==================== fetch_pc_unit
===== src/rtl/fetch_pc_unit_pkg.sv =====
// fetch_pc_unit_pkg: fetch FSM state encoding and PC constants shared by the fetch unit.
package fetch_pc_unit_pkg;
  localparam int REGWIDTH = 32;
  localparam logic [31:0] PCINC = 32'd4;
  localparam logic [31:0] RESET_PC_DEFAULT = 32'h0000_0000;
  typedef enum logic [2:0] {IDLE, REQ, WAIT, HOLD, DRAIN} state_t;
endpackage


===== src/rtl/fetch_pc_unit.sv =====
// fetch_pc_unit: owns the PC, issues single-outstanding fetches, hands instructions to decode
// and redirects on taken branches/jumps resolved in execute.
module fetch_pc_unit
  import fetch_pc_unit_pkg::*;
#(
  parameter int XLEN = REGWIDTH,
  parameter logic [XLEN-1:0] RESET_PC = XLEN'(RESET_PC_DEFAULT)
) (
  input  logic            clk,
  input  logic            rst_n,
  output logic            imem_req,
  output logic [XLEN-1:0] imem_addr,
  input  logic            imem_rvalid,
  input  logic [XLEN-1:0] imem_rdata,
  output logic            inst_valid,
  input  logic            inst_ready,
  output logic [XLEN-1:0] inst,
  output logic [XLEN-1:0] inst_pc,
  input  logic            ex_valid,
  input  logic            ex_branch,
  input  logic            ex_jump,
  input  logic            ex_zero,
  input  logic [XLEN-1:0] ex_target,
  output logic            redirect
);
  state_t state, next;
  logic [XLEN-1:0] pc;
  logic take;
  assign take = ex_valid && (ex_jump || (ex_branch && ex_zero));
  always_ff @(posedge clk or negedge rst_n) begin
    if (!rst_n) state <= IDLE;
    else        state <= next;
  end
  always_comb begin
    next = state;
    unique case (state)
      IDLE:    next = REQ;
      REQ:     next = take ? DRAIN : WAIT;
      WAIT:    next = imem_rvalid ? (take ? REQ : HOLD) : (take ? DRAIN : WAIT);
      HOLD:    next = (take || inst_ready) ? REQ : HOLD;
      DRAIN:   next = imem_rvalid ? REQ : DRAIN;
      default: next = IDLE;
    endcase
  end
  always_comb begin
    imem_req  = state == REQ;
    imem_addr = imem_req ? pc : '0;
    redirect  = take && state != IDLE;
  end
  // a redirect in WAIT swallows the arriving response instead of presenting it
  always_ff @(posedge clk or negedge rst_n) begin
    if (!rst_n) begin
      pc         <= RESET_PC;
      inst       <= '0;
      inst_pc    <= '0;
      inst_valid <= 1'b0;
    end else begin
      if (redirect) pc <= ex_target & ~XLEN'(3);
      else if (state == HOLD && inst_ready) pc <= pc + XLEN'(PCINC);
      if (state == WAIT && imem_rvalid && !redirect) begin
        inst       <= imem_rdata;
        inst_pc    <= pc;
        inst_valid <= 1'b1;
      end else if (state == HOLD && (inst_ready || redirect)) begin
        inst_valid <= 1'b0;
      end
    end
  end
endmodule


===== config.mk =====
export PLATFORM = sky130hd
export DESIGN_NAME = fetch_pc_unit
export DESIGN_NICKNAME = d
export VERILOG_FILES = /design/src/rtl/fetch_pc_unit_pkg.sv /design/src/rtl/fetch_pc_unit.sv
export SDC_FILE = /design/constraint.sdc
export NUM_CORES = 1
export LEC_CHECK = 0
export CAP_MARGIN = 25
export CORE_ASPECT_RATIO = 1.75
export CORE_MARGIN = 8
export CORE_UTILIZATION = 50
export CTS_BUF_LIST = sky130_fd_sc_hd__clkbuf_8
export DETAILED_ROUTE_END_ITERATION = 8
export PLACE_DENSITY_LB_ADDON = 0.15
export SETUP_SLACK_MARGIN = 0.15
export SLEW_MARGIN = 20
export SYNTH_ARGS = -nofsm -noshare
export SYNTH_HDL_FRONTEND = slang
export SYNTH_SLANG_ARGS = --single-unit

===== constraint.sdc =====
create_clock -name clk -period 3.33 [get_ports clk]
set_input_delay 0.333 -clock clk [delete_from_list [all_inputs] [get_ports clk]]
set_output_delay 0.333 -clock clk [all_outputs]
set_load 0.02 [all_outputs]

==================== mitm_controller
--- src/rtl/mitm_controller.sv ---
// mitm_controller: sequencer for the UART man-in-the-middle datapath.
// Received bytes from if0/if1 are transformed according to the current mode
// and queued toward the opposite interface's transmitter. This block also owns
// the mode register and the communication-session tracker.
// Optional frame counters are enabled with the macro MITM_FRAME_COUNT_EN.

module mitm_tx_path #(
   parameter int W     = 8,
   parameter int DEPTH = 2
) (
   input  logic         clk,
   input  logic         rst_n,
   input  logic         push,
   input  logic [W-1:0] push_data,
   input  logic         tx_busy,
   output logic [W-1:0] tx_data,
   output logic         tx_start,
   output logic         overflow,
   output logic         empty,
   output logic         idle
);

   localparam int AW = $clog2(DEPTH);

   typedef enum logic [1:0] {
      TX_IDLE,
      TX_WAIT_BUSY,
      TX_WAIT_DONE
   } tx_state_e;

   logic [W-1:0] mem_q [DEPTH];
   logic [W-1:0] mem_d [DEPTH];
   logic [AW:0]  wr_q, wr_d;
   logic [AW:0]  rd_q, rd_d;
   logic         ovf_q, ovf_d;
   logic         full;
   tx_state_e    state_q, state_d;
   logic [1:0]   wait_q, wait_d;
   logic [W-1:0] tx_data_q, tx_data_d;
   logic         tx_start_q, tx_start_d;

   assign empty    = (wr_q == rd_q);
   assign full     = (wr_q[AW] != rd_q[AW]) && (wr_q[AW-1:0] == rd_q[AW-1:0]);
   assign tx_data  = tx_data_q;
   assign tx_start = tx_start_q;
   assign overflow = ovf_q;
   assign idle     = (state_q == TX_IDLE);

   // Enqueue side: store the byte, or drop it and raise the sticky overflow flag when full.
   always_comb begin
      mem_d = mem_q;
      wr_d  = wr_q;
      ovf_d = ovf_q;
      if (push) begin
         if (full) begin
            ovf_d = 1'b1;
         end else begin
            mem_d[wr_q[AW-1:0]] = push_data;
            wr_d = wr_q + 1'b1;
         end
      end
   end

   // Transmit handshake: pop one byte, pulse start, then follow busy (with a short timeout if busy never shows).
   always_comb begin
      state_d    = state_q;
      rd_d       = rd_q;
      wait_d     = wait_q;
      tx_data_d  = tx_data_q;
      tx_start_d = 1'b0;
      case (state_q)
         TX_IDLE: begin
            if (!empty && !tx_busy) begin
               tx_data_d  = mem_q[rd_q[AW-1:0]];
               rd_d       = rd_q + 1'b1;
               tx_start_d = 1'b1;
               wait_d     = 2'd0;
               state_d    = TX_WAIT_BUSY;
            end
         end
         TX_WAIT_BUSY: begin
            if (tx_busy) begin
               state_d = TX_WAIT_DONE;
            end else if (wait_q == 2'd3) begin
               state_d = TX_IDLE;
            end else begin
               wait_d = wait_q + 2'd1;
            end
         end
         TX_WAIT_DONE: begin
            if (!tx_busy) begin
               state_d = TX_IDLE;
            end
         end
         default: state_d = TX_IDLE;
      endcase
   end

   // State registers for the queue and the transmit handshake.
   always_ff @(posedge clk or negedge rst_n) begin
      if (!rst_n) begin
         for (int i = 0; i < DEPTH; i++) begin
            mem_q[i] <= '0;
         end
         wr_q       <= '0;
         rd_q       <= '0;
         ovf_q      <= 1'b0;
         state_q    <= TX_IDLE;
         wait_q     <= 2'd0;
         tx_data_q  <= '0;
         tx_start_q <= 1'b0;
      end else begin
         mem_q      <= mem_d;
         wr_q       <= wr_d;
         rd_q       <= rd_d;
         ovf_q      <= ovf_d;
         state_q    <= state_d;
         wait_q     <= wait_d;
         tx_data_q  <= tx_data_d;
         tx_start_q <= tx_start_d;
      end
   end

endmodule

module mitm_controller #(
   parameter int                       NUM_DATA_BITS       = 8,
   parameter int                       MODE_WIDTH          = 4,
   parameter logic [NUM_DATA_BITS-1:0] SUB_VALUE           = 8'hA5,
   parameter int                       FIFO_DEPTH          = 2,
   parameter int                       IDLE_TIMEOUT_CYCLES = 1250
) (
   input  logic                     sys_clk,
   input  logic                     sys_rst_n,
   input  logic                     mode_next,
   output logic [MODE_WIDTH-1:0]    mode_leds,
   output logic                     comm_active,
   input  logic [NUM_DATA_BITS-1:0] if0_rx_data,
   input  logic                     if0_rx_valid,
   input  logic [NUM_DATA_BITS-1:0] if1_rx_data,
   input  logic                     if1_rx_valid,
   output logic [NUM_DATA_BITS-1:0] if0_tx_data,
   output logic                     if0_tx_start,
   input  logic                     if0_tx_busy,
   output logic [NUM_DATA_BITS-1:0] if1_tx_data,
   output logic                     if1_tx_start,
   input  logic                     if1_tx_busy,
   output logic [1:0]               overflow,
   output logic [15:0]              frame_cnt0,
   output logic [15:0]              frame_cnt1
);

   localparam int IDLE_CW = $clog2(IDLE_TIMEOUT_CYCLES);
   localparam logic [IDLE_CW-1:0] IDLE_LIMIT = IDLE_CW'(IDLE_TIMEOUT_CYCLES - 1);

   typedef enum logic [1:0] {
      MODE_FORWARD,
      MODE_SUB0_BLOCK1,
      MODE_SUB1_BLOCK0,
      MODE_ROT13
   } mode_e;

   mode_e                     mode_q, mode_d;
   logic                      pending_q, pending_d;
   logic                      comm_active_q, comm_active_d;
   logic [IDLE_CW-1:0]        idle_cnt_q, idle_cnt_d;
   logic                      any_rx;
   logic                      mode_step;
   logic                      all_quiet;
   logic                      push01, push10;
   logic [NUM_DATA_BITS-1:0]  push01_data, push10_data;
   logic                      empty01, empty10, idle01, idle10;
   logic                      ovf01, ovf10;

   function automatic logic [NUM_DATA_BITS-1:0] rot13(input logic [NUM_DATA_BITS-1:0] b);
      logic [NUM_DATA_BITS-1:0] r;
      r = b;
      if ((b >= NUM_DATA_BITS'(8'h41) && b <= NUM_DATA_BITS'(8'h4D)) ||
          (b >= NUM_DATA_BITS'(8'h61) && b <= NUM_DATA_BITS'(8'h6D))) begin
         r = b + NUM_DATA_BITS'(13);
      end else if ((b >= NUM_DATA_BITS'(8'h4E) && b <= NUM_DATA_BITS'(8'h5A)) ||
                   (b >= NUM_DATA_BITS'(8'h6E) && b <= NUM_DATA_BITS'(8'h7A))) begin
         r = b - NUM_DATA_BITS'(13);
      end
      return r;
   endfunction

   assign any_rx      = if0_rx_valid | if1_rx_valid;
   assign mode_step   = (pending_q | mode_next) & ~comm_active_q & ~any_rx;
   assign all_quiet   = empty01 & empty10 & idle01 & idle10;
   assign mode_leds   = MODE_WIDTH'(1) << mode_q;
   assign comm_active = comm_active_q;
   assign overflow    = {ovf10, ovf01};

   // Apply the current mode to each received byte and decide whether it gets queued.
   always_comb begin
      push01      = if0_rx_valid;
      push10      = if1_rx_valid;
      push01_data = if0_rx_data;
      push10_data = if1_rx_data;
      case (mode_q)
         MODE_SUB0_BLOCK1: begin
            push01_data = SUB_VALUE;
            push10      = 1'b0;
         end
         MODE_SUB1_BLOCK0: begin
            push10_data = SUB_VALUE;
            push01      = 1'b0;
         end
         MODE_ROT13: begin
            push01_data = rot13(if0_rx_data);
            push10_data = rot13(if1_rx_data);
         end
         default: ;
      endcase
   end

   // Mode stepping is deferred until the session ends; extra pulses while pending collapse.
   always_comb begin
      mode_d    = mode_q;
      pending_d = pending_q | mode_next;
      if (mode_step) begin
         mode_d    = mode_e'(mode_q + 2'd1);
         pending_d = 1'b0;
      end
   end

   // Session tracker: any received byte re-arms it; it ends after the idle window once everything drained.
   always_comb begin
      comm_active_d = comm_active_q;
      idle_cnt_d    = idle_cnt_q;
      if (any_rx) begin
         comm_active_d = 1'b1;
         idle_cnt_d    = '0;
      end else if (comm_active_q) begin
         if (idle_cnt_q == IDLE_LIMIT) begin
            if (all_quiet) begin
               comm_active_d = 1'b0;
               idle_cnt_d    = '0;
            end
         end else begin
            idle_cnt_d = idle_cnt_q + 1'b1;
         end
      end
   end

   // Mode and session registers.
   always_ff @(posedge sys_clk or negedge sys_rst_n) begin
      if (!sys_rst_n) begin
         mode_q        <= MODE_FORWARD;
         pending_q     <= 1'b0;
         comm_active_q <= 1'b0;
         idle_cnt_q    <= '0;
      end else begin
         mode_q        <= mode_d;
         pending_q     <= pending_d;
         comm_active_q <= comm_active_d;
         idle_cnt_q    <= idle_cnt_d;
      end
   end

   mitm_tx_path #(.W(NUM_DATA_BITS), .DEPTH(FIFO_DEPTH)) u_path01 (
      .clk       (sys_clk),
      .rst_n     (sys_rst_n),
      .push      (push01),
      .push_data (push01_data),
      .tx_busy   (if1_tx_busy),
      .tx_data   (if1_tx_data),
      .tx_start  (if1_tx_start),
      .overflow  (ovf01),
      .empty     (empty01),
      .idle      (idle01)
   );

   mitm_tx_path #(.W(NUM_DATA_BITS), .DEPTH(FIFO_DEPTH)) u_path10 (
      .clk       (sys_clk),
      .rst_n     (sys_rst_n),
      .push      (push10),
      .push_data (push10_data),
      .tx_busy   (if0_tx_busy),
      .tx_data   (if0_tx_data),
      .tx_start  (if0_tx_start),
      .overflow  (ovf10),
      .empty     (empty10),
      .idle      (idle10)
   );

`ifdef MITM_FRAME_COUNT_EN
   logic [15:0] frame_cnt0_q, frame_cnt0_d;
   logic [15:0] frame_cnt1_q, frame_cnt1_d;

   assign frame_cnt0 = frame_cnt0_q;
   assign frame_cnt1 = frame_cnt1_q;

   // Saturating per-direction frame counters, cleared whenever the mode changes.
   always_comb begin
      frame_cnt0_d = frame_cnt0_q;
      frame_cnt1_d = frame_cnt1_q;
      if (mode_step) begin
         frame_cnt0_d = '0;
         frame_cnt1_d = '0;
      end else begin
         if (if1_tx_start && frame_cnt0_q != 16'hFFFF) begin
            frame_cnt0_d = frame_cnt0_q + 16'd1;
         end
         if (if0_tx_start && frame_cnt1_q != 16'hFFFF) begin
            frame_cnt1_d = frame_cnt1_q + 16'd1;
         end
      end
   end

   // Frame counter registers.
   always_ff @(posedge sys_clk or negedge sys_rst_n) begin
      if (!sys_rst_n) begin
         frame_cnt0_q <= '0;
         frame_cnt1_q <= '0;
      end else begin
         frame_cnt0_q <= frame_cnt0_d;
         frame_cnt1_q <= frame_cnt1_d;
      end
   end
`else
   assign frame_cnt0 = 16'd0;
   assign frame_cnt1 = 16'd0;
`endif

endmodule

--- config.mk ---
export PLATFORM = sky130hd
export DESIGN_NAME = mitm_controller
export DESIGN_NICKNAME = d
export VERILOG_FILES = /design/src/rtl/mitm_controller.sv
export SDC_FILE = /design/constraint.sdc
export NUM_CORES = 1
export LEC_CHECK = 0
export ABC_AREA = 1
export CORE_ASPECT_RATIO = 1.25
export CORE_MARGIN = 2
export CORE_UTILIZATION = 51
export DETAILED_ROUTE_END_ITERATION = 8
export GPL_TIMING_DRIVEN = 0
export PLACE_DENSITY = 0.76
export SYNTH_ARGS = -nofsm -noshare
export SYNTH_HDL_FRONTEND = slang
export SYNTH_SLANG_ARGS = --single-unit
--- constraint.sdc ---
create_clock -name sys_clk -period 1.94 [get_ports sys_clk]
set_clock_uncertainty 0.1 [all_clocks]
set_input_delay 0.291 -clock sys_clk [delete_from_list [all_inputs] [get_ports sys_clk]]
set_output_delay 0.291 -clock sys_clk [all_outputs]
set_load 0.02 [all_outputs]
==================== seg_scan_ctrl
`config.mk`:
```
export PLATFORM = sky130hd
export DESIGN_NAME = seg_scan_ctrl
export DESIGN_NICKNAME = d
export VERILOG_FILES = /design/src/rtl/seg_pkg.sv /design/src/rtl/seg_regfile.sv /design/src/rtl/seg_scan_ctrl.sv
export SDC_FILE = /design/constraint.sdc
export NUM_CORES = 1
export LEC_CHECK = 0
export CORE_UTILIZATION = 40
export CTS_CLUSTER_SIZE = 30
export DETAILED_ROUTE_END_ITERATION = 6
export PLACE_DENSITY = 0.66
export SKIP_LAST_GASP = 1
export SYNTH_ARGS = -nofsm -noshare
export SYNTH_HDL_FRONTEND = slang
export SYNTH_SLANG_ARGS = --single-unit
```
`constraint.sdc`:
```
create_clock -name clk -period 2 [get_ports clk]
set_input_delay 0.4 -clock clk [delete_from_list [all_inputs] [get_ports clk]]
set_output_delay 0.4 -clock clk [all_outputs]
set_load 0.05 [all_outputs]
```
`src/rtl/seg_pkg.sv`:
```
// seg_pkg: shared types and helpers for the segment scan controller
package seg_pkg;
  localparam int CODE_W = 4;
  typedef enum logic [1:0] {S_IDLE, S_BLANK, S_SHOW} state_t;
  function automatic int cnt_w(int p, int b);
    return $clog2((p > b ? p : b) + 1);
  endfunction
endpackage

```
`src/rtl/seg_regfile.sv`:
```
// seg_regfile: double-buffered per-digit code store with commit handshake
module seg_regfile import seg_pkg::*; #(
  parameter int NDIG = 4,
  localparam int IW = $clog2(NDIG)
) (
  input  logic              clk,
  input  logic              reset,
  input  logic              wr_en,
  input  logic [2:0]        wr_addr,
  input  logic [CODE_W-1:0] wr_data,
  input  logic              commit,
  input  logic              idle,
  input  logic              boundary,
  input  logic [IW-1:0]     rd_idx,
  output logic [CODE_W-1:0] rd_data,
  output logic              wr_ready
);
  logic [CODE_W-1:0] shadow_q [NDIG];
  logic [CODE_W-1:0] shadow_d [NDIG];
  logic [CODE_W-1:0] active_q [NDIG];
  logic [CODE_W-1:0] active_d [NDIG];
  logic ready_q, ready_d, take, copy;
  always_comb begin
    take = commit & ready_q;
    copy = (boundary & (take | ~ready_q)) | (idle & ~ready_q);
    // copy takes shadow_d so a write in the commit cycle is included
    for (int i = 0; i < NDIG; i++) begin
      shadow_d[i] = (wr_en && ready_q && wr_addr == 3'(i)) ? wr_data : shadow_q[i];
      active_d[i] = copy ? shadow_d[i] : active_q[i];
    end
    ready_d = copy | (ready_q & ~commit);
  end
  always_ff @(posedge clk or posedge reset)
    if (reset) begin
      shadow_q <= '{default: '0};
      active_q <= '{default: '0};
      ready_q  <= 1'b1;
    end else begin
      shadow_q <= shadow_d;
      active_q <= active_d;
      ready_q  <= ready_d;
    end
  assign rd_data  = active_q[rd_idx];
  assign wr_ready = ready_q;
endmodule

```
`src/rtl/seg_scan_ctrl.sv`:
```
// seg_scan_ctrl: time-multiplexed seven-segment digit scanner with blanking gaps
module seg_scan_ctrl import seg_pkg::*; #(
  parameter int NDIG     = 4,
  parameter int PRESCALE = 1000,
  parameter int BLANK    = 2
) (
  input  logic              clk,
  input  logic              reset,
  input  logic              enable,
  input  logic              wr_en,
  input  logic [2:0]        wr_addr,
  input  logic [CODE_W-1:0] wr_data,
  input  logic              commit,
  output logic              wr_ready,
  output logic [CODE_W-1:0] s_code,
  output logic              code_valid,
  output logic [NDIG-1:0]   dig_en,
  output logic              frame_done
);
  localparam int IW = $clog2(NDIG);
  localparam int CW = cnt_w(PRESCALE, BLANK);
  state_t state_q, state_d;
  logic [IW-1:0] idx_q, idx_d;
  logic [CW-1:0] cnt_q, cnt_d;
  logic [CODE_W-1:0] s_code_q, s_code_d, rd_data;
  logic [NDIG-1:0] dig_en_q, dig_en_d;
  logic code_valid_q, code_valid_d, frame_done_q, frame_done_d, boundary, last;
  seg_regfile #(.NDIG(NDIG)) u_rf (
    .clk(clk), .reset(reset), .wr_en(wr_en), .wr_addr(wr_addr), .wr_data(wr_data),
    .commit(commit), .idle(state_q == S_IDLE), .boundary(boundary), .rd_idx(idx_d),
    .rd_data(rd_data), .wr_ready(wr_ready)
  );
  always_comb begin
    state_d  = state_q;
    idx_d    = idx_q;
    cnt_d    = cnt_q - 1'b1;
    boundary = 1'b0;
    last     = cnt_q == '0;
    if (!enable) begin
      state_d = S_IDLE;
      idx_d   = '0;
      cnt_d   = '0;
    end else if (state_q == S_IDLE) begin
      state_d = S_BLANK;
      idx_d   = '0;
      cnt_d   = CW'(BLANK - 1);
    end else if (last && state_q == S_BLANK) begin
      state_d = S_SHOW;
      cnt_d   = CW'(PRESCALE - 1);
    end else if (last) begin
      state_d  = S_BLANK;
      cnt_d    = CW'(BLANK - 1);
      boundary = idx_q == IW'(NDIG - 1);
      idx_d    = boundary ? '0 : idx_q + 1'b1;
    end
    // outputs are registered from the next-state view so they align with the state
    code_valid_d = state_d == S_SHOW;
    s_code_d     = code_valid_d ? rd_data : '0;
    dig_en_d     = code_valid_d ? {{(NDIG-1){1'b0}}, 1'b1} << idx_d : '0;
    frame_done_d = boundary;
  end
  always_ff @(posedge clk or posedge reset)
    if (reset) begin
      state_q      <= S_IDLE;
      idx_q        <= '0;
      cnt_q        <= '0;
      s_code_q     <= '0;
      code_valid_q <= 1'b0;
      dig_en_q     <= '0;
      frame_done_q <= 1'b0;
    end else begin
      state_q      <= state_d;
      idx_q        <= idx_d;
      cnt_q        <= cnt_d;
      s_code_q     <= s_code_d;
      code_valid_q <= code_valid_d;
      dig_en_q     <= dig_en_d;
      frame_done_q <= frame_done_d;
    end
  assign s_code     = s_code_q;
  assign code_valid = code_valid_q;
  assign dig_en     = dig_en_q;
  assign frame_done = frame_done_q;
endmodule
```

==> screenshots <==
Placed cells, one color a class.
Plate I
(4 px per um)
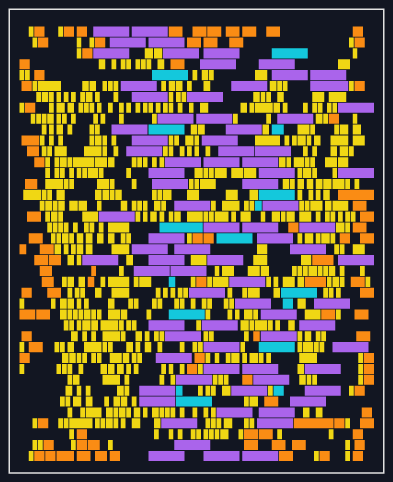
Plate II
(6 px per um)
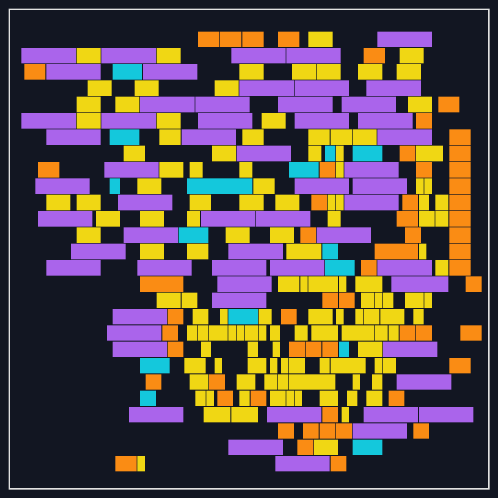
Plate III
(4 px per um)
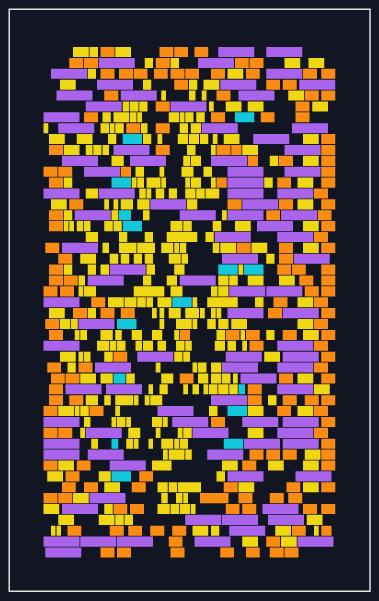
Of these, most cells: Plate I
Of these, largest die: Plate III
Plate II: seg_scan_ctrl
Plate I: mitm_controller
Plate III: fetch_pc_unit

**seg_scan_ctrl: cell sizes after repair**

(4 px per um)
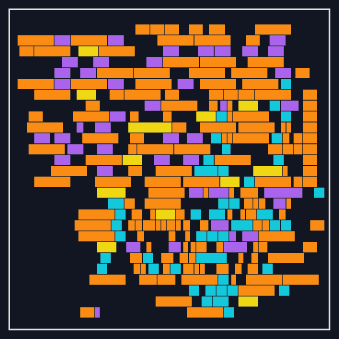
drive 2: shown in purple, cells 44, share 17%. drive 6 and up: shown in yellow, cells 12, share 4.7%. drive 3 to 4: shown in cyan, cells 44, share 17%. drive 1 or less: shown in orange, cells 157, share 61%.

==> notes.md, seg_scan_ctrl <==
- Distinct lib cells used: 38
- per-cell routed wire length: 15.0 um
- power per cell area: 1630 nW/um2
- simple logic cell fraction of the synthesized area: 10.7%
- FF+latch area: 1430 um2
- largest net degree at the start of global routing: 30
- horizontal extent of the die: 79.7 um
- delay contributed by the slowest stage of the critical path: 0.55 ns
- First DRT Iteration DRCs: 110
- status: finished with violations
- max_cap viols: 0
- count of cell instances traversed by the critical path: 5
- failing checks: setup timing
- setup ws final: -0.0905 ns
- initial core utilization: 42.5%
- final antenna diode count: 0
- Mapped Avg Cell Area: 12.9 um2
- final setup violation count: 7
- number of standard cells in the layout, taps in and fillers out: 329
- Placed Instance Area: 2980 um2
- most common library cell in the layout ignoring fill and taps: sky130_fd_sc_hd__dfrtp_1
- met2 routed WL: 2150 um
- post-route fraction of the period consumed by the critical path: 105%
- max-slew violation count: 0
- number of nets in the synthesized netlist: 202
- proportion of register bits with asynchronous set or reset after synthesis: 100%
- number of CTS-inserted buffers: 9
- worst slack at placement: -0.229 ns
- leakage power: 0.00151 uW
- worst reg-to-reg path cell count: 5
- Arr. time, crit path: 2.30 ns
- tally of nets with antenna violations remaining after routing: 0
- Flop pwr share: 34.7%
- largest family of logic cells by area: multiplexers
- Cells after Synth: 187
- total gr overflow: 0
- Worst Hold Class: in2async
[seg_scan_ctrl: sequential cells by signal (all words and copies together), names as in the netlist]
name           count
cnt_q             10
state_q            2
u_rf.shadow_q     16
idx_q              2
u_rf.active_q     16
u_rf.wr_ready      1
s_code             4
code_valid         1
frame_done         1
dig_en             4
[seg_scan_ctrl: cell type report]
class,instances,share of cell area (%)
flip-flops and latches,57,44.0
inverters,5,0.655
multi-input cells,123,31.4
clock buffers,9,3.81
well taps,72,2.77
clock inverters,6,1.85
repair buffers,57,15.6
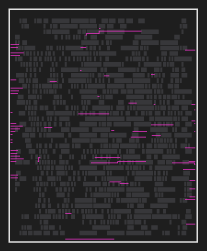
**Above:** mitm_controller (M3 wires).
(2 px per um)
The layer carries 302 um of wire. The wires run mostly horizontal. 53 nets have wire on it. The longest straight run is 24.1 um. The layer holds 2.6% of the routed length.

**mitm_controller: cell sizes after repair**

(3 px per um)
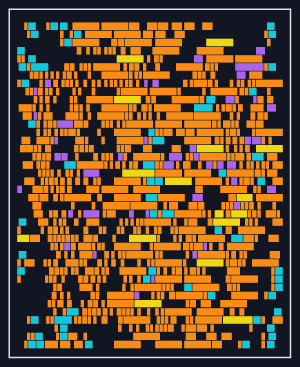
drive 3 to 4: shown in cyan, cells 58, share 7.4%. drive 6 and up: shown in yellow, cells 16, share 2.0%. drive 2: shown in purple, cells 43, share 5.5%. drive 1 or less: shown in orange, cells 664, share 85%.
post-route standard cell area excluding fillers: 6240 um2
setup ws final: 0.0765 ns
Layout area overhead: 22.8%
buffer count excluding the clock tree in the final layout: 96

==> notes.md, mitm_controller <==
- xor/xnor share of the synthesized area: 2.76%
- multi-input logic cell count: 509
- proportion of register bits with asynchronous set or reset after synthesis: 100%
- group drawing the most power: registers
- CORE AREA: 9660 um2
- clk sinks: 83
- max_cap viols: 0
- Worst-path clk slew: 0.06 ns
- transition time of the tightest slew-check pin: 0.490 ns
- proportion of power drawn by combinational gates: 38.2%
- Distinct lib cells used: 43
- detailed-route via count: 4,460
- cell class with the largest area share: logic gates
- H-tree depth: 3
- number of failing hold endpoints at the final stage: 0
- Adder-Cell Fraction of Synth Area: 3.94%
- number of standard cells in the layout, taps in and fillers out: 907
- initial core utilization: 52.6%
- number of input and output port buffers inserted: 44
- fraction of area in registers: 33.3%
- Flop pwr share: 38.9%
- comb. cell area: 2540 um2
- status: finished clean
- flop count: 83
- remaining max-slew budget at the tightest pin: 67.1%
- end of the critical path: mode_leds[2]
- highest net fanout along the worst path: 7
- Cells after Synth: 681
- final worst hold slack: 0.268 ns
- startpoint of the most critical hold path: if0_rx_data[2]
- clock latency at the later pin of the worst-skew pair: 0.33 ns
- Ports: 80
- DRC viols: 0
- maximum clock frequency: 537 MHz
- GR met3 Demand/Resource: 3.38%
- most common library cell in the layout ignoring fill and taps: sky130_fd_sc_hd__nand2_1
- fill cell total of the finished layout: 877
- count of inverters not on the clock network in the layout: 77
- post-CTS resize count: 11
- Worst Hold Path EP: u_path01.mem_q[10]
- aggregate global-route resource usage: 21.9%
- mux cell area share after synthesis: 0%
- placed insts: 883
- # clk buffers: 9
-- mitm_controller: worst max-delay path, cell delays in order, from the launching register on --
cell                              delay, ns
sky130_fd_sc_hd__dfrtp_1               0.43
sky130_fd_sc_hd__inv_1                 0.11
sky130_fd_sc_hd__ha_2                  0.28
sky130_fd_sc_hd__clkdlybuf4s15_1       0.33
-- mitm_controller: cells by family after synthesis --
| group | count (synthesis) |
|---|---|
| AOI/OAI and AO/OA | 68 |
| xor gates and xnor gates | 16 |
| adders and majority gates | 16 |
| buffers and inverters | 120 |
| DFF | 83 |
| other | 1 |
| and+or+nand+nor | 377 |
**fetch_pc_unit: cell sizes after repair**

(3 px per um)
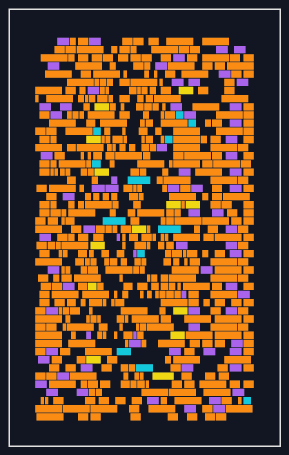
drive 3 to 4: shown in cyan, cells 12, share 2.1%. drive 2: shown in purple, cells 73, share 13%. drive 6 and up: shown in yellow, cells 13, share 2.2%. drive 1 or less: shown in orange, cells 484, share 83%.

**fetch_pc_unit: where the registers sit**

(3 px per um)
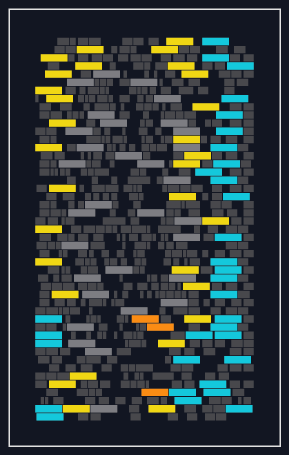
state: shown in orange, sequential cells 3. inst_pc: shown in yellow, sequential cells 30. inst: shown in cyan, sequential cells 32, where widely spread.
Another 31 sequential cells are not colored.
utilization of the core after routing: 70.8%
fraction of area in registers: 36.3%
sequential-cell power consumption: 2300 uW
FF+latch area: 2400 um2

==> notes.md, fetch_pc_unit <==
- Ports: 171
- status: finished clean
- Worst-path clk slew: 0.09 ns
- most common library cell in the layout ignoring fill and taps: sky130_fd_sc_hd__clkdlybuf4s50_1
- Worst Hold Class: in2async
- First DRT Iteration DRCs: 186
- proportion of register bits with asynchronous set or reset after synthesis: 100%
- post-route standard cell area excluding fillers: 6620 um2
- Adder-Cell Fraction of Synth Area: 0.263%
- tally of nets with antenna violations remaining after routing: 0
- worst slack at placement: 0.843 ns
- Arr. time, crit path: 2.41 ns
- Critical Path Slowest Stage Cell: sky130_fd_sc_hd__clkdlybuf4s50_1
- number of standard cells in the layout, taps in and fillers out: 704
- endpoint class of the critical path: output port
- aggregate global-route resource usage: 20.9%
- critical path cell sequence: inv_2 -> nor3_2 -> buf_4 -> and2_1 -> clkdlybuf4s50_1
- most frequent cells in the layout: sky130_fd_sc_hd__clkdlybuf4s50_1 (163), sky130_fd_sc_hd__dfrtp_1 (96), sky130_fd_sc_hd__mux2_2 (62)
- detail-routed via count per cell: 5.65
fetch_pc_unit: area by class of cell:
| type | instances | area share, % |
|---|---|---|
| inverter | 10 | 0.567 |
| sequential | 96 | 36.3 |
| timing repair buffer | 170 | 25.6 |
| clock buffer | 11 | 2.29 |
| tap | 122 | 2.30 |
| multi-input combinational | 291 | 32.5 |
| clock inverter | 4 | 0.416 |
fetch_pc_unit: registers in the layout (all words and copies together), names as in the netlist:
signal,flops
inst,32
inst_valid,1
inst_pc,30
state,3
pc,30

==================== xor_lrc_stream
--- src/rtl/xor_pkg.sv ---
// Shared definitions for the xor_lrc_stream block.
//   frame_state_t : frame tracking FSM states
//   cnt_width()   : width of a beat counter that must hold 0..frame_max
package xor_pkg;

    typedef enum logic [1:0] {
        IDLE,
        IN_FRAME,
        OVERRUN
    } frame_state_t;

    function automatic int cnt_width(input int frame_max);
        return $clog2(frame_max + 1);
    endfunction

endpackage

--- src/rtl/xor_out_reg.sv ---
// Single-entry valid/ready output register holding the XOR result and its
// end-of-frame marker.
//   clk, rst             : clock, asynchronous active-high reset
//   load                 : capture next_y/next_last this cycle
//   next_y, next_last    : data to capture
//   out_ready            : downstream accepts the held word
//   out_valid, y,
//   out_last             : registered output word
module xor_out_reg #(
    parameter int WIDTH = 8
) (
    input  logic             clk,
    input  logic             rst,
    input  logic             load,
    input  logic [WIDTH-1:0] next_y,
    input  logic             next_last,
    input  logic             out_ready,
    output logic             out_valid,
    output logic [WIDTH-1:0] y,
    output logic             out_last
);

    // A load always wins over a drain so a word taken in the same cycle the
    // previous one leaves keeps out_valid high (full throughput).
    always_ff @(posedge clk or posedge rst) begin
        if (rst) begin
            out_valid <= 1'b0;
            y         <= '0;
            out_last  <= 1'b0;
        end else if (load) begin
            out_valid <= 1'b1;
            y         <= next_y;
            out_last  <= next_last;
        end else if (out_valid && out_ready) begin
            out_valid <= 1'b0;
        end
    end

endmodule

--- src/rtl/xor_lrc_stream.sv ---
// Streaming WIDTH-bit XOR with per-frame longitudinal XOR checksum (LRC).
//   clk, rst                  : clock, asynchronous active-high reset
//   in_valid/in_ready         : input handshake for a, b, in_last
//   out_valid/out_ready       : output handshake for y = a^b, out_last
//   lrc_valid                 : one-cycle pulse at end of frame
//   lrc, frame_len, frame_err : checksum, saturated beat count and overrun
//                               flag of the last completed frame
module xor_lrc_stream
    import xor_pkg::*;
#(
    parameter  int WIDTH     = 8,
    parameter  int FRAME_MAX = 16,
    localparam int CW        = cnt_width(FRAME_MAX)
) (
    input  logic             clk,
    input  logic             rst,
    input  logic             in_valid,
    output logic             in_ready,
    input  logic [WIDTH-1:0] a,
    input  logic [WIDTH-1:0] b,
    input  logic             in_last,
    output logic             out_valid,
    input  logic             out_ready,
    output logic [WIDTH-1:0] y,
    output logic             out_last,
    output logic             lrc_valid,
    output logic [WIDTH-1:0] lrc,
    output logic [CW-1:0]    frame_len,
    output logic             frame_err
);

    frame_state_t     state;
    logic [WIDTH-1:0] acc;
    logic [CW-1:0]    cnt;
    logic             accept;
    logic             cnt_full;
    logic [WIDTH-1:0] beat_xor;

    // in_ready is forced low while reset is asserted so nothing is accepted
    // into a block that is being cleared.
    assign in_ready = !rst && (!out_valid || out_ready);
    assign accept   = in_valid && in_ready;
    assign beat_xor = a ^ b;
    assign cnt_full = (cnt == CW'(FRAME_MAX));

    xor_out_reg #(
        .WIDTH(WIDTH)
    ) u_out_reg (
        .clk      (clk),
        .rst      (rst),
        .load     (accept),
        .next_y   (beat_xor),
        .next_last(in_last),
        .out_ready(out_ready),
        .out_valid(out_valid),
        .y        (y),
        .out_last (out_last)
    );

    // cnt holds the number of beats already accepted in the current frame
    // (saturated), so a last beat arriving with cnt already at FRAME_MAX is
    // beat FRAME_MAX+1 and the frame is an overrun.
    always_ff @(posedge clk or posedge rst) begin
        if (rst) begin
            state     <= IDLE;
            acc       <= '0;
            cnt       <= '0;
            lrc_valid <= 1'b0;
            lrc       <= '0;
            frame_len <= '0;
            frame_err <= 1'b0;
        end else begin
            lrc_valid <= 1'b0;
            if (accept) begin
                if (in_last) begin
                    lrc_valid <= 1'b1;
                    lrc       <= acc ^ beat_xor;
                    frame_len <= cnt_full ? CW'(FRAME_MAX) : cnt + CW'(1);
                    frame_err <= (state == OVERRUN) || cnt_full;
                    acc       <= '0;
                    cnt       <= '0;
                    state     <= IDLE;
                end else begin
                    acc <= acc ^ beat_xor;
                    if (!cnt_full) begin
                        cnt <= cnt + CW'(1);
                    end
                    case (state)
                        IDLE:     state <= cnt_full ? OVERRUN : IN_FRAME;
                        IN_FRAME: if (cnt_full) state <= OVERRUN;
                        OVERRUN:  state <= OVERRUN;
                        default:  state <= IDLE;
                    endcase
                end
            end
        end
    end

endmodule

--- config.mk ---
export PLATFORM = sky130hd
export DESIGN_NAME = xor_lrc_stream
export DESIGN_NICKNAME = d
export VERILOG_FILES = /design/src/rtl/xor_pkg.sv /design/src/rtl/xor_out_reg.sv /design/src/rtl/xor_lrc_stream.sv
export SDC_FILE = /design/constraint.sdc
export NUM_CORES = 1
export LEC_CHECK = 0
export CAP_MARGIN = 40
export CORE_MARGIN = 2
export CORE_UTILIZATION = 29
export DETAILED_ROUTE_END_ITERATION = 8
export GPL_ROUTABILITY_DRIVEN = 1
export HOLD_SLACK_MARGIN = 0.03
export PLACE_DENSITY = 0.53
export SLEW_MARGIN = 20
export SYNTH_ARGS = -nofsm -noshare
export SYNTH_HDL_FRONTEND = slang
export SYNTH_SLANG_ARGS = --single-unit
--- constraint.sdc ---
create_clock -name clk -period 1.8 [get_ports clk]
set_input_delay 0.36 -clock clk [delete_from_list [all_inputs] [get_ports clk]]
set_output_delay 0.36 -clock clk [all_outputs]
set_load 0.02 [all_outputs]
==================== mem_lane_unit
[config.mk]
export PLATFORM = sky130hd
export DESIGN_NAME = mem_lane_unit
export DESIGN_NICKNAME = d
export VERILOG_FILES = /design/src/rtl/mem_lane_unit.sv
export SDC_FILE = /design/constraint.sdc
export NUM_CORES = 1
export LEC_CHECK = 0
export CORE_MARGIN = 2
export CORE_UTILIZATION = 42
export CTS_CLUSTER_DIAMETER = 200
export DETAILED_ROUTE_END_ITERATION = 16
export GPL_TIMING_DRIVEN = 0
export PLACE_DENSITY = 0.83
export SYNTH_ARGS = -nofsm -noshare
export SYNTH_HDL_FRONTEND = slang
export SYNTH_SLANG_ARGS = --single-unit
[constraint.sdc]
create_clock -name clk -period 3.01 [get_ports clk]
set_clock_uncertainty 0.15 [all_clocks]
set_input_delay 0.602 -clock clk [delete_from_list [all_inputs] [get_ports clk]]
set_output_delay 0.602 -clock clk [all_outputs]
set_load 0.03 [all_outputs]
[src/rtl/mem_lane_unit.sv]
`default_nettype none
// ============================================================================
//  Module   : mem_lane_unit
//  Purpose  : Data-memory access unit. Accepts one load/store at a time,
//             drives a request/acknowledge memory port with aligned address,
//             byte enables and lane-shifted write data, and returns the
//             extended load result. Access sizes run from byte up to
//             doubleword, the last only on a 64-bit bus.
//  Options  : MISALIGN_SPLIT_EN - when defined, misaligned accesses are
//             served. One that fits in a single bus word takes one beat.
//             One that crosses a word boundary takes two beats. When the
//             macro is undefined, misaligned accesses are rejected with an
//             error response.
//  Revision : 1.0 - initial release
// ============================================================================
module mem_lane_unit #(
  parameter int DW = 32,
  parameter int AW = 32
) (
  input  logic            clk,
  input  logic            rst,
  input  logic            req_valid,
  output logic            req_ready,
  input  logic            req_we,
  input  logic [1:0]      req_size,
  input  logic            req_signed,
  input  logic [AW-1:0]   req_addr,
  input  logic [DW-1:0]   req_wdata,
  output logic            mem_req,
  output logic            mem_we,
  output logic [AW-1:0]   mem_addr,
  output logic [DW/8-1:0] mem_be,
  output logic [DW-1:0]   mem_wdata,
  input  logic            mem_ack,
  input  logic [DW-1:0]   mem_rdata,
  output logic            rsp_valid,
  output logic [DW-1:0]   rsp_rdata,
  output logic            rsp_err
);

  localparam int NB = DW / 8;
  localparam int OW = $clog2(NB);
`ifdef MISALIGN_SPLIT_EN
  // The mask covers two bus words so that a crossing access can spill into
  // the second beat.
  localparam int MW = 2 * NB;
  localparam logic [OW:0] NB_L = (OW+1)'(NB);
`else
  localparam int MW = NB;
`endif

  localparam logic [1:0] S_IDLE  = 2'd0;
  localparam logic [1:0] S_BEAT1 = 2'd1;
  localparam logic [1:0] S_BEAT2 = 2'd2;
  localparam logic [1:0] S_RESP  = 2'd3;

  logic [1:0]    state_q, state_d;

  // Latched request fields
  logic          we_q, we_d;
  logic          sgn_q, sgn_d;
  logic [1:0]    size_q, size_d;
  logic [OW-1:0] off_q, off_d;
`ifdef MISALIGN_SPLIT_EN
  logic [DW-1:0] wdata_q, wdata_d;
  logic [MW-1:0] mask_q, mask_d;
  logic [DW-1:0] acc_q, acc_d;
`endif

  // Registered outputs
  logic          mem_req_q, mem_req_d;
  logic          mem_we_q, mem_we_d;
  logic [AW-1:0] mem_addr_q, mem_addr_d;
  logic [NB-1:0] mem_be_q, mem_be_d;
  logic [DW-1:0] mem_wdata_q, mem_wdata_d;
  logic          rsp_valid_q, rsp_valid_d;
  logic [DW-1:0] rsp_rdata_q, rsp_rdata_d;
  logic          rsp_err_q, rsp_err_d;

  // Request decode
  logic          w_accept;
  logic [OW-1:0] w_off;
  logic [3:0]    w_bytes;
  logic [3:0]    w_bm1;
  logic [MW-1:0] w_lowmask;
  logic [MW-1:0] w_mask;
  logic          w_illegal;
  logic          w_aligned;
  logic [OW+2:0] w_sh_req;

  // Beat datapath
  logic          w_beat_done;
  logic [OW+2:0] w_sh1;
  logic [DW-1:0] w_asm1;
  logic [DW-1:0] w_final;
  logic [DW-1:0] w_ext;
`ifdef MISALIGN_SPLIT_EN
  logic [OW:0]   w_noff;
  logic [OW+3:0] w_sh2;
  logic [DW-1:0] w_asm2;
`endif

  // Keep the low 8*bytes bits of d and fill the rest with zero or the sign.
  function automatic logic [DW-1:0] extend(input logic [DW-1:0] d,
                                           input logic [1:0] sz,
                                           input logic sg);
    logic [DW-1:0] res;
    int            nbits;
    logic          msb;
    nbits = 8 << sz;
    if (nbits > DW) nbits = DW;
    msb = d[nbits-1];
    for (int i = 0; i < DW; i++) begin
      res[i] = (i < nbits) ? d[i] : (sg & msb);
    end
    return res;
  endfunction

  // Decode the incoming request: size, offset, lane mask and legality.
  always_comb begin
    w_accept  = req_valid & req_ready;
    w_off     = req_addr[OW-1:0];
    w_bytes   = 4'd1 << req_size;
    w_bm1     = w_bytes - 4'd1;
    for (int i = 0; i < MW; i++) begin
      w_lowmask[i] = (i < int'(w_bytes));
    end
    w_mask    = w_lowmask << w_off;
    w_illegal = (NB == 4) && (req_size == 2'b11);
    w_aligned = ((4'(w_off) & w_bm1) == 4'd0);
    w_sh_req  = {w_off, 3'b000};
  end

  // Lane-shift returned read data and assemble the extended load result.
  always_comb begin
    w_beat_done = mem_req_q & mem_ack;
    w_sh1       = {off_q, 3'b000};
    w_asm1      = mem_rdata >> w_sh1;
`ifdef MISALIGN_SPLIT_EN
    w_noff      = NB_L - {1'b0, off_q};
    w_sh2       = {w_noff, 3'b000};
    w_asm2      = acc_q | (mem_rdata << w_sh2);
    w_final     = (state_q == S_BEAT2) ? w_asm2 : w_asm1;
`else
    w_final     = w_asm1;
`endif
    w_ext       = extend(w_final, size_q, sgn_q);
  end

  // State register.
  always_ff @(posedge clk) begin
    if (rst) state_q <= S_IDLE;
    else     state_q <= state_d;
  end

  // Next-state logic.
  always_comb begin
    state_d = state_q;
    case (state_q)
      S_IDLE: begin
        if (w_accept) begin
          if (w_illegal) begin
            state_d = S_RESP;
          end else if (w_aligned) begin
            state_d = S_BEAT1;
          end else begin
`ifdef MISALIGN_SPLIT_EN
            state_d = S_BEAT1;
`else
            state_d = S_RESP;
`endif
          end
        end
      end
      S_BEAT1: begin
        if (w_beat_done) begin
`ifdef MISALIGN_SPLIT_EN
          state_d = (|mask_q[MW-1:NB]) ? S_BEAT2 : S_RESP;
`else
          state_d = S_RESP;
`endif
        end
      end
`ifdef MISALIGN_SPLIT_EN
      S_BEAT2: begin
        if (w_beat_done) state_d = S_RESP;
      end
`endif
      S_RESP:  state_d = S_IDLE;
      default: state_d = S_IDLE;
    endcase
  end

  // Output and datapath next values: launch beats, capture data, respond.
  always_comb begin
    we_d        = we_q;
    sgn_d       = sgn_q;
    size_d      = size_q;
    off_d       = off_q;
`ifdef MISALIGN_SPLIT_EN
    wdata_d     = wdata_q;
    mask_d      = mask_q;
    acc_d       = acc_q;
`endif
    mem_req_d   = mem_req_q;
    mem_we_d    = mem_we_q;
    mem_addr_d  = mem_addr_q;
    mem_be_d    = mem_be_q;
    mem_wdata_d = mem_wdata_q;
    rsp_valid_d = 1'b0;
    rsp_rdata_d = '0;
    rsp_err_d   = 1'b0;
    case (state_q)
      S_IDLE: begin
        if (w_accept) begin
          we_d   = req_we;
          sgn_d  = req_signed;
          size_d = req_size;
          off_d  = w_off;
`ifdef MISALIGN_SPLIT_EN
          wdata_d = req_wdata;
          mask_d  = w_mask;
          acc_d   = '0;
`endif
          if (state_d == S_BEAT1) begin
            mem_req_d   = 1'b1;
            mem_we_d    = req_we;
            mem_addr_d  = {req_addr[AW-1:OW], {OW{1'b0}}};
            mem_be_d    = w_mask[NB-1:0];
            mem_wdata_d = req_wdata << w_sh_req;
          end else begin
            // Rejected request: respond immediately, never touch memory.
            rsp_valid_d = 1'b1;
            rsp_err_d   = 1'b1;
          end
        end
      end
      S_BEAT1: begin
        if (w_beat_done) begin
`ifdef MISALIGN_SPLIT_EN
          acc_d = w_asm1;
`endif
          if (state_d == S_RESP) begin
            mem_req_d   = 1'b0;
            rsp_valid_d = 1'b1;
            rsp_rdata_d = we_q ? '0 : w_ext;
          end
`ifdef MISALIGN_SPLIT_EN
          else begin
            // Second beat covers the bytes that spilled past the bus word.
            mem_addr_d  = mem_addr_q + AW'(NB);
            mem_be_d    = mask_q[MW-1:NB];
            mem_wdata_d = wdata_q >> w_sh2;
          end
`endif
        end
      end
`ifdef MISALIGN_SPLIT_EN
      S_BEAT2: begin
        if (w_beat_done) begin
          mem_req_d   = 1'b0;
          rsp_valid_d = 1'b1;
          rsp_rdata_d = we_q ? '0 : w_ext;
        end
      end
`endif
      default: ;
    endcase
  end

  // Datapath and output registers.
  always_ff @(posedge clk) begin
    if (rst) begin
      we_q        <= 1'b0;
      sgn_q       <= 1'b0;
      size_q      <= 2'b00;
      off_q       <= '0;
`ifdef MISALIGN_SPLIT_EN
      wdata_q     <= '0;
      mask_q      <= '0;
      acc_q       <= '0;
`endif
      mem_req_q   <= 1'b0;
      mem_we_q    <= 1'b0;
      mem_addr_q  <= '0;
      mem_be_q    <= '0;
      mem_wdata_q <= '0;
      rsp_valid_q <= 1'b0;
      rsp_rdata_q <= '0;
      rsp_err_q   <= 1'b0;
    end else begin
      we_q        <= we_d;
      sgn_q       <= sgn_d;
      size_q      <= size_d;
      off_q       <= off_d;
`ifdef MISALIGN_SPLIT_EN
      wdata_q     <= wdata_d;
      mask_q      <= mask_d;
      acc_q       <= acc_d;
`endif
      mem_req_q   <= mem_req_d;
      mem_we_q    <= mem_we_d;
      mem_addr_q  <= mem_addr_d;
      mem_be_q    <= mem_be_d;
      mem_wdata_q <= mem_wdata_d;
      rsp_valid_q <= rsp_valid_d;
      rsp_rdata_q <= rsp_rdata_d;
      rsp_err_q   <= rsp_err_d;
    end
  end

  assign req_ready = (state_q == S_IDLE) & ~rst;
  assign mem_req   = mem_req_q;
  assign mem_we    = mem_we_q;
  assign mem_addr  = mem_addr_q;
  assign mem_be    = mem_be_q;
  assign mem_wdata = mem_wdata_q;
  assign rsp_valid = rsp_valid_q;
  assign rsp_rdata = rsp_rdata_q;
  assign rsp_err   = rsp_err_q;

endmodule
`default_nettype wire
==================== norm_round
[config.mk]
export PLATFORM = sky130hd
export DESIGN_NAME = norm_round
export DESIGN_NICKNAME = d
export VERILOG_FILES = /design/src/rtl/norm_round.sv
export SDC_FILE = /design/constraint.sdc
export NUM_CORES = 1
export LEC_CHECK = 0
export CAP_MARGIN = 15
export CORE_UTILIZATION = 25
export DETAILED_ROUTE_END_ITERATION = 8
export SKIP_CTS_REPAIR_TIMING = 1
export SYNTH_ARGS = -nofsm -noshare
export SYNTH_HDL_FRONTEND = slang
export SYNTH_SLANG_ARGS = --single-unit
[constraint.sdc]
create_clock -name clk -period 3.24 [get_ports clk]
set_input_delay 0.486 -clock clk [delete_from_list [all_inputs] [get_ports clk]]
set_output_delay 0.486 -clock clk [all_outputs]
set_load 0.02 [all_outputs]
[src/rtl/norm_round.sv]
// norm_round: sequential normalise-and-round stage of the single-precision
// FPU datapath. Accepts the raw sign / exponent / double-width mantissa from
// the multiply/add core, normalises the mantissa one bit per cycle, applies
// round-to-nearest-even and presents the packed fields to the result-packing
// stage.
//
// Ports:
//   clk        rising-edge clock
//   rst        asynchronous active-low reset
//   in_valid   upstream operand valid
//   in_ready   stage can accept (IDLE only, low while in reset)
//   in_s       operand sign
//   in_e       biased exponent, two's complement, EXP_W+2 bits
//   in_m       unnormalised mantissa, binary point between bits 46 and 45
//   in_flag    class: 00 infinity, 01 invalid, 10 zero, 11 finite
//   out_valid  s/e/m/flag/oom valid
//   out_ready  downstream accepts
//   s, e, m    sign, biased exponent, fraction
//   flag       class for the packing stage
//   oom        exponent out of range (overflow or underflow)
module norm_round #(
  parameter int EXP_W = 8,
  parameter int MAN_W = 23
) (
  input  logic                 clk,
  input  logic                 rst,
  input  logic                 in_valid,
  output logic                 in_ready,
  input  logic                 in_s,
  input  logic [EXP_W+1:0]     in_e,
  input  logic [2*MAN_W+1:0]   in_m,
  input  logic [1:0]           in_flag,
  output logic                 out_valid,
  input  logic                 out_ready,
  output logic                 s,
  output logic [EXP_W-1:0]     e,
  output logic [MAN_W-1:0]     m,
  output logic [1:0]           flag,
  output logic                 oom
);

  localparam int MW = 2 * MAN_W + 2;  // mantissa width
  localparam int XW = EXP_W + 2;      // internal signed exponent width

  localparam logic signed [XW-1:0] EXP_ONE = XW'(1);
  localparam logic signed [XW-1:0] EXP_MAX = XW'((2 ** EXP_W) - 2);

  localparam logic [1:0] FLAG_ZERO   = 2'b10;
  localparam logic [1:0] FLAG_FINITE = 2'b11;

  typedef enum logic [1:0] {IDLE, NORM, ROUND, DONE} state_t;

  state_t                 state;
  logic [MW-1:0]          mant;
  logic signed [XW-1:0]   exp_q;
  logic                   sticky;
  logic                   sign_q;

  // Rounding datapath, only consumed in ROUND.
  logic                   round_inc;
  logic [MAN_W:0]         frac_sum;   // {carry, fraction} of the visible bits
  logic signed [XW-1:0]   exp_rnd;
  logic                   out_of_range;

  // NOTE: in_ready is gated with the raw reset pin so it is low for the
  // whole time reset is held, not just from the first clock edge after it.
  assign in_ready = rst && (state == IDLE);

  // NOTE: every signal written in this block gets a default first, so no
  // path through it can infer a latch.
  always_comb begin
    round_inc    = 1'b0;
    frac_sum     = '0;
    exp_rnd      = exp_q;
    out_of_range = 1'b0;

    // Hidden bit is implicit: adding to the 23 visible bits with one bit of
    // headroom; a carry out means the 1.111..1 + ulp case, i.e. 10.000..0.
    round_inc    = mant[MAN_W-1] & ((|mant[MAN_W-2:0]) | sticky | mant[MAN_W]);
    frac_sum     = {1'b0, mant[MW-3:MAN_W]} + {{MAN_W{1'b0}}, round_inc};
    exp_rnd      = frac_sum[MAN_W] ? (exp_q + EXP_ONE) : exp_q;
    out_of_range = (exp_rnd > EXP_MAX) || (exp_rnd < EXP_ONE);
  end

  // NOTE: all state is updated with non-blocking assignments so every
  // register samples the pre-edge values of the others.
  always_ff @(posedge clk or negedge rst) begin
    if (!rst) begin
      state     <= IDLE;
      mant      <= '0;
      exp_q     <= '0;
      sticky    <= 1'b0;
      sign_q    <= 1'b0;
      out_valid <= 1'b0;
      s         <= 1'b0;
      e         <= '0;
      m         <= '0;
      flag      <= 2'b00;
      oom       <= 1'b0;
    end else begin
      unique case (state)
        IDLE: begin
          if (in_valid) begin
            mant   <= in_m;
            exp_q  <= $signed(in_e);
            sticky <= 1'b0;
            sign_q <= in_s;
            if (in_flag != FLAG_FINITE) begin
              s         <= in_s;
              e         <= '0;
              m         <= '0;
              flag      <= in_flag;
              oom       <= 1'b0;
              out_valid <= 1'b1;
              state     <= DONE;
            end else begin
              state <= NORM;
            end
          end
        end

        NORM: begin
          if (mant == '0) begin
            s         <= sign_q;
            e         <= '0;
            m         <= '0;
            flag      <= FLAG_ZERO;
            oom       <= 1'b0;
            out_valid <= 1'b1;
            state     <= DONE;
          end else if (mant[MW-1]) begin
            // Product in [2,4): one right shift, keep the dropped bit.
            mant   <= mant >> 1;
            sticky <= sticky | mant[0];
            exp_q  <= exp_q + EXP_ONE;
            state  <= ROUND;
          end else if (mant[MW-2]) begin
            state <= ROUND;
          end else begin
            mant  <= mant << 1;
            exp_q <= exp_q - EXP_ONE;
          end
        end

        ROUND: begin
          s         <= sign_q;
          flag      <= FLAG_FINITE;
          oom       <= out_of_range;
          e         <= out_of_range ? '0 : exp_rnd[EXP_W-1:0];
          m         <= out_of_range ? '0 : frac_sum[MAN_W-1:0];
          exp_q     <= exp_rnd;
          out_valid <= 1'b1;
          state     <= DONE;
        end

        DONE: begin
          if (out_ready) begin
            out_valid <= 1'b0;
            state     <= IDLE;
          end
        end

        default: state <= IDLE;
      endcase
    end
  end

endmodule

**xor_lrc_stream: placed cells, one color a class**

(6 px per um)
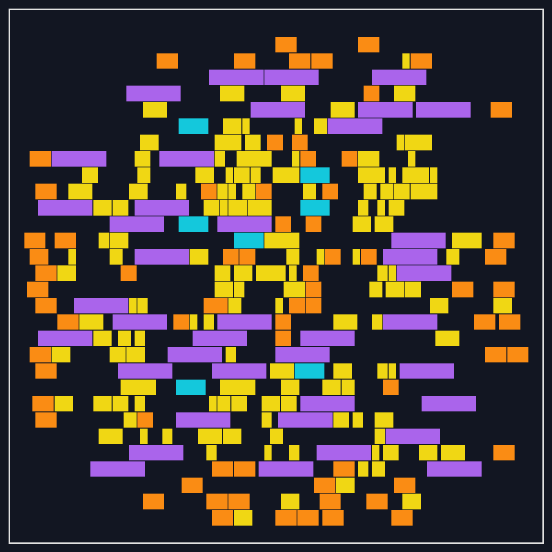
clock drivers and dummy loads: shown in cyan, cells 7, share of their area 3.4%. all other logic: shown in yellow, cells 140, share of their area 38%. flip-flops: shown in purple, cells 40, share of their area 36%. other buffers and delay cells: shown in orange, cells 71, share of their area 23%.

==> notes.md, xor_lrc_stream <==
- data-path buffer share of cell area in the final layout: 22.3%
- Ports: 47
- DRC viols: 0
- remaining max-slew budget at the tightest pin: 73.9%
- multi-input logic cell count: 132
- Placed Instance Area: 2780 um2
- clk sinks: 40
- fill cell total of the finished layout: 674
- worst slack at placement: -0.241 ns
- iteration count of the initial detailed-routing pass: 4
- GR met3 Demand/Resource: 2.99%
- combinational-cell power consumption: 1510 uW
- most frequent cells in the layout: sky130_fd_sc_hd__clkdlybuf4s50_1 (45), sky130_fd_sc_hd__dfrtp_1 (40), sky130_fd_sc_hd__buf_4 (24)
- switching component of the power: 1210 uW
- placed insts: 346
- Worst Hold Path EP: u_out_reg.out_last
- status: finished clean
- Cells after Synth: 191
- post-CTS resize count: 1
- cell taking the most area after synthesis: sky130_fd_sc_hd__dfrtp_1
- xor/xnor share of the synthesized area: 7.57%
- dominant synthesized flop cell: sky130_fd_sc_hd__dfrtp_1
- First DRT Iteration DRCs: 70
- count of cell instances traversed by the critical path: 6
- largest family of logic cells by area: simple AND/OR/NAND/NOR gates
- post-detailed-placement half-perimeter wirelength: 3300 um
- clock latency at the later pin of the worst-skew pair: 0.29 ns
- sequential-cell power consumption: 1440 uW
- ratio of cells with drive above 1 in the final layout: 20.9%
- vias in the first global route: 1,660
- power per cell area: 1230 nW/um2
- Worst Hold Class: reg2reg
- simple logic cell fraction of the synthesized area: 15.6%
- total routed wirelength: 4550 um
- initial core utilization: 30.3%
- routing usage on met1: 17.7%
- worst reg2reg endpoint: cnt[2]
- count of inverters not on the clock network in the layout: 8
- final setup violation count: 0
- buffering stage count on the worst path with inverters included: 3
- total gr overflow: 0
- clock tree buffer depth: 2
-- xor_lrc_stream: routing by layer --
layer  vias up  part of all wire (%)
li1        811                     -
met1       805                    48
met2        39                    46
met3         6                   4.7
met4         0                   1.3
met5         -                     0
-- xor_lrc_stream: stage by stage --
stage	hold WS, ns	TNS (ns)
5_1_grt	0.536	0
3_5_place_dp	0.465	-2.87
2_1_floorplan	0.508	0
4_1_cts	0.498	0
3_3_place_gp	0.474	-2.59
6_report	0.493	0
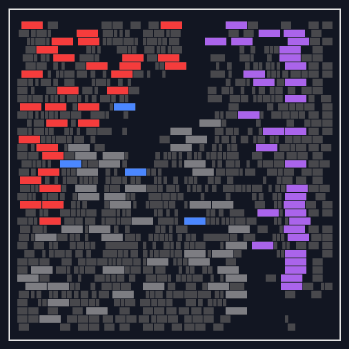
**Above:** mem_lane_unit (where the registers sit).
(3 px per um)
mem_addr: shown in red, sequential cells 30. rsp_rdata: shown in purple, sequential cells 32, where a column on the right. mem_be: shown in blue, sequential cells 4.
Another 44 sequential cells are not colored.

==> notes.md, mem_lane_unit <==
- EDFF count, synth: 0
- clock network fraction of design power: 30.8%
- number of cell instances after yosys synthesis: 577
- count of cell instances traversed by the critical path: 9
- Critical Path Slowest Stage Cell: sky130_fd_sc_hd__clkdlybuf4s50_1
- final setup violation count: 0
- ratio of cells with drive above 1 in the final layout: 5.65%
- final-layout clock-cell area share: 2.79%
- worst reg2reg endpoint: rsp_rdata[15]
- total routed wirelength: 16,000 um
- post-route standard cell area excluding fillers: 7120 um2
- delay contributed by the slowest stage of the critical path: 0.54 ns
- placed insts: 922
- count of inverters not on the clock network in the layout: 6
- Yosys top cell by instances: sky130_fd_sc_hd__nand2_1
- utilization of the core after routing: 65.4%
- endpoint class of the critical path: flop
- status: finished clean
- worst path required time: 3.10 ns
- origin of the critical flop-to-flop path: size_q[0]
- DRC viols: 0
- fraction of area in registers: 30.9%
- Worst-path clk slew: 0.09 ns
- First DRT Iteration DRCs: 336
- top post-synthesis cells by area: sky130_fd_sc_hd__dfxtp_1 (47%), sky130_fd_sc_hd__nand2_1 (10%), sky130_fd_sc_hd__a21oi_1 (9.2%)
- mux cell area share after synthesis: 7.05%
- Layout area overhead: 51.5%
- sequential-cell power consumption: 1500 uW
- H-tree depth: 3
- Yosys warnings: 0
- dominant synthesized flop cell: sky130_fd_sc_hd__dfxtp_1
- per-cell routed wire length: 17.0 um
- leakage power: 0.00253 uW
- horizontal extent of the die: 110 um
- Worst Hold Class: reg2reg
- CP delay by family, top: buffers and inverters
- total internal power: 2150 uW
- critical path cell sequence: clkdlybuf4s50_1 -> nor2_1 -> inv_1 -> ha_1 -> o221ai_2 -> clkbuf_1 -> a211oi_1 -> a21oi_1 -> nor2_1
- end of the critical path: mem_wdata[24]
- iteration count of the initial detailed-routing pass: 4
-- mem_lane_unit: per-layer routing --
metal / vias to the layer above / GRT usage [%] / part of all wire, %
li1: 2405 / - / -
met1: 2352 / 29.6 / 39
met2: 262 / 45.2 / 47
met3: 42 / 9.31 / 11
met4: 0 / 11.4 / 2.6
met5: - / 0 / 0
-- mem_lane_unit: sequential cells by signal, summed over array words and instances (netlist names) --
name / count
mem_we: 1
rsp_valid: 1
off_q: 2
rsp_err: 1
mem_req: 1
mem_be: 4
size_q: 2
sgn_q: 1
mem_wdata: 32
state_q: 2
mem_addr: 30
we_q: 1
rsp_rdata: 32
**norm_round: cell sizes after repair**

(2 px per um)
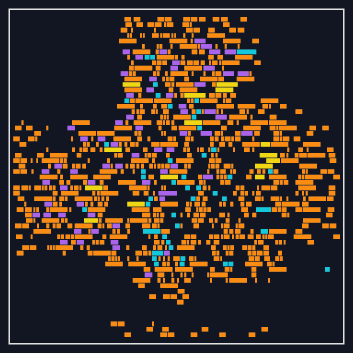
drive 3 to 4: shown in cyan, cells 45, share 5.4%. drive 1 or less: shown in orange, cells 711, share 85%. drive 6 and up: shown in yellow, cells 15, share 1.8%. drive 2: shown in purple, cells 64, share 7.7%.

==> notes.md, norm_round <==
- summed negative setup slack over all endpoints: 0 ns
- EDFF count, synth: 0
- DRC viols: 7
- post-route standard cell area excluding fillers: 8430 um2
- worst reg-to-reg path cell count: 8
- most frequent cells in the layout: sky130_fd_sc_hd__a21oi_1 (104), sky130_fd_sc_hd__clkdlybuf4s50_1 (100), sky130_fd_sc_hd__dfrtp_1 (97)
- comb. cell area: 3870 um2
- total gr overflow: 0
- number of CTS-inserted buffers: 9
- failing checks: DRC
- Placed Instance Area: 8080 um2
- critical path cell sequence: ha_1 -> and3_1 -> and2_1 -> and3_1 -> nand4_1 -> a211o_1 -> buf_4 -> o41ai_1
- most common library cell in the layout ignoring fill and taps: sky130_fd_sc_hd__a21oi_1
- Adder-Cell Fraction of Synth Area: 1.48%
- status: finished with violations
- initial core utilization: 25.7%
- routability congestion estimate: 0.854
- CP delay by family, top: simple AND/OR/NAND/NOR gates
- worst reg-to-reg setup slack: 0.33 ns
- group drawing the most power: combinational cells
==> norm_round: state kept, by name, indices dropped and copies added, names as in the netlist, 2 cells and up <==
signal  flops
flag        2
e           8
state       2
mant       48
m          23
exp_q      10
==> norm_round: layer usage <==
layer / GRT usage (%) / routed length (um) / vias up
met5: 0 / 0 / -
met1: 21.3 / 9800 / 2940
met2: 23.4 / 9550 / 118
met3: 2.16 / 705 / 12
met4: 2.58 / 126 / 0
li1: - / - / 2917

==> gallery <==
M3 wires.
picture 1
(1.5 px per um)
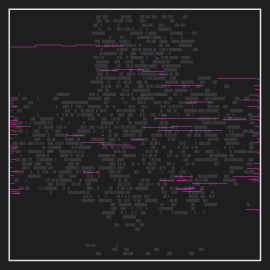
picture 2
(2 px per um)
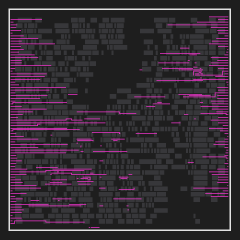
picture 3
(3 px per um)
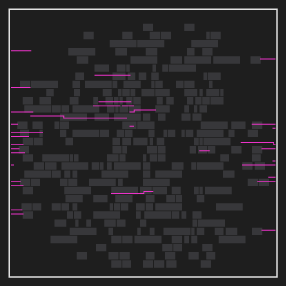
- picture 1 = norm_round
- picture 2 = mem_lane_unit
- picture 3 = xor_lrc_stream
Of these, largest die: picture 1
Of these, smallest die: picture 3

Key to picture 2:
187 nets have wire on it. The layer carries 1,780 um of wire. The wires run mostly horizontal.


==================== serial_adder
**serial_adder: placed cells, one color a class**

(6 px per um)
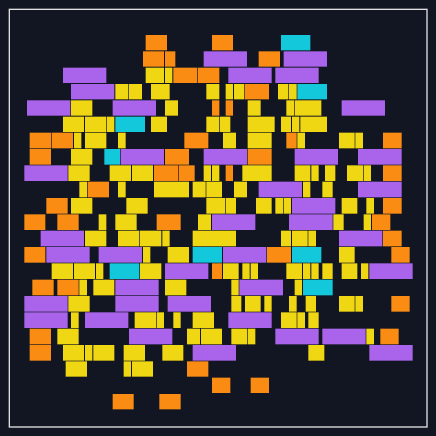

## config.mk

```make
export PLATFORM = sky130hd
export DESIGN_NAME = serial_adder
export DESIGN_NICKNAME = d
export VERILOG_FILES = /design/src/rtl/serial_adder_pkg.sv /design/src/rtl/serial_adder_fa_cell.sv /design/src/rtl/serial_adder.sv
export SDC_FILE = /design/constraint.sdc
export NUM_CORES = 1
export LEC_CHECK = 0
export CORE_MARGIN = 2
export CORE_UTILIZATION = 41
export CTS_CLUSTER_DIAMETER = 40
export DETAILED_ROUTE_END_ITERATION = 16
export GPL_TIMING_DRIVEN = 0
export PLACE_DENSITY = 0.75
export SYNTH_ARGS = -nofsm -noshare
export SYNTH_HDL_FRONTEND = slang
export SYNTH_SLANG_ARGS = --single-unit
```

## constraint.sdc

```tcl
create_clock -name clk -period 1.9 [get_ports clk]
set_input_delay 0.57 -clock clk [delete_from_list [all_inputs] [get_ports clk]]
set_output_delay 0.57 -clock clk [all_outputs]
set_load 0.05 [all_outputs]
```

## src/rtl/serial_adder_pkg.sv

```systemverilog
// Shared definitions for the bit-serial adder: FSM state encoding,
// default operand width and the bit-counter width helper.
package serial_adder_pkg;

    localparam int DEFAULT_WIDTH = 8;

    typedef enum logic [1:0] {
        IDLE  = 2'd0,
        SHIFT = 2'd1,
        DONE  = 2'd2
    } state_t;

    // Bit counter must index 0..w-1; a 1-bit operand still needs a 1-bit counter.
    function automatic int cnt_width(input int w);
        return (w > 1) ? $clog2(w) : 1;
    endfunction

endpackage

```

## src/rtl/serial_adder_fa_cell.sv

```systemverilog
// One-bit combinational full adder used as the arithmetic core of
// serial_adder. Distinct name so it can live next to the library full adder.
module serial_adder_fa_cell (
    input  logic a,
    input  logic b,
    input  logic ci,
    output logic s,
    output logic co
);

    assign s  = a ^ b ^ ci;
    assign co = (a & b) | (ci & (a ^ b));

endmodule

```

## src/rtl/serial_adder.sv

```systemverilog
// Bit-serial WIDTH-bit adder: operands are loaded in parallel, summed LSB
// first through a single full-adder cell plus a carry flop, and the result
// is offered on a valid/ready handshake.
// Optional macro SERIAL_ADDER_OVF_EN adds a registered signed-overflow output.
module serial_adder
    import serial_adder_pkg::*;
#(
    parameter int WIDTH = DEFAULT_WIDTH
) (
    input  logic             clk,
    input  logic             rst_n,
    input  logic             start_valid,
    output logic             start_ready,
    input  logic [WIDTH-1:0] a_in,
    input  logic [WIDTH-1:0] b_in,
    input  logic             cin,
    output logic [WIDTH-1:0] sum_out,
    output logic             cout_out,
`ifdef SERIAL_ADDER_OVF_EN
    output logic             ovf_out,
`endif
    output logic             done_valid,
    input  logic             done_ready,
    output logic             busy
);

    localparam int                CNT_W = cnt_width(WIDTH);
    localparam logic [CNT_W-1:0] LAST  = CNT_W'(WIDTH - 1);

    state_t           state;
    logic [WIDTH-1:0] a_sr;
    logic [WIDTH-1:0] b_sr;
    logic [WIDTH-1:0] sum_sr;
    logic [WIDTH-1:0] sum_next;
    logic             carry;
    logic [CNT_W-1:0] cnt;
    logic             s;
    logic             co;

    serial_adder_fa_cell u_fa_cell (
        .a  (a_sr[0]),
        .b  (b_sr[0]),
        .ci (carry),
        .s  (s),
        .co (co)
    );

    // New sum bit enters at the MSB; after WIDTH shifts the LSB lands at bit 0.
    generate
        if (WIDTH == 1) begin : g_w1
            assign sum_next = s;
        end else begin : g_wn
            assign sum_next = {s, sum_sr[WIDTH-1:1]};
        end
    endgenerate

    assign start_ready = (state == IDLE);
    assign busy        = (state != IDLE);

    // FSM, shift datapath and result registers.
    always_ff @(posedge clk) begin
        if (!rst_n) begin
            state      <= IDLE;
            a_sr       <= '0;
            b_sr       <= '0;
            sum_sr     <= '0;
            carry      <= 1'b0;
            cnt        <= '0;
            sum_out    <= '0;
            cout_out   <= 1'b0;
            done_valid <= 1'b0;
`ifdef SERIAL_ADDER_OVF_EN
            ovf_out    <= 1'b0;
`endif
        end else begin
            case (state)
                IDLE: begin
                    if (start_valid) begin
                        a_sr  <= a_in;
                        b_sr  <= b_in;
                        carry <= cin;
                        cnt   <= '0;
                        state <= SHIFT;
                    end
                end
                SHIFT: begin
                    a_sr   <= a_sr >> 1;
                    b_sr   <= b_sr >> 1;
                    sum_sr <= sum_next;
                    carry  <= co;
                    if (cnt == LAST) begin
                        state      <= DONE;
                        sum_out    <= sum_next;
                        cout_out   <= co;
                        done_valid <= 1'b1;
`ifdef SERIAL_ADDER_OVF_EN
                        // carry still holds the carry into the MSB on the last step
                        ovf_out    <= carry ^ co;
`endif
                    end else begin
                        cnt <= cnt + CNT_W'(1);
                    end
                end
                DONE: begin
                    if (done_ready) begin
                        done_valid <= 1'b0;
                        state      <= IDLE;
                    end
                end
                default: state <= IDLE;
            endcase
        end
    end

endmodule

```

==================== toeplitz_acc
===== src/rtl/toeplitz_pkg.sv =====
// Shared types and sizing helpers for the Toeplitz hash consumer and its column generators.
package toeplitz_pkg;

    typedef enum logic [1:0] {
        SYNC = 2'd0,
        WAIT = 2'd1,
        RUN  = 2'd2,
        HOLD = 2'd3
    } state_t;

    // Beats per block: each beat consumes STRIDE input bits and STRIDE matrix columns.
    function automatic int nb_of(input int n, input int stride);
        return n / stride;
    endfunction

    // Width of a phase counter spanning 0..nb-1, never narrower than one bit.
    function automatic int ph_width(input int nb);
        return (nb > 1) ? $clog2(nb) : 1;
    endfunction

endpackage


===== src/rtl/gf2_lane_mac.sv =====
// GF(2) multiply-accumulate across lanes: XOR of every column lane whose input bit is set.
module gf2_lane_mac #(
    parameter int L      = 128,
    parameter int STRIDE = 1
) (
    input  logic [STRIDE*L-1:0] cols,
    input  logic [STRIDE-1:0]   din,
    output logic [L-1:0]        term
);

    always_comb begin
        term = '0;
        for (int k = 0; k < STRIDE; k++) begin
            if (din[k]) begin
                term = term ^ cols[k*L +: L];
            end
        end
    end

endmodule


===== src/rtl/toeplitz_acc.sv =====
// Toeplitz hash accumulator: consumes raw bits in lockstep with the column generators
// and emits one L-bit hash per N-bit block through a single-entry output register.
module toeplitz_acc
    import toeplitz_pkg::*;
#(
    parameter int N      = 256,
    parameter int L      = 128,
    parameter int STRIDE = 1
) (
    input  logic                clk,
    input  logic                reset_n,
    input  logic [STRIDE*L-1:0] cols,
    output logic                gen_reset,
    input  logic [STRIDE-1:0]   din,
    input  logic                din_valid,
    output logic                din_ready,
    output logic [L-1:0]        hash,
    output logic                hash_valid,
    input  logic                hash_ready,
    output logic                err
);

    localparam int NB = nb_of(N, STRIDE);
    localparam int PW = ph_width(NB);
    localparam logic [PW-1:0] PH_LAST = PW'(NB - 1);

    state_t        state;
    logic [PW-1:0] ph;
    logic [L-1:0]  acc;
    logic [L-1:0]  term;
    logic [L-1:0]  result;
    logic          accept;
    logic          last;
    logic          out_free;

    gf2_lane_mac #(
        .L      (L),
        .STRIDE (STRIDE)
    ) u_mac (
        .cols (cols),
        .din  (din),
        .term (term)
    );

    // A block may only start where the generators present column group 0.
    always_comb begin
        din_ready = (state == RUN) || ((state == WAIT) && (ph == '0));
        accept    = din_valid && din_ready;
        last      = (ph == PH_LAST);
        out_free  = !hash_valid || hash_ready;
        result    = ((state == RUN) ? acc : '0) ^ term;
    end

    // Phase tracks the generators, which restart on any edge that sees gen_reset high.
    always_ff @(posedge clk or negedge reset_n) begin
        if (!reset_n) begin
            ph <= '0;
        end else if (gen_reset || last) begin
            ph <= '0;
        end else begin
            ph <= ph + PW'(1);
        end
    end

    always_ff @(posedge clk or negedge reset_n) begin
        if (!reset_n) begin
            state      <= SYNC;
            gen_reset  <= 1'b1;
            acc        <= '0;
            hash       <= '0;
            hash_valid <= 1'b0;
            err        <= 1'b0;
        end else begin
            err <= 1'b0;
            if (hash_valid && hash_ready) begin
                hash_valid <= 1'b0;
            end
            unique case (state)
                SYNC: begin
                    gen_reset <= 1'b0;
                    state     <= WAIT;
                end
                WAIT, RUN: begin
                    if (accept && last) begin
                        if (out_free) begin
                            hash       <= result;
                            hash_valid <= 1'b1;
                            state      <= WAIT;
                        end else begin
                            acc   <= result;
                            state <= HOLD;
                        end
                    end else if (accept) begin
                        acc   <= result;
                        state <= RUN;
                    end else if (state == RUN) begin
                        // Source stalled mid-block: the partial sum is unusable.
                        acc   <= '0;
                        err   <= 1'b1;
                        state <= WAIT;
                    end
                end
                HOLD: begin
                    if (out_free) begin
                        hash       <= acc;
                        hash_valid <= 1'b1;
                        state      <= WAIT;
                    end
                end
                default: state <= SYNC;
            endcase
        end
    end

endmodule


===== config.mk =====
export PLATFORM = sky130hd
export DESIGN_NAME = toeplitz_acc
export DESIGN_NICKNAME = d
export VERILOG_FILES = /design/src/rtl/toeplitz_pkg.sv /design/src/rtl/gf2_lane_mac.sv /design/src/rtl/toeplitz_acc.sv
export SDC_FILE = /design/constraint.sdc
export NUM_CORES = 1
export LEC_CHECK = 0
export CORE_UTILIZATION = 50
export DETAILED_ROUTE_END_ITERATION = 10
export DONT_BUFFER_PORTS = 1
export PLACE_DENSITY = 0.64
export SETUP_SLACK_MARGIN = 0.05
export SYNTH_ARGS = -nofsm -noshare
export SYNTH_HDL_FRONTEND = slang
export SYNTH_SLANG_ARGS = --single-unit

===== constraint.sdc =====
create_clock -name clk -period 2.5 [get_ports clk]
set_input_delay 0.375 -clock clk [delete_from_list [all_inputs] [get_ports clk]]
set_output_delay 0.375 -clock clk [all_outputs]
set_load 0.05 [all_outputs]

**toeplitz_acc: where the registers sit**

(2 px per um)
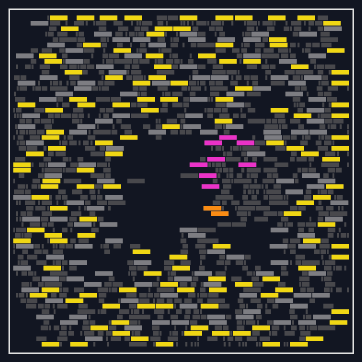
state: shown in orange, sequential cells 2. ph: shown in magenta, sequential cells 8, where middle. hash: shown in yellow, sequential cells 128, where widely spread.
Another 131 sequential cells are not colored.
utilization of the core after routing: 56.4%
FF+latch area: 6730 um2
sequential-cell power consumption: 6010 uW
fraction of area in registers: 42.8%

==> notes.md, toeplitz_acc <==
- most frequent cells after synthesis: sky130_fd_sc_hd__dfrtp_1 (268), sky130_fd_sc_hd__nand2_1 (258), sky130_fd_sc_hd__mux2_2 (137)
- status: finished with violations
- final worst path period need: 2.37 ns
- number of failing hold endpoints at the final stage: 268
- cell class with the largest area share: logic gates
- comb. cell area: 7030 um2
- remaining max-slew budget at the tightest pin: 22.7%
- TritonCTS clock tree: yes
- maximum vdd ir drop: 0.499 mV
- failing checks: hold timing
- Yosys top cell by instances: sky130_fd_sc_hd__dfrtp_1
- final worst hold slack: -0.477 ns
- placed insts: 1,503
- clock network fraction of design power: 39.3%
- simple logic cell fraction of the synthesized area: 8.20%
- Yosys warnings: 0
- final antenna diode count: 0
- final setup violation count: 0
- iteration count of the initial detailed-routing pass: 4
- startpoint types: flop
- Top Usage Layer GRT: met2
-- toeplitz_acc: registers in the layout, indices dropped and copies added, names as in the netlist --
signal / cells
hash: 128
state: 2
err: 1
gen_reset: 1
ph: 8
acc: 128
hash_valid: 1
-- toeplitz_acc: how the worst max path moves through the flow --
stage                        start        end  cells after the start
after floorplan           state[1]    hash[0]                      9
final                     state[0]   hash[69]                      7
after global placement    state[1]   hash[69]                      8
after global routing         ph[0]   hash[69]                      8
after CTS                 state[1]  din_ready                      6
after detailed placement  state[1]   hash[69]                      8
**serial_adder: M3 wires**

(4 px per um)
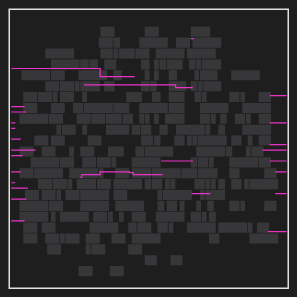
22 nets have wire on it. The wires run mostly horizontal. The longest straight run is 22.8 um. The layer carries 157 um of wire. The layer holds 4.6% of the routed length.

About 'placed cells, one color a class' of serial_adder:
other buffers and delay cells: shown in orange, cells 45, share of their area 19%. flip-flops: shown in purple, cells 39, share of their area 36%. all other logic: shown in yellow, cells 127, share of their area 40%. clock drivers and dummy loads: shown in cyan, cells 8, share of their area 4.8%.
fraction of area in registers: 35.1%
CORE AREA: 4060 um2
utilization of the core after routing: 54.8%

==> notes.md, serial_adder <==
- largest net degree at the start of global routing: 13
- ratio of cells with drive above 1 in the final layout: 11.4%
- Top Usage Layer GRT: met2
- clock tree buffer depth: 2
- end of the critical path: busy
- transition time of the tightest slew-check pin: 0.486 ns
- horizontal extent of the die: 69.4 um
- DRC viols: 0
- Placed Instance Area: 2140 um2
- antenna violations before repair: 0
- number of nets in the synthesized netlist: 203
- H-tree depth: 2
- count of warning messages emitted by the tools: 26
- most frequent cells after synthesis: sky130_fd_sc_hd__nand2_1 (43), sky130_fd_sc_hd__dfxtp_1 (39), sky130_fd_sc_hd__mux2i_1 (16)
- area figure in the yosys stat output: 1750 um2
- flop count: 39
- status: finished clean
- FF+latch area: 781 um2
- number of input and output port buffers inserted: 32
- buffer count excluding the clock tree in the final layout: 45
- number of standard cells in the layout, taps in and fillers out: 269
==> serial_adder: state kept, by name, indices dropped and copies added (netlist names) <==
signal,cells
b_sr,8
state,2
carry,1
cout_out,1
a_sr,8
sum_sr,7
sum_out,8
cnt,3
done_valid,1
==> serial_adder: power breakdown <==
group,total [uW],internal [uW],switching [uW]
sequential,880,857,23.3
combinational,259,138,121
clock,628,330,298
==> serial_adder: per-layer routing <==
metal,wire [um],up-vias
met5,0,-
met4,38,0
met3,156,4
met2,1590,28
met1,1580,608
li1,-,695

==================== display_decoder
**display_decoder: cell sizes after repair**

(4 px per um)
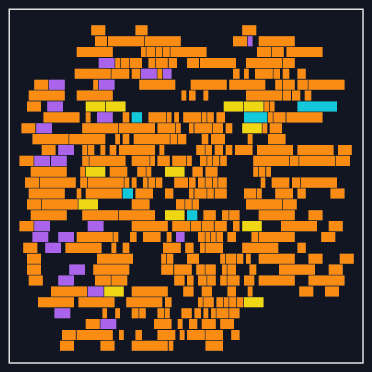

File: src/rtl/display_decoder.sv
// display_decoder
//   Time-multiplexed 4-digit 7-segment driver (mm:ss) for the front panel.
//   A shadow register captures bcd_in on load. The shadow is copied to the
//   displayed value only at frame boundaries, so a frame is never torn.
//   Digits are scanned one per SCAN_DIV clocks. Leading-zero blanking, a
//   colon point on digit 2, and a frame-counted blink are provided.
// Ports
//   clk, rst       clock, async active-high reset
//   load, bcd_in   capture {d3,d2,d1,d0} BCD into the shadow register
//   blank_lz       blank leading zero digits d3..d1
//   colon_en       light dp while digit 2 is selected
//   blink_en       blank everything during odd blink phases
//   seg, dp, an    registered segments {g..a}, point, one-hot digit select

module seg7_dec (
  input  logic [3:0] d,
  output logic [6:0] seg
);
  always_comb begin
    seg = 7'b1000000;  // dash for non-BCD codes
    case (d)
      4'd0: seg = 7'b0111111;
      4'd1: seg = 7'b0000110;
      4'd2: seg = 7'b1011011;
      4'd3: seg = 7'b1001111;
      4'd4: seg = 7'b1100110;
      4'd5: seg = 7'b1101101;
      4'd6: seg = 7'b1111101;
      4'd7: seg = 7'b0000111;
      4'd8: seg = 7'b1111111;
      4'd9: seg = 7'b1101111;
      default: seg = 7'b1000000;
    endcase
  end
endmodule

module display_decoder #(
  parameter int SCAN_DIV     = 100,
  parameter int BLINK_FRAMES = 64
) (
  input  logic        clk,
  input  logic        rst,
  input  logic        load,
  input  logic [15:0] bcd_in,
  input  logic        blank_lz,
  input  logic        colon_en,
  input  logic        blink_en,
  output logic [6:0]  seg,
  output logic        dp,
  output logic [3:0]  an
);
  localparam int CW = $clog2(SCAN_DIV);
  localparam int FW = (BLINK_FRAMES > 1) ? $clog2(BLINK_FRAMES) : 1;

  logic [CW-1:0]      cnt;
  logic [1:0]         idx;
  logic [FW-1:0]      fcnt;
  logic               phase;
  logic [15:0]        shadow;
  logic [3:0][3:0]    disp;
  logic [3:0][6:0]    seg_dig;
  logic [3:0]         lz;
  logic               tick, frame;

  assign tick  = (cnt == CW'(SCAN_DIV - 1));
  assign frame = tick && (idx == 2'd3);

  // Scan prescaler, digit index, frame/blink counters, shadow/display regs.
  // A load on a boundary edge is seen by shadow only; disp takes the old
  // shadow and the new value shows one frame later.
  always_ff @(posedge clk or posedge rst) begin
    if (rst) begin
      cnt    <= '0;
      idx    <= '0;
      fcnt   <= '0;
      phase  <= 1'b0;
      shadow <= '0;
      disp   <= '0;
    end else begin
      cnt <= tick ? '0 : cnt + 1'b1;
      if (tick) idx <= idx + 2'd1;
      if (frame) begin
        disp <= shadow;
        if (fcnt == FW'(BLINK_FRAMES - 1)) begin
          fcnt  <= '0;
          phase <= ~phase;
        end else begin
          fcnt <= fcnt + 1'b1;
        end
      end
      if (load) shadow <= bcd_in;
    end
  end

  // One decoder per digit; the scan mux picks the selected one.
  for (genvar g = 0; g < 4; g++) begin : g_dec
    seg7_dec u_dec (.d(disp[g]), .seg(seg_dig[g]));
  end

  // A digit is a leading zero if it and every higher digit are zero.
  always_comb begin
    lz    = '0;
    lz[3] = blank_lz && (disp[3] == 4'd0);
    lz[2] = lz[3] && (disp[2] == 4'd0);
    lz[1] = lz[2] && (disp[1] == 4'd0);
  end

  always_ff @(posedge clk or posedge rst) begin
    if (rst) begin
      seg <= '0;
      dp  <= 1'b0;
      an  <= '0;
    end else if (blink_en && phase) begin
      seg <= '0;
      dp  <= 1'b0;
      an  <= '0;
    end else begin
      an  <= 4'b0001 << idx;
      seg <= lz[idx] ? 7'd0 : seg_dig[idx];
      dp  <= colon_en && (idx == 2'd2) && !lz[idx];
    end
  end
endmodule
File: config.mk
export PLATFORM = sky130hd
export DESIGN_NAME = display_decoder
export DESIGN_NICKNAME = d
export VERILOG_FILES = /design/src/rtl/display_decoder.sv
export SDC_FILE = /design/constraint.sdc
export NUM_CORES = 1
export LEC_CHECK = 0
export CORE_MARGIN = 2
export CORE_UTILIZATION = 45
export CTS_BUF_LIST = sky130_fd_sc_hd__clkbuf_8
export DETAILED_ROUTE_END_ITERATION = 16
export PLACE_DENSITY_LB_ADDON = 0.2
export SYNTH_ARGS = -nofsm -noshare
export SYNTH_HDL_FRONTEND = slang
export SYNTH_SLANG_ARGS = --single-unit
File: constraint.sdc
create_clock -name clk -period 4.7 [get_ports clk]
set_input_delay 0.94 -clock clk [delete_from_list [all_inputs] [get_ports clk]]
set_output_delay 0.94 -clock clk [all_outputs]
set_load 0.01 [all_outputs]
==================== ddr_a2m_reqdisp
<file path="src/rtl/ddr_a2m_reqdisp.sv">
// AXI2MBA request dispatcher: pops merged AW/AR requests and emits MBA commands,
// splitting INCR bursts at P_MAXBL and (with DDR_A2M_REQDISP_BNDSPLIT_EN) at 2^P_BNDRY bytes.
module ddr_a2m_reqdisp #(
  parameter int P_IW    = 8,
  parameter int P_AW    = 40,
  parameter int P_MAXBL = 16,
  parameter int P_BNDRY = 12
) (
  input  logic            CLK,
  input  logic            ZRESET,
  input  logic            EMPTY,
  output logic            RE,
  input  logic [P_IW-1:0] AXID,
  input  logic [P_AW-1:0] AXADDR,
  input  logic [7:0]      AXLEN,
  input  logic [2:0]      AXSIZE,
  input  logic [1:0]      AXBURST,
  input  logic            AXLOCK,
  input  logic            AXDIR,
  output logic            MCMDVALID,
  input  logic            MCMDREADY,
  output logic [P_IW-1:0] MCMDID,
  output logic [P_AW-1:0] MCMDADDR,
  output logic [7:0]      MCMDLEN,
  output logic [2:0]      MCMDSIZE,
  output logic            MCMDDIR,
  output logic            MCMDLOCK,
  output logic            MCMDWRAP,
  output logic            MCMDLAST,
  output logic [1:0]      DBGSTATE
);

  // Handshake: a command transfers on a rising CLK where MCMDVALID & MCMDREADY;
  // MCMDVALID never drops and MCMD* never change until that transfer happens.

  if (P_MAXBL < 1 || P_MAXBL > 256 || (P_MAXBL & (P_MAXBL - 1)) != 0) begin : g_bad_maxbl
    $error("P_MAXBL must be a power of two in 1..256");
  end
  if (P_BNDRY < 1 || P_BNDRY > P_AW) begin : g_bad_bndry
    $error("P_BNDRY must be in 1..P_AW");
  end

  typedef enum logic [1:0] {
    S_IDLE = 2'd0,
    S_CALC = 2'd1,
    S_CMD  = 2'd2
  } state_t;

  localparam logic [1:0] BURST_FIXED = 2'b00;
  localparam logic [1:0] BURST_WRAP  = 2'b10;

  state_t          state_q;
  logic [P_AW-1:0] addr_q;
  logic [8:0]      rem_q;
  logic [8:0]      n_q;
  logic [2:0]      size_q;
  logic [1:0]      burst_q;
  logic [P_IW-1:0] id_q;
  logic            dir_q;
  logic            lock_q;

  logic            mvalid_q;
  logic [P_IW-1:0] mid_q;
  logic [P_AW-1:0] maddr_q;
  logic [7:0]      mlen_q;
  logic [2:0]      msize_q;
  logic            mdir_q;
  logic            mlock_q;
  logic            mwrap_q;
  logic            mlast_q;

  logic [P_AW-1:0] aligned_d;
  logic [P_AW-1:0] addr_d;
  logic [8:0]      n_d;
  logic [8:0]      n_lim;
  logic [8:0]      rem_d;

`ifdef DDR_A2M_REQDISP_BNDSPLIT_EN
  localparam int CW = (P_BNDRY + 1 > 9) ? P_BNDRY + 1 : 9;
  logic [CW-1:0] bnd_room;
  logic [CW-1:0] bnd_beats;
`endif

  always_comb begin
    aligned_d = addr_q & ~((P_AW'(1) << size_q) - P_AW'(1));
    n_lim     = (rem_q < 9'(P_MAXBL)) ? rem_q : 9'(P_MAXBL);
`ifdef DDR_A2M_REQDISP_BNDSPLIT_EN
    // Beats left before the boundary; at least 1 since the address is size-aligned.
    bnd_room  = (CW'(1) << P_BNDRY) - CW'(aligned_d[P_BNDRY-1:0]);
    bnd_beats = bnd_room >> size_q;
    if (bnd_beats < CW'(n_lim)) begin
      n_lim = 9'(bnd_beats);
    end
`endif
    case (burst_q)
      BURST_FIXED: n_d = 9'd1;
      BURST_WRAP:  n_d = rem_q;
      default:     n_d = n_lim;
    endcase
    addr_d = aligned_d + (P_AW'(n_q) << size_q);
    rem_d  = rem_q - n_q;
  end

  always_ff @(posedge CLK or negedge ZRESET) begin
    if (!ZRESET) begin
      state_q  <= S_IDLE;
      addr_q   <= '0;
      rem_q    <= '0;
      n_q      <= '0;
      size_q   <= '0;
      burst_q  <= '0;
      id_q     <= '0;
      dir_q    <= 1'b0;
      lock_q   <= 1'b0;
      mvalid_q <= 1'b0;
      mid_q    <= '0;
      maddr_q  <= '0;
      mlen_q   <= '0;
      msize_q  <= '0;
      mdir_q   <= 1'b0;
      mlock_q  <= 1'b0;
      mwrap_q  <= 1'b0;
      mlast_q  <= 1'b0;
    end else begin
      case (state_q)
        S_IDLE: begin
          if (!EMPTY) begin
            addr_q  <= AXADDR;
            rem_q   <= 9'(AXLEN) + 9'd1;
            size_q  <= AXSIZE;
            burst_q <= AXBURST;
            id_q    <= AXID;
            dir_q   <= AXDIR;
            lock_q  <= AXLOCK;
            state_q <= S_CALC;
          end
        end
        S_CALC: begin
          n_q      <= n_d;
          mvalid_q <= 1'b1;
          mid_q    <= id_q;
          maddr_q  <= addr_q;
          mlen_q   <= 8'(n_d - 9'd1);
          msize_q  <= size_q;
          mdir_q   <= dir_q;
          mlock_q  <= lock_q;
          mwrap_q  <= (burst_q == BURST_WRAP);
          mlast_q  <= (n_d == rem_q);
          state_q  <= S_CMD;
        end
        S_CMD: begin
          if (MCMDREADY) begin
            mvalid_q <= 1'b0;
            rem_q    <= rem_d;
            // FIXED keeps its address; WRAP always finishes here, so only INCR matters.
            if (burst_q != BURST_FIXED && burst_q != BURST_WRAP) begin
              addr_q <= addr_d;
            end
            state_q <= (rem_d == 9'd0) ? S_IDLE : S_CALC;
          end
        end
        default: state_q <= S_IDLE;
      endcase
    end
  end

  assign RE        = ZRESET & (state_q == S_IDLE) & ~EMPTY;
  assign MCMDVALID = mvalid_q;
  assign MCMDID    = mid_q;
  assign MCMDADDR  = maddr_q;
  assign MCMDLEN   = mlen_q;
  assign MCMDSIZE  = msize_q;
  assign MCMDDIR   = mdir_q;
  assign MCMDLOCK  = mlock_q;
  assign MCMDWRAP  = mwrap_q;
  assign MCMDLAST  = mlast_q;
  assign DBGSTATE  = state_q;

endmodule

</file>
<file path="config.mk">
export PLATFORM = sky130hd
export DESIGN_NAME = ddr_a2m_reqdisp
export DESIGN_NICKNAME = d
export VERILOG_FILES = /design/src/rtl/ddr_a2m_reqdisp.sv
export SDC_FILE = /design/constraint.sdc
export NUM_CORES = 1
export LEC_CHECK = 0
export ABC_AREA = 1
export CAP_MARGIN = 20
export CORE_MARGIN = 10
export CORE_UTILIZATION = 45
export DETAILED_ROUTE_END_ITERATION = 7
export PLACE_DENSITY_LB_ADDON = 0.3
export SLEW_MARGIN = 20
export SYNTH_ARGS = -nofsm -noshare
export SYNTH_HDL_FRONTEND = slang
export SYNTH_SLANG_ARGS = --single-unit
</file>
<file path="constraint.sdc">
create_clock -name CLK -period 7.7 [get_ports CLK]
set_clock_uncertainty 0.15 [all_clocks]
set_input_delay 1.54 -clock CLK [delete_from_list [all_inputs] [get_ports CLK]]
set_output_delay 1.54 -clock CLK [all_outputs]
set_load 0.02 [all_outputs]
</file>

==> screenshots <==
M3 wires.
(a)
(3 px per um)
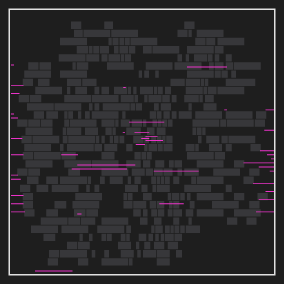
(b)
(1.5 px per um)
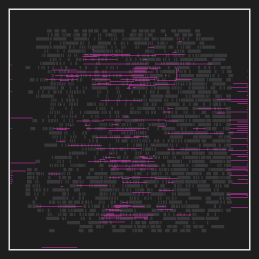
display_decoder -> (a)
ddr_a2m_reqdisp -> (b)

Key to (b):
The layer carries 1,910 um of wire. The layer holds 6.9% of the routed length. The wires run mostly horizontal. 150 nets have wire on it. The longest straight run is 57.0 um.

**display_decoder: placed standard cells**

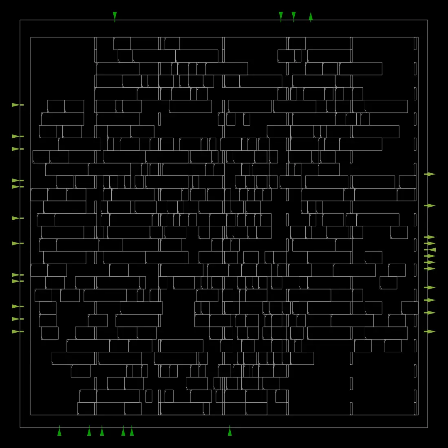
number of standard cells in the layout, taps in and fillers out: 436
CORE AREA: 6830 um2
count of standard-cell rows: 30
fraction of area in registers: 40.0%

Notes on 'cell sizes after repair' of display_decoder above:
drive 3 to 4: shown in cyan, cells 5, share 1.5%. drive 2: shown in purple, cells 23, share 6.8%. drive 6 and up: shown in yellow, cells 12, share 3.5%. drive 1 or less: shown in orange, cells 300, share 88%.
setup ws final: 2.27 ns
buffer count excluding the clock tree in the final layout: 35
post-route standard cell area excluding fillers: 3750 um2
Layout area overhead: 18.1%

==> notes.md, display_decoder <==
- clock tree buffer depth: 2
- routing usage on met1: 22.6%
- endpoint class of the critical path: flop
- metal1 wirelength: 2880 um
- EDFF count, synth: 0
- worst path required time: 4.90 ns
- top post-synthesis cells by area: sky130_fd_sc_hd__dfrtp_1 (47%), sky130_fd_sc_hd__ha_1 (9.4%), sky130_fd_sc_hd__mux2_2 (7.1%)
- largest net degree at the start of global routing: 41
- Area leader share: 47.2%
- xor/xnor share of the synthesized area: 2.48%
- switching component of the power: 205 uW
- transition time of the tightest slew-check pin: 0.809 ns
- post-CTS resize count: 0
- startpoint types: flop
- First DRT Iteration DRCs: 212
- Layout Skew: 0.00785 ns
- detailed-route via count: 2,248
- status: finished clean
- Mapped Avg Cell Area: 10.4 um2
- simple logic cell fraction of the synthesized area: 14.3%
- met2 routed WL: 2500 um
- Synth Seq Share: 47.2%
- cell class with the largest area share: logic gates
- # clk buffers: 12
- Cells after Synth: 305
- summed negative setup slack over all endpoints: 0 ns
- post-synthesis instance area: 3180 um2
- global-route wire length before repair: 9780 um
- aggregate global-route resource usage: 16.5%
- worst slack at placement: 2.29 ns
- Adder-Cell Fraction of Synth Area: 9.45%
- Registers, synthesis: 60
- end of the critical path: disp[11]
- number of CTS-inserted buffers: 9
- proportion of register bits with asynchronous set or reset after synthesis: 100%
- clock network fraction of design power: 41.1%
- chip area: 7750 um2
- final setup violation count: 0
- origin of the critical flop-to-flop path: idx[0]
- Placed Instance Area: 3580 um2
- worst reg2reg endpoint: disp[11]
- leakage power: 0.00161 uW
==> display_decoder: sequential cells by signal, summed over array words and instances (netlist names) <==
name,flops
shadow,16
disp,16
idx,2
an,4
dp,1
phase,1
seg,7
cnt,7
fcnt,6
==> display_decoder: power by group through the flow <==
stage	registers, uW	logic (uW)	clock network (uW)
floorplan	544	24.6	0
global placement	547	45.8	0
detailed placement	547	47.2	0
CTS	538	47.4	421
global route	539	51.2	449
finish	538	45.5	407
**ddr_a2m_reqdisp: cell sizes after repair**

(2 px per um)
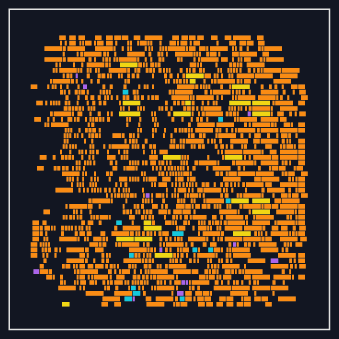
drive 3 to 4: shown in cyan, cells 12, share 0.85%. drive 2: shown in purple, cells 12, share 0.85%. drive 6 and up: shown in yellow, cells 23, share 1.6%. drive 1 or less: shown in orange, cells 1,368, share 97%.

**ddr_a2m_reqdisp: placed standard cells**

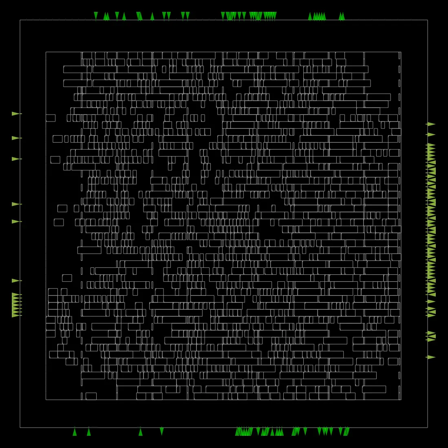
utilization of the core after routing: 57.3%
flop count: 139
count of standard-cell rows: 50
number of standard cells in the layout, taps in and fillers out: 1,675

==> notes.md, ddr_a2m_reqdisp <==
- status: finished clean
- xor/xnor share of the synthesized area: 1.80%
- most frequent cells in the layout: sky130_fd_sc_hd__nand2_1 (389), sky130_fd_sc_hd__inv_1 (173), sky130_fd_sc_hd__nor2_1 (157)
- Area leader share: 39.8%
- proportion of register bits with asynchronous set or reset after synthesis: 100%
- First DRT Iteration DRCs: 847
- GR met3 Demand/Resource: 3.95%
- clk sinks: 139
- summed negative setup slack over all endpoints: 0 ns
- number of post-CTS setup repair buffers: 0
- Worst Hold Path EP: MCMDADDR[4]
- area figure in the yosys stat output: 8740 um2
- final setup violation count: 0
- highest routed metal layer: met4
- Critical Path Slowest Stage Cell: sky130_fd_sc_hd__clkdlybuf4s50_1
- routing usage on met1: 32.4%
- met3 layer wire length in the routed design: 1910 um
- logic gate fraction of the total cell area: 40.9%
- aggregate global-route resource usage: 21.4%
- Top Usage Layer GRT: met1
- setup repair after global routing missed its margin: no
- Layout area overhead: 23.8%
- switching component of the power: 2580 uW
- number of CTS-inserted buffers: 17
- endpoint class of the critical path: output port
- delay contributed by the slowest stage of the critical path: 0.67 ns
- count of cell instances traversed by the critical path: 4
- buffer count excluding the clock tree in the final layout: 137
- Tap Count: 260
- CORE AREA: 18,900 um2
- GRT met2 Usage: 30.1%
- number of input and output port buffers inserted: 133
- total gr overflow: 0
- post-CTS resize count: 0
[ddr_a2m_reqdisp: flip-flops by register name, indices dropped and copies added, names as in the netlist, 3 cells and up]
name and flops:
MCMDADDR 40, MCMDID 8, MCMDLEN 8, MCMDSIZE 3, addr_q 40, id_q 8
n_q 9, rem_q 9, size_q 3
[ddr_a2m_reqdisp: power groups by stage]
stage	Sequential [uW]	Combinational [uW]	Clock, uW
detailed placement	1390	2960	0
CTS	1380	2980	829
finish	1390	2990	818
global placement	1380	2930	0
global route	1430	3380	860
floorplan	1460	1900	0

==================== param_serializer
**param_serializer: placed standard cells**

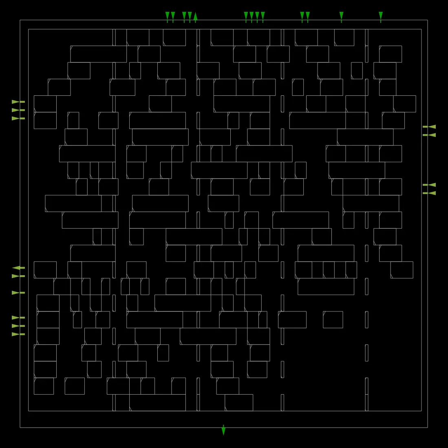

===== src/rtl/param_serializer.sv =====
// Parallel-to-serial shifter: one DATA_W word in, L bits out (L set per word), MSB- or LSB-first.
// Latency: first bit is on the outputs the cycle after the accepting edge; val is high for exactly L cycles.
// Backpressure: o_busy is high for every bit except the last. Words offered while busy, or with a
//   length below MIN_BITS, are dropped. Nothing is queued.
//
// Ports:
//   clk            rising-edge clock
//   i_arst_n       asynchronous active-low reset
//   i_data         parallel word, captured on accept
//   i_data_mod     bit count to send; 0 means DATA_W
//   i_data_val     single-cycle word qualifier
//   i_msb_first    1 = MSB first, 0 = LSB first; captured on accept
//   o_ser_data     serial bit; 0 whenever o_ser_data_val is low
//   o_ser_data_val serial bit is valid this cycle
//   o_busy         high = a word offered now is ignored
module param_serializer #(
   parameter int DATA_W   = 16,
   parameter int MOD_W    = $clog2(DATA_W),
   parameter int MIN_BITS = 3
) (
   input  logic              clk,
   input  logic              i_arst_n,
   input  logic [DATA_W-1:0] i_data,
   input  logic [MOD_W-1:0]  i_data_mod,
   input  logic              i_data_val,
   input  logic              i_msb_first,
   output logic              o_ser_data,
   output logic              o_ser_data_val,
   output logic              o_busy
);

   typedef enum logic {IDLE = 1'b0, SHIFT = 1'b1} state_t;

   // The counter is one bit wider than the length field so it can hold DATA_W itself.
   localparam logic [MOD_W:0] CNT_FULL = DATA_W[MOD_W:0];
   localparam logic [MOD_W:0] CNT_MIN  = MIN_BITS[MOD_W:0];
   localparam logic [MOD_W:0] CNT_ONE  = {{MOD_W{1'b0}}, 1'b1};

   state_t            state_q, state_d;
   logic [DATA_W-1:0] shreg_q, shreg_d;
   logic [MOD_W:0]    cnt_q, cnt_d;
   logic              val_q, val_d;
   logic              busy_q, busy_d;

   logic [MOD_W:0]    word_len;
   logic              accept;
   logic [DATA_W-1:0] load_word;

   assign word_len = (i_data_mod == '0) ? CNT_FULL : {1'b0, i_data_mod};
   assign accept   = i_data_val && !busy_q && (word_len >= CNT_MIN);

   // The shift register always shifts left and the line bit is its MSB. An LSB-first word is
   // bit-reversed at load time so both orders share one datapath.
   always_comb begin
      load_word = i_data;
      if (!i_msb_first) begin
         for (int i = 0; i < DATA_W; i++) begin
            load_word[DATA_W-1-i] = i_data[i];
         end
      end
   end

   // State and datapath registers
   always_ff @(posedge clk or negedge i_arst_n) begin
      if (!i_arst_n) begin
         state_q <= IDLE;
         shreg_q <= '0;
         cnt_q   <= '0;
         val_q   <= 1'b0;
         busy_q  <= 1'b0;
      end else begin
         state_q <= state_d;
         shreg_q <= shreg_d;
         cnt_q   <= cnt_d;
         val_q   <= val_d;
         busy_q  <= busy_d;
      end
   end

   // Next-state logic. An accept takes priority, so a word accepted during the last bit
   // reloads the shifter on the same edge and the line never goes idle.
   always_comb begin
      state_d = state_q;
      shreg_d = shreg_q;
      cnt_d   = cnt_q;
      if (accept) begin
         state_d = SHIFT;
         shreg_d = load_word;
         cnt_d   = word_len;
      end else if (state_q == SHIFT) begin
         if (cnt_q == CNT_ONE) begin
            // Clearing the shifter keeps the line bit at 0 while idle.
            state_d = IDLE;
            shreg_d = '0;
            cnt_d   = '0;
         end else begin
            shreg_d = shreg_q << 1;
            cnt_d   = cnt_q - CNT_ONE;
         end
      end
   end

   // Output logic. These are computed from the next state so that valid and busy come
   // straight out of flops, in step with the shifter MSB.
   always_comb begin
      val_d  = (state_d == SHIFT);
      busy_d = (state_d == SHIFT) && (cnt_d != CNT_ONE);
   end

   assign o_ser_data     = shreg_q[DATA_W-1];
   assign o_ser_data_val = val_q;
   assign o_busy         = busy_q;

endmodule


===== config.mk =====
export PLATFORM = sky130hd
export DESIGN_NAME = param_serializer
export DESIGN_NICKNAME = d
export VERILOG_FILES = /design/src/rtl/param_serializer.sv
export SDC_FILE = /design/constraint.sdc
export NUM_CORES = 1
export LEC_CHECK = 0
export CAP_MARGIN = 20
export CELL_PAD_IN_SITES_DETAIL_PLACEMENT = 2
export CELL_PAD_IN_SITES_GLOBAL_PLACEMENT = 2
export CORE_UTILIZATION = 31
export DETAILED_ROUTE_END_ITERATION = 10
export MAX_ROUTING_LAYER = met4
export PLACE_DENSITY = 0.75
export SLEW_MARGIN = 20
export SYNTH_ARGS = -nofsm -noshare
export SYNTH_HDL_FRONTEND = slang
export SYNTH_SLANG_ARGS = --single-unit

===== constraint.sdc =====
create_clock -name clk -period 2.5 [get_ports clk]
set_clock_uncertainty 0.15 [all_clocks]
set_input_delay 0.25 -clock clk [delete_from_list [all_inputs] [get_ports clk]]
set_output_delay 0.25 -clock clk [all_outputs]
set_load 0.01 [all_outputs]

==================== popcount_window_acc
===== src/rtl/popcount_window_acc.sv =====
// Window accumulator for 5-bit popcounts: sums up to WINDOW accepted counts
// and presents sum, word count and threshold match on a held output handshake.
module popcount_window_acc #(
  parameter int WINDOW = 8,
  parameter int ACC_W  = 8,
  parameter int CNT_W  = 4
) (
  input  logic             clk,
  input  logic             rst,
  input  logic [4:0]       count_in,
  input  logic             in_valid,
  output logic             in_ready,
  input  logic             last_in,
  input  logic [ACC_W-1:0] threshold,
  output logic [ACC_W-1:0] sum_out,
  output logic [CNT_W-1:0] words_out,
  output logic             match_out,
  output logic             out_valid,
  input  logic             out_ready,
  output logic             err_out
);

  // state | meaning
  // ACCUM | accepting words, adding clamped counts into acc
  // HOLD  | result presented on out_valid, waiting for out_ready

  typedef enum logic {ACCUM, HOLD} state_t;

  state_t           state, state_nxt;
  logic [ACC_W-1:0] acc, acc_nxt, acc_add, sum_nxt;
  logic [CNT_W-1:0] idx, idx_nxt, words_nxt;
  logic [4:0]       c;
  logic             accept, closing, illegal;
  logic             match_nxt, err_nxt;

  assign in_ready  = (state == ACCUM);
  assign out_valid = (state == HOLD);

  always_comb begin
    illegal   = (count_in > 5'd16);
    c         = illegal ? 5'd16 : count_in;
    acc_add   = acc + ACC_W'(c);
    accept    = in_valid && in_ready;
    closing   = (idx == CNT_W'(WINDOW - 1)) || last_in;
    state_nxt = state;
    acc_nxt   = acc;
    idx_nxt   = idx;
    sum_nxt   = sum_out;
    words_nxt = words_out;
    match_nxt = match_out;
    err_nxt   = err_out | (accept && illegal);
    case (state)
      ACCUM: begin
        if (accept) begin
          if (closing) begin
            sum_nxt   = acc_add;
            words_nxt = idx + 1'b1;
            match_nxt = (acc_add >= threshold);
            acc_nxt   = '0;
            idx_nxt   = '0;
            state_nxt = HOLD;
          end else begin
            acc_nxt = acc_add;
            idx_nxt = idx + 1'b1;
          end
        end
      end
      HOLD: begin
        if (out_ready) state_nxt = ACCUM;
      end
      default: state_nxt = ACCUM;
    endcase
  end

  always_ff @(posedge clk or posedge rst) begin
    if (rst) begin
      state     <= ACCUM;
      acc       <= '0;
      idx       <= '0;
      sum_out   <= '0;
      words_out <= '0;
      match_out <= 1'b0;
      err_out   <= 1'b0;
    end else begin
      state     <= state_nxt;
      acc       <= acc_nxt;
      idx       <= idx_nxt;
      sum_out   <= sum_nxt;
      words_out <= words_nxt;
      match_out <= match_nxt;
      err_out   <= err_nxt;
    end
  end

endmodule


===== config.mk =====
export PLATFORM = sky130hd
export DESIGN_NAME = popcount_window_acc
export DESIGN_NICKNAME = d
export VERILOG_FILES = /design/src/rtl/popcount_window_acc.sv
export SDC_FILE = /design/constraint.sdc
export NUM_CORES = 1
export LEC_CHECK = 0
export CAP_MARGIN = 30
export CORE_UTILIZATION = 45
export DETAILED_ROUTE_END_ITERATION = 6
export PLACE_DENSITY_LB_ADDON = 0.05
export REMOVE_ABC_BUFFERS = 1
export SYNTH_ARGS = -nofsm -noshare
export SYNTH_HDL_FRONTEND = slang
export SYNTH_SLANG_ARGS = --single-unit

===== constraint.sdc =====
create_clock -name clk -period 2.4 [get_ports clk]
set_clock_uncertainty 0.05 [all_clocks]
set_input_delay 0.48 -clock clk [delete_from_list [all_inputs] [get_ports clk]]
set_output_delay 0.48 -clock clk [all_outputs]
set_load 0.02 [all_outputs]

==================== wb_write_queue_flat
### config.mk
export PLATFORM = sky130hd
export DESIGN_NAME = wb_write_queue_flat
export DESIGN_NICKNAME = d
export VERILOG_FILES = /design/src/rtl/wb_write_queue_if.sv /design/src/rtl/wb_write_queue.sv /design/src/flat_wrapper.sv
export SDC_FILE = /design/constraint.sdc
export NUM_CORES = 1
export LEC_CHECK = 0
export CAP_MARGIN = 5
export CORE_ASPECT_RATIO = 0.5
export CORE_MARGIN = 4
export CORE_UTILIZATION = 57
export CTS_CLUSTER_SIZE = 24
export DETAILED_ROUTE_END_ITERATION = 16
export PLACE_DENSITY = 0.83
export SLEW_MARGIN = 20
export SYNTH_ARGS = -nofsm -noshare
export SYNTH_HDL_FRONTEND = slang
export SYNTH_SLANG_ARGS = --single-unit
### constraint.sdc
create_clock -name clk -period 11.2 [get_ports clk]
set_input_delay 2.24 -clock clk [delete_from_list [all_inputs] [get_ports clk]]
set_output_delay 2.24 -clock clk [all_outputs]
set_load 0.02 [all_outputs]
### src/rtl/wb_write_queue_if.sv
// Writeback queue bus: ALU/load request ports, bank write port,
// and the hazard lookup used by decode.
interface wb_write_queue_if #(
    parameter int N     = 32,
    parameter int Bits  = 64,
    parameter int Depth = 4
);
    localparam int PW = $clog2(N);
    localparam int CW = $clog2(Depth) + 1;

    logic            a_valid;
    logic [PW-1:0]   a_ptr;
    logic [Bits-1:0] a_data;
    logic            a_ready;
    logic            b_valid;
    logic [PW-1:0]   b_ptr;
    logic [Bits-1:0] b_data;
    logic            b_ready;
    logic            hold;
    logic [PW-1:0]   ptr_wr;
    logic [Bits-1:0] data_wr;
    logic            wr_en;
    logic [PW-1:0]   rs1_ptr;
    logic [PW-1:0]   rs2_ptr;
    logic            rs1_pending;
    logic            rs2_pending;
    logic [Bits-1:0] rs1_fwd;
    logic [Bits-1:0] rs2_fwd;
    logic [CW-1:0]   count;

    modport master (
        output a_valid, a_ptr, a_data,
        output b_valid, b_ptr, b_data,
        output hold, rs1_ptr, rs2_ptr,
        input  a_ready, b_ready,
        input  ptr_wr, data_wr, wr_en,
        input  rs1_pending, rs2_pending,
        input  rs1_fwd, rs2_fwd, count
    );

    modport slave (
        input  a_valid, a_ptr, a_data,
        input  b_valid, b_ptr, b_data,
        input  hold, rs1_ptr, rs2_ptr,
        output a_ready, b_ready,
        output ptr_wr, data_wr, wr_en,
        output rs1_pending, rs2_pending,
        output rs1_fwd, rs2_fwd, count
    );
endinterface

### src/rtl/wb_write_queue.sv
// In-order writeback FIFO in front of the register bank, with
// pending/forward lookup for two read pointers.
module wb_write_queue #(
    parameter int N     = 32,
    parameter int Bits  = 64,
    parameter int Depth = 4
) (
    input logic clk,
    input logic rst,
    wb_write_queue_if.slave bus
);
    localparam int PW = $clog2(N);
    localparam int AW = $clog2(Depth);
    localparam int CW = $clog2(Depth) + 1;

    logic [PW-1:0]   ptr_q  [Depth];
    logic [Bits-1:0] data_q [Depth];
    logic [AW-1:0]   head_q;
    logic [AW-1:0]   tail_q;
    logic [CW-1:0]   count_q;

    logic          pop;
    logic [CW-1:0] free;
    logic          b_take;
    logic          b_enq;
    logic          a_enq;
    logic [AW-1:0] a_slot;
    logic [CW-1:0] enq_n;

    assign pop  = (count_q != '0) && !bus.hold;
    assign free = CW'(Depth) - count_q + CW'(pop);

    assign bus.b_ready = !rst && (free >= CW'(1));
    assign b_take = bus.b_valid && bus.b_ready
                 && (bus.b_ptr != '0);
    assign bus.a_ready = !rst
                      && (free >= CW'(1) + CW'(b_take));

    // x0 requests are acknowledged but never occupy a slot.
    assign b_enq  = b_take;
    assign a_enq  = bus.a_valid && bus.a_ready
                 && (bus.a_ptr != '0);
    assign a_slot = tail_q + AW'(b_enq);
    assign enq_n  = CW'(b_enq) + CW'(a_enq);

    always_ff @(posedge clk or posedge rst) begin
        if (rst) begin
            head_q  <= '0;
            tail_q  <= '0;
            count_q <= '0;
        end else begin
            head_q  <= head_q + AW'(pop);
            tail_q  <= tail_q + AW'(enq_n);
            count_q <= count_q + enq_n - CW'(pop);
        end
    end

    always_ff @(posedge clk) begin
        if (b_enq) begin
            ptr_q[tail_q]  <= bus.b_ptr;
            data_q[tail_q] <= bus.b_data;
        end
        if (a_enq) begin
            ptr_q[a_slot]  <= bus.a_ptr;
            data_q[a_slot] <= bus.a_data;
        end
    end

    assign bus.wr_en   = pop;
    assign bus.ptr_wr  = pop ? ptr_q[head_q]  : '0;
    assign bus.data_wr = pop ? data_q[head_q] : '0;
    assign bus.count   = count_q;

    // Walk oldest to youngest so the last hit is the youngest entry.
    function automatic logic [Bits:0] find(
        input logic [PW-1:0] rs
    );
        logic [Bits:0] r;
        logic [AW-1:0] idx;
        r = '0;
        for (int k = 0; k < Depth; k++) begin
            idx = head_q + AW'(k);
            if (CW'(k) < count_q && rs != '0
                && ptr_q[idx] == rs) begin
                r = {1'b1, data_q[idx]};
            end
        end
        return r;
    endfunction

    logic [Bits:0] hit1;
    logic [Bits:0] hit2;

    assign hit1 = find(bus.rs1_ptr);
    assign hit2 = find(bus.rs2_ptr);

    assign bus.rs1_pending = hit1[Bits];
    assign bus.rs1_fwd     = hit1[Bits-1:0];
    assign bus.rs2_pending = hit2[Bits];
    assign bus.rs2_fwd     = hit2[Bits-1:0];
endmodule

### src/flat_wrapper.sv
// flat-port wrapper written by rule: the top's interface ports become plain ports
module wb_write_queue_flat 
#(
    parameter int N     = 32,
    parameter int Bits  = 64,
    parameter int Depth = 4
)
  (clk, rst, bus_a_valid, bus_a_ptr, bus_a_data, bus_b_valid, bus_b_ptr, bus_b_data, bus_hold, bus_rs1_ptr, bus_rs2_ptr, bus_a_ready, bus_b_ready, bus_ptr_wr, bus_data_wr, bus_wr_en, bus_rs1_pending, bus_rs2_pending, bus_rs1_fwd, bus_rs2_fwd, bus_count);
  wb_write_queue_if #(.N(N), .Bits(Bits), .Depth(Depth)) bus_i ();
  input logic clk;
  input logic rst;
  input wire logic [$bits(bus_i.a_valid)-1:0] bus_a_valid;
  input wire logic [$bits(bus_i.a_ptr)-1:0] bus_a_ptr;
  input wire logic [$bits(bus_i.a_data)-1:0] bus_a_data;
  input wire logic [$bits(bus_i.b_valid)-1:0] bus_b_valid;
  input wire logic [$bits(bus_i.b_ptr)-1:0] bus_b_ptr;
  input wire logic [$bits(bus_i.b_data)-1:0] bus_b_data;
  input wire logic [$bits(bus_i.hold)-1:0] bus_hold;
  input wire logic [$bits(bus_i.rs1_ptr)-1:0] bus_rs1_ptr;
  input wire logic [$bits(bus_i.rs2_ptr)-1:0] bus_rs2_ptr;
  output wire logic [$bits(bus_i.a_ready)-1:0] bus_a_ready;
  output wire logic [$bits(bus_i.b_ready)-1:0] bus_b_ready;
  output wire logic [$bits(bus_i.ptr_wr)-1:0] bus_ptr_wr;
  output wire logic [$bits(bus_i.data_wr)-1:0] bus_data_wr;
  output wire logic [$bits(bus_i.wr_en)-1:0] bus_wr_en;
  output wire logic [$bits(bus_i.rs1_pending)-1:0] bus_rs1_pending;
  output wire logic [$bits(bus_i.rs2_pending)-1:0] bus_rs2_pending;
  output wire logic [$bits(bus_i.rs1_fwd)-1:0] bus_rs1_fwd;
  output wire logic [$bits(bus_i.rs2_fwd)-1:0] bus_rs2_fwd;
  output wire logic [$bits(bus_i.count)-1:0] bus_count;
  assign bus_i.a_valid = bus_a_valid;
  assign bus_i.a_ptr = bus_a_ptr;
  assign bus_i.a_data = bus_a_data;
  assign bus_i.b_valid = bus_b_valid;
  assign bus_i.b_ptr = bus_b_ptr;
  assign bus_i.b_data = bus_b_data;
  assign bus_i.hold = bus_hold;
  assign bus_i.rs1_ptr = bus_rs1_ptr;
  assign bus_i.rs2_ptr = bus_rs2_ptr;
  assign bus_a_ready = bus_i.a_ready;
  assign bus_b_ready = bus_i.b_ready;
  assign bus_ptr_wr = bus_i.ptr_wr;
  assign bus_data_wr = bus_i.data_wr;
  assign bus_wr_en = bus_i.wr_en;
  assign bus_rs1_pending = bus_i.rs1_pending;
  assign bus_rs2_pending = bus_i.rs2_pending;
  assign bus_rs1_fwd = bus_i.rs1_fwd;
  assign bus_rs2_fwd = bus_i.rs2_fwd;
  assign bus_count = bus_i.count;
  wb_write_queue #(.N(N), .Bits(Bits), .Depth(Depth)) u_core (.clk(clk), .rst(rst), .bus(bus_i));
endmodule
==================== skip_add_seq
[src/rtl/skip_add_seq_pkg.sv]
// Shared types and constants for the byte-serial carry-skip adder.
package skip_add_seq_pkg;

   localparam int unsigned SLICE_W = 8;
   localparam int unsigned NREQ    = 2;

   typedef enum logic [1:0] {
      IDLE,
      RUN,
      DONE
   } state_t;

endpackage

[src/rtl/skip_slice8.sv]
// 8-bit combinational adder built from two 4-bit carry-skip groups.
module skip_slice8
   import skip_add_seq_pkg::*;
(
   input  logic [SLICE_W-1:0] a,
   input  logic [SLICE_W-1:0] b,
   input  logic               ci,
   output logic [SLICE_W-1:0] s,
   output logic               co
);

   localparam int unsigned GRP_W = 4;
   localparam int unsigned NGRP  = SLICE_W / GRP_W;

   logic [SLICE_W-1:0] p;
   logic [SLICE_W-1:0] g;
   logic [NGRP:0]      gc;
   logic               rc;

   assign p = a ^ b;
   assign g = a & b;

   // Each group ripples internally; when every bit propagates, the group
   // carry-out is taken straight from the group carry-in.
   always_comb begin
      s     = '0;
      gc    = '0;
      rc    = 1'b0;
      gc[0] = ci;
      for (int unsigned k = 0; k < NGRP; k++) begin
         rc = gc[k];
         for (int unsigned j = 0; j < GRP_W; j++) begin
            s[k*GRP_W + j] = p[k*GRP_W + j] ^ rc;
            rc             = g[k*GRP_W + j] | (p[k*GRP_W + j] & rc);
         end
         gc[k+1] = (&p[k*GRP_W +: GRP_W]) ? gc[k] : rc;
      end
   end

   assign co = gc[NGRP];

endmodule

[src/rtl/skip_add_seq.sv]
// Two-requester, round-robin, byte-serial adder using one shared carry-skip slice.
// Define SKIP_ADD_SUB_EN to add the req_sub port (a - b via inverted b, carry-in 1).
module skip_add_seq
   import skip_add_seq_pkg::*;
#(
   parameter int unsigned NBYTES = 4
)
(
   input  logic                                 clk,
   input  logic                                 rst,
   input  logic [NREQ-1:0]                      req_valid,
   output logic [NREQ-1:0]                      req_ready,
   input  logic [NREQ-1:0][SLICE_W*NBYTES-1:0]  req_a,
   input  logic [NREQ-1:0][SLICE_W*NBYTES-1:0]  req_b,
   input  logic [NREQ-1:0]                      req_ci,
`ifdef SKIP_ADD_SUB_EN
   input  logic [NREQ-1:0]                      req_sub,
`endif
   output logic                                 res_valid,
   input  logic                                 res_ready,
   output logic [SLICE_W*NBYTES-1:0]            res_sum,
   output logic                                 res_co,
   output logic                                 res_id
);

   localparam int unsigned W  = SLICE_W * NBYTES;
   localparam int unsigned IW = (NBYTES > 1) ? $clog2(NBYTES) : 1;

   state_t               state;
   logic                 ptr;
   logic                 grant;
   logic                 accept;
   logic                 sub_sel;
   logic [W-1:0]         a_q;
   logic [W-1:0]         b_q;
   logic                 carry;
   logic [IW-1:0]        idx;
   logic [SLICE_W-1:0]   byte_a;
   logic [SLICE_W-1:0]   byte_b;
   logic [SLICE_W-1:0]   byte_s;
   logic                 byte_co;

   always_comb begin
      grant = ptr;
      if (req_valid[0] && !req_valid[1])
         grant = 1'b0;
      else if (req_valid[1] && !req_valid[0])
         grant = 1'b1;
      req_ready = '0;
      if (state == IDLE)
         req_ready[grant] = req_valid[grant];
      accept = |(req_valid & req_ready);
   end

`ifdef SKIP_ADD_SUB_EN
   assign sub_sel = req_sub[grant];
`else
   assign sub_sel = 1'b0;
`endif

   assign byte_a = a_q[int'(idx)*SLICE_W +: SLICE_W];
   assign byte_b = b_q[int'(idx)*SLICE_W +: SLICE_W];

   skip_slice8 u_slice (
      .a  (byte_a),
      .b  (byte_b),
      .ci (carry),
      .s  (byte_s),
      .co (byte_co)
   );

   always_ff @(posedge clk) begin
      if (rst) begin
         state     <= IDLE;
         ptr       <= 1'b0;
         a_q       <= '0;
         b_q       <= '0;
         carry     <= 1'b0;
         idx       <= '0;
         res_valid <= 1'b0;
         res_sum   <= '0;
         res_co    <= 1'b0;
         res_id    <= 1'b0;
      end else begin
         case (state)
            IDLE: begin
               if (accept) begin
                  a_q    <= req_a[grant];
                  b_q    <= sub_sel ? ~req_b[grant] : req_b[grant];
                  carry  <= sub_sel | req_ci[grant];
                  res_id <= grant;
                  idx    <= '0;
                  ptr    <= ~grant;
                  state  <= RUN;
               end
            end
            RUN: begin
               res_sum[int'(idx)*SLICE_W +: SLICE_W] <= byte_s;
               carry <= byte_co;
               idx   <= idx + 1'b1;
               if (idx == IW'(NBYTES - 1)) begin
                  res_co    <= byte_co;
                  res_valid <= 1'b1;
                  state     <= DONE;
               end
            end
            DONE: begin
               if (res_ready) begin
                  res_valid <= 1'b0;
                  state     <= IDLE;
               end
            end
            default: state <= IDLE;
         endcase
      end
   end

endmodule

[config.mk]
export PLATFORM = sky130hd
export DESIGN_NAME = skip_add_seq
export DESIGN_NICKNAME = d
export VERILOG_FILES = /design/src/rtl/skip_add_seq_pkg.sv /design/src/rtl/skip_slice8.sv /design/src/rtl/skip_add_seq.sv
export SDC_FILE = /design/constraint.sdc
export NUM_CORES = 1
export LEC_CHECK = 0
export CAP_MARGIN = 5
export CORE_MARGIN = 10
export CORE_UTILIZATION = 52
export CTS_BUF_LIST = sky130_fd_sc_hd__clkbuf_8
export DETAILED_ROUTE_END_ITERATION = 12
export MAX_ROUTING_LAYER = met4
export PLACE_DENSITY = 0.93
export RECOVER_POWER = 50
export SLEW_MARGIN = 30
export SYNTH_ARGS = -nofsm -noshare
export SYNTH_HDL_FRONTEND = slang
export SYNTH_SLANG_ARGS = --single-unit
[constraint.sdc]
create_clock -name clk -period 12.55 [get_ports clk]
set_input_delay 2.51 -clock clk [delete_from_list [all_inputs] [get_ports clk]]
set_output_delay 2.51 -clock clk [all_outputs]
set_load 0.02 [all_outputs]
==================== passage_counter
===== config.mk =====
export PLATFORM = sky130hd
export DESIGN_NAME = passage_counter
export DESIGN_NICKNAME = d
export VERILOG_FILES = /design/src/rtl/passage_pkg.sv /design/src/rtl/seg7_decoder.sv /design/src/rtl/passage_counter.sv
export SDC_FILE = /design/constraint.sdc
export NUM_CORES = 1
export LEC_CHECK = 0
export CAP_MARGIN = 30
export CORE_MARGIN = 2
export CORE_UTILIZATION = 47
export CTS_BUF_LIST = sky130_fd_sc_hd__clkbuf_4 sky130_fd_sc_hd__clkbuf_8
export CTS_CLUSTER_SIZE = 8
export DETAILED_ROUTE_END_ITERATION = 8
export PLACE_DENSITY = 0.71
export SYNTH_ARGS = -nofsm -noshare
export SYNTH_HDL_FRONTEND = slang
export SYNTH_SLANG_ARGS = --single-unit
export TNS_END_PERCENT = 10

===== constraint.sdc =====
create_clock -name i_clk -period 4.6 [get_ports i_clk]
set_input_delay 1.38 -clock i_clk [delete_from_list [all_inputs] [get_ports i_clk]]
set_output_delay 1.38 -clock i_clk [all_outputs]
set_load 0.02 [all_outputs]

===== src/rtl/passage_pkg.sv =====
// Shared encodings for the passage counter: FSM states, segment patterns, BCD helpers.
// Segments are active-low, bit6=a .. bit0=g.
package passage_pkg;

    localparam logic [0:0] ST_COUNTING = 1'b0;
    localparam logic [0:0] ST_ALERT    = 1'b1;

    localparam logic [6:0] SEG_BLANK = 7'b1111111;
    localparam logic [6:0] SEG_E     = 7'b0110000;
    localparam logic [6:0] SEG_DASH  = 7'b1111110;

    typedef struct packed {
        logic [3:0] tens;
        logic [3:0] units;
    } bcd_t;

    function automatic bcd_t bcd_inc(input bcd_t b);
        bcd_t r;
        r = b;
        if (b.units == 4'd9) begin
            r.units = 4'd0;
            r.tens  = b.tens + 4'd1;
        end else begin
            r.units = b.units + 4'd1;
        end
        return r;
    endfunction

    function automatic bcd_t bcd_dec(input bcd_t b);
        bcd_t r;
        r = b;
        if (b.units == 4'd0) begin
            r.units = 4'd9;
            r.tens  = b.tens - 4'd1;
        end else begin
            r.units = b.units - 4'd1;
        end
        return r;
    endfunction

endpackage


===== src/rtl/seg7_decoder.sv =====
// BCD digit to active-low 7-segment pattern; purely combinational, no backpressure.
// Codes above 9 blank the digit.
module seg7_decoder
    import passage_pkg::*;
(
    input  logic [3:0] i_bcd,
    output logic [6:0] o_seg
);

    always_comb begin
        o_seg = SEG_BLANK;
        case (i_bcd)
            4'd0: o_seg = 7'b0000001;
            4'd1: o_seg = 7'b1001111;
            4'd2: o_seg = 7'b0010010;
            4'd3: o_seg = 7'b0000110;
            4'd4: o_seg = 7'b1001100;
            4'd5: o_seg = 7'b0100100;
            4'd6: o_seg = 7'b0100000;
            4'd7: o_seg = 7'b0001111;
            4'd8: o_seg = 7'b0000000;
            4'd9: o_seg = 7'b0000100;
            default: o_seg = SEG_BLANK;
        endcase
    end

endmodule


===== src/rtl/passage_counter.sv =====
// Occupancy counter fed by gate passage events; count, BCD and FULL update on the sampling edge.
// No backpressure: FULL tells the gate to refuse entries, and events arriving during ALERT are dropped.
module passage_counter
    import passage_pkg::*;
#(
    parameter int CAPACITY     = 20,
    parameter int ALERT_CYCLES = 50
) (
    input  logic       i_clk,
    input  logic       i_rst_n,
    input  logic       i_ev_valid,
    input  logic       i_ev_dir,
    output logic [6:0] o_count,
    output logic       o_full,
    output logic [6:0] o_hex1,
    output logic [6:0] o_hex0,
    output logic       o_ledg,
    output logic       o_ledr
);

    localparam int              TW     = (ALERT_CYCLES > 1) ? $clog2(ALERT_CYCLES) : 1;
    localparam logic [6:0]      CAP    = 7'(CAPACITY);
    localparam logic [TW-1:0]   RELOAD = TW'(ALERT_CYCLES - 1);
    localparam logic [TW-1:0]   ONE    = TW'(1);

    logic [0:0]    r_state;
    logic [6:0]    r_count;
    bcd_t          r_bcd;
    logic [TW-1:0] r_timer;
    logic          r_ev_q;

    logic          w_ev;
    logic          w_full;
    logic          w_alert;
    logic [6:0]    w_seg_tens;
    logic [6:0]    w_seg_units;

    // Rising-edge detect; r_ev_q resets high so a level already present at release is ignored.
    assign w_ev    = i_ev_valid & ~r_ev_q;
    assign w_full  = (r_count == CAP);
    assign w_alert = (r_state == ST_ALERT);

    always_ff @(posedge i_clk) begin
        if (!i_rst_n) begin
            r_state <= ST_COUNTING;
            r_count <= '0;
            r_bcd   <= '0;
            r_timer <= '0;
            r_ev_q  <= 1'b1;
        end else begin
            r_ev_q <= i_ev_valid;
            case (r_state)
                ST_COUNTING: begin
                    if (w_ev) begin
                        if (i_ev_dir && !w_full) begin
                            r_count <= r_count + 7'd1;
                            r_bcd   <= bcd_inc(r_bcd);
                        end else if (!i_ev_dir && (r_count != 7'd0)) begin
                            r_count <= r_count - 7'd1;
                            r_bcd   <= bcd_dec(r_bcd);
                        end else begin
                            r_timer <= RELOAD;
                            r_state <= ST_ALERT;
                        end
                    end
                end
                default: begin
                    // Dwell covers RELOAD..0 inclusive, i.e. ALERT_CYCLES cycles.
                    if (r_timer == '0) begin
                        r_state <= ST_COUNTING;
                    end else begin
                        r_timer <= r_timer - ONE;
                    end
                end
            endcase
        end
    end

    seg7_decoder u_seg_tens (
        .i_bcd (r_bcd.tens),
        .o_seg (w_seg_tens)
    );

    seg7_decoder u_seg_units (
        .i_bcd (r_bcd.units),
        .o_seg (w_seg_units)
    );

    assign o_count = r_count;
    assign o_full  = w_full;
    assign o_hex1  = w_alert ? SEG_E :
                     (r_bcd.tens == 4'd0) ? SEG_BLANK : w_seg_tens;
    assign o_hex0  = w_alert ? SEG_DASH : w_seg_units;
    assign o_ledg  = ~w_alert & ~w_full;
    assign o_ledr  = w_full | w_alert;

endmodule


**wb_write_queue_flat: placed cells, one color a class**

(2 px per um)
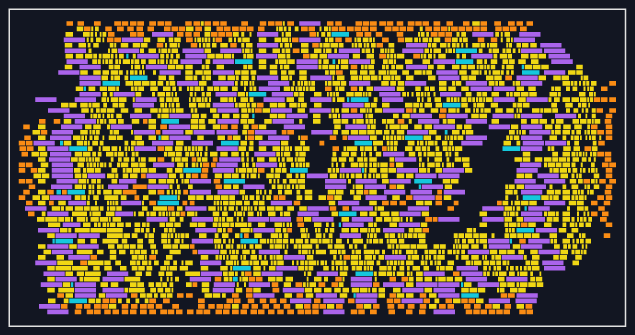
other buffers and delay cells: shown in orange, cells 390, share of their area 13%. all other logic: shown in yellow, cells 2,066, share of their area 55%. flip-flops: shown in purple, cells 283, share of their area 29%. clock drivers and dummy loads: shown in cyan, cells 53, share of their area 3.1%.

==> notes.md, wb_write_queue_flat <==
- clk sinks: 283
- First DRT Iteration DRCs: 3,543
- Critical Path Slowest Stage Cell: sky130_fd_sc_hd__nand3_4
- WS Path Type: in2out
- Yosys top cell by instances: sky130_fd_sc_hd__mux2_2
- utilization of the core after routing: 68.4%
- power in the clock group: 978 uW
- most used cell along the critical path: sky130_fd_sc_hd__clkdlybuf4s50_1
- most frequent cells after synthesis: sky130_fd_sc_hd__mux2_2 (463), sky130_fd_sc_hd__edfxtp_1 (276), sky130_fd_sc_hd__nor2_1 (262)
- maximum vdd ir drop: 0.222 mV
- startpoint types: primary input
- Layout Skew: 0.0281 ns
- number of nets in the synthesized netlist: 2,798
- count of hold-fix buffers inserted at cts: 0
- final worst hold slack: 0.692 ns
- post-synthesis instance area: 25,600 um2
- placed insts: 3,327
- setup repair after global routing missed its margin: no
- origin of the critical flop-to-flop path: u_core.bus.count[2]
- overall power of the completed layout: 8340 uW
- post-CTS resize count: 0
- worst slack at placement: 2.02 ns
- number of standard cells in the layout, taps in and fillers out: 3,396
- power per cell area: 278 nW/um2
- switching component of the power: 4040 uW
- Tap Count: 588
- total internal power: 4310 uW
- critical path cell sequence: clkdlybuf4s50_1 -> xnor2_1 -> nor4_1 -> or4b_4 -> nand3_1 -> nand3_4 -> a211oi_1 -> a211o_1 -> clkdlybuf4s50_1
- clock tree buffer depth: 3
- cell count of the worst hold path: 1
- mux cell area share after synthesis: 27.6%
- group drawing the most power: combinational cells
- area figure in the yosys stat output: 25,600 um2
- per-cell routed wire length: 26.4 um
- Adder-Cell Fraction of Synth Area: 0.617%
- post-route fraction of the period consumed by the critical path: 82.9%
- Mapped Avg Cell Area: 9.70 um2
- detailed-route via count: 24,400
- status: finished clean
- multi-input logic cell count: 2,048
- Worst Hold Path EP: u_core.tail_q[1]
- Distinct lib cells used: 64
[wb_write_queue_flat: registers in the layout (all words and copies together) (netlist names)]
signal and count:
u_core.bus.count 3, u_core.data_q 256, u_core.head_q 2, u_core.ptr_q 20, u_core.tail_q 2
[wb_write_queue_flat: routing by layer]
metal  global-route usage [%]  up-vias  wire, um  part of all wire [%]
li1                         -    10600         -                     -
met1                     43.8    11700     33400                    37
met2                     56.9     1783     41100                    46
met3                     5.41      433      9610                    11
met4                     22.2        0      5650                   6.3
met5                    0.484        -         0                     0
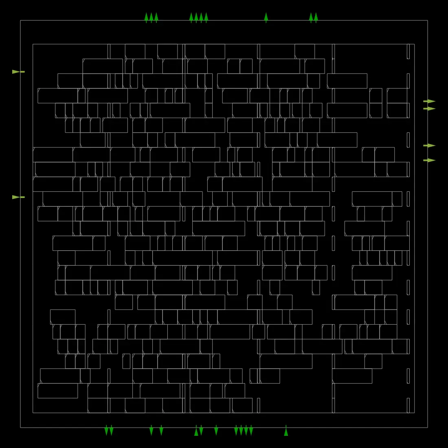
**Above:** passage_counter (placed standard cells).
fraction of area in registers: 26.0%
fill cell total of the finished layout: 426

==> notes.md, passage_counter <==
- status: finished clean
- remaining max-slew budget at the tightest pin: 40.1%
- post-CTS resize count: 0
- worst reg2reg endpoint: u_seg_tens.o_seg[1]
- leakage power: 0.00117 uW
- chip area: 5640 um2
- worst slack at placement: 0.424 ns
- final worst hold slack: 0.516 ns
- overall power of the completed layout: 807 uW
- number of standard cells in the layout, taps in and fillers out: 375
- Critical Path Slowest Stage Cell: sky130_fd_sc_hd__a2111o_1
- Cells after Synth: 274
- setup repair after global routing missed its margin: no
- Flop pwr share: 43.7%
- clock latency at the later pin of the worst-skew pair: 0.28 ns
- most used cell along the critical path: sky130_fd_sc_hd__nor2_1
- Area leader share: 31.2%
- area figure in the yosys stat output: 2380 um2
- Post-Synth AOI/OAI Area: 19.7%
- WS Path Type: in2reg
- power in the clock group: 269 uW
- power per cell area: 283 nW/um2
- proportion of power drawn by combinational gates: 23.0%
- Ports: 28
- CP delay by family, top: simple AND/OR/NAND/NOR gates
- data-path buffer share of cell area in the final layout: 12.1%
- flop count: 37
- ratio of cells with drive above 1 in the final layout: 13.6%
- worst path required time: 4.77 ns
- post-synthesis instance area: 2380 um2
- FF+latch area: 741 um2
- number of nets in the layout: 337
- H-tree depth: 2
- clk sinks: 37
- number of input and output port buffers inserted: 27
- delay contributed by the slowest stage of the critical path: 0.49 ns
- switching part of the total power: 27.6%
- most common library cell in the layout ignoring fill and taps: sky130_fd_sc_hd__dfxtp_1
- largest family of logic cells by area: simple AND/OR/NAND/NOR gates
passage_counter: routing by layer:
metal  wire length (um)  share of wire, %  track usage (%)  up-vias
met3                 77               1.6             3.61        4
li1                   -                 -                -     1019
met5                  0                 0                0        -
met2               2380                50             32.4       14
met1               2300                48             23.8      920
met4                 39              0.81             4.56        0
passage_counter: tightest hold or removal path: cells and delay by family (launching register included):
kind	cells	cell delay, ns
flops	1	0.33
compound gates	2	0.14
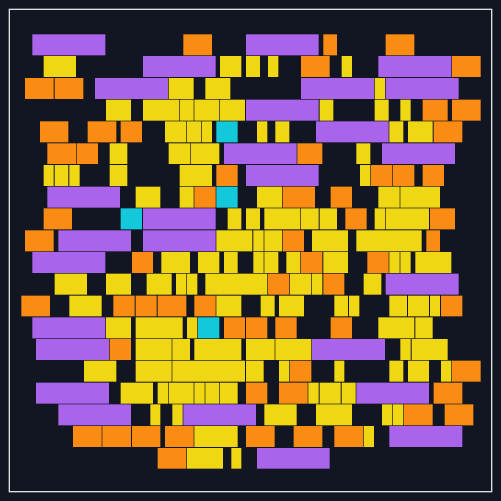
**Above:** popcount_window_acc (placed cells, one color a class).
(8 px per um)
all other logic: shown in yellow, cells 118, share of their area 42%. flip-flops: shown in purple, cells 27, share of their area 32%. other buffers and delay cells: shown in orange, cells 60, share of their area 25%. clock drivers and dummy loads: shown in cyan, cells 4, share of their area 1.4%.

**popcount_window_acc: placed standard cells**

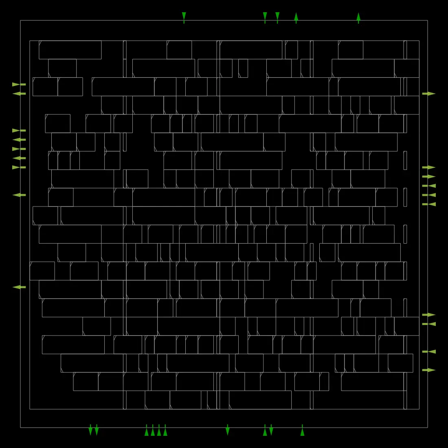
CORE AREA: 3130 um2
utilization of the core after routing: 69.7%
fill cell total of the finished layout: 266

==> notes.md, popcount_window_acc <==
- antenna violations before repair: 0
- origin of the critical flop-to-flop path: acc[0]
- failing checks: setup timing
- GRT met2 Usage: 38.3%
- TritonCTS clock tree: yes
- transition time of the tightest slew-check pin: 0.342 ns
- total gr overflow: 0
- setup ws final: -0.0522 ns
- number of failing hold endpoints at the final stage: 0
- Critical Path Slowest Stage Cell: sky130_fd_sc_hd__dfrtp_1
- tally of nets with antenna violations remaining after routing: 0
- post-synthesis instance area: 1520 um2
- routing usage on met1: 27.7%
- endpoint class of the critical path: flop
- final setup violation count: 1
- number of input and output port buffers inserted: 33
- simple logic cell fraction of the synthesized area: 13.1%
- First DRT Iteration DRCs: 19
- Cells after Synth: 148
- Flop pwr share: 40.0%
- Worst-path clk slew: 0.17 ns
- Placed Instance Area: 2050 um2
- clk sinks: 27
- cell class with the largest area share: logic gates
- startpoint of the most critical hold path: count_in[4]
- chip area: 3610 um2
- iteration count of the initial detailed-routing pass: 4
- count of inverters not on the clock network in the layout: 16
- status: finished with violations
- detailed-route via count: 1,312
- comb. cell area: 836 um2
-- popcount_window_acc: repair_timing --
item / CTS / global route
resized: 19 / 5
endpoints found under the setup margin: 2 / 1
setup buffers: 6 / 0
pin swaps: 16 / 2
-- popcount_window_acc: metrics by stage --
stage	TNS, ns	utilization [%]	setup WS (ns)
after floorplan	-0.237	-	-0.237
after global placement	-2.83	65.5	-0.822
after detailed placement	-3.52	65.5	-0.959
after CTS	-0.0495	68.4	-0.0495
after global routing	-0.204	69.7	-0.204
final	-0.0522	69.7	-0.0522
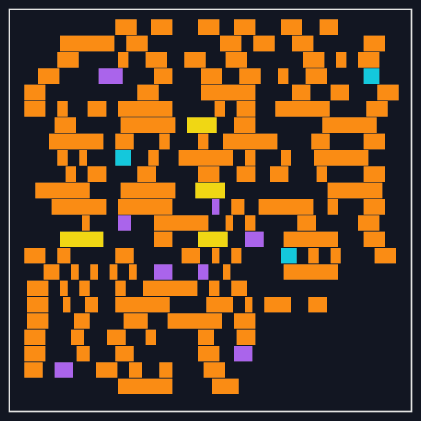
**Above:** param_serializer (cell sizes after repair).
(6 px per um)
drive 6 and up: shown in yellow, cells 4, share 2.6%. drive 3 to 4: shown in cyan, cells 3, share 2.0%. drive 1 or less: shown in orange, cells 137, share 90%. drive 2: shown in purple, cells 8, share 5.3%.

Notes on 'placed standard cells' of param_serializer above:
count of standard-cell rows: 23
fraction of area in registers: 34.1%
utilization of the core after routing: 41.8%
flop count: 23

==> notes.md, param_serializer <==
- number of cell instances after yosys synthesis: 125
- number of nets in the layout: 179
- number of post-CTS setup repair buffers: 0
- max-slew violation count: 0
- placed insts: 198
- number of failing hold endpoints at the final stage: 0
- First DRT Iteration DRCs: 50
- clock latency at the later pin of the worst-skew pair: 0.26 ns
- Mapped Avg Cell Area: 10.4 um2
- power per cell area: 1090 nW/um2
- post-synthesis instance area: 1300 um2
- dominant synthesized flop cell: sky130_fd_sc_hd__dfrtp_1
- switching component of the power: 750 uW
- most frequent cells after synthesis: sky130_fd_sc_hd__dfrtp_1 (23), sky130_fd_sc_hd__a21oi_1 (19), sky130_fd_sc_hd__mux2i_1 (16)
- largest family of logic cells by area: AND-OR/OR-AND gates
- tally of nets with antenna violations remaining after routing: 0
- post-detailed-placement half-perimeter wirelength: 2830 um
- Synth Seq Share: 44.2%
- end of the critical path: o_busy
- largest net degree at the start of global routing: 35
- xor/xnor share of the synthesized area: 1.35%
- worst reg2reg endpoint: o_busy
- Placed Instance Area: 1640 um2
- post-route standard cell area excluding fillers: 1690 um2
- setup ws final: 0.177 ns
- transition time of the tightest slew-check pin: 0.367 ns
- Yosys warnings: 0
- overall power of the completed layout: 1850 uW
- max_cap viols: 0
- count of hold-fix buffers inserted at cts: 0
- # clk buffers: 3
- Registers, synthesis: 23
- root buffer cell: sky130_fd_sc_hd__clkbuf_8
- status: finished clean
- chip area: 4460 um2
- final-layout clock-cell area share: 2.75%
- summed negative setup slack over all endpoints: 0 ns
- post-CTS resize count: 0
- Layout area overhead: 29.5%
- number of CTS-inserted buffers: 3
- top post-synthesis cells by area: sky130_fd_sc_hd__dfrtp_1 (44%), sky130_fd_sc_hd__mux2i_1 (12%), sky130_fd_sc_hd__a221oi_1 (10%)
- routability congestion estimate: 0.807
-- param_serializer: worst max-delay path: stages, from the launching register on --
cell	delay, ns
sky130_fd_sc_hd__dfrtp_1	0.41
sky130_fd_sc_hd__inv_1	0.09
sky130_fd_sc_hd__ha_1	0.20
sky130_fd_sc_hd__or3b_2	0.48
sky130_fd_sc_hd__a21oi_1	0.20
sky130_fd_sc_hd__o21ai_0	0.14
sky130_fd_sc_hd__a2111o_1	0.31
sky130_fd_sc_hd__o31a_1	0.24
-- param_serializer: registers in the layout, summed over array words and instances (netlist names) --
name / cells
shreg_q: 16
cnt_q: 5
o_busy: 1
o_ser_data_val: 1
**skip_add_seq: placed cells, one color a class**

(4 px per um)
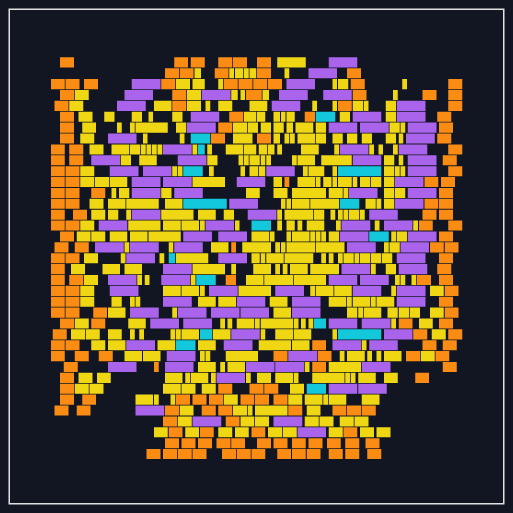
other buffers and delay cells: shown in orange, cells 176, share of their area 24%. flip-flops: shown in purple, cells 105, share of their area 29%. all other logic: shown in yellow, cells 372, share of their area 44%. clock drivers and dummy loads: shown in cyan, cells 16, share of their area 3.3%.
utilization of the core after routing: 71.4%
fraction of area in registers: 28.4%

==> notes.md, skip_add_seq <==
- max_cap viols: 2
- max-slew violation count: 108
- WS Path Type: in2out
- tally of nets with antenna violations remaining after routing: 0
- Worst Hold Path EP: res_id
- root buffer cell: sky130_fd_sc_hd__clkbuf_8
- switching component of the power: 258 uW
- GR met3 Demand/Resource: 4.42%
- overall power of the completed layout: 863 uW
- clock latency at the later pin of the worst-skew pair: 0.37 ns
- initial core utilization: 53.5%
- global-route wire length before repair: 24,400 um
- count of cell instances traversed by the critical path: 5
- launching instance or port of the critical path: req_valid[1]
- worst reg-to-reg setup slack: 6.51 ns
- antenna violations before repair: 0
- area figure in the yosys stat output: 5540 um2
- largest family of logic cells by area: AND-OR/OR-AND gates
- count of standard-cell rows: 37
- clock network fraction of design power: 29.0%
- Layout Skew: 0.00639 ns
- power per cell area: 117 nW/um2
- number of post-CTS setup repair buffers: 0
- number of input and output port buffers inserted: 171
- status: finished with violations
- leakage power: 0.00292 uW
- group drawing the most power: registers
- cell class with the largest area share: logic gates
- failing checks: capacitance limit, slew limit
- post-CTS resize count: 0
- proportion of power drawn by combinational gates: 27.3%
- transition time of the tightest slew-check pin: 3.25 ns
- Adder-Cell Fraction of Synth Area: 6.25%
- highest routed metal layer: met4
- Registers, synthesis: 105
==> skip_add_seq: per-stage QoR <==
step	std cells	utilization, %	setup WS, ns	cell area, um2
2_1_floorplan	518	-	6.48	5540
3_3_place_gp	789	69.5	5.21	7210
3_5_place_dp	789	69.5	5.15	7210
4_1_cts	805	71.9	5.15	7450
5_1_grt	805	71.4	5.15	7400
6_report	805	71.4	5.27	7400
==> skip_add_seq: kinds of logic after synthesis <==
| logic type | after synthesis |
|---|---|
| adders and majority gates | 23 |
| and+or+nand+nor | 134 |
| DFF | 105 |
| buffers and inverters | 67 |
| muxes | 82 |
| AOI/OAI and AO/OA | 107 |

## Gallery

M3 wires.
panel A
(4 px per um)
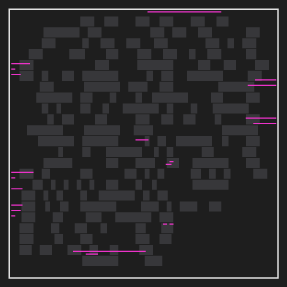
panel B
(1 px per um)
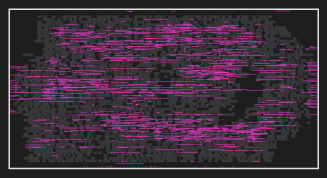
panel C
(4 px per um)
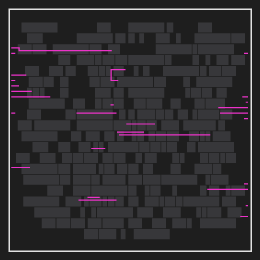
panel D
(4 px per um)
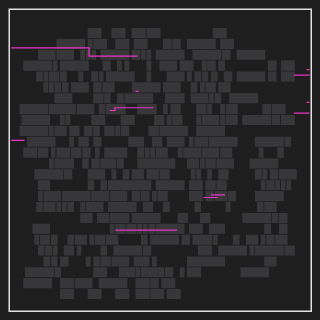
panel E
(2 px per um)
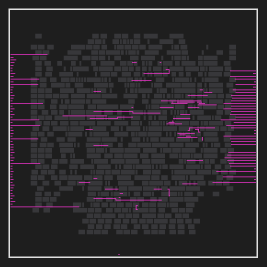
- panel B = wb_write_queue_flat
- panel D = passage_counter
- panel C = popcount_window_acc
- panel A = param_serializer
- panel E = skip_add_seq
The one with the smallest die is panel C.
The one with the largest die is panel B.


==================== risc_mem_port_arbiter
**risc_mem_port_arbiter: placed cells, one color a class**

(6 px per um)
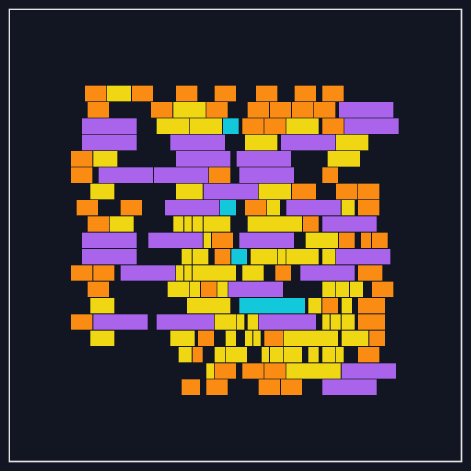

`src/rtl/risc_mem_port_arbiter.sv`:
```
// risc_mem_port_arbiter: round-robin arbiter sharing one memory port between fetch (A) and load/store (B),
// with fixed-latency read capture and an optional bounded burst lock.
module risc_mem_port_arbiter #(
    parameter int DW        = 16,
    parameter int MEM_LAT   = 2,
    parameter int MAX_BURST = 4
) (
    input  logic          clk,
    input  logic          rst_n,
    input  logic          req_a,
    input  logic          req_b,
    input  logic          we_a,
    input  logic          we_b,
    input  logic          lock_a,
    input  logic          lock_b,
    output logic          gnt_a,
    output logic          gnt_b,
    output logic          ack_a,
    output logic          ack_b,
    output logic          sel,
    output logic          mem_en,
    output logic          mem_we,
    input  logic [DW-1:0] mem_rdata,
    output logic [DW-1:0] rdata,
    output logic          busy
);
    typedef enum logic [1:0] {IDLE, ISSUE, WAIT, RESP} state_t;
    state_t     state, state_nx;
    logic       last_owner, we_q, owner_nx, req_own, lock_own, we_own, last_wait, burst_go;
    logic [2:0] cnt;
    logic [3:0] burst_cnt;
    // sel doubles as the owner register: it is only rewritten on arbitration in IDLE
    always_comb begin
        req_own   = sel ? req_b : req_a;
        lock_own  = sel ? lock_b : lock_a;
        we_own    = sel ? we_b : we_a;
        owner_nx  = (req_a && req_b) ? !last_owner : req_b;
        last_wait = cnt == 3'(MEM_LAT - 1);
        burst_go  = lock_own && req_own && (burst_cnt < 4'(MAX_BURST - 1));
        state_nx  = (state == IDLE)  ? ((req_a || req_b) ? ISSUE : IDLE) :
                    (state == ISSUE) ? WAIT :
                    (state == WAIT)  ? (last_wait ? RESP : WAIT) :
                                       (burst_go ? ISSUE : IDLE);
        mem_en    = state == ISSUE;
        mem_we    = mem_en && we_own;
        gnt_a     = mem_en && !sel;
        gnt_b     = mem_en && sel;
        ack_a     = (state == RESP) && !sel;
        ack_b     = (state == RESP) && sel;
        busy      = state != IDLE;
    end
    always_ff @(posedge clk or negedge rst_n) begin
        if (!rst_n) begin
            state      <= IDLE;
            sel        <= 1'b0;
            last_owner <= 1'b1;
            we_q       <= 1'b0;
            cnt        <= 3'd0;
            burst_cnt  <= 4'd0;
            rdata      <= '0;
        end else begin
            state <= state_nx;
            if (state == IDLE && (req_a || req_b)) sel <= owner_nx;
            if (state == ISSUE) begin
                last_owner <= sel;
                we_q       <= we_own;
                cnt        <= 3'd0;
            end
            if (state == WAIT) cnt <= cnt + 3'd1;
            if (state == WAIT && last_wait && !we_q) rdata <= mem_rdata;
            if (state == RESP) burst_cnt <= burst_go ? burst_cnt + 4'd1 : 4'd0;
        end
    end
endmodule

```
`config.mk`:
```
export PLATFORM = sky130hd
export DESIGN_NAME = risc_mem_port_arbiter
export DESIGN_NICKNAME = d
export VERILOG_FILES = /design/src/rtl/risc_mem_port_arbiter.sv
export SDC_FILE = /design/constraint.sdc
export NUM_CORES = 1
export LEC_CHECK = 0
export CAP_MARGIN = 20
export CORE_MARGIN = 10
export CORE_UTILIZATION = 43
export CTS_CLUSTER_DIAMETER = 100
export DETAILED_ROUTE_END_ITERATION = 7
export PLACE_DENSITY = 0.77
export SLEW_MARGIN = 10
export SYNTH_ARGS = -nofsm -noshare
export SYNTH_HDL_FRONTEND = slang
export SYNTH_SLANG_ARGS = --single-unit
```
`constraint.sdc`:
```
create_clock -name clk -period 1.8 [get_ports clk]
set_input_delay 0.27 -clock clk [delete_from_list [all_inputs] [get_ports clk]]
set_output_delay 0.27 -clock clk [all_outputs]
set_load 0.005 [all_outputs]
```
==================== prio_encoder_en_flat
## config.mk

```make
export PLATFORM = sky130hd
export DESIGN_NAME = prio_encoder_en_flat
export DESIGN_NICKNAME = d
export VERILOG_FILES = /design/src/rtl/prio_encoder_en_if.sv /design/src/rtl/prio_encoder_en.sv /design/src/flat_wrapper.sv
export SDC_FILE = /design/constraint.sdc
export NUM_CORES = 1
export LEC_CHECK = 0
export CAP_MARGIN = 10
export CORE_AREA = 10 10 47 49
export DETAILED_ROUTE_END_ITERATION = 10
export DIE_AREA = 0 0 57 59
export PLACE_DENSITY = 0.68
export SYNTH_ARGS = -nofsm -noshare
export SYNTH_HDL_FRONTEND = slang
export SYNTH_SLANG_ARGS = --single-unit
```

## constraint.sdc

```tcl
create_clock -name clk -period 2.1 [get_ports clk]
set_input_delay 0.42 -clock clk [delete_from_list [all_inputs] [get_ports clk]]
set_output_delay 0.42 -clock clk [all_outputs]
set_load 0.01 [all_outputs]
```

## src/rtl/prio_encoder_en_if.sv

```systemverilog
// Request/grant bus for prio_encoder_en: enabled request pulses in, indexed valid/ready output.
interface prio_encoder_en_if #(
    parameter int unsigned N = 4,
    parameter int unsigned W = 2
);
    logic         E;
    logic [N-1:0] REQ;
    logic         OUT_READY;
    logic         OUT_VALID;
    logic [W-1:0] OUT_IDX;
    logic [N-1:0] PENDING;
    logic         ERR_DUP;

    // Requester/consumer side
    modport master (
        output E, REQ, OUT_READY,
        input  OUT_VALID, OUT_IDX, PENDING, ERR_DUP
    );

    // Encoder side
    modport slave (
        input  E, REQ, OUT_READY,
        output OUT_VALID, OUT_IDX, PENDING, ERR_DUP
    );
endinterface

```

## src/rtl/prio_encoder_en.sv

```systemverilog
// Sequential N-to-log2(N) priority encoder: sticky pending register served one index at a time.
// Optional macro PRIO_ENCODER_ROUND_ROBIN_EN switches fixed lowest-index priority to round-robin.
module prio_encoder_en #(
    parameter int unsigned N = 4,
    parameter int unsigned W = 2
) (
    input  logic               clk,
    input  logic               rst,
    prio_encoder_en_if.slave   bus
);

    typedef enum logic [0:0] {IDLE = 1'b0, HOLD = 1'b1} state_e;

    state_e       state_q, state_d;
    logic [N-1:0] pending_q, pending_d;
    logic         out_valid_q, out_valid_d;
    logic [W-1:0] out_idx_q, out_idx_d;
    logic         err_dup_q, err_dup_d;

    logic         fire;
    logic [N-1:0] clr;
    logic [N-1:0] set;
    logic [N-1:0] rem;

`ifdef PRIO_ENCODER_ROUND_ROBIN_EN
    logic [W-1:0] rr_ptr_q, rr_ptr_d;

    // First set bit searching upward from ptr+1, wrapping modulo N
    function automatic logic [W-1:0] select(input logic [N-1:0] v, input logic [W-1:0] ptr);
        logic [W-1:0] idx;
        logic [W-1:0] cand;
        logic         found;
        idx   = '0;
        found = 1'b0;
        for (int k = 1; k <= int'(N); k++) begin
            cand = ptr + W'(k);
            if (!found && v[cand]) begin
                idx   = cand;
                found = 1'b1;
            end
        end
        return idx;
    endfunction
`else
    // Lowest set index wins
    function automatic logic [W-1:0] select(input logic [N-1:0] v);
        logic [W-1:0] idx;
        idx = '0;
        for (int i = int'(N) - 1; i >= 0; i--) begin
            if (v[i]) idx = W'(i);
        end
        return idx;
    endfunction
`endif

    assign fire = out_valid_q & bus.OUT_READY;
    assign clr  = fire ? (N'(1) << out_idx_q) : '0;
    assign set  = bus.E ? bus.REQ : '0;
    assign rem  = pending_q & ~clr;

    // Pending bookkeeping, duplicate detection and output FSM
    always_comb begin
        state_d     = state_q;
        out_valid_d = out_valid_q;
        out_idx_d   = out_idx_q;
        pending_d   = rem | set;
        err_dup_d   = |(set & pending_q & ~clr);
`ifdef PRIO_ENCODER_ROUND_ROBIN_EN
        rr_ptr_d    = fire ? out_idx_q : rr_ptr_q;
`endif
        unique case (state_q)
            IDLE: begin
                out_valid_d = 1'b0;
                if (pending_q != '0) begin
                    state_d     = HOLD;
                    out_valid_d = 1'b1;
`ifdef PRIO_ENCODER_ROUND_ROBIN_EN
                    out_idx_d   = select(pending_q, rr_ptr_q);
`else
                    out_idx_d   = select(pending_q);
`endif
                end
            end
            HOLD: begin
                out_valid_d = 1'b1;
                if (fire) begin
                    // Same-cycle requests are not in rem; they get served on a later pass
                    if (rem != '0) begin
`ifdef PRIO_ENCODER_ROUND_ROBIN_EN
                        out_idx_d = select(rem, out_idx_q);
`else
                        out_idx_d = select(rem);
`endif
                    end else begin
                        state_d     = IDLE;
                        out_valid_d = 1'b0;
                    end
                end
            end
            default: begin
                state_d     = IDLE;
                out_valid_d = 1'b0;
            end
        endcase
    end

    always_ff @(posedge clk) begin
        if (rst) begin
            state_q     <= IDLE;
            pending_q   <= '0;
            out_valid_q <= 1'b0;
            out_idx_q   <= '0;
            err_dup_q   <= 1'b0;
`ifdef PRIO_ENCODER_ROUND_ROBIN_EN
            rr_ptr_q    <= W'(N - 1);
`endif
        end else begin
            state_q     <= state_d;
            pending_q   <= pending_d;
            out_valid_q <= out_valid_d;
            out_idx_q   <= out_idx_d;
            err_dup_q   <= err_dup_d;
`ifdef PRIO_ENCODER_ROUND_ROBIN_EN
            rr_ptr_q    <= rr_ptr_d;
`endif
        end
    end

    assign bus.OUT_VALID = out_valid_q;
    assign bus.OUT_IDX   = out_idx_q;
    assign bus.PENDING   = pending_q;
    assign bus.ERR_DUP   = err_dup_q;

endmodule

```

## src/flat_wrapper.sv

```systemverilog
// flat-port wrapper written by rule: the top's interface ports become plain ports
module prio_encoder_en_flat 
#(
    parameter int unsigned N = 4,
    parameter int unsigned W = 2
)
  (clk, rst, bus_E, bus_REQ, bus_OUT_READY, bus_OUT_VALID, bus_OUT_IDX, bus_PENDING, bus_ERR_DUP);
  prio_encoder_en_if #(.N(N), .W(W)) bus_i ();
  input  logic clk;
  input  logic rst;
  input wire logic [$bits(bus_i.E)-1:0] bus_E;
  input wire logic [$bits(bus_i.REQ)-1:0] bus_REQ;
  input wire logic [$bits(bus_i.OUT_READY)-1:0] bus_OUT_READY;
  output wire logic [$bits(bus_i.OUT_VALID)-1:0] bus_OUT_VALID;
  output wire logic [$bits(bus_i.OUT_IDX)-1:0] bus_OUT_IDX;
  output wire logic [$bits(bus_i.PENDING)-1:0] bus_PENDING;
  output wire logic [$bits(bus_i.ERR_DUP)-1:0] bus_ERR_DUP;
  assign bus_i.E = bus_E;
  assign bus_i.REQ = bus_REQ;
  assign bus_i.OUT_READY = bus_OUT_READY;
  assign bus_OUT_VALID = bus_i.OUT_VALID;
  assign bus_OUT_IDX = bus_i.OUT_IDX;
  assign bus_PENDING = bus_i.PENDING;
  assign bus_ERR_DUP = bus_i.ERR_DUP;
  prio_encoder_en #(.N(N), .W(W)) u_core (.clk(clk), .rst(rst), .bus(bus_i));
endmodule
```

==================== if_stage
## config.mk

```make
export PLATFORM = sky130hd
export DESIGN_NAME = if_stage
export DESIGN_NICKNAME = d
export VERILOG_FILES = /design/src/rtl/if_stage.sv
export SDC_FILE = /design/constraint.sdc
export NUM_CORES = 1
export LEC_CHECK = 0
export CAP_MARGIN = 10
export CORE_ASPECT_RATIO = 0.9
export CORE_MARGIN = 5
export CORE_UTILIZATION = 45
export CTS_BUF_LIST = sky130_fd_sc_hd__clkbuf_4 sky130_fd_sc_hd__clkbuf_8
export DETAILED_ROUTE_END_ITERATION = 7
export PLACE_DENSITY = 0.87
export SYNTH_ARGS = -nofsm -noshare
export SYNTH_HDL_FRONTEND = slang
export SYNTH_SLANG_ARGS = --single-unit
```

## constraint.sdc

```tcl
create_clock -name clk_i -period 2.71 [get_ports clk_i]
set_input_delay 0.6775 -clock clk_i [delete_from_list [all_inputs] [get_ports clk_i]]
set_output_delay 0.6775 -clock clk_i [all_outputs]
set_load 0.005 [all_outputs]
```

## src/rtl/if_stage.sv

```systemverilog
// Instruction-fetch stage: owns PC and IR, runs a variable-latency handshake with
// instruction memory, and handles stall and branch/jump redirects.
module if_stage #(
  parameter logic [31:0] RESET_PC  = 32'h0000_0000,
  parameter logic [31:0] NOP_INSTR = 32'h0000_0013
) (
  input  logic        clk_i,
  input  logic        reset_i,
  input  logic        stall_i,
  input  logic        pc_load_i,
  input  logic [31:0] pc_target_i,
  output logic        imem_req_o,
  output logic [31:0] imem_addr_o,
  input  logic        imem_ack_i,
  input  logic [31:0] imem_rdata_i,
  output logic        instr_valid_o,
  output logic [31:0] instr_o,
  output logic [24:0] inm_o,
  output logic [31:0] pc_o,
  output logic [31:0] pc_plus4_o,
  output logic        misaligned_o
);

  typedef enum logic [1:0] {StFetch, StDrain, StHold} state_e;

  state_e      state_q, state_d;
  logic [31:0] pc_q, pc_d;
  logic [31:0] instr_q, instr_d;
  logic        instr_valid_q, instr_valid_d;
  logic        misaligned_q, misaligned_d;
  logic [31:0] redirect_q, redirect_d;
  logic [31:0] target_aligned;

  assign target_aligned = {pc_target_i[31:2], 2'b00};

  always_comb begin
    state_d       = state_q;
    pc_d          = pc_q;
    instr_d       = instr_q;
    instr_valid_d = instr_valid_q;
    redirect_d    = redirect_q;
    misaligned_d  = misaligned_q | (pc_load_i & (pc_target_i[1:0] != 2'b00));

    unique case (state_q)
      StFetch: begin
        if (imem_ack_i) begin
          if (pc_load_i) begin
            pc_d = target_aligned;
          end else begin
            instr_d       = imem_rdata_i;
            instr_valid_d = 1'b1;
            state_d       = StHold;
          end
        end else if (pc_load_i) begin
          // Keep pc (and hence imem_addr) stable until the abandoned fetch completes.
          redirect_d = target_aligned;
          state_d    = StDrain;
        end
      end
      StDrain: begin
        if (pc_load_i) redirect_d = target_aligned;
        if (imem_ack_i) begin
          pc_d    = pc_load_i ? target_aligned : redirect_q;
          state_d = StFetch;
        end
      end
      StHold: begin
        if (pc_load_i) begin
          pc_d          = target_aligned;
          instr_d       = NOP_INSTR;
          instr_valid_d = 1'b0;
          state_d       = StFetch;
        end else if (!stall_i) begin
          pc_d          = pc_q + 32'd4;
          instr_valid_d = 1'b0;
          state_d       = StFetch;
        end
      end
      default: state_d = StFetch;
    endcase
  end

  always_ff @(posedge clk_i) begin
    if (reset_i) begin
      state_q       <= StFetch;
      pc_q          <= RESET_PC;
      instr_q       <= NOP_INSTR;
      instr_valid_q <= 1'b0;
      misaligned_q  <= 1'b0;
      redirect_q    <= 32'h0;
    end else begin
      state_q       <= state_d;
      pc_q          <= pc_d;
      instr_q       <= instr_d;
      instr_valid_q <= instr_valid_d;
      misaligned_q  <= misaligned_d;
      redirect_q    <= redirect_d;
    end
  end

  // Request drops during reset so memory abandons any outstanding transaction.
  assign imem_req_o    = !reset_i && (state_q == StFetch || state_q == StDrain);
  assign imem_addr_o   = pc_q;
  assign instr_valid_o = instr_valid_q;
  assign instr_o       = instr_q;
  assign inm_o         = instr_q[31:7];
  assign pc_o          = pc_q;
  assign pc_plus4_o    = pc_q + 32'd4;
  assign misaligned_o  = misaligned_q;

endmodule

```

==================== serial_add_ctrl
==> src/rtl/serial_add_pkg.sv <==
// Shared types and constants for the bit-serial adder controller.
package serial_add_pkg;

  localparam int WIDTH_DEFAULT = 8;

  typedef logic [1:0] state_t;
  localparam state_t ST_IDLE = 2'd0;
  localparam state_t ST_RUN  = 2'd1;
  localparam state_t ST_DONE = 2'd2;

endpackage

==> src/rtl/serial_fa_stage.sv <==
// Single-bit full adder: the combinational datapath stage driven one bit per clock.
module serial_fa_stage (
  input  logic a,
  input  logic b,
  input  logic c_in,
  output logic sum,
  output logic c_out
);

  assign sum   = a ^ b ^ c_in;
  assign c_out = (a & b) | (c_in & (a ^ b));

endmodule

==> src/rtl/serial_add_ctrl.sv <==
// Bit-serial WIDTH-bit adder sequencer, LSB first, valid/ready on both sides.
// Define SERIAL_ADD_SUB_EN to honour op_sub (a - b via b inversion and carry preset).
module serial_add_ctrl
  import serial_add_pkg::*;
#(
  parameter int WIDTH = WIDTH_DEFAULT
) (
  input  logic             clk,
  input  logic             reset,
  input  logic             in_valid,
  output logic             in_ready,
  input  logic [WIDTH-1:0] a,
  input  logic [WIDTH-1:0] b,
  input  logic             op_sub,
  output logic             out_valid,
  input  logic             out_ready,
  output logic [WIDTH-1:0] sum,
  output logic             c_out,
  output logic             busy
);

  localparam int CW = $clog2(WIDTH + 1);

  state_t           state;
  logic [WIDTH-1:0] a_sh, b_sh, sum_r, sum_nxt, b_ld;
  logic [CW-1:0]    cnt;
  logic             carry, c_out_r, out_valid_r;
  logic             st_sum, st_cout, sub, last;

`ifdef SERIAL_ADD_SUB_EN
  assign sub  = op_sub;
  assign b_ld = sub ? ~b : b;
`else
  logic unused_op_sub;
  assign unused_op_sub = op_sub;
  assign sub  = 1'b0;
  assign b_ld = b;
`endif

  serial_fa_stage u_fa (
    .a    (a_sh[0]),
    .b    (b_sh[0]),
    .c_in (carry),
    .sum  (st_sum),
    .c_out(st_cout)
  );

  assign last = (cnt == CW'(WIDTH - 1));

  // Result assembles MSB-first into the top so it is aligned after WIDTH shifts.
  always_comb begin
    sum_nxt = sum_r >> 1;
    sum_nxt[WIDTH-1] = st_sum;
  end

  always_ff @(posedge clk or negedge reset) begin
    if (!reset) begin
      state       <= ST_IDLE;
      a_sh        <= '0;
      b_sh        <= '0;
      sum_r       <= '0;
      carry       <= 1'b0;
      cnt         <= '0;
      c_out_r     <= 1'b0;
      out_valid_r <= 1'b0;
    end else begin
      case (state)
        ST_IDLE: if (in_valid) begin
          a_sh  <= a;
          b_sh  <= b_ld;
          carry <= sub;
          cnt   <= '0;
          state <= ST_RUN;
        end
        ST_RUN: begin
          a_sh  <= a_sh >> 1;
          b_sh  <= b_sh >> 1;
          sum_r <= sum_nxt;
          carry <= st_cout;
          cnt   <= cnt + CW'(1);
          if (last) begin
            state       <= ST_DONE;
            out_valid_r <= 1'b1;
            c_out_r     <= st_cout;
          end
        end
        ST_DONE: if (out_ready) begin
          state       <= ST_IDLE;
          out_valid_r <= 1'b0;
        end
        default: state <= ST_IDLE;
      endcase
    end
  end

  assign in_ready  = (state == ST_IDLE);
  assign busy      = (state != ST_IDLE);
  assign out_valid = out_valid_r;
  assign sum       = sum_r;
  assign c_out     = c_out_r;

endmodule
==> config.mk <==
export PLATFORM = sky130hd
export DESIGN_NAME = serial_add_ctrl
export DESIGN_NICKNAME = d
export VERILOG_FILES = /design/src/rtl/serial_add_pkg.sv /design/src/rtl/serial_fa_stage.sv /design/src/rtl/serial_add_ctrl.sv
export SDC_FILE = /design/constraint.sdc
export NUM_CORES = 1
export LEC_CHECK = 0
export ABC_AREA = 1
export CORE_AREA = 2 2 73 75
export DETAILED_ROUTE_END_ITERATION = 7
export DIE_AREA = 0 0 75 77
export HOLD_SLACK_MARGIN = 0.05
export PLACE_DENSITY_LB_ADDON = 0.3
export SETUP_SLACK_MARGIN = 0.1
export SLEW_MARGIN = 30
export SYNTH_ARGS = -nofsm -noshare
export SYNTH_HDL_FRONTEND = slang
export SYNTH_SLANG_ARGS = --single-unit
==> constraint.sdc <==
create_clock -name clk -period 1.48 [get_ports clk]
set_input_delay 0.296 -clock clk [delete_from_list [all_inputs] [get_ports clk]]
set_output_delay 0.296 -clock clk [all_outputs]
set_load 0.1 [all_outputs]
**risc_mem_port_arbiter: placed standard cells**

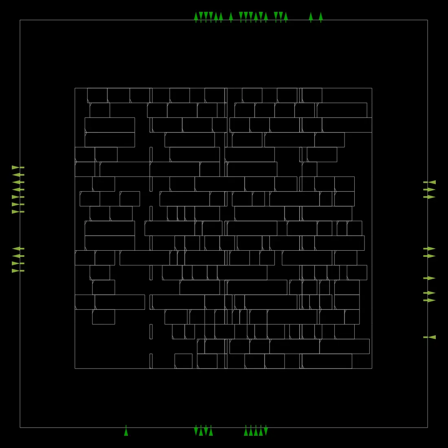
number of standard cells in the layout, taps in and fillers out: 187
utilization of the core after routing: 69.4%

**risc_mem_port_arbiter: where the registers sit**

(4 px per um)
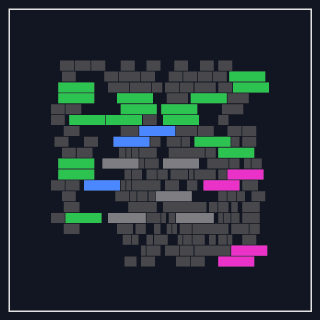
burst_cnt: shown in magenta, sequential cells 4. rdata: shown in green, sequential cells 16. cnt: shown in blue, sequential cells 3.
Another 5 sequential cells are not colored.
FF+latch area: 703 um2
sequential-cell power consumption: 1100 uW
fraction of area in registers: 35.8%

About 'placed cells, one color a class' of risc_mem_port_arbiter:
other buffers and delay cells: shown in orange, cells 58, share of their area 29%. all other logic: shown in yellow, cells 66, share of their area 32%. flip-flops: shown in purple, cells 28, share of their area 37%. clock drivers and dummy loads: shown in cyan, cells 4, share of their area 2.7%.
count of standard-cell rows: 19
post-route standard cell area excluding fillers: 1960 um2
CORE AREA: 2830 um2

==> notes.md, risc_mem_port_arbiter <==
- Critical Path Slowest Stage Cell: sky130_fd_sc_hd__dfrtp_1
- number of cell instances after yosys synthesis: 96
- Registers, synthesis: 28
- overall power of the completed layout: 3070 uW
- root buffer cell: sky130_fd_sc_hd__clkbuf_4
- status: finished clean
- worst path required time: 1.53 ns
- maximum clock frequency: 569 MHz
- cell class with the largest area share: flip-flops and latches
- Adder-Cell Fraction of Synth Area: 6.70%
- Tap Count: 31
- chip area: 5640 um2
- logic gate fraction of the total cell area: 29.9%
- Arr. time, crit path: 1.49 ns
- origin of the critical flop-to-flop path: state[0]
- most frequent cells in the layout: sky130_fd_sc_hd__clkdlybuf4s50_1 (40), sky130_fd_sc_hd__dfrtp_1 (26), sky130_fd_sc_hd__mux2_4 (10), sky130_fd_sc_hd__buf_4 (10), sky130_fd_sc_hd__mux2_2 (7)
- Cells after Synth: 96
- buffer count excluding the clock tree in the final layout: 58
- initial core utilization: 46.2%
- Worst-path clk slew: 0.15 ns
- ratio of cells with drive above 1 in the final layout: 28.8%
- delay contributed by the slowest stage of the critical path: 0.47 ns
- xor/xnor share of the synthesized area: 0%
- TritonCTS clock tree: yes
- max-slew violation count: 0
- leakage power: 0.000943 uW
- total gr overflow: 0
- count of cell instances traversed by the critical path: 4
- routability congestion estimate: 0.729
- worst reg-to-reg path cell count: 5
- antenna violations before repair: 0
- final-layout clock-cell area share: 2.68%
- registers with the most flip-flops: rdata: 16 flops, burst_cnt: 4 flops, cnt: 3 flops
- Ports: 48
- flip-flop count of the largest register, all copies and words added: 16
- Layout area overhead: 50.4%
- Area leader share: 51.7%
- H-tree depth: 1
- worst slack at placement: 0.0941 ns
- count of warning messages emitted by the tools: 31
risc_mem_port_arbiter: report_power, final:
| part | switching, uW | internal, uW | total, uW |
|---|---|---|---|
| sequential | 203 | 899 | 1100 |
| clock | 195 | 225 | 420 |
| combinational | 561 | 988 | 1550 |
| total | 958 | 2110 | 3070 |
risc_mem_port_arbiter: per-layer routing:
metal	share of wire, %	track usage, %	wire length [um]	up-vias
met1	40	12.6	1280	470
met3	6.2	3.02	197	4
li1	-	-	-	454
met2	52	20.7	1660	24
met4	2.1	6.72	67	0
met5	0	0	0	-
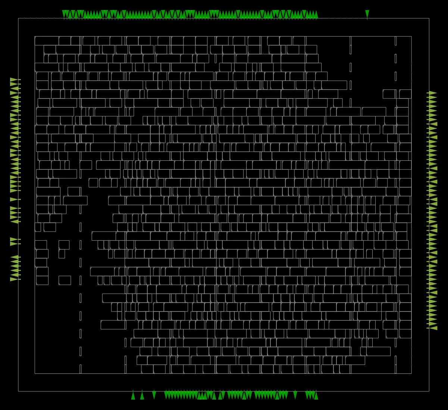
**Above:** if_stage (placed standard cells).
CORE AREA: 11,900 um2
number of standard cells in the layout, taps in and fillers out: 1,102
count of standard-cell rows: 38
flop count: 100

==> notes.md, if_stage <==
- most common library cell in the layout ignoring fill and taps: sky130_fd_sc_hd__clkdlybuf4s50_1
- origin of the critical flop-to-flop path: imem_addr_o[10]
- critical path cell sequence: nand4_1 -> nor4_4 -> buf_4 -> buf_6 -> nand4_1 -> xnor2_1 -> buf_2
- failing checks: setup timing
- summed negative setup slack over all endpoints: -1.17 ns
- Ports: 225
- setup ws final: -0.196 ns
- top post-synthesis cells by area: sky130_fd_sc_hd__dfxtp_1 (37%), sky130_fd_sc_hd__buf_4 (8.4%), sky130_fd_sc_hd__nand2_1 (6.2%)
- Worst Hold Path EP: misaligned_o
- cell taking the most area after synthesis: sky130_fd_sc_hd__dfxtp_1
- largest net degree at the start of global routing: 33
- number of nets in the layout: 1,012
- met2 routed WL: 10,800 um
- final setup violation count: 15
- area figure in the yosys stat output: 5440 um2
- count of warning messages emitted by the tools: 31
- Worst Hold Class: reg2reg
- TritonCTS clock tree: yes
- cell count of the worst hold path: 2
- total routed wirelength: 23,100 um
- CP delay by family, top: simple AND/OR/NAND/NOR gates
- placed insts: 1,036
- H-tree depth: 3
- metal1 wirelength: 8520 um
- Mapped Avg Cell Area: 7.93 um2
- Layout Skew: 0.0142 ns
- number of input and output port buffers inserted: 224
- power per cell area: 478 nW/um2
- leakage power: 0.00350 uW
- status: finished with violations
- count of inverters not on the clock network in the layout: 11
- number of cell instances after yosys synthesis: 686
- Placed Instance Area: 7810 um2
- vias in the first global route: 6,232
- worst reg-to-reg path cell count: 15
- startpoint of the most critical hold path: misaligned_o
- remaining max-slew budget at the tightest pin: 48.0%
- post-detailed-placement half-perimeter wirelength: 14,400 um
- chip area: 14,400 um2
- Adder-Cell Fraction of Synth Area: 1.15%
- total gr overflow: 0
- worst reg-to-reg setup slack: 0 ns
-- if_stage: repair_timing --
action | CTS | global route
setup buffers | 23 | 28
pin swaps | 22 | 25
setup endpoints to repair | 26 | 19
endpoints found under the hold margin | 0 | 0
gates resized | 82 | 82
-- if_stage: where the power goes --
group	switching, uW	total (uW)	leakage [uW]	internal [uW]
clock	551	1070	0.000105	517
combinational	674	1400	0.00257	730
sequential	107	1700	0.000827	1590
total	1330	4170	0.00350	2840
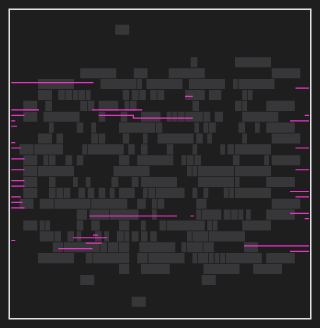
**Above:** serial_add_ctrl (M3 wires).
(4 px per um)
31 nets have wire on it. The layer carries 183 um of wire. The wires run mostly horizontal. The longest straight run is 21.6 um.

==> notes.md, serial_add_ctrl <==
- xor/xnor share of the synthesized area: 0%
- count of cell instances traversed by the critical path: 3
- number of cell instances after yosys synthesis: 166
- comb. cell area: 563 um2
- clock tree buffer depth: 2
- most frequent cells after synthesis: sky130_fd_sc_hd__nand3_1 (52), sky130_fd_sc_hd__nand2_1 (44), sky130_fd_sc_hd__dfrtp_1 (33)
- failing checks: setup timing
- count of warning messages emitted by the tools: 30
- cell taking the most area after synthesis: sky130_fd_sc_hd__dfrtp_1
- highest net fanout along the worst path: 3
- number of standard cells in the layout, taps in and fillers out: 277
- final setup violation count: 1
- number of failing hold endpoints at the final stage: 0
- count of hold-fix buffers inserted at cts: 0
- leakage power: 0.000995 uW
- number of nets in the synthesized netlist: 189
- count of inverters not on the clock network in the layout: 8
- Registers, synthesis: 33
- H-tree depth: 2
- iteration count of the initial detailed-routing pass: 4
- logic gate fraction of the total cell area: 26.3%
- status: finished with violations
- chip area: 5780 um2
- final antenna diode count: 0
- number of CTS-inserted buffers: 5
- most common library cell in the layout ignoring fill and taps: sky130_fd_sc_hd__nand3_1
- end of the critical path: busy
- Critical Path Slowest Stage Cell: sky130_fd_sc_hd__dfrtp_1
- number of nets in the layout: 230
- setup ws final: -0.0156 ns
- dominant synthesized flop cell: sky130_fd_sc_hd__dfrtp_1
- Layout Skew: 0.00602 ns
- aggregate global-route resource usage: 12.8%
- Cells after Synth: 166
- cell class with the largest area share: flip-flops and latches
- post-detailed-placement half-perimeter wirelength: 2210 um
- critical path cell sequence: nor2_4 -> clkinvlp_4 -> buf_12
- final worst path period need: 1.50 ns
- clock latency at the later pin of the worst-skew pair: 0.28 ns
- final worst hold slack: 0.367 ns
- post-route fraction of the period consumed by the critical path: 101%
- Worst Hold Class: in2async
## serial_add_ctrl: layer usage
layer | up-vias | global-route usage, % | wire length (um)
met4 | 0 | 3.21 | 36
met3 | 5 | 4.60 | 183
met2 | 40 | 18.2 | 1460
met5 | - | 0 | 0
li1 | 632 | - | -
met1 | 566 | 18.3 | 1590
## serial_add_ctrl: where the power goes
| group | switching (uW) | internal [uW] | total, uW | leakage, uW |
|---|---|---|---|---|
| clock network | 323 | 319 | 643 | 0.0000410 |
| registers | 309 | 1280 | 1590 | 0.000422 |
| logic | 1820 | 1040 | 2860 | 0.000533 |
**prio_encoder_en_flat: M3 wires**

(4 px per um)
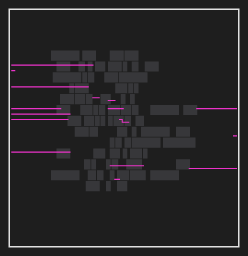
14 nets have wire on it. The longest straight run is 20.2 um. The layer carries 137 um of wire. The layer holds 10% of the routed length.
detailed-route via count: 518
GR met3 Demand/Resource: 4.29%

**prio_encoder_en_flat: placed cells, one color a class**

(8 px per um)
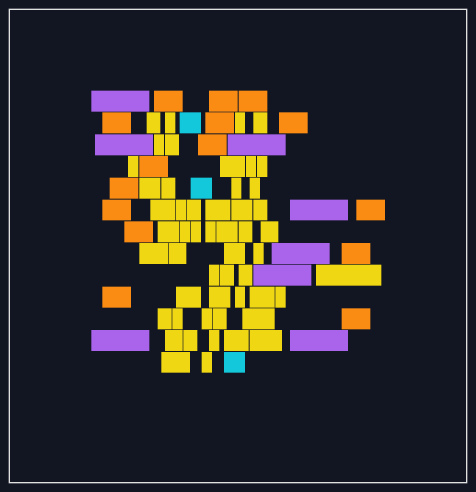
cells driving clock nets: shown in cyan, cells 3, share of their area 3.5%. flip-flops: shown in purple, cells 8, share of their area 25%. other buffers and delay cells: shown in orange, cells 15, share of their area 23%. all other logic: shown in yellow, cells 52, share of their area 49%.

==> notes.md, prio_encoder_en_flat <==
- final worst hold slack: 0.562 ns
- worst path required time: 1.68 ns
- number of failing hold endpoints at the final stage: 0
- worst reg-to-reg setup slack: 0.38 ns
- status: finished clean
- delay contributed by the slowest stage of the critical path: 0.62 ns
- total internal power: 310 uW
- Critical Path Slowest Stage Cell: sky130_fd_sc_hd__clkdlybuf4s50_1
- buffering stage count on the worst path with inverters included: 1
- top post-synthesis cells by area: sky130_fd_sc_hd__dfxtp_1 (32%), sky130_fd_sc_hd__nand2_1 (5.3%), sky130_fd_sc_hd__nor2_1 (5.3%)
- group drawing the most power: registers
- final antenna diode count: 0
- post-route fraction of the period consumed by the critical path: 88.8%
- utilization of the core after routing: 47.8%
- vias in the first global route: 449
- Placed Instance Area: 647 um2
- count of hold-fix buffers inserted at cts: 0
- worst reg2reg endpoint: u_core.bus.OUT_IDX[1]
- critical path cell sequence: clkdlybuf4s50_1
- Yosys warnings: 0
- Area leader share: 32.2%
- overall power of the completed layout: 464 uW
- post-route standard cell area excluding fillers: 669 um2
- simple logic cell fraction of the synthesized area: 21.9%
- worst reg-to-reg path cell count: 4
- highest routed metal layer: met4
- setup ws final: 0.236 ns
- number of cell instances after yosys synthesis: 63
- Distinct lib cells used: 30
- CP delay by family, top: buffers and inverters
==> prio_encoder_en_flat: state kept, by name, indices dropped and copies added, names as in the netlist <==
signal,count
u_core.bus.OUT_VALID,1
u_core.bus.PENDING,4
u_core.bus.ERR_DUP,1
u_core.bus.OUT_IDX,2
==> prio_encoder_en_flat: area by class of cell <==
class / instances / area [um2]
sequential: 8 / 160
tap: 16 / 20.0
fill: 149 / 732
multi-input combinational: 46 / 294
clock buffer: 3 / 22.5
inverter: 6 / 22.5
timing repair buffer: 15 / 150

==> gallery <==
Cell sizes after repair.
image #1
(4 px per um)
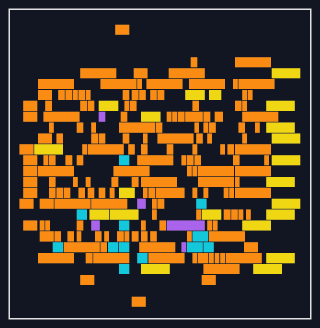
image #2
(3 px per um)
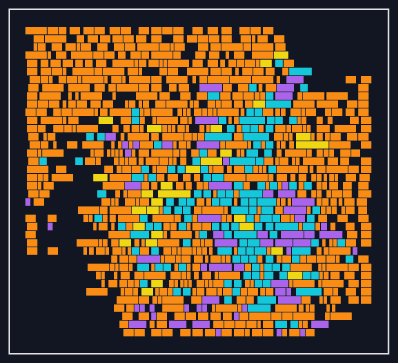
image #3
(6 px per um)
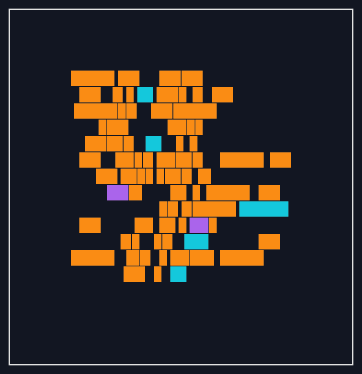
image #4
(4 px per um)
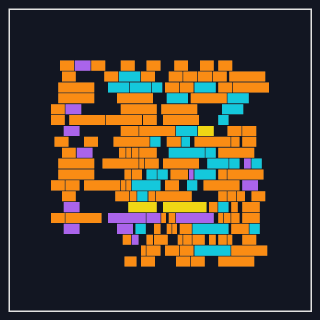
prio_encoder_en_flat is image #3.
risc_mem_port_arbiter is image #4.
if_stage is image #2.
serial_add_ctrl is image #1.
Of these, most cells: image #2

Key to image #1:
drive 6 and up: shown in yellow, cells 21, share 10%. drive 3 to 4: shown in cyan, cells 12, share 5.8%. drive 2: shown in purple, cells 5, share 2.4%. drive 1 or less: shown in orange, cells 169, share 82%.


==================== sort_drain_reader
**sort_drain_reader: where the registers sit**

(2 px per um)
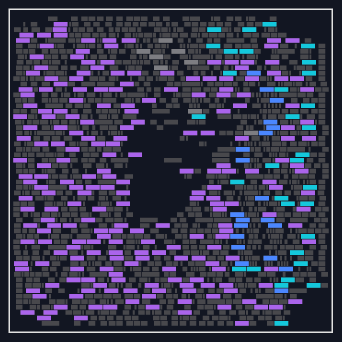

===== src/rtl/sort_pkg.sv =====
// Shared definitions for the sorting chain: key field bounds, cell state flags and
// the drain reader FSM encoding.
package sort_pkg;

    localparam int unsigned PRIO_HI = 19;
    localparam int unsigned PRIO_LO = 12;
    localparam int unsigned TIE_HI  = 11;
    localparam int unsigned TIE_LO  = 0;
    localparam int unsigned KEY_W   = PRIO_HI - TIE_LO + 1;

    localparam logic EMPTY    = 1'b0;
    localparam logic OCCUPIED = 1'b1;

    typedef enum logic [1:0] {
        StIdle  = 2'd0,
        StLoad  = 2'd1,
        StDrain = 2'd2,
        StDone  = 2'd3
    } state_e;

endpackage


===== src/rtl/sort_key_cmp.sv =====
// Unsigned key comparator: priority field first, tiebreak field on equal priority.
module sort_key_cmp
    import sort_pkg::*;
(
    input  logic [KEY_W-1:0] a,
    input  logic [KEY_W-1:0] b,
    output logic             a_gt_b
);

    logic prio_gt;
    logic prio_eq;
    logic tie_gt;

    assign prio_gt = a[PRIO_HI:PRIO_LO] >  b[PRIO_HI:PRIO_LO];
    assign prio_eq = a[PRIO_HI:PRIO_LO] == b[PRIO_HI:PRIO_LO];
    assign tie_gt  = a[TIE_HI:TIE_LO]   >  b[TIE_HI:TIE_LO];

    assign a_gt_b = prio_gt || (prio_eq && tie_gt);

endmodule


===== src/rtl/sort_drain_reader.sv =====
// Freezes the sorting chain, snapshots its occupied head cells and drains them in order
// over a valid/ready stream, flagging any popped key that rises above its predecessor.
module sort_drain_reader
    import sort_pkg::*;
#(
    parameter int unsigned DEPTH = 8,
    parameter int unsigned WIDTH = 32
) (
    input  logic                         clk,
    input  logic                         rst,
    input  logic                         start,
    input  logic [DEPTH*WIDTH-1:0]       snap_data,
    input  logic [DEPTH-1:0]             snap_state,
    output logic                         sorter_en,
    output logic [WIDTH-1:0]             out_data,
    output logic                         out_valid,
    input  logic                         out_ready,
    output logic                         out_last,
    output logic [$clog2(DEPTH+1)-1:0]   remaining,
    output logic                         busy,
    output logic                         done,
    output logic                         order_err
);

    localparam int unsigned CNT_W = $clog2(DEPTH + 1);

    state_e             state_q, state_d;
    logic [WIDTH-1:0]   buf_q [DEPTH];
    logic [WIDTH-1:0]   buf_d [DEPTH];
    logic [CNT_W-1:0]   remaining_q, remaining_d;
    logic [CNT_W-1:0]   load_cnt;
    logic               load_stop;
    logic [KEY_W-1:0]   prev_key_q, prev_key_d;
    logic               first_q, first_d;
    logic               order_err_q, order_err_d;
    logic               head_gt_prev;

    sort_key_cmp u_key_cmp (
        .a      (buf_q[0][KEY_W-1:0]),
        .b      (prev_key_q),
        .a_gt_b (head_gt_prev)
    );

    // Only the contiguous run of occupied cells from the head counts.
    always_comb begin
        load_cnt  = '0;
        load_stop = 1'b0;
        for (int i = 0; i < int'(DEPTH); i++) begin
            if (!load_stop && snap_state[i] == OCCUPIED) begin
                load_cnt = CNT_W'(i + 1);
            end else begin
                load_stop = 1'b1;
            end
        end
    end

    always_comb begin
        state_d     = state_q;
        buf_d       = buf_q;
        remaining_d = remaining_q;
        prev_key_d  = prev_key_q;
        first_d     = first_q;
        order_err_d = order_err_q;
        unique case (state_q)
            StIdle: begin
                if (start) begin
                    state_d     = StLoad;
                    order_err_d = 1'b0;
                end
            end
            StLoad: begin
                for (int i = 0; i < int'(DEPTH); i++) begin
                    buf_d[i] = snap_data[i*WIDTH +: WIDTH];
                end
                remaining_d = load_cnt;
                first_d     = 1'b1;
                state_d     = (load_cnt == '0) ? StDone : StDrain;
            end
            StDrain: begin
                if (out_ready) begin
                    for (int i = 0; i < int'(DEPTH) - 1; i++) begin
                        buf_d[i] = buf_q[i+1];
                    end
                    buf_d[DEPTH-1] = '0;
                    remaining_d    = remaining_q - 1'b1;
                    prev_key_d     = buf_q[0][KEY_W-1:0];
                    first_d        = 1'b0;
                    if (!first_q && head_gt_prev) begin
                        order_err_d = 1'b1;
                    end
                    if (remaining_q == CNT_W'(1)) begin
                        state_d = StDone;
                    end
                end
            end
            StDone: begin
                state_d = StIdle;
            end
            default: begin
                state_d = StIdle;
            end
        endcase
    end

    always_ff @(posedge clk) begin
        if (rst) begin
            state_q     <= StIdle;
            for (int i = 0; i < int'(DEPTH); i++) begin
                buf_q[i] <= '0;
            end
            remaining_q <= '0;
            prev_key_q  <= '0;
            first_q     <= 1'b1;
            order_err_q <= 1'b0;
        end else begin
            state_q     <= state_d;
            buf_q       <= buf_d;
            remaining_q <= remaining_d;
            prev_key_q  <= prev_key_d;
            first_q     <= first_d;
            order_err_q <= order_err_d;
        end
    end

    assign sorter_en = (state_q == StIdle);
    assign busy      = (state_q != StIdle);
    assign out_valid = (state_q == StDrain);
    assign out_last  = (state_q == StDrain) && (remaining_q == CNT_W'(1));
    assign done      = (state_q == StDone);
    assign out_data  = buf_q[0];
    assign remaining = remaining_q;
    assign order_err = order_err_q;

endmodule


===== config.mk =====
export PLATFORM = sky130hd
export DESIGN_NAME = sort_drain_reader
export DESIGN_NICKNAME = d
export VERILOG_FILES = /design/src/rtl/sort_pkg.sv /design/src/rtl/sort_key_cmp.sv /design/src/rtl/sort_drain_reader.sv
export SDC_FILE = /design/constraint.sdc
export NUM_CORES = 1
export LEC_CHECK = 0
export CAP_MARGIN = 20
export CORE_UTILIZATION = 55
export DETAILED_ROUTE_END_ITERATION = 7
export PLACE_DENSITY = 0.86
export SYNTH_ARGS = -nofsm -noshare
export SYNTH_HDL_FRONTEND = slang
export SYNTH_SLANG_ARGS = --single-unit

===== constraint.sdc =====
create_clock -name clk -period 4.2 [get_ports clk]
set_clock_uncertainty 0.2 [all_clocks]
set_input_delay 0.63 -clock clk [delete_from_list [all_inputs] [get_ports clk]]
set_output_delay 0.63 -clock clk [all_outputs]
set_load 0.03 [all_outputs]

==================== trace_port_tx
`config.mk`:
```
export PLATFORM = sky130hd
export DESIGN_NAME = trace_port_tx
export DESIGN_NICKNAME = d
export VERILOG_FILES = /design/src/rtl/trace_pkg.sv /design/src/rtl/trace_port_tx.sv
export SDC_FILE = /design/constraint.sdc
export NUM_CORES = 1
export LEC_CHECK = 0
export CORE_MARGIN = 5
export CORE_UTILIZATION = 59
export DETAILED_ROUTE_END_ITERATION = 10
export PLACE_DENSITY = 0.82
export REMOVE_ABC_BUFFERS = 1
export SYNTH_ARGS = -nofsm -noshare
export SYNTH_HDL_FRONTEND = slang
export SYNTH_SLANG_ARGS = --single-unit
```
`constraint.sdc`:
```
create_clock -name trace_clk -period 5.9 [get_ports trace_clk]
set_clock_uncertainty 0.05 [all_clocks]
set_input_delay 0.59 -clock trace_clk [delete_from_list [all_inputs] [get_ports trace_clk]]
set_output_delay 0.59 -clock trace_clk [all_outputs]
set_load 0.02 [all_outputs]
```
`src/rtl/trace_pkg.sv`:
```
// -----------------------------------------------------------------------------
// trace_pkg
// Shared definitions for the TRACEDATA transmitter:
//   - trace_state_e : packet type currently occupying the trace port
//   - FSYNC_BYTE0..3: TPIU full-sync packet, FF FF FF 7F
//   - HSYNC_BYTE0..1: halfword-sync idle filler, FF 7F
//   - *_LAST_IDX    : byte index of the final byte of each packet type
// -----------------------------------------------------------------------------
package trace_pkg;

  localparam int DATA_W = 8;
  localparam int NIB_W  = 4;

  typedef enum logic [1:0] {
    ST_IDLE  = 2'd0,
    ST_FSYNC = 2'd1,
    ST_HSYNC = 2'd2,
    ST_DATA  = 2'd3
  } trace_state_e;

  localparam logic [DATA_W-1:0] FSYNC_BYTE0 = 8'hFF;
  localparam logic [DATA_W-1:0] FSYNC_BYTE1 = 8'hFF;
  localparam logic [DATA_W-1:0] FSYNC_BYTE2 = 8'hFF;
  localparam logic [DATA_W-1:0] FSYNC_BYTE3 = 8'h7F;

  localparam logic [DATA_W-1:0] HSYNC_BYTE0 = 8'hFF;
  localparam logic [DATA_W-1:0] HSYNC_BYTE1 = 8'h7F;

  localparam logic [1:0] FSYNC_LAST_IDX = 2'd3;
  localparam logic [1:0] HSYNC_LAST_IDX = 2'd1;
  localparam logic [1:0] DATA_LAST_IDX  = 2'd0;

endpackage : trace_pkg

```
`src/rtl/trace_port_tx.sv`:
```
// -----------------------------------------------------------------------------
// trace_port_tx
// Parallel trace-port transmitter. Serialises a byte stream onto a 4-bit
// TRACEDATA port (low nibble first, one nibble per clock), inserts full-sync
// packets at start-up and every pSYNC_PERIOD data bytes, and fills idle time
// with halfword-sync packets.
//
// Ports:
//   trace_clk     in   sole clock, rising edge
//   reset_n       in   asynchronous active-low reset
//   enable        in   1 = transmit; 0 = finish current packet, then go quiet
//   I_data[7:0]   in   byte to transmit
//   I_valid       in   I_data valid
//   O_ready       out  byte taken this cycle if I_valid=1 (never looks at I_valid)
//   O_trace_data  out  registered TRACEDATA nibble
//   O_busy        out  1 whenever a packet is on the port
//   O_sync_count  out  number of full-sync packets sent, wraps at 255
//
// The state registers (r_state, r_idx, r_phase) describe the nibble that is
// currently on O_trace_data. The next-slot values are computed combinationally
// and the matching nibble is registered on the same edge, so a byte accepted
// on a decision cycle shows its low nibble in the very next cycle.
// -----------------------------------------------------------------------------
module trace_port_tx
  import trace_pkg::*;
#(
  parameter int pSYNC_PERIOD = 256,
  parameter int pCNT_WIDTH   = 16
) (
  input  logic              trace_clk,
  input  logic              reset_n,
  input  logic              enable,
  input  logic [DATA_W-1:0] I_data,
  input  logic              I_valid,
  output logic              O_ready,
  output logic [NIB_W-1:0]  O_trace_data,
  output logic              O_busy,
  output logic [7:0]        O_sync_count
);

  localparam logic [pCNT_WIDTH-1:0] SYNC_PERIOD_C = pCNT_WIDTH'(pSYNC_PERIOD);

  trace_state_e            r_state;
  logic [1:0]              r_idx;
  logic                    r_phase;
  logic [pCNT_WIDTH-1:0]   r_byte_cnt;
  logic [DATA_W-1:0]       r_data;
  logic [NIB_W-1:0]        r_trace_data;
  logic [7:0]              r_sync_count;

  trace_state_e            w_nstate;
  logic [1:0]              w_nidx;
  logic                    w_nphase;
  logic [1:0]              w_last_idx;
  logic                    w_decide;
  logic                    w_period_hit;
  logic                    w_ready;
  logic                    w_load;
  logic                    w_cnt_clr;
  logic [DATA_W-1:0]       w_next_byte;
  logic [NIB_W-1:0]        w_next_nib;
  logic                    w_fsync_done;

  // Index of the final byte of the packet currently on the port
  always_comb begin
    w_last_idx = DATA_LAST_IDX;
    case (r_state)
      ST_FSYNC: w_last_idx = FSYNC_LAST_IDX;
      ST_HSYNC: w_last_idx = HSYNC_LAST_IDX;
      default:  w_last_idx = DATA_LAST_IDX;
    endcase
  end

  // A decision is taken while the high nibble of a packet's last byte is out
  assign w_decide     = (r_state != ST_IDLE) && r_phase && (r_idx == w_last_idx);
  assign w_period_hit = (r_byte_cnt == SYNC_PERIOD_C);
  assign w_ready      = w_decide && enable && !w_period_hit;

  // Next-slot FSM
  always_comb begin
    w_nstate  = r_state;
    w_nidx    = r_idx;
    w_nphase  = r_phase;
    w_load    = 1'b0;
    w_cnt_clr = 1'b0;

    if (r_state == ST_IDLE) begin
      if (enable) begin
        // A fresh start always opens with a full sync and a new period
        w_nstate  = ST_FSYNC;
        w_nidx    = 2'd0;
        w_nphase  = 1'b0;
        w_cnt_clr = 1'b1;
      end
    end else if (!r_phase) begin
      w_nphase = 1'b1;
    end else if (!w_decide) begin
      w_nidx   = r_idx + 2'd1;
      w_nphase = 1'b0;
    end else begin
      w_nidx   = 2'd0;
      w_nphase = 1'b0;
      if (!enable) begin
        w_nstate = ST_IDLE;
      end else if (w_period_hit) begin
        w_nstate  = ST_FSYNC;
        w_cnt_clr = 1'b1;
      end else if (I_valid) begin
        w_nstate = ST_DATA;
        w_load   = 1'b1;
      end else begin
        w_nstate = ST_HSYNC;
      end
    end
  end

  // Byte that will occupy the next slot, then pick its nibble
  always_comb begin
    w_next_byte = '0;
    case (w_nstate)
      ST_FSYNC: begin
        case (w_nidx)
          2'd0:    w_next_byte = FSYNC_BYTE0;
          2'd1:    w_next_byte = FSYNC_BYTE1;
          2'd2:    w_next_byte = FSYNC_BYTE2;
          default: w_next_byte = FSYNC_BYTE3;
        endcase
      end
      ST_HSYNC: w_next_byte = w_nidx[0] ? HSYNC_BYTE1 : HSYNC_BYTE0;
      ST_DATA:  w_next_byte = w_load ? I_data : r_data;
      default:  w_next_byte = '0;
    endcase
    w_next_nib = w_nphase ? w_next_byte[7:4] : w_next_byte[3:0];
  end

  // The 7 of a full sync is driven on the edge entering its last slot
  assign w_fsync_done = (w_nstate == ST_FSYNC) && (w_nidx == FSYNC_LAST_IDX) && w_nphase;

  // ---- control / output register stage ----
  always_ff @(posedge trace_clk or negedge reset_n) begin
    if (!reset_n) begin
      r_state      <= ST_IDLE;
      r_idx        <= 2'd0;
      r_phase      <= 1'b0;
      r_byte_cnt   <= '0;
      r_trace_data <= '0;
      r_sync_count <= 8'd0;
    end else begin
      r_state      <= w_nstate;
      r_idx        <= w_nidx;
      r_phase      <= w_nphase;
      r_trace_data <= w_next_nib;
      if (w_cnt_clr) begin
        r_byte_cnt <= '0;
      end else if (w_load && !w_period_hit) begin
        r_byte_cnt <= r_byte_cnt + 1'b1;
      end
      if (w_fsync_done) begin
        r_sync_count <= r_sync_count + 8'd1;
      end
    end
  end

  // Held data byte; only read while in DATA, so it needs no reset
  always_ff @(posedge trace_clk) begin
    if (w_load) begin
      r_data <= I_data;
    end
  end

  assign O_ready      = w_ready;
  assign O_trace_data = r_trace_data;
  assign O_busy       = (r_state != ST_IDLE);
  assign O_sync_count = r_sync_count;

endmodule : trace_port_tx

```
==================== rom_access_ctrl
**config.mk**
```make
export PLATFORM = sky130hd
export DESIGN_NAME = rom_access_ctrl
export DESIGN_NICKNAME = d
export VERILOG_FILES = /design/src/rtl/rom_access_ctrl_pkg.sv /design/src/rtl/rom_access_ctrl_rr_arb2.sv /design/src/rtl/rom_access_ctrl.sv
export SDC_FILE = /design/constraint.sdc
export NUM_CORES = 1
export LEC_CHECK = 0
export CAP_MARGIN = 20
export CORE_MARGIN = 3
export CORE_UTILIZATION = 50
export DETAILED_ROUTE_END_ITERATION = 8
export DONT_BUFFER_PORTS = 1
export PLACE_DENSITY = 0.61
export SYNTH_ARGS = -nofsm -noshare
export SYNTH_HDL_FRONTEND = slang
export SYNTH_SLANG_ARGS = --single-unit
```
**constraint.sdc**
```tcl
create_clock -name clk -period 7.3 [get_ports clk]
set_clock_uncertainty 0.1 [all_clocks]
set_input_delay 1.095 -clock clk [delete_from_list [all_inputs] [get_ports clk]]
set_output_delay 1.095 -clock clk [all_outputs]
set_load 0.05 [all_outputs]
```
**src/rtl/rom_access_ctrl_pkg.sv**
```systemverilog
// Shared definitions for the instruction-ROM access controller.
//   - state encodings used by the controller FSM
//   - requester port IDs (IF / LD), also the bit positions in the one-hot grant
//   - ROM byte size and an address legality helper
package rom_access_ctrl_pkg;

    localparam logic [1:0] _RAC_IDLE   = 2'd0;
    localparam logic [1:0] _RAC_ACCESS = 2'd1;
    localparam logic [1:0] _RAC_RESP   = 2'd2;

    localparam int unsigned _RAC_IF = 0;
    localparam int unsigned _RAC_LD = 1;

    localparam int unsigned _RAC_ROM_BYTES = 2048;

    typedef enum logic [1:0] {
        StIdle   = _RAC_IDLE,
        StAccess = _RAC_ACCESS,
        StResp   = _RAC_RESP
    } rac_state_e;

    // Word aligned and inside the ROM image.
    function automatic logic addr_valid(input logic [31:0] addr);
        return (addr[1:0] == 2'b00) && (addr < 32'(_RAC_ROM_BYTES));
    endfunction

endpackage

```
**src/rtl/rom_access_ctrl_rr_arb2.sv**
```systemverilog
// Two-requester round-robin arbiter (combinational).
//   i_req        : request vector, bit 0 = IF, bit 1 = LD
//   i_last_grant : port granted last time (0 = IF, 1 = LD)
//   i_enable     : allows a grant this cycle
//   o_grant      : one-hot grant, all-zero when disabled or idle
module rr_arb2
    import rom_access_ctrl_pkg::*;
(
    input  logic [1:0] i_req,
    input  logic       i_last_grant,
    input  logic       i_enable,
    output logic [1:0] o_grant
);

    always_comb begin
        o_grant = 2'b00;
        if (i_enable) begin
            // On a tie the port that did not win last time is served.
            o_grant[_RAC_IF] = i_req[_RAC_IF] &
                               (~i_req[_RAC_LD] | (i_last_grant == 1'(_RAC_LD)));
            o_grant[_RAC_LD] = i_req[_RAC_LD] &
                               (~i_req[_RAC_IF] | (i_last_grant == 1'(_RAC_IF)));
        end
    end

endmodule

```
**src/rtl/rom_access_ctrl.sv**
```systemverilog
// Instruction-ROM access controller shared by instruction fetch (IF) and the
// data load path (LD). Converts byte addresses to word indices, holds the ROM
// enabled for WAIT_STATES+1 cycles, and returns registered data with a
// one-cycle ack. Misaligned / out-of-range addresses are answered with err
// without touching the ROM.
//   clk, rst              : clock, asynchronous active-high reset
//   if_* / ld_*           : req (level), byte addr, ack pulse, rdata, err
//   rom_nce/rom_re/rom_addr/rom_data : ROM interface (nce active-low)
//   busy                  : controller not idle
module rom_access_ctrl
    import rom_access_ctrl_pkg::*;
#(
    parameter int unsigned WAIT_STATES = 1,
    parameter int unsigned ADDR_W      = 9,
    parameter int unsigned DATA_W      = 32
) (
    input  logic              clk,
    input  logic              rst,
    input  logic              if_req,
    input  logic [31:0]       if_addr,
    output logic              if_ack,
    output logic [DATA_W-1:0] if_rdata,
    output logic              if_err,
    input  logic              ld_req,
    input  logic [31:0]       ld_addr,
    output logic              ld_ack,
    output logic [DATA_W-1:0] ld_rdata,
    output logic              ld_err,
    output logic              rom_nce,
    output logic              rom_re,
    output logic [ADDR_W-1:0] rom_addr,
    input  logic [DATA_W-1:0] rom_data,
    output logic              busy
);

    rac_state_e        r_state;
    rac_state_e        w_state_next;
    logic              r_last_grant;
    logic              r_gnt;          // port being served
    logic              r_err;
    logic [3:0]        r_cnt;
    logic [ADDR_W-1:0] r_rom_addr;
    logic [DATA_W-1:0] r_if_rdata;
    logic [DATA_W-1:0] r_ld_rdata;

    logic [1:0]        w_grant;
    logic              w_grant_en;
    logic              w_access;
    logic              w_resp;
    logic [31:0]       w_sel_addr;
    logic              w_sel_valid;

    rr_arb2 u_arb (
        .i_req        ({ld_req, if_req}),
        .i_last_grant (r_last_grant),
        .i_enable     (w_grant_en),
        .o_grant      (w_grant)
    );

    assign w_sel_addr  = w_grant[_RAC_LD] ? ld_addr : if_addr;
    assign w_sel_valid = addr_valid(w_sel_addr);

    always_ff @(posedge clk or posedge rst) begin
        if (rst) begin
            r_state <= StIdle;
        end else begin
            r_state <= w_state_next;
        end
    end

    always_comb begin
        w_state_next = r_state;
        w_grant_en   = 1'b0;
        w_access     = 1'b0;
        w_resp       = 1'b0;
        unique case (r_state)
            StIdle: begin
                w_grant_en = 1'b1;
                if (|w_grant) begin
                    w_state_next = w_sel_valid ? StAccess : StResp;
                end
            end
            StAccess: begin
                w_access = 1'b1;
                if (r_cnt == 4'd0) begin
                    w_state_next = StResp;
                end
            end
            StResp: begin
                w_resp       = 1'b1;
                w_state_next = StIdle;
            end
            default: w_state_next = StIdle;
        endcase
    end

    always_ff @(posedge clk or posedge rst) begin
        if (rst) begin
            r_last_grant <= 1'(_RAC_LD);
            r_gnt        <= 1'(_RAC_IF);
            r_err        <= 1'b0;
            r_cnt        <= 4'd0;
            r_rom_addr   <= '0;
            r_if_rdata   <= '0;
            r_ld_rdata   <= '0;
        end else begin
            if (r_state == StIdle && (|w_grant)) begin
                r_gnt        <= w_grant[_RAC_LD];
                r_last_grant <= w_grant[_RAC_LD];
                r_err        <= ~w_sel_valid;
                if (w_sel_valid) begin
                    r_rom_addr <= w_sel_addr[ADDR_W+1:2];
                    r_cnt      <= 4'(WAIT_STATES);
                end else if (w_grant[_RAC_LD]) begin
                    r_ld_rdata <= '0;
                end else begin
                    r_if_rdata <= '0;
                end
            end else if (r_state == StAccess) begin
                if (r_cnt != 4'd0) begin
                    r_cnt <= r_cnt - 4'd1;
                end else if (r_gnt == 1'(_RAC_LD)) begin
                    r_ld_rdata <= rom_data;
                end else begin
                    r_if_rdata <= rom_data;
                end
            end
        end
    end

    assign rom_nce  = ~w_access;
    assign rom_re   = w_access;
    assign rom_addr = r_rom_addr;
    assign busy     = (r_state != StIdle);

    assign if_ack   = w_resp & (r_gnt == 1'(_RAC_IF));
    assign ld_ack   = w_resp & (r_gnt == 1'(_RAC_LD));
    assign if_err   = if_ack & r_err;
    assign ld_err   = ld_ack & r_err;
    assign if_rdata = r_if_rdata;
    assign ld_rdata = r_ld_rdata;

endmodule

```
==================== port_qos_scheduler
## src/rtl/port_qos_scheduler.sv

```systemverilog
// port_qos_scheduler
// Per-output-port packet scheduler. Counts complete packets buffered per
// priority, picks the next queue to drain (strict priority or weighted
// round-robin), and walks the shared-cache reader through one
// request / acknowledge / done handshake per packet.
module port_qos_scheduler #(
   parameter int PRIORITY       = 8,
   parameter int WIDTH_PRIORITY = $clog2(PRIORITY),
   parameter int CNT_WIDTH      = 8,
   parameter int WEIGHT_WIDTH   = 4
) (
   input  logic                             clk,
   input  logic                             rst_n,
   input  logic                             enq_vld,
   input  logic [WIDTH_PRIORITY-1:0]        enq_priority,
   input  logic                             qos_controll,
   input  logic [PRIORITY*WEIGHT_WIDTH-1:0] weight,
   input  logic                             ready,
   output logic                             sched_vld,
   output logic [WIDTH_PRIORITY-1:0]        sched_priority,
   input  logic                             sched_ack,
   input  logic                             pkt_done,
   output logic                             busy,
   output logic                             queue_empty,
   output logic                             error
);

   typedef enum logic [1:0] {
      ST_IDLE = 2'd0,
      ST_REQ  = 2'd1,
      ST_XFER = 2'd2
   } state_t;

   state_t                    state_q, state_d;
   logic [CNT_WIDTH-1:0]      cnt_q [PRIORITY];
   logic [WIDTH_PRIORITY-1:0] ptr_q, ptr_d;
   logic [WEIGHT_WIDTH-1:0]   credit_q, credit_d;
   logic [WIDTH_PRIORITY-1:0] sel_q, sel_d;
   logic                      error_q;

   logic [PRIORITY-1:0]       nz;
   logic                      any_nz;
   logic [WIDTH_PRIORITY-1:0] sp_sel;
   logic [WIDTH_PRIORITY-1:0] wrr_sel;
   logic                      wrr_found;
   logic [WEIGHT_WIDTH-1:0]   wrr_weight;
   logic [WEIGHT_WIDTH-1:0]   wrr_credit;
   logic                      deq;
   logic [PRIORITY-1:0]       ovf;
   int                        idx;

   // Which queues hold at least one complete packet.
   always_comb begin
      for (int p = 0; p < PRIORITY; p++) begin
         nz[p] = |cnt_q[p];
      end
      any_nz = |nz;
   end

   // Strict priority: the highest nonzero index wins (later iterations override).
   always_comb begin
      sp_sel = '0;
      for (int p = 0; p < PRIORITY; p++) begin
         if (nz[p]) begin
            sp_sel = WIDTH_PRIORITY'(p);
         end
      end
   end

   // WRR search: walk downward from ptr-1 with wrap, ending at ptr itself.
   always_comb begin
      // NOTE: every always_comb output gets a default first so no path can
      // leave it unassigned and infer a latch.
      wrr_sel   = ptr_q;
      wrr_found = 1'b0;
      idx       = 0;
      for (int k = 1; k <= PRIORITY; k++) begin
         idx = (int'(ptr_q) - k + PRIORITY) % PRIORITY;
         if (!wrr_found && nz[idx]) begin
            wrr_found = 1'b1;
            wrr_sel   = WIDTH_PRIORITY'(idx);
         end
      end
      wrr_weight = weight[wrr_sel*WEIGHT_WIDTH +: WEIGHT_WIDTH];
      // A weight of zero behaves like one: the new turn carries no extra credit.
      wrr_credit = (wrr_weight == '0) ? '0 : wrr_weight - 1'b1;
   end

   // Next-state, selection and WRR bookkeeping for the handshake FSM.
   always_comb begin
      state_d  = state_q;
      ptr_d    = ptr_q;
      credit_d = credit_q;
      sel_d    = sel_q;
      unique case (state_q)
         ST_IDLE: begin
            if (ready && any_nz) begin
               state_d = ST_REQ;
               if (!qos_controll) begin
                  sel_d = sp_sel;
               end else if (nz[ptr_q] && (credit_q != '0)) begin
                  sel_d    = ptr_q;
                  credit_d = credit_q - 1'b1;
               end else begin
                  sel_d    = wrr_sel;
                  ptr_d    = wrr_sel;
                  credit_d = wrr_credit;
               end
            end
         end
         ST_REQ: begin
            // The request is held until acknowledged, regardless of ready.
            if (sched_ack) begin
               state_d = ST_XFER;
            end
         end
         ST_XFER: begin
            if (pkt_done) begin
               state_d = ST_IDLE;
            end
         end
         default: state_d = ST_IDLE;
      endcase
   end

   assign deq = (state_q == ST_REQ) && sched_ack;

   // State, selection and WRR pointer/credit registers.
   always_ff @(posedge clk or negedge rst_n) begin
      if (!rst_n) begin
         state_q  <= ST_IDLE;
         ptr_q    <= WIDTH_PRIORITY'(PRIORITY - 1);
         credit_q <= '0;
         sel_q    <= '0;
      end else begin
         // NOTE: sequential state uses non-blocking assignments so every
         // register samples pre-edge values and simulation matches hardware.
         state_q  <= state_d;
         ptr_q    <= ptr_d;
         credit_q <= credit_d;
         sel_q    <= sel_d;
      end
   end

   // Overflow detection: increment on an all-ones counter without a matching decrement.
   always_comb begin
      for (int p = 0; p < PRIORITY; p++) begin
         ovf[p] = enq_vld && (enq_priority == WIDTH_PRIORITY'(p))
                  && !(deq && (sel_q == WIDTH_PRIORITY'(p)))
                  && (&cnt_q[p]);
      end
   end

   // Per-priority pending-packet counters; a same-cycle enqueue and dequeue cancel.
   always_ff @(posedge clk or negedge rst_n) begin
      if (!rst_n) begin
         // NOTE: this counter array is reset explicitly; pending counts must
         // read zero after reset, so it cannot be left as an uninitialised RAM.
         for (int p = 0; p < PRIORITY; p++) begin
            cnt_q[p] <= '0;
         end
      end else begin
         for (int p = 0; p < PRIORITY; p++) begin
            if (enq_vld && (enq_priority == WIDTH_PRIORITY'(p))
                && !(deq && (sel_q == WIDTH_PRIORITY'(p)))) begin
               if (!(&cnt_q[p])) begin
                  cnt_q[p] <= cnt_q[p] + 1'b1;
               end
            end else if (deq && (sel_q == WIDTH_PRIORITY'(p))
                         && !(enq_vld && (enq_priority == WIDTH_PRIORITY'(p)))) begin
               cnt_q[p] <= cnt_q[p] - 1'b1;
            end
         end
      end
   end

   // One-cycle error pulse following an overflowing enqueue.
   always_ff @(posedge clk or negedge rst_n) begin
      if (!rst_n) begin
         error_q <= 1'b0;
      end else begin
         error_q <= |ovf;
      end
   end

   assign sched_vld      = (state_q == ST_REQ);
   assign sched_priority = sel_q;
   assign busy           = (state_q != ST_IDLE);
   assign queue_empty    = !any_nz;
   assign error          = error_q;

endmodule

```

## config.mk

```make
export PLATFORM = sky130hd
export DESIGN_NAME = port_qos_scheduler
export DESIGN_NICKNAME = d
export VERILOG_FILES = /design/src/rtl/port_qos_scheduler.sv
export SDC_FILE = /design/constraint.sdc
export NUM_CORES = 1
export LEC_CHECK = 0
export CAP_MARGIN = 30
export CELL_PAD_IN_SITES_DETAIL_PLACEMENT = 0
export CELL_PAD_IN_SITES_GLOBAL_PLACEMENT = 1
export CORE_AREA = 2 2 124 126
export CTS_CLUSTER_DIAMETER = 60
export DETAILED_ROUTE_END_ITERATION = 8
export DIE_AREA = 0 0 126 128
export GPL_TIMING_DRIVEN = 0
export HOLD_SLACK_MARGIN = 0.02
export PLACE_DENSITY_LB_ADDON = 0.1
export SLEW_MARGIN = 40
export SYNTH_ARGS = -nofsm -noshare
export SYNTH_HDL_FRONTEND = slang
export SYNTH_SLANG_ARGS = --single-unit
export TNS_END_PERCENT = 1
```

## constraint.sdc

```tcl
create_clock -name clk -period 6.1 [get_ports clk]
set_input_delay 0.61 -clock clk [delete_from_list [all_inputs] [get_ports clk]]
set_output_delay 0.61 -clock clk [all_outputs]
set_load 0.005 [all_outputs]
```


==> layout pictures side by side <==
Cell sizes after repair.
shot_01.png
(3 px per um)
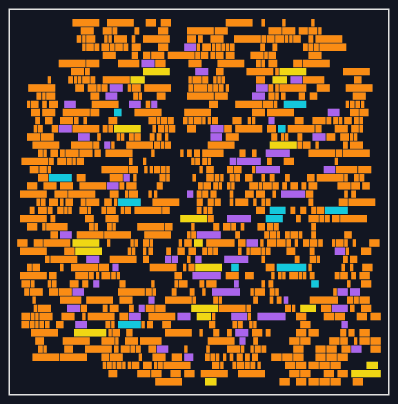
shot_02.png
(4 px per um)
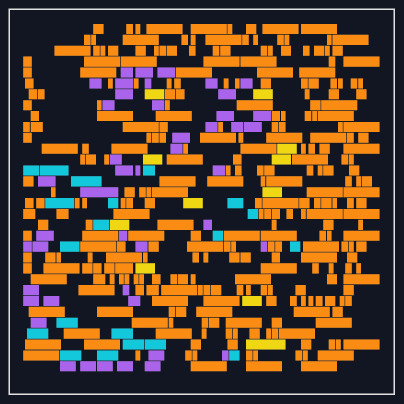
shot_03.png
(6 px per um)
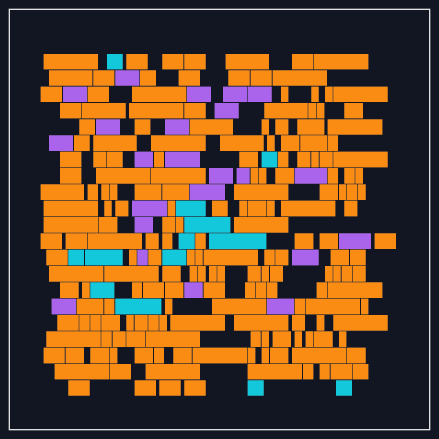
shot_04.png
(2 px per um)
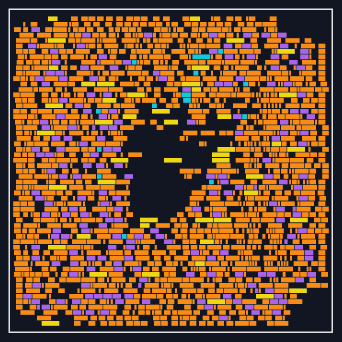
trace_port_tx is shot_03.png.
rom_access_ctrl is shot_02.png.
port_qos_scheduler is shot_01.png.
sort_drain_reader is shot_04.png.

Key to shot_04.png:
drive 1 or less: shown in orange, cells 1,333, share 84%. drive 3 to 4: shown in cyan, cells 14, share 0.88%. drive 6 and up: shown in yellow, cells 47, share 2.9%. drive 2: shown in purple, cells 200, share 13%.

**rom_access_ctrl: placed cells, one color a class**

(4 px per um)
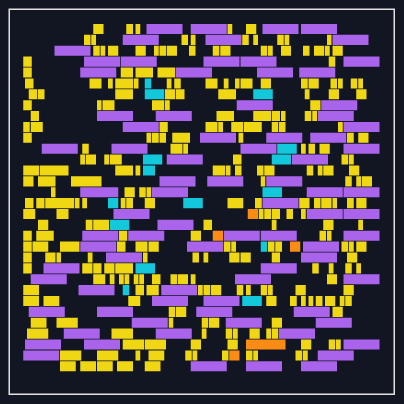
all other logic: shown in yellow, cells 275, share of their area 44%. clock drivers and dummy loads: shown in cyan, cells 15, share of their area 4.1%. other buffers and delay cells: shown in orange, cells 5, share of their area 1.4%. flip-flops: shown in purple, cells 82, share of their area 50%.
count of standard-cell rows: 32
fraction of area in registers: 48.5%

==> notes.md, rom_access_ctrl <==
- status: finished clean
- xor/xnor share of the synthesized area: 0.217%
- aggregate global-route resource usage: 21.7%
- met3 layer wire length in the routed design: 918 um
- setup repair after global routing missed its margin: no
- antenna violations before repair: 2
- Layout area overhead: 4.89%
- end of the critical path: if_rdata[18]
- DRC viols: 0
- total gr overflow: 0
- Arr. time, crit path: 3.99 ns
- clock tree buffer depth: 2
- origin of the critical flop-to-flop path: r_state[0]
- routing usage on met1: 28.4%
- Mapped Avg Cell Area: 10.5 um2
rom_access_ctrl: cell families after synthesis:
family,after synthesis
fa+ha+maj,1
compound gates,139
xor+xnor,1
flops,82
simple gates,109
mux,18
buf+inv,34
rom_access_ctrl: where the power goes:
part	switching [uW]	internal, uW	total (uW)
combinational	460	309	769
sequential	859	657	1520
clock	163	130	293
rom_access_ctrl: flip-flops by register name (all words and copies together) (netlist names):
| register | count |
|---|---|
| rom_addr | 9 |
| r_err | 1 |
| r_gnt | 1 |
| r_cnt | 4 |
| r_last_grant | 1 |
| if_rdata | 32 |
| r_state | 2 |
| ld_rdata | 32 |
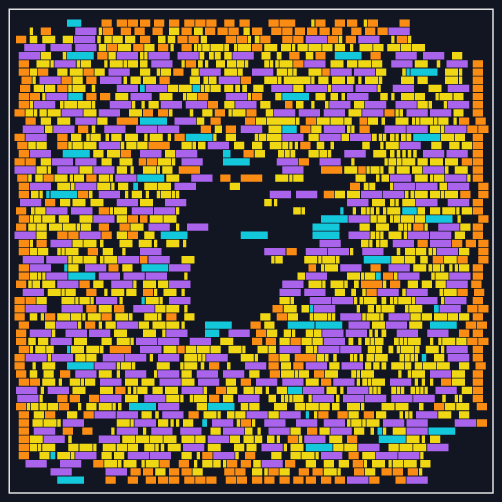
**Above:** sort_drain_reader (placed cells, one color a class).
(3 px per um)
all other logic: shown in yellow, cells 929, share of their area 42%. clock drivers and dummy loads: shown in cyan, cells 55, share of their area 5.5%. flip-flops: shown in purple, cells 284, share of their area 33%. other buffers and delay cells: shown in orange, cells 326, share of their area 19%.

**sort_drain_reader: placed standard cells**

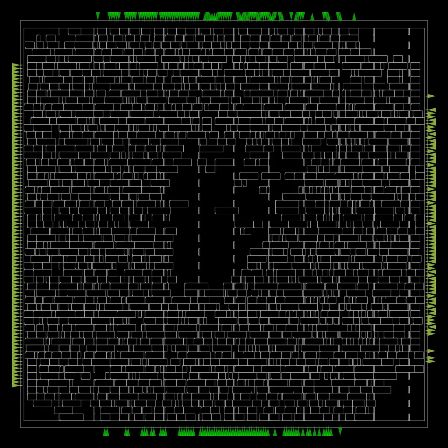
fraction of area in registers: 32.2%
fill cell total of the finished layout: 1,816

Notes on 'where the registers sit' of sort_drain_reader above:
prev_key_q: shown in blue, sequential cells 20. buf_q: shown in purple, sequential cells 224, where widely spread. out_data: shown in cyan, sequential cells 32, where a column on the right.
sequential-cell power consumption: 4720 uW
FF+latch area: 5690 um2

==> notes.md, sort_drain_reader <==
- total gr overflow: 0
- GR met3 Demand/Resource: 5.48%
- clock tree buffer depth: 3
- number of failing hold endpoints at the final stage: 0
- DRC viols: 0
- status: finished clean
- count of cell instances traversed by the critical path: 4
- Mapped Avg Cell Area: 10.2 um2
- cell taking the most area after synthesis: sky130_fd_sc_hd__dfxtp_1
- final worst path period need: 3.57 ns
- area figure in the yosys stat output: 13,900 um2
- TritonCTS clock tree: yes
- cell count of the worst hold path: 2
- Area leader share: 41.0%
- CP delay by family, top: buffers and inverters
- post-CTS resize count: 0
- multi-input logic cell count: 901
- Adder-Cell Fraction of Synth Area: 2.35%
- remaining max-slew budget at the tightest pin: 37.9%
- routability congestion estimate: 0.822
- chip area: 25,900 um2
- critical path cell sequence: inv_1 -> ha_4 -> and3_1 -> clkdlybuf4s50_1
- number of input and output port buffers inserted: 309
- comb. cell area: 7190 um2
- Critical Path Slowest Stage Cell: sky130_fd_sc_hd__ha_4
- number of standard cells in the layout, taps in and fillers out: 1,921
- xor/xnor share of the synthesized area: 0%
-- sort_drain_reader: report_power, final --
group          internal [uW]  switching (uW)  total, uW
clock network           1450            1060       2520
registers               3900             824       4720
logic                   2850            3880       6730
total                   8200            5760      14000
-- sort_drain_reader: sequential cells by signal, indices dropped and copies added, names as in the netlist --
signal and count:
buf_q 224, state_q 2, out_data 32, remaining 4
order_err 1, first_q 1, prev_key_q 20
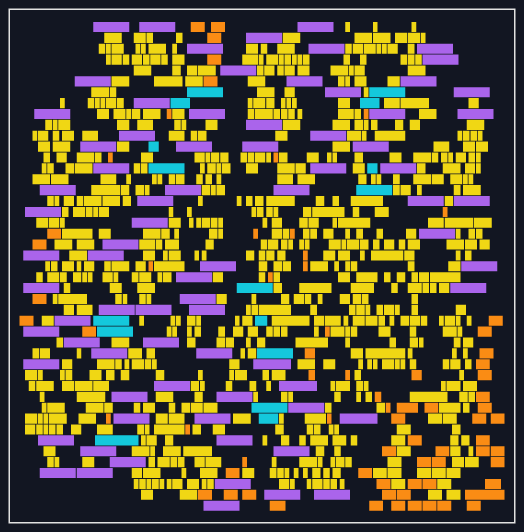
**Above:** port_qos_scheduler (placed cells, one color a class).
(4 px per um)
flip-flops: shown in purple, cells 77, share of their area 25%. all other logic: shown in yellow, cells 672, share of their area 63%. clock drivers and dummy loads: shown in cyan, cells 16, share of their area 4.2%. other buffers and delay cells: shown in orange, cells 72, share of their area 8.0%.

==> notes.md, port_qos_scheduler <==
- TritonCTS clock tree: yes
- fraction of area in registers: 24.3%
- initial core utilization: 46.3%
- cell class with the largest area share: logic gates
- total gr overflow: 0
- Tap Count: 188
- buffer count excluding the clock tree in the final layout: 72
- largest family of logic cells by area: simple AND/OR/NAND/NOR gates
- clock tree buffer depth: 2
- number of failing hold endpoints at the final stage: 0
- area figure in the yosys stat output: 6880 um2
- Yosys warnings: 0
- most frequent cells in the layout: sky130_fd_sc_hd__a21oi_1 (88), sky130_fd_sc_hd__nor2_1 (81), sky130_fd_sc_hd__dfrtp_1 (74)
- summed negative setup slack over all endpoints: 0 ns
- final-layout clock-cell area share: 4.04%
- FF+latch area: 1930 um2
- CP delay by family, top: buffers and inverters
- status: finished clean
port_qos_scheduler: report_power, final:
part | leakage (uW) | total, uW | internal, uW | switching [uW]
registers | 0.000892 | 1140 | 769 | 372
logic | 0.00213 | 2360 | 1110 | 1250
clock network | 0.000151 | 584 | 352 | 232
port_qos_scheduler: per-stage QoR:
stage	total power [uW]	instances	hold WS, ns
3_3_place_gp	3400	1008	0.477
3_5_place_dp	3490	1009	0.502
2_1_floorplan	2940	773	0.314
4_1_cts	4100	1025	0.170
5_1_grt	4490	1025	0.183
6_report	4090	1025	0.159
**trace_port_tx: where the registers sit**

(6 px per um)
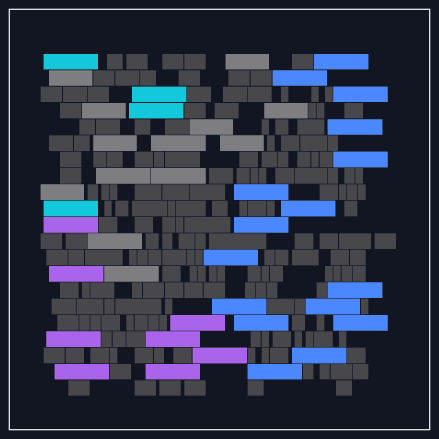
O_sync_count: shown in purple, sequential cells 8. r_byte_cnt: shown in blue, sequential cells 16. O_trace_data: shown in cyan, sequential cells 4, where top left.
FF+latch area: 986 um2
fraction of area in registers: 39.9%
sequential-cell power consumption: 406 uW
utilization of the core after routing: 72.9%

==> notes.md, trace_port_tx <==
- EDFF count, synth: 0
- GR met3 Demand/Resource: 5.80%
- Layout area overhead: 17.1%
- power in the clock group: 138 uW
- iteration count of the initial detailed-routing pass: 4
- global-route wire length before repair: 7420 um
- post-CTS resize count: 0
- horizontal extent of the die: 69.8 um
- count of cell instances traversed by the critical path: 6
- flop count: 41
- Critical Path Slowest Stage Cell: sky130_fd_sc_hd__clkdlybuf4s50_1
- number of CTS-inserted buffers: 5
- buffer count excluding the clock tree in the final layout: 26
- total routed wirelength: 4190 um
- status: finished clean
- endpoint class of the critical path: output port
[trace_port_tx: per-stage QoR]
stage                     hold WS [ns]  area (um2)  utilization (%)  instances  total power, uW
final                            0.433        2470             72.9        272             1050
after global routing             0.451        2470             72.9        272             1130
after CTS                        0.435        2470             72.9        272             1060
after detailed placement         0.412        2420             71.5        264              925
after global placement           0.404        2420             71.5        264              899
after floorplan                  0.244        2110                -        192              776
[trace_port_tx: state kept, by name, summed over array words and instances (netlist names)]
signal,cells
r_phase,1
r_data,8
r_state,2
O_trace_data,4
r_byte_cnt,16
O_sync_count,8
r_idx,2


==> notes/layouts.md <==
Pictures saved along the way, in no particular order.

Placed standard cells.
shot_01.png
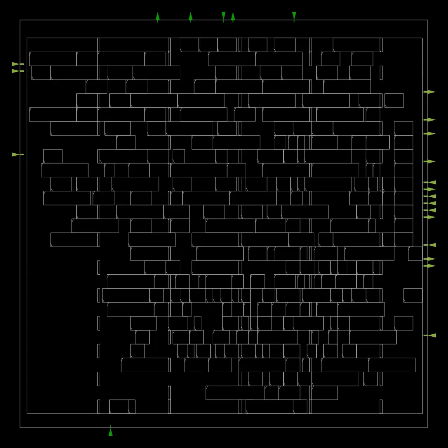
shot_02.png
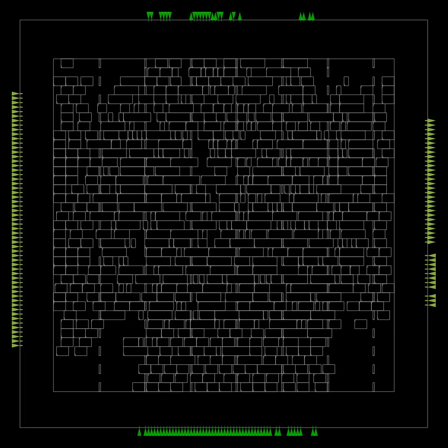
shot_03.png
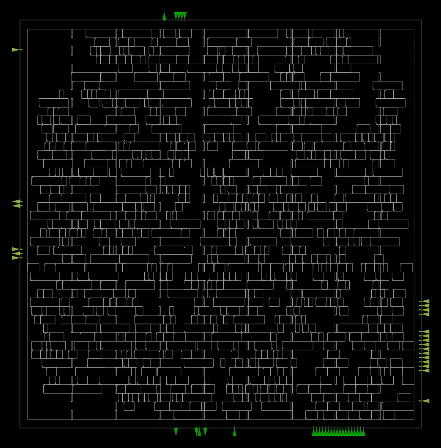
shot_04.png
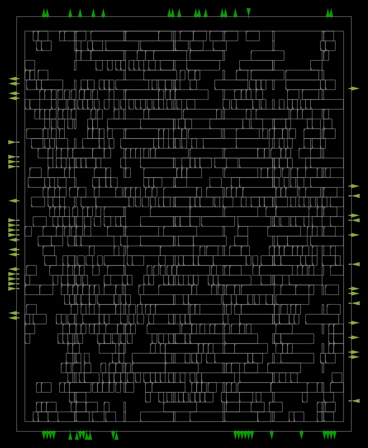
shot_05.png
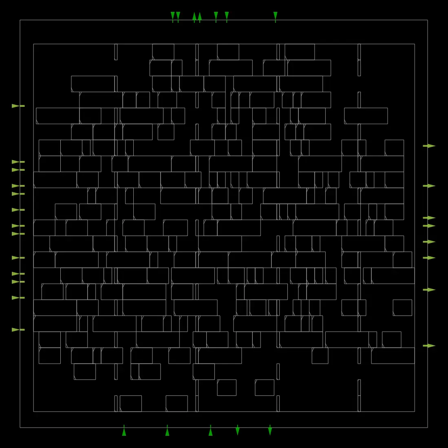
shot_06.png
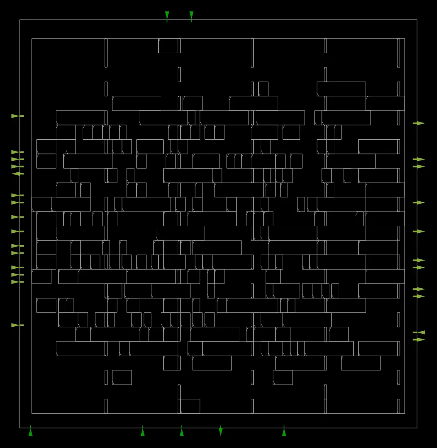
serial_adder is shot_05.png.
mitm_controller is shot_04.png.
seg_scan_ctrl is shot_01.png.
port_qos_scheduler is shot_03.png.
serial_add_ctrl is shot_06.png.
skip_add_seq is shot_02.png.


==> screenshots <==
Cell sizes after repair.
(a)
(3 px per um)
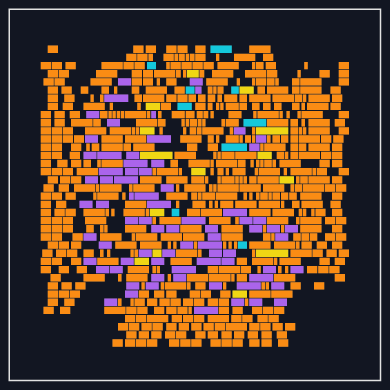
(b)
(1.5 px per um)
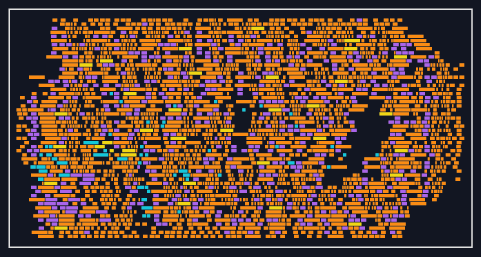
(c)
(6 px per um)
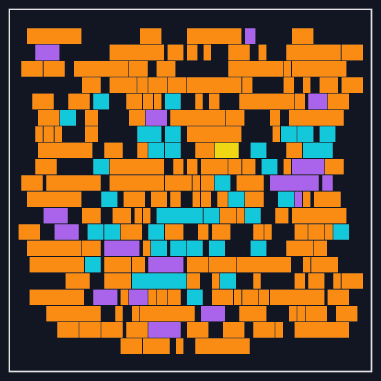
(d)
(3 px per um)
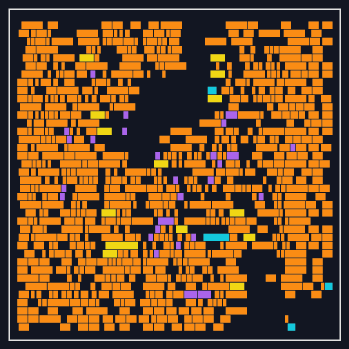
(e)
(6 px per um)
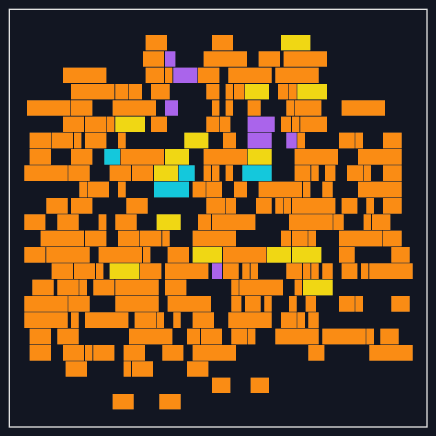
(f)
(4 px per um)
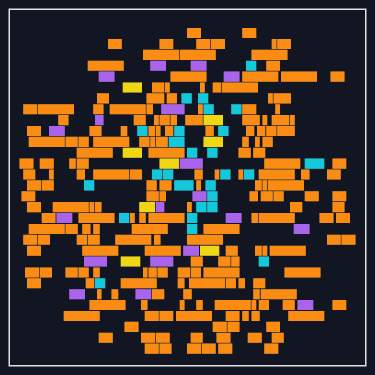
mem_lane_unit: (d)
skip_add_seq: (a)
wb_write_queue_flat: (b)
serial_adder: (e)
popcount_window_acc: (c)
xor_lrc_stream: (f)

Key to (d):
drive 6 and up: shown in yellow, cells 14, share 1.8%. drive 1 or less: shown in orange, cells 752, share 94%. drive 2: shown in purple, cells 27, share 3.4%. drive 3 to 4: shown in cyan, cells 4, share 0.50%.

Power is estimated from default activity; no workload was simulated.
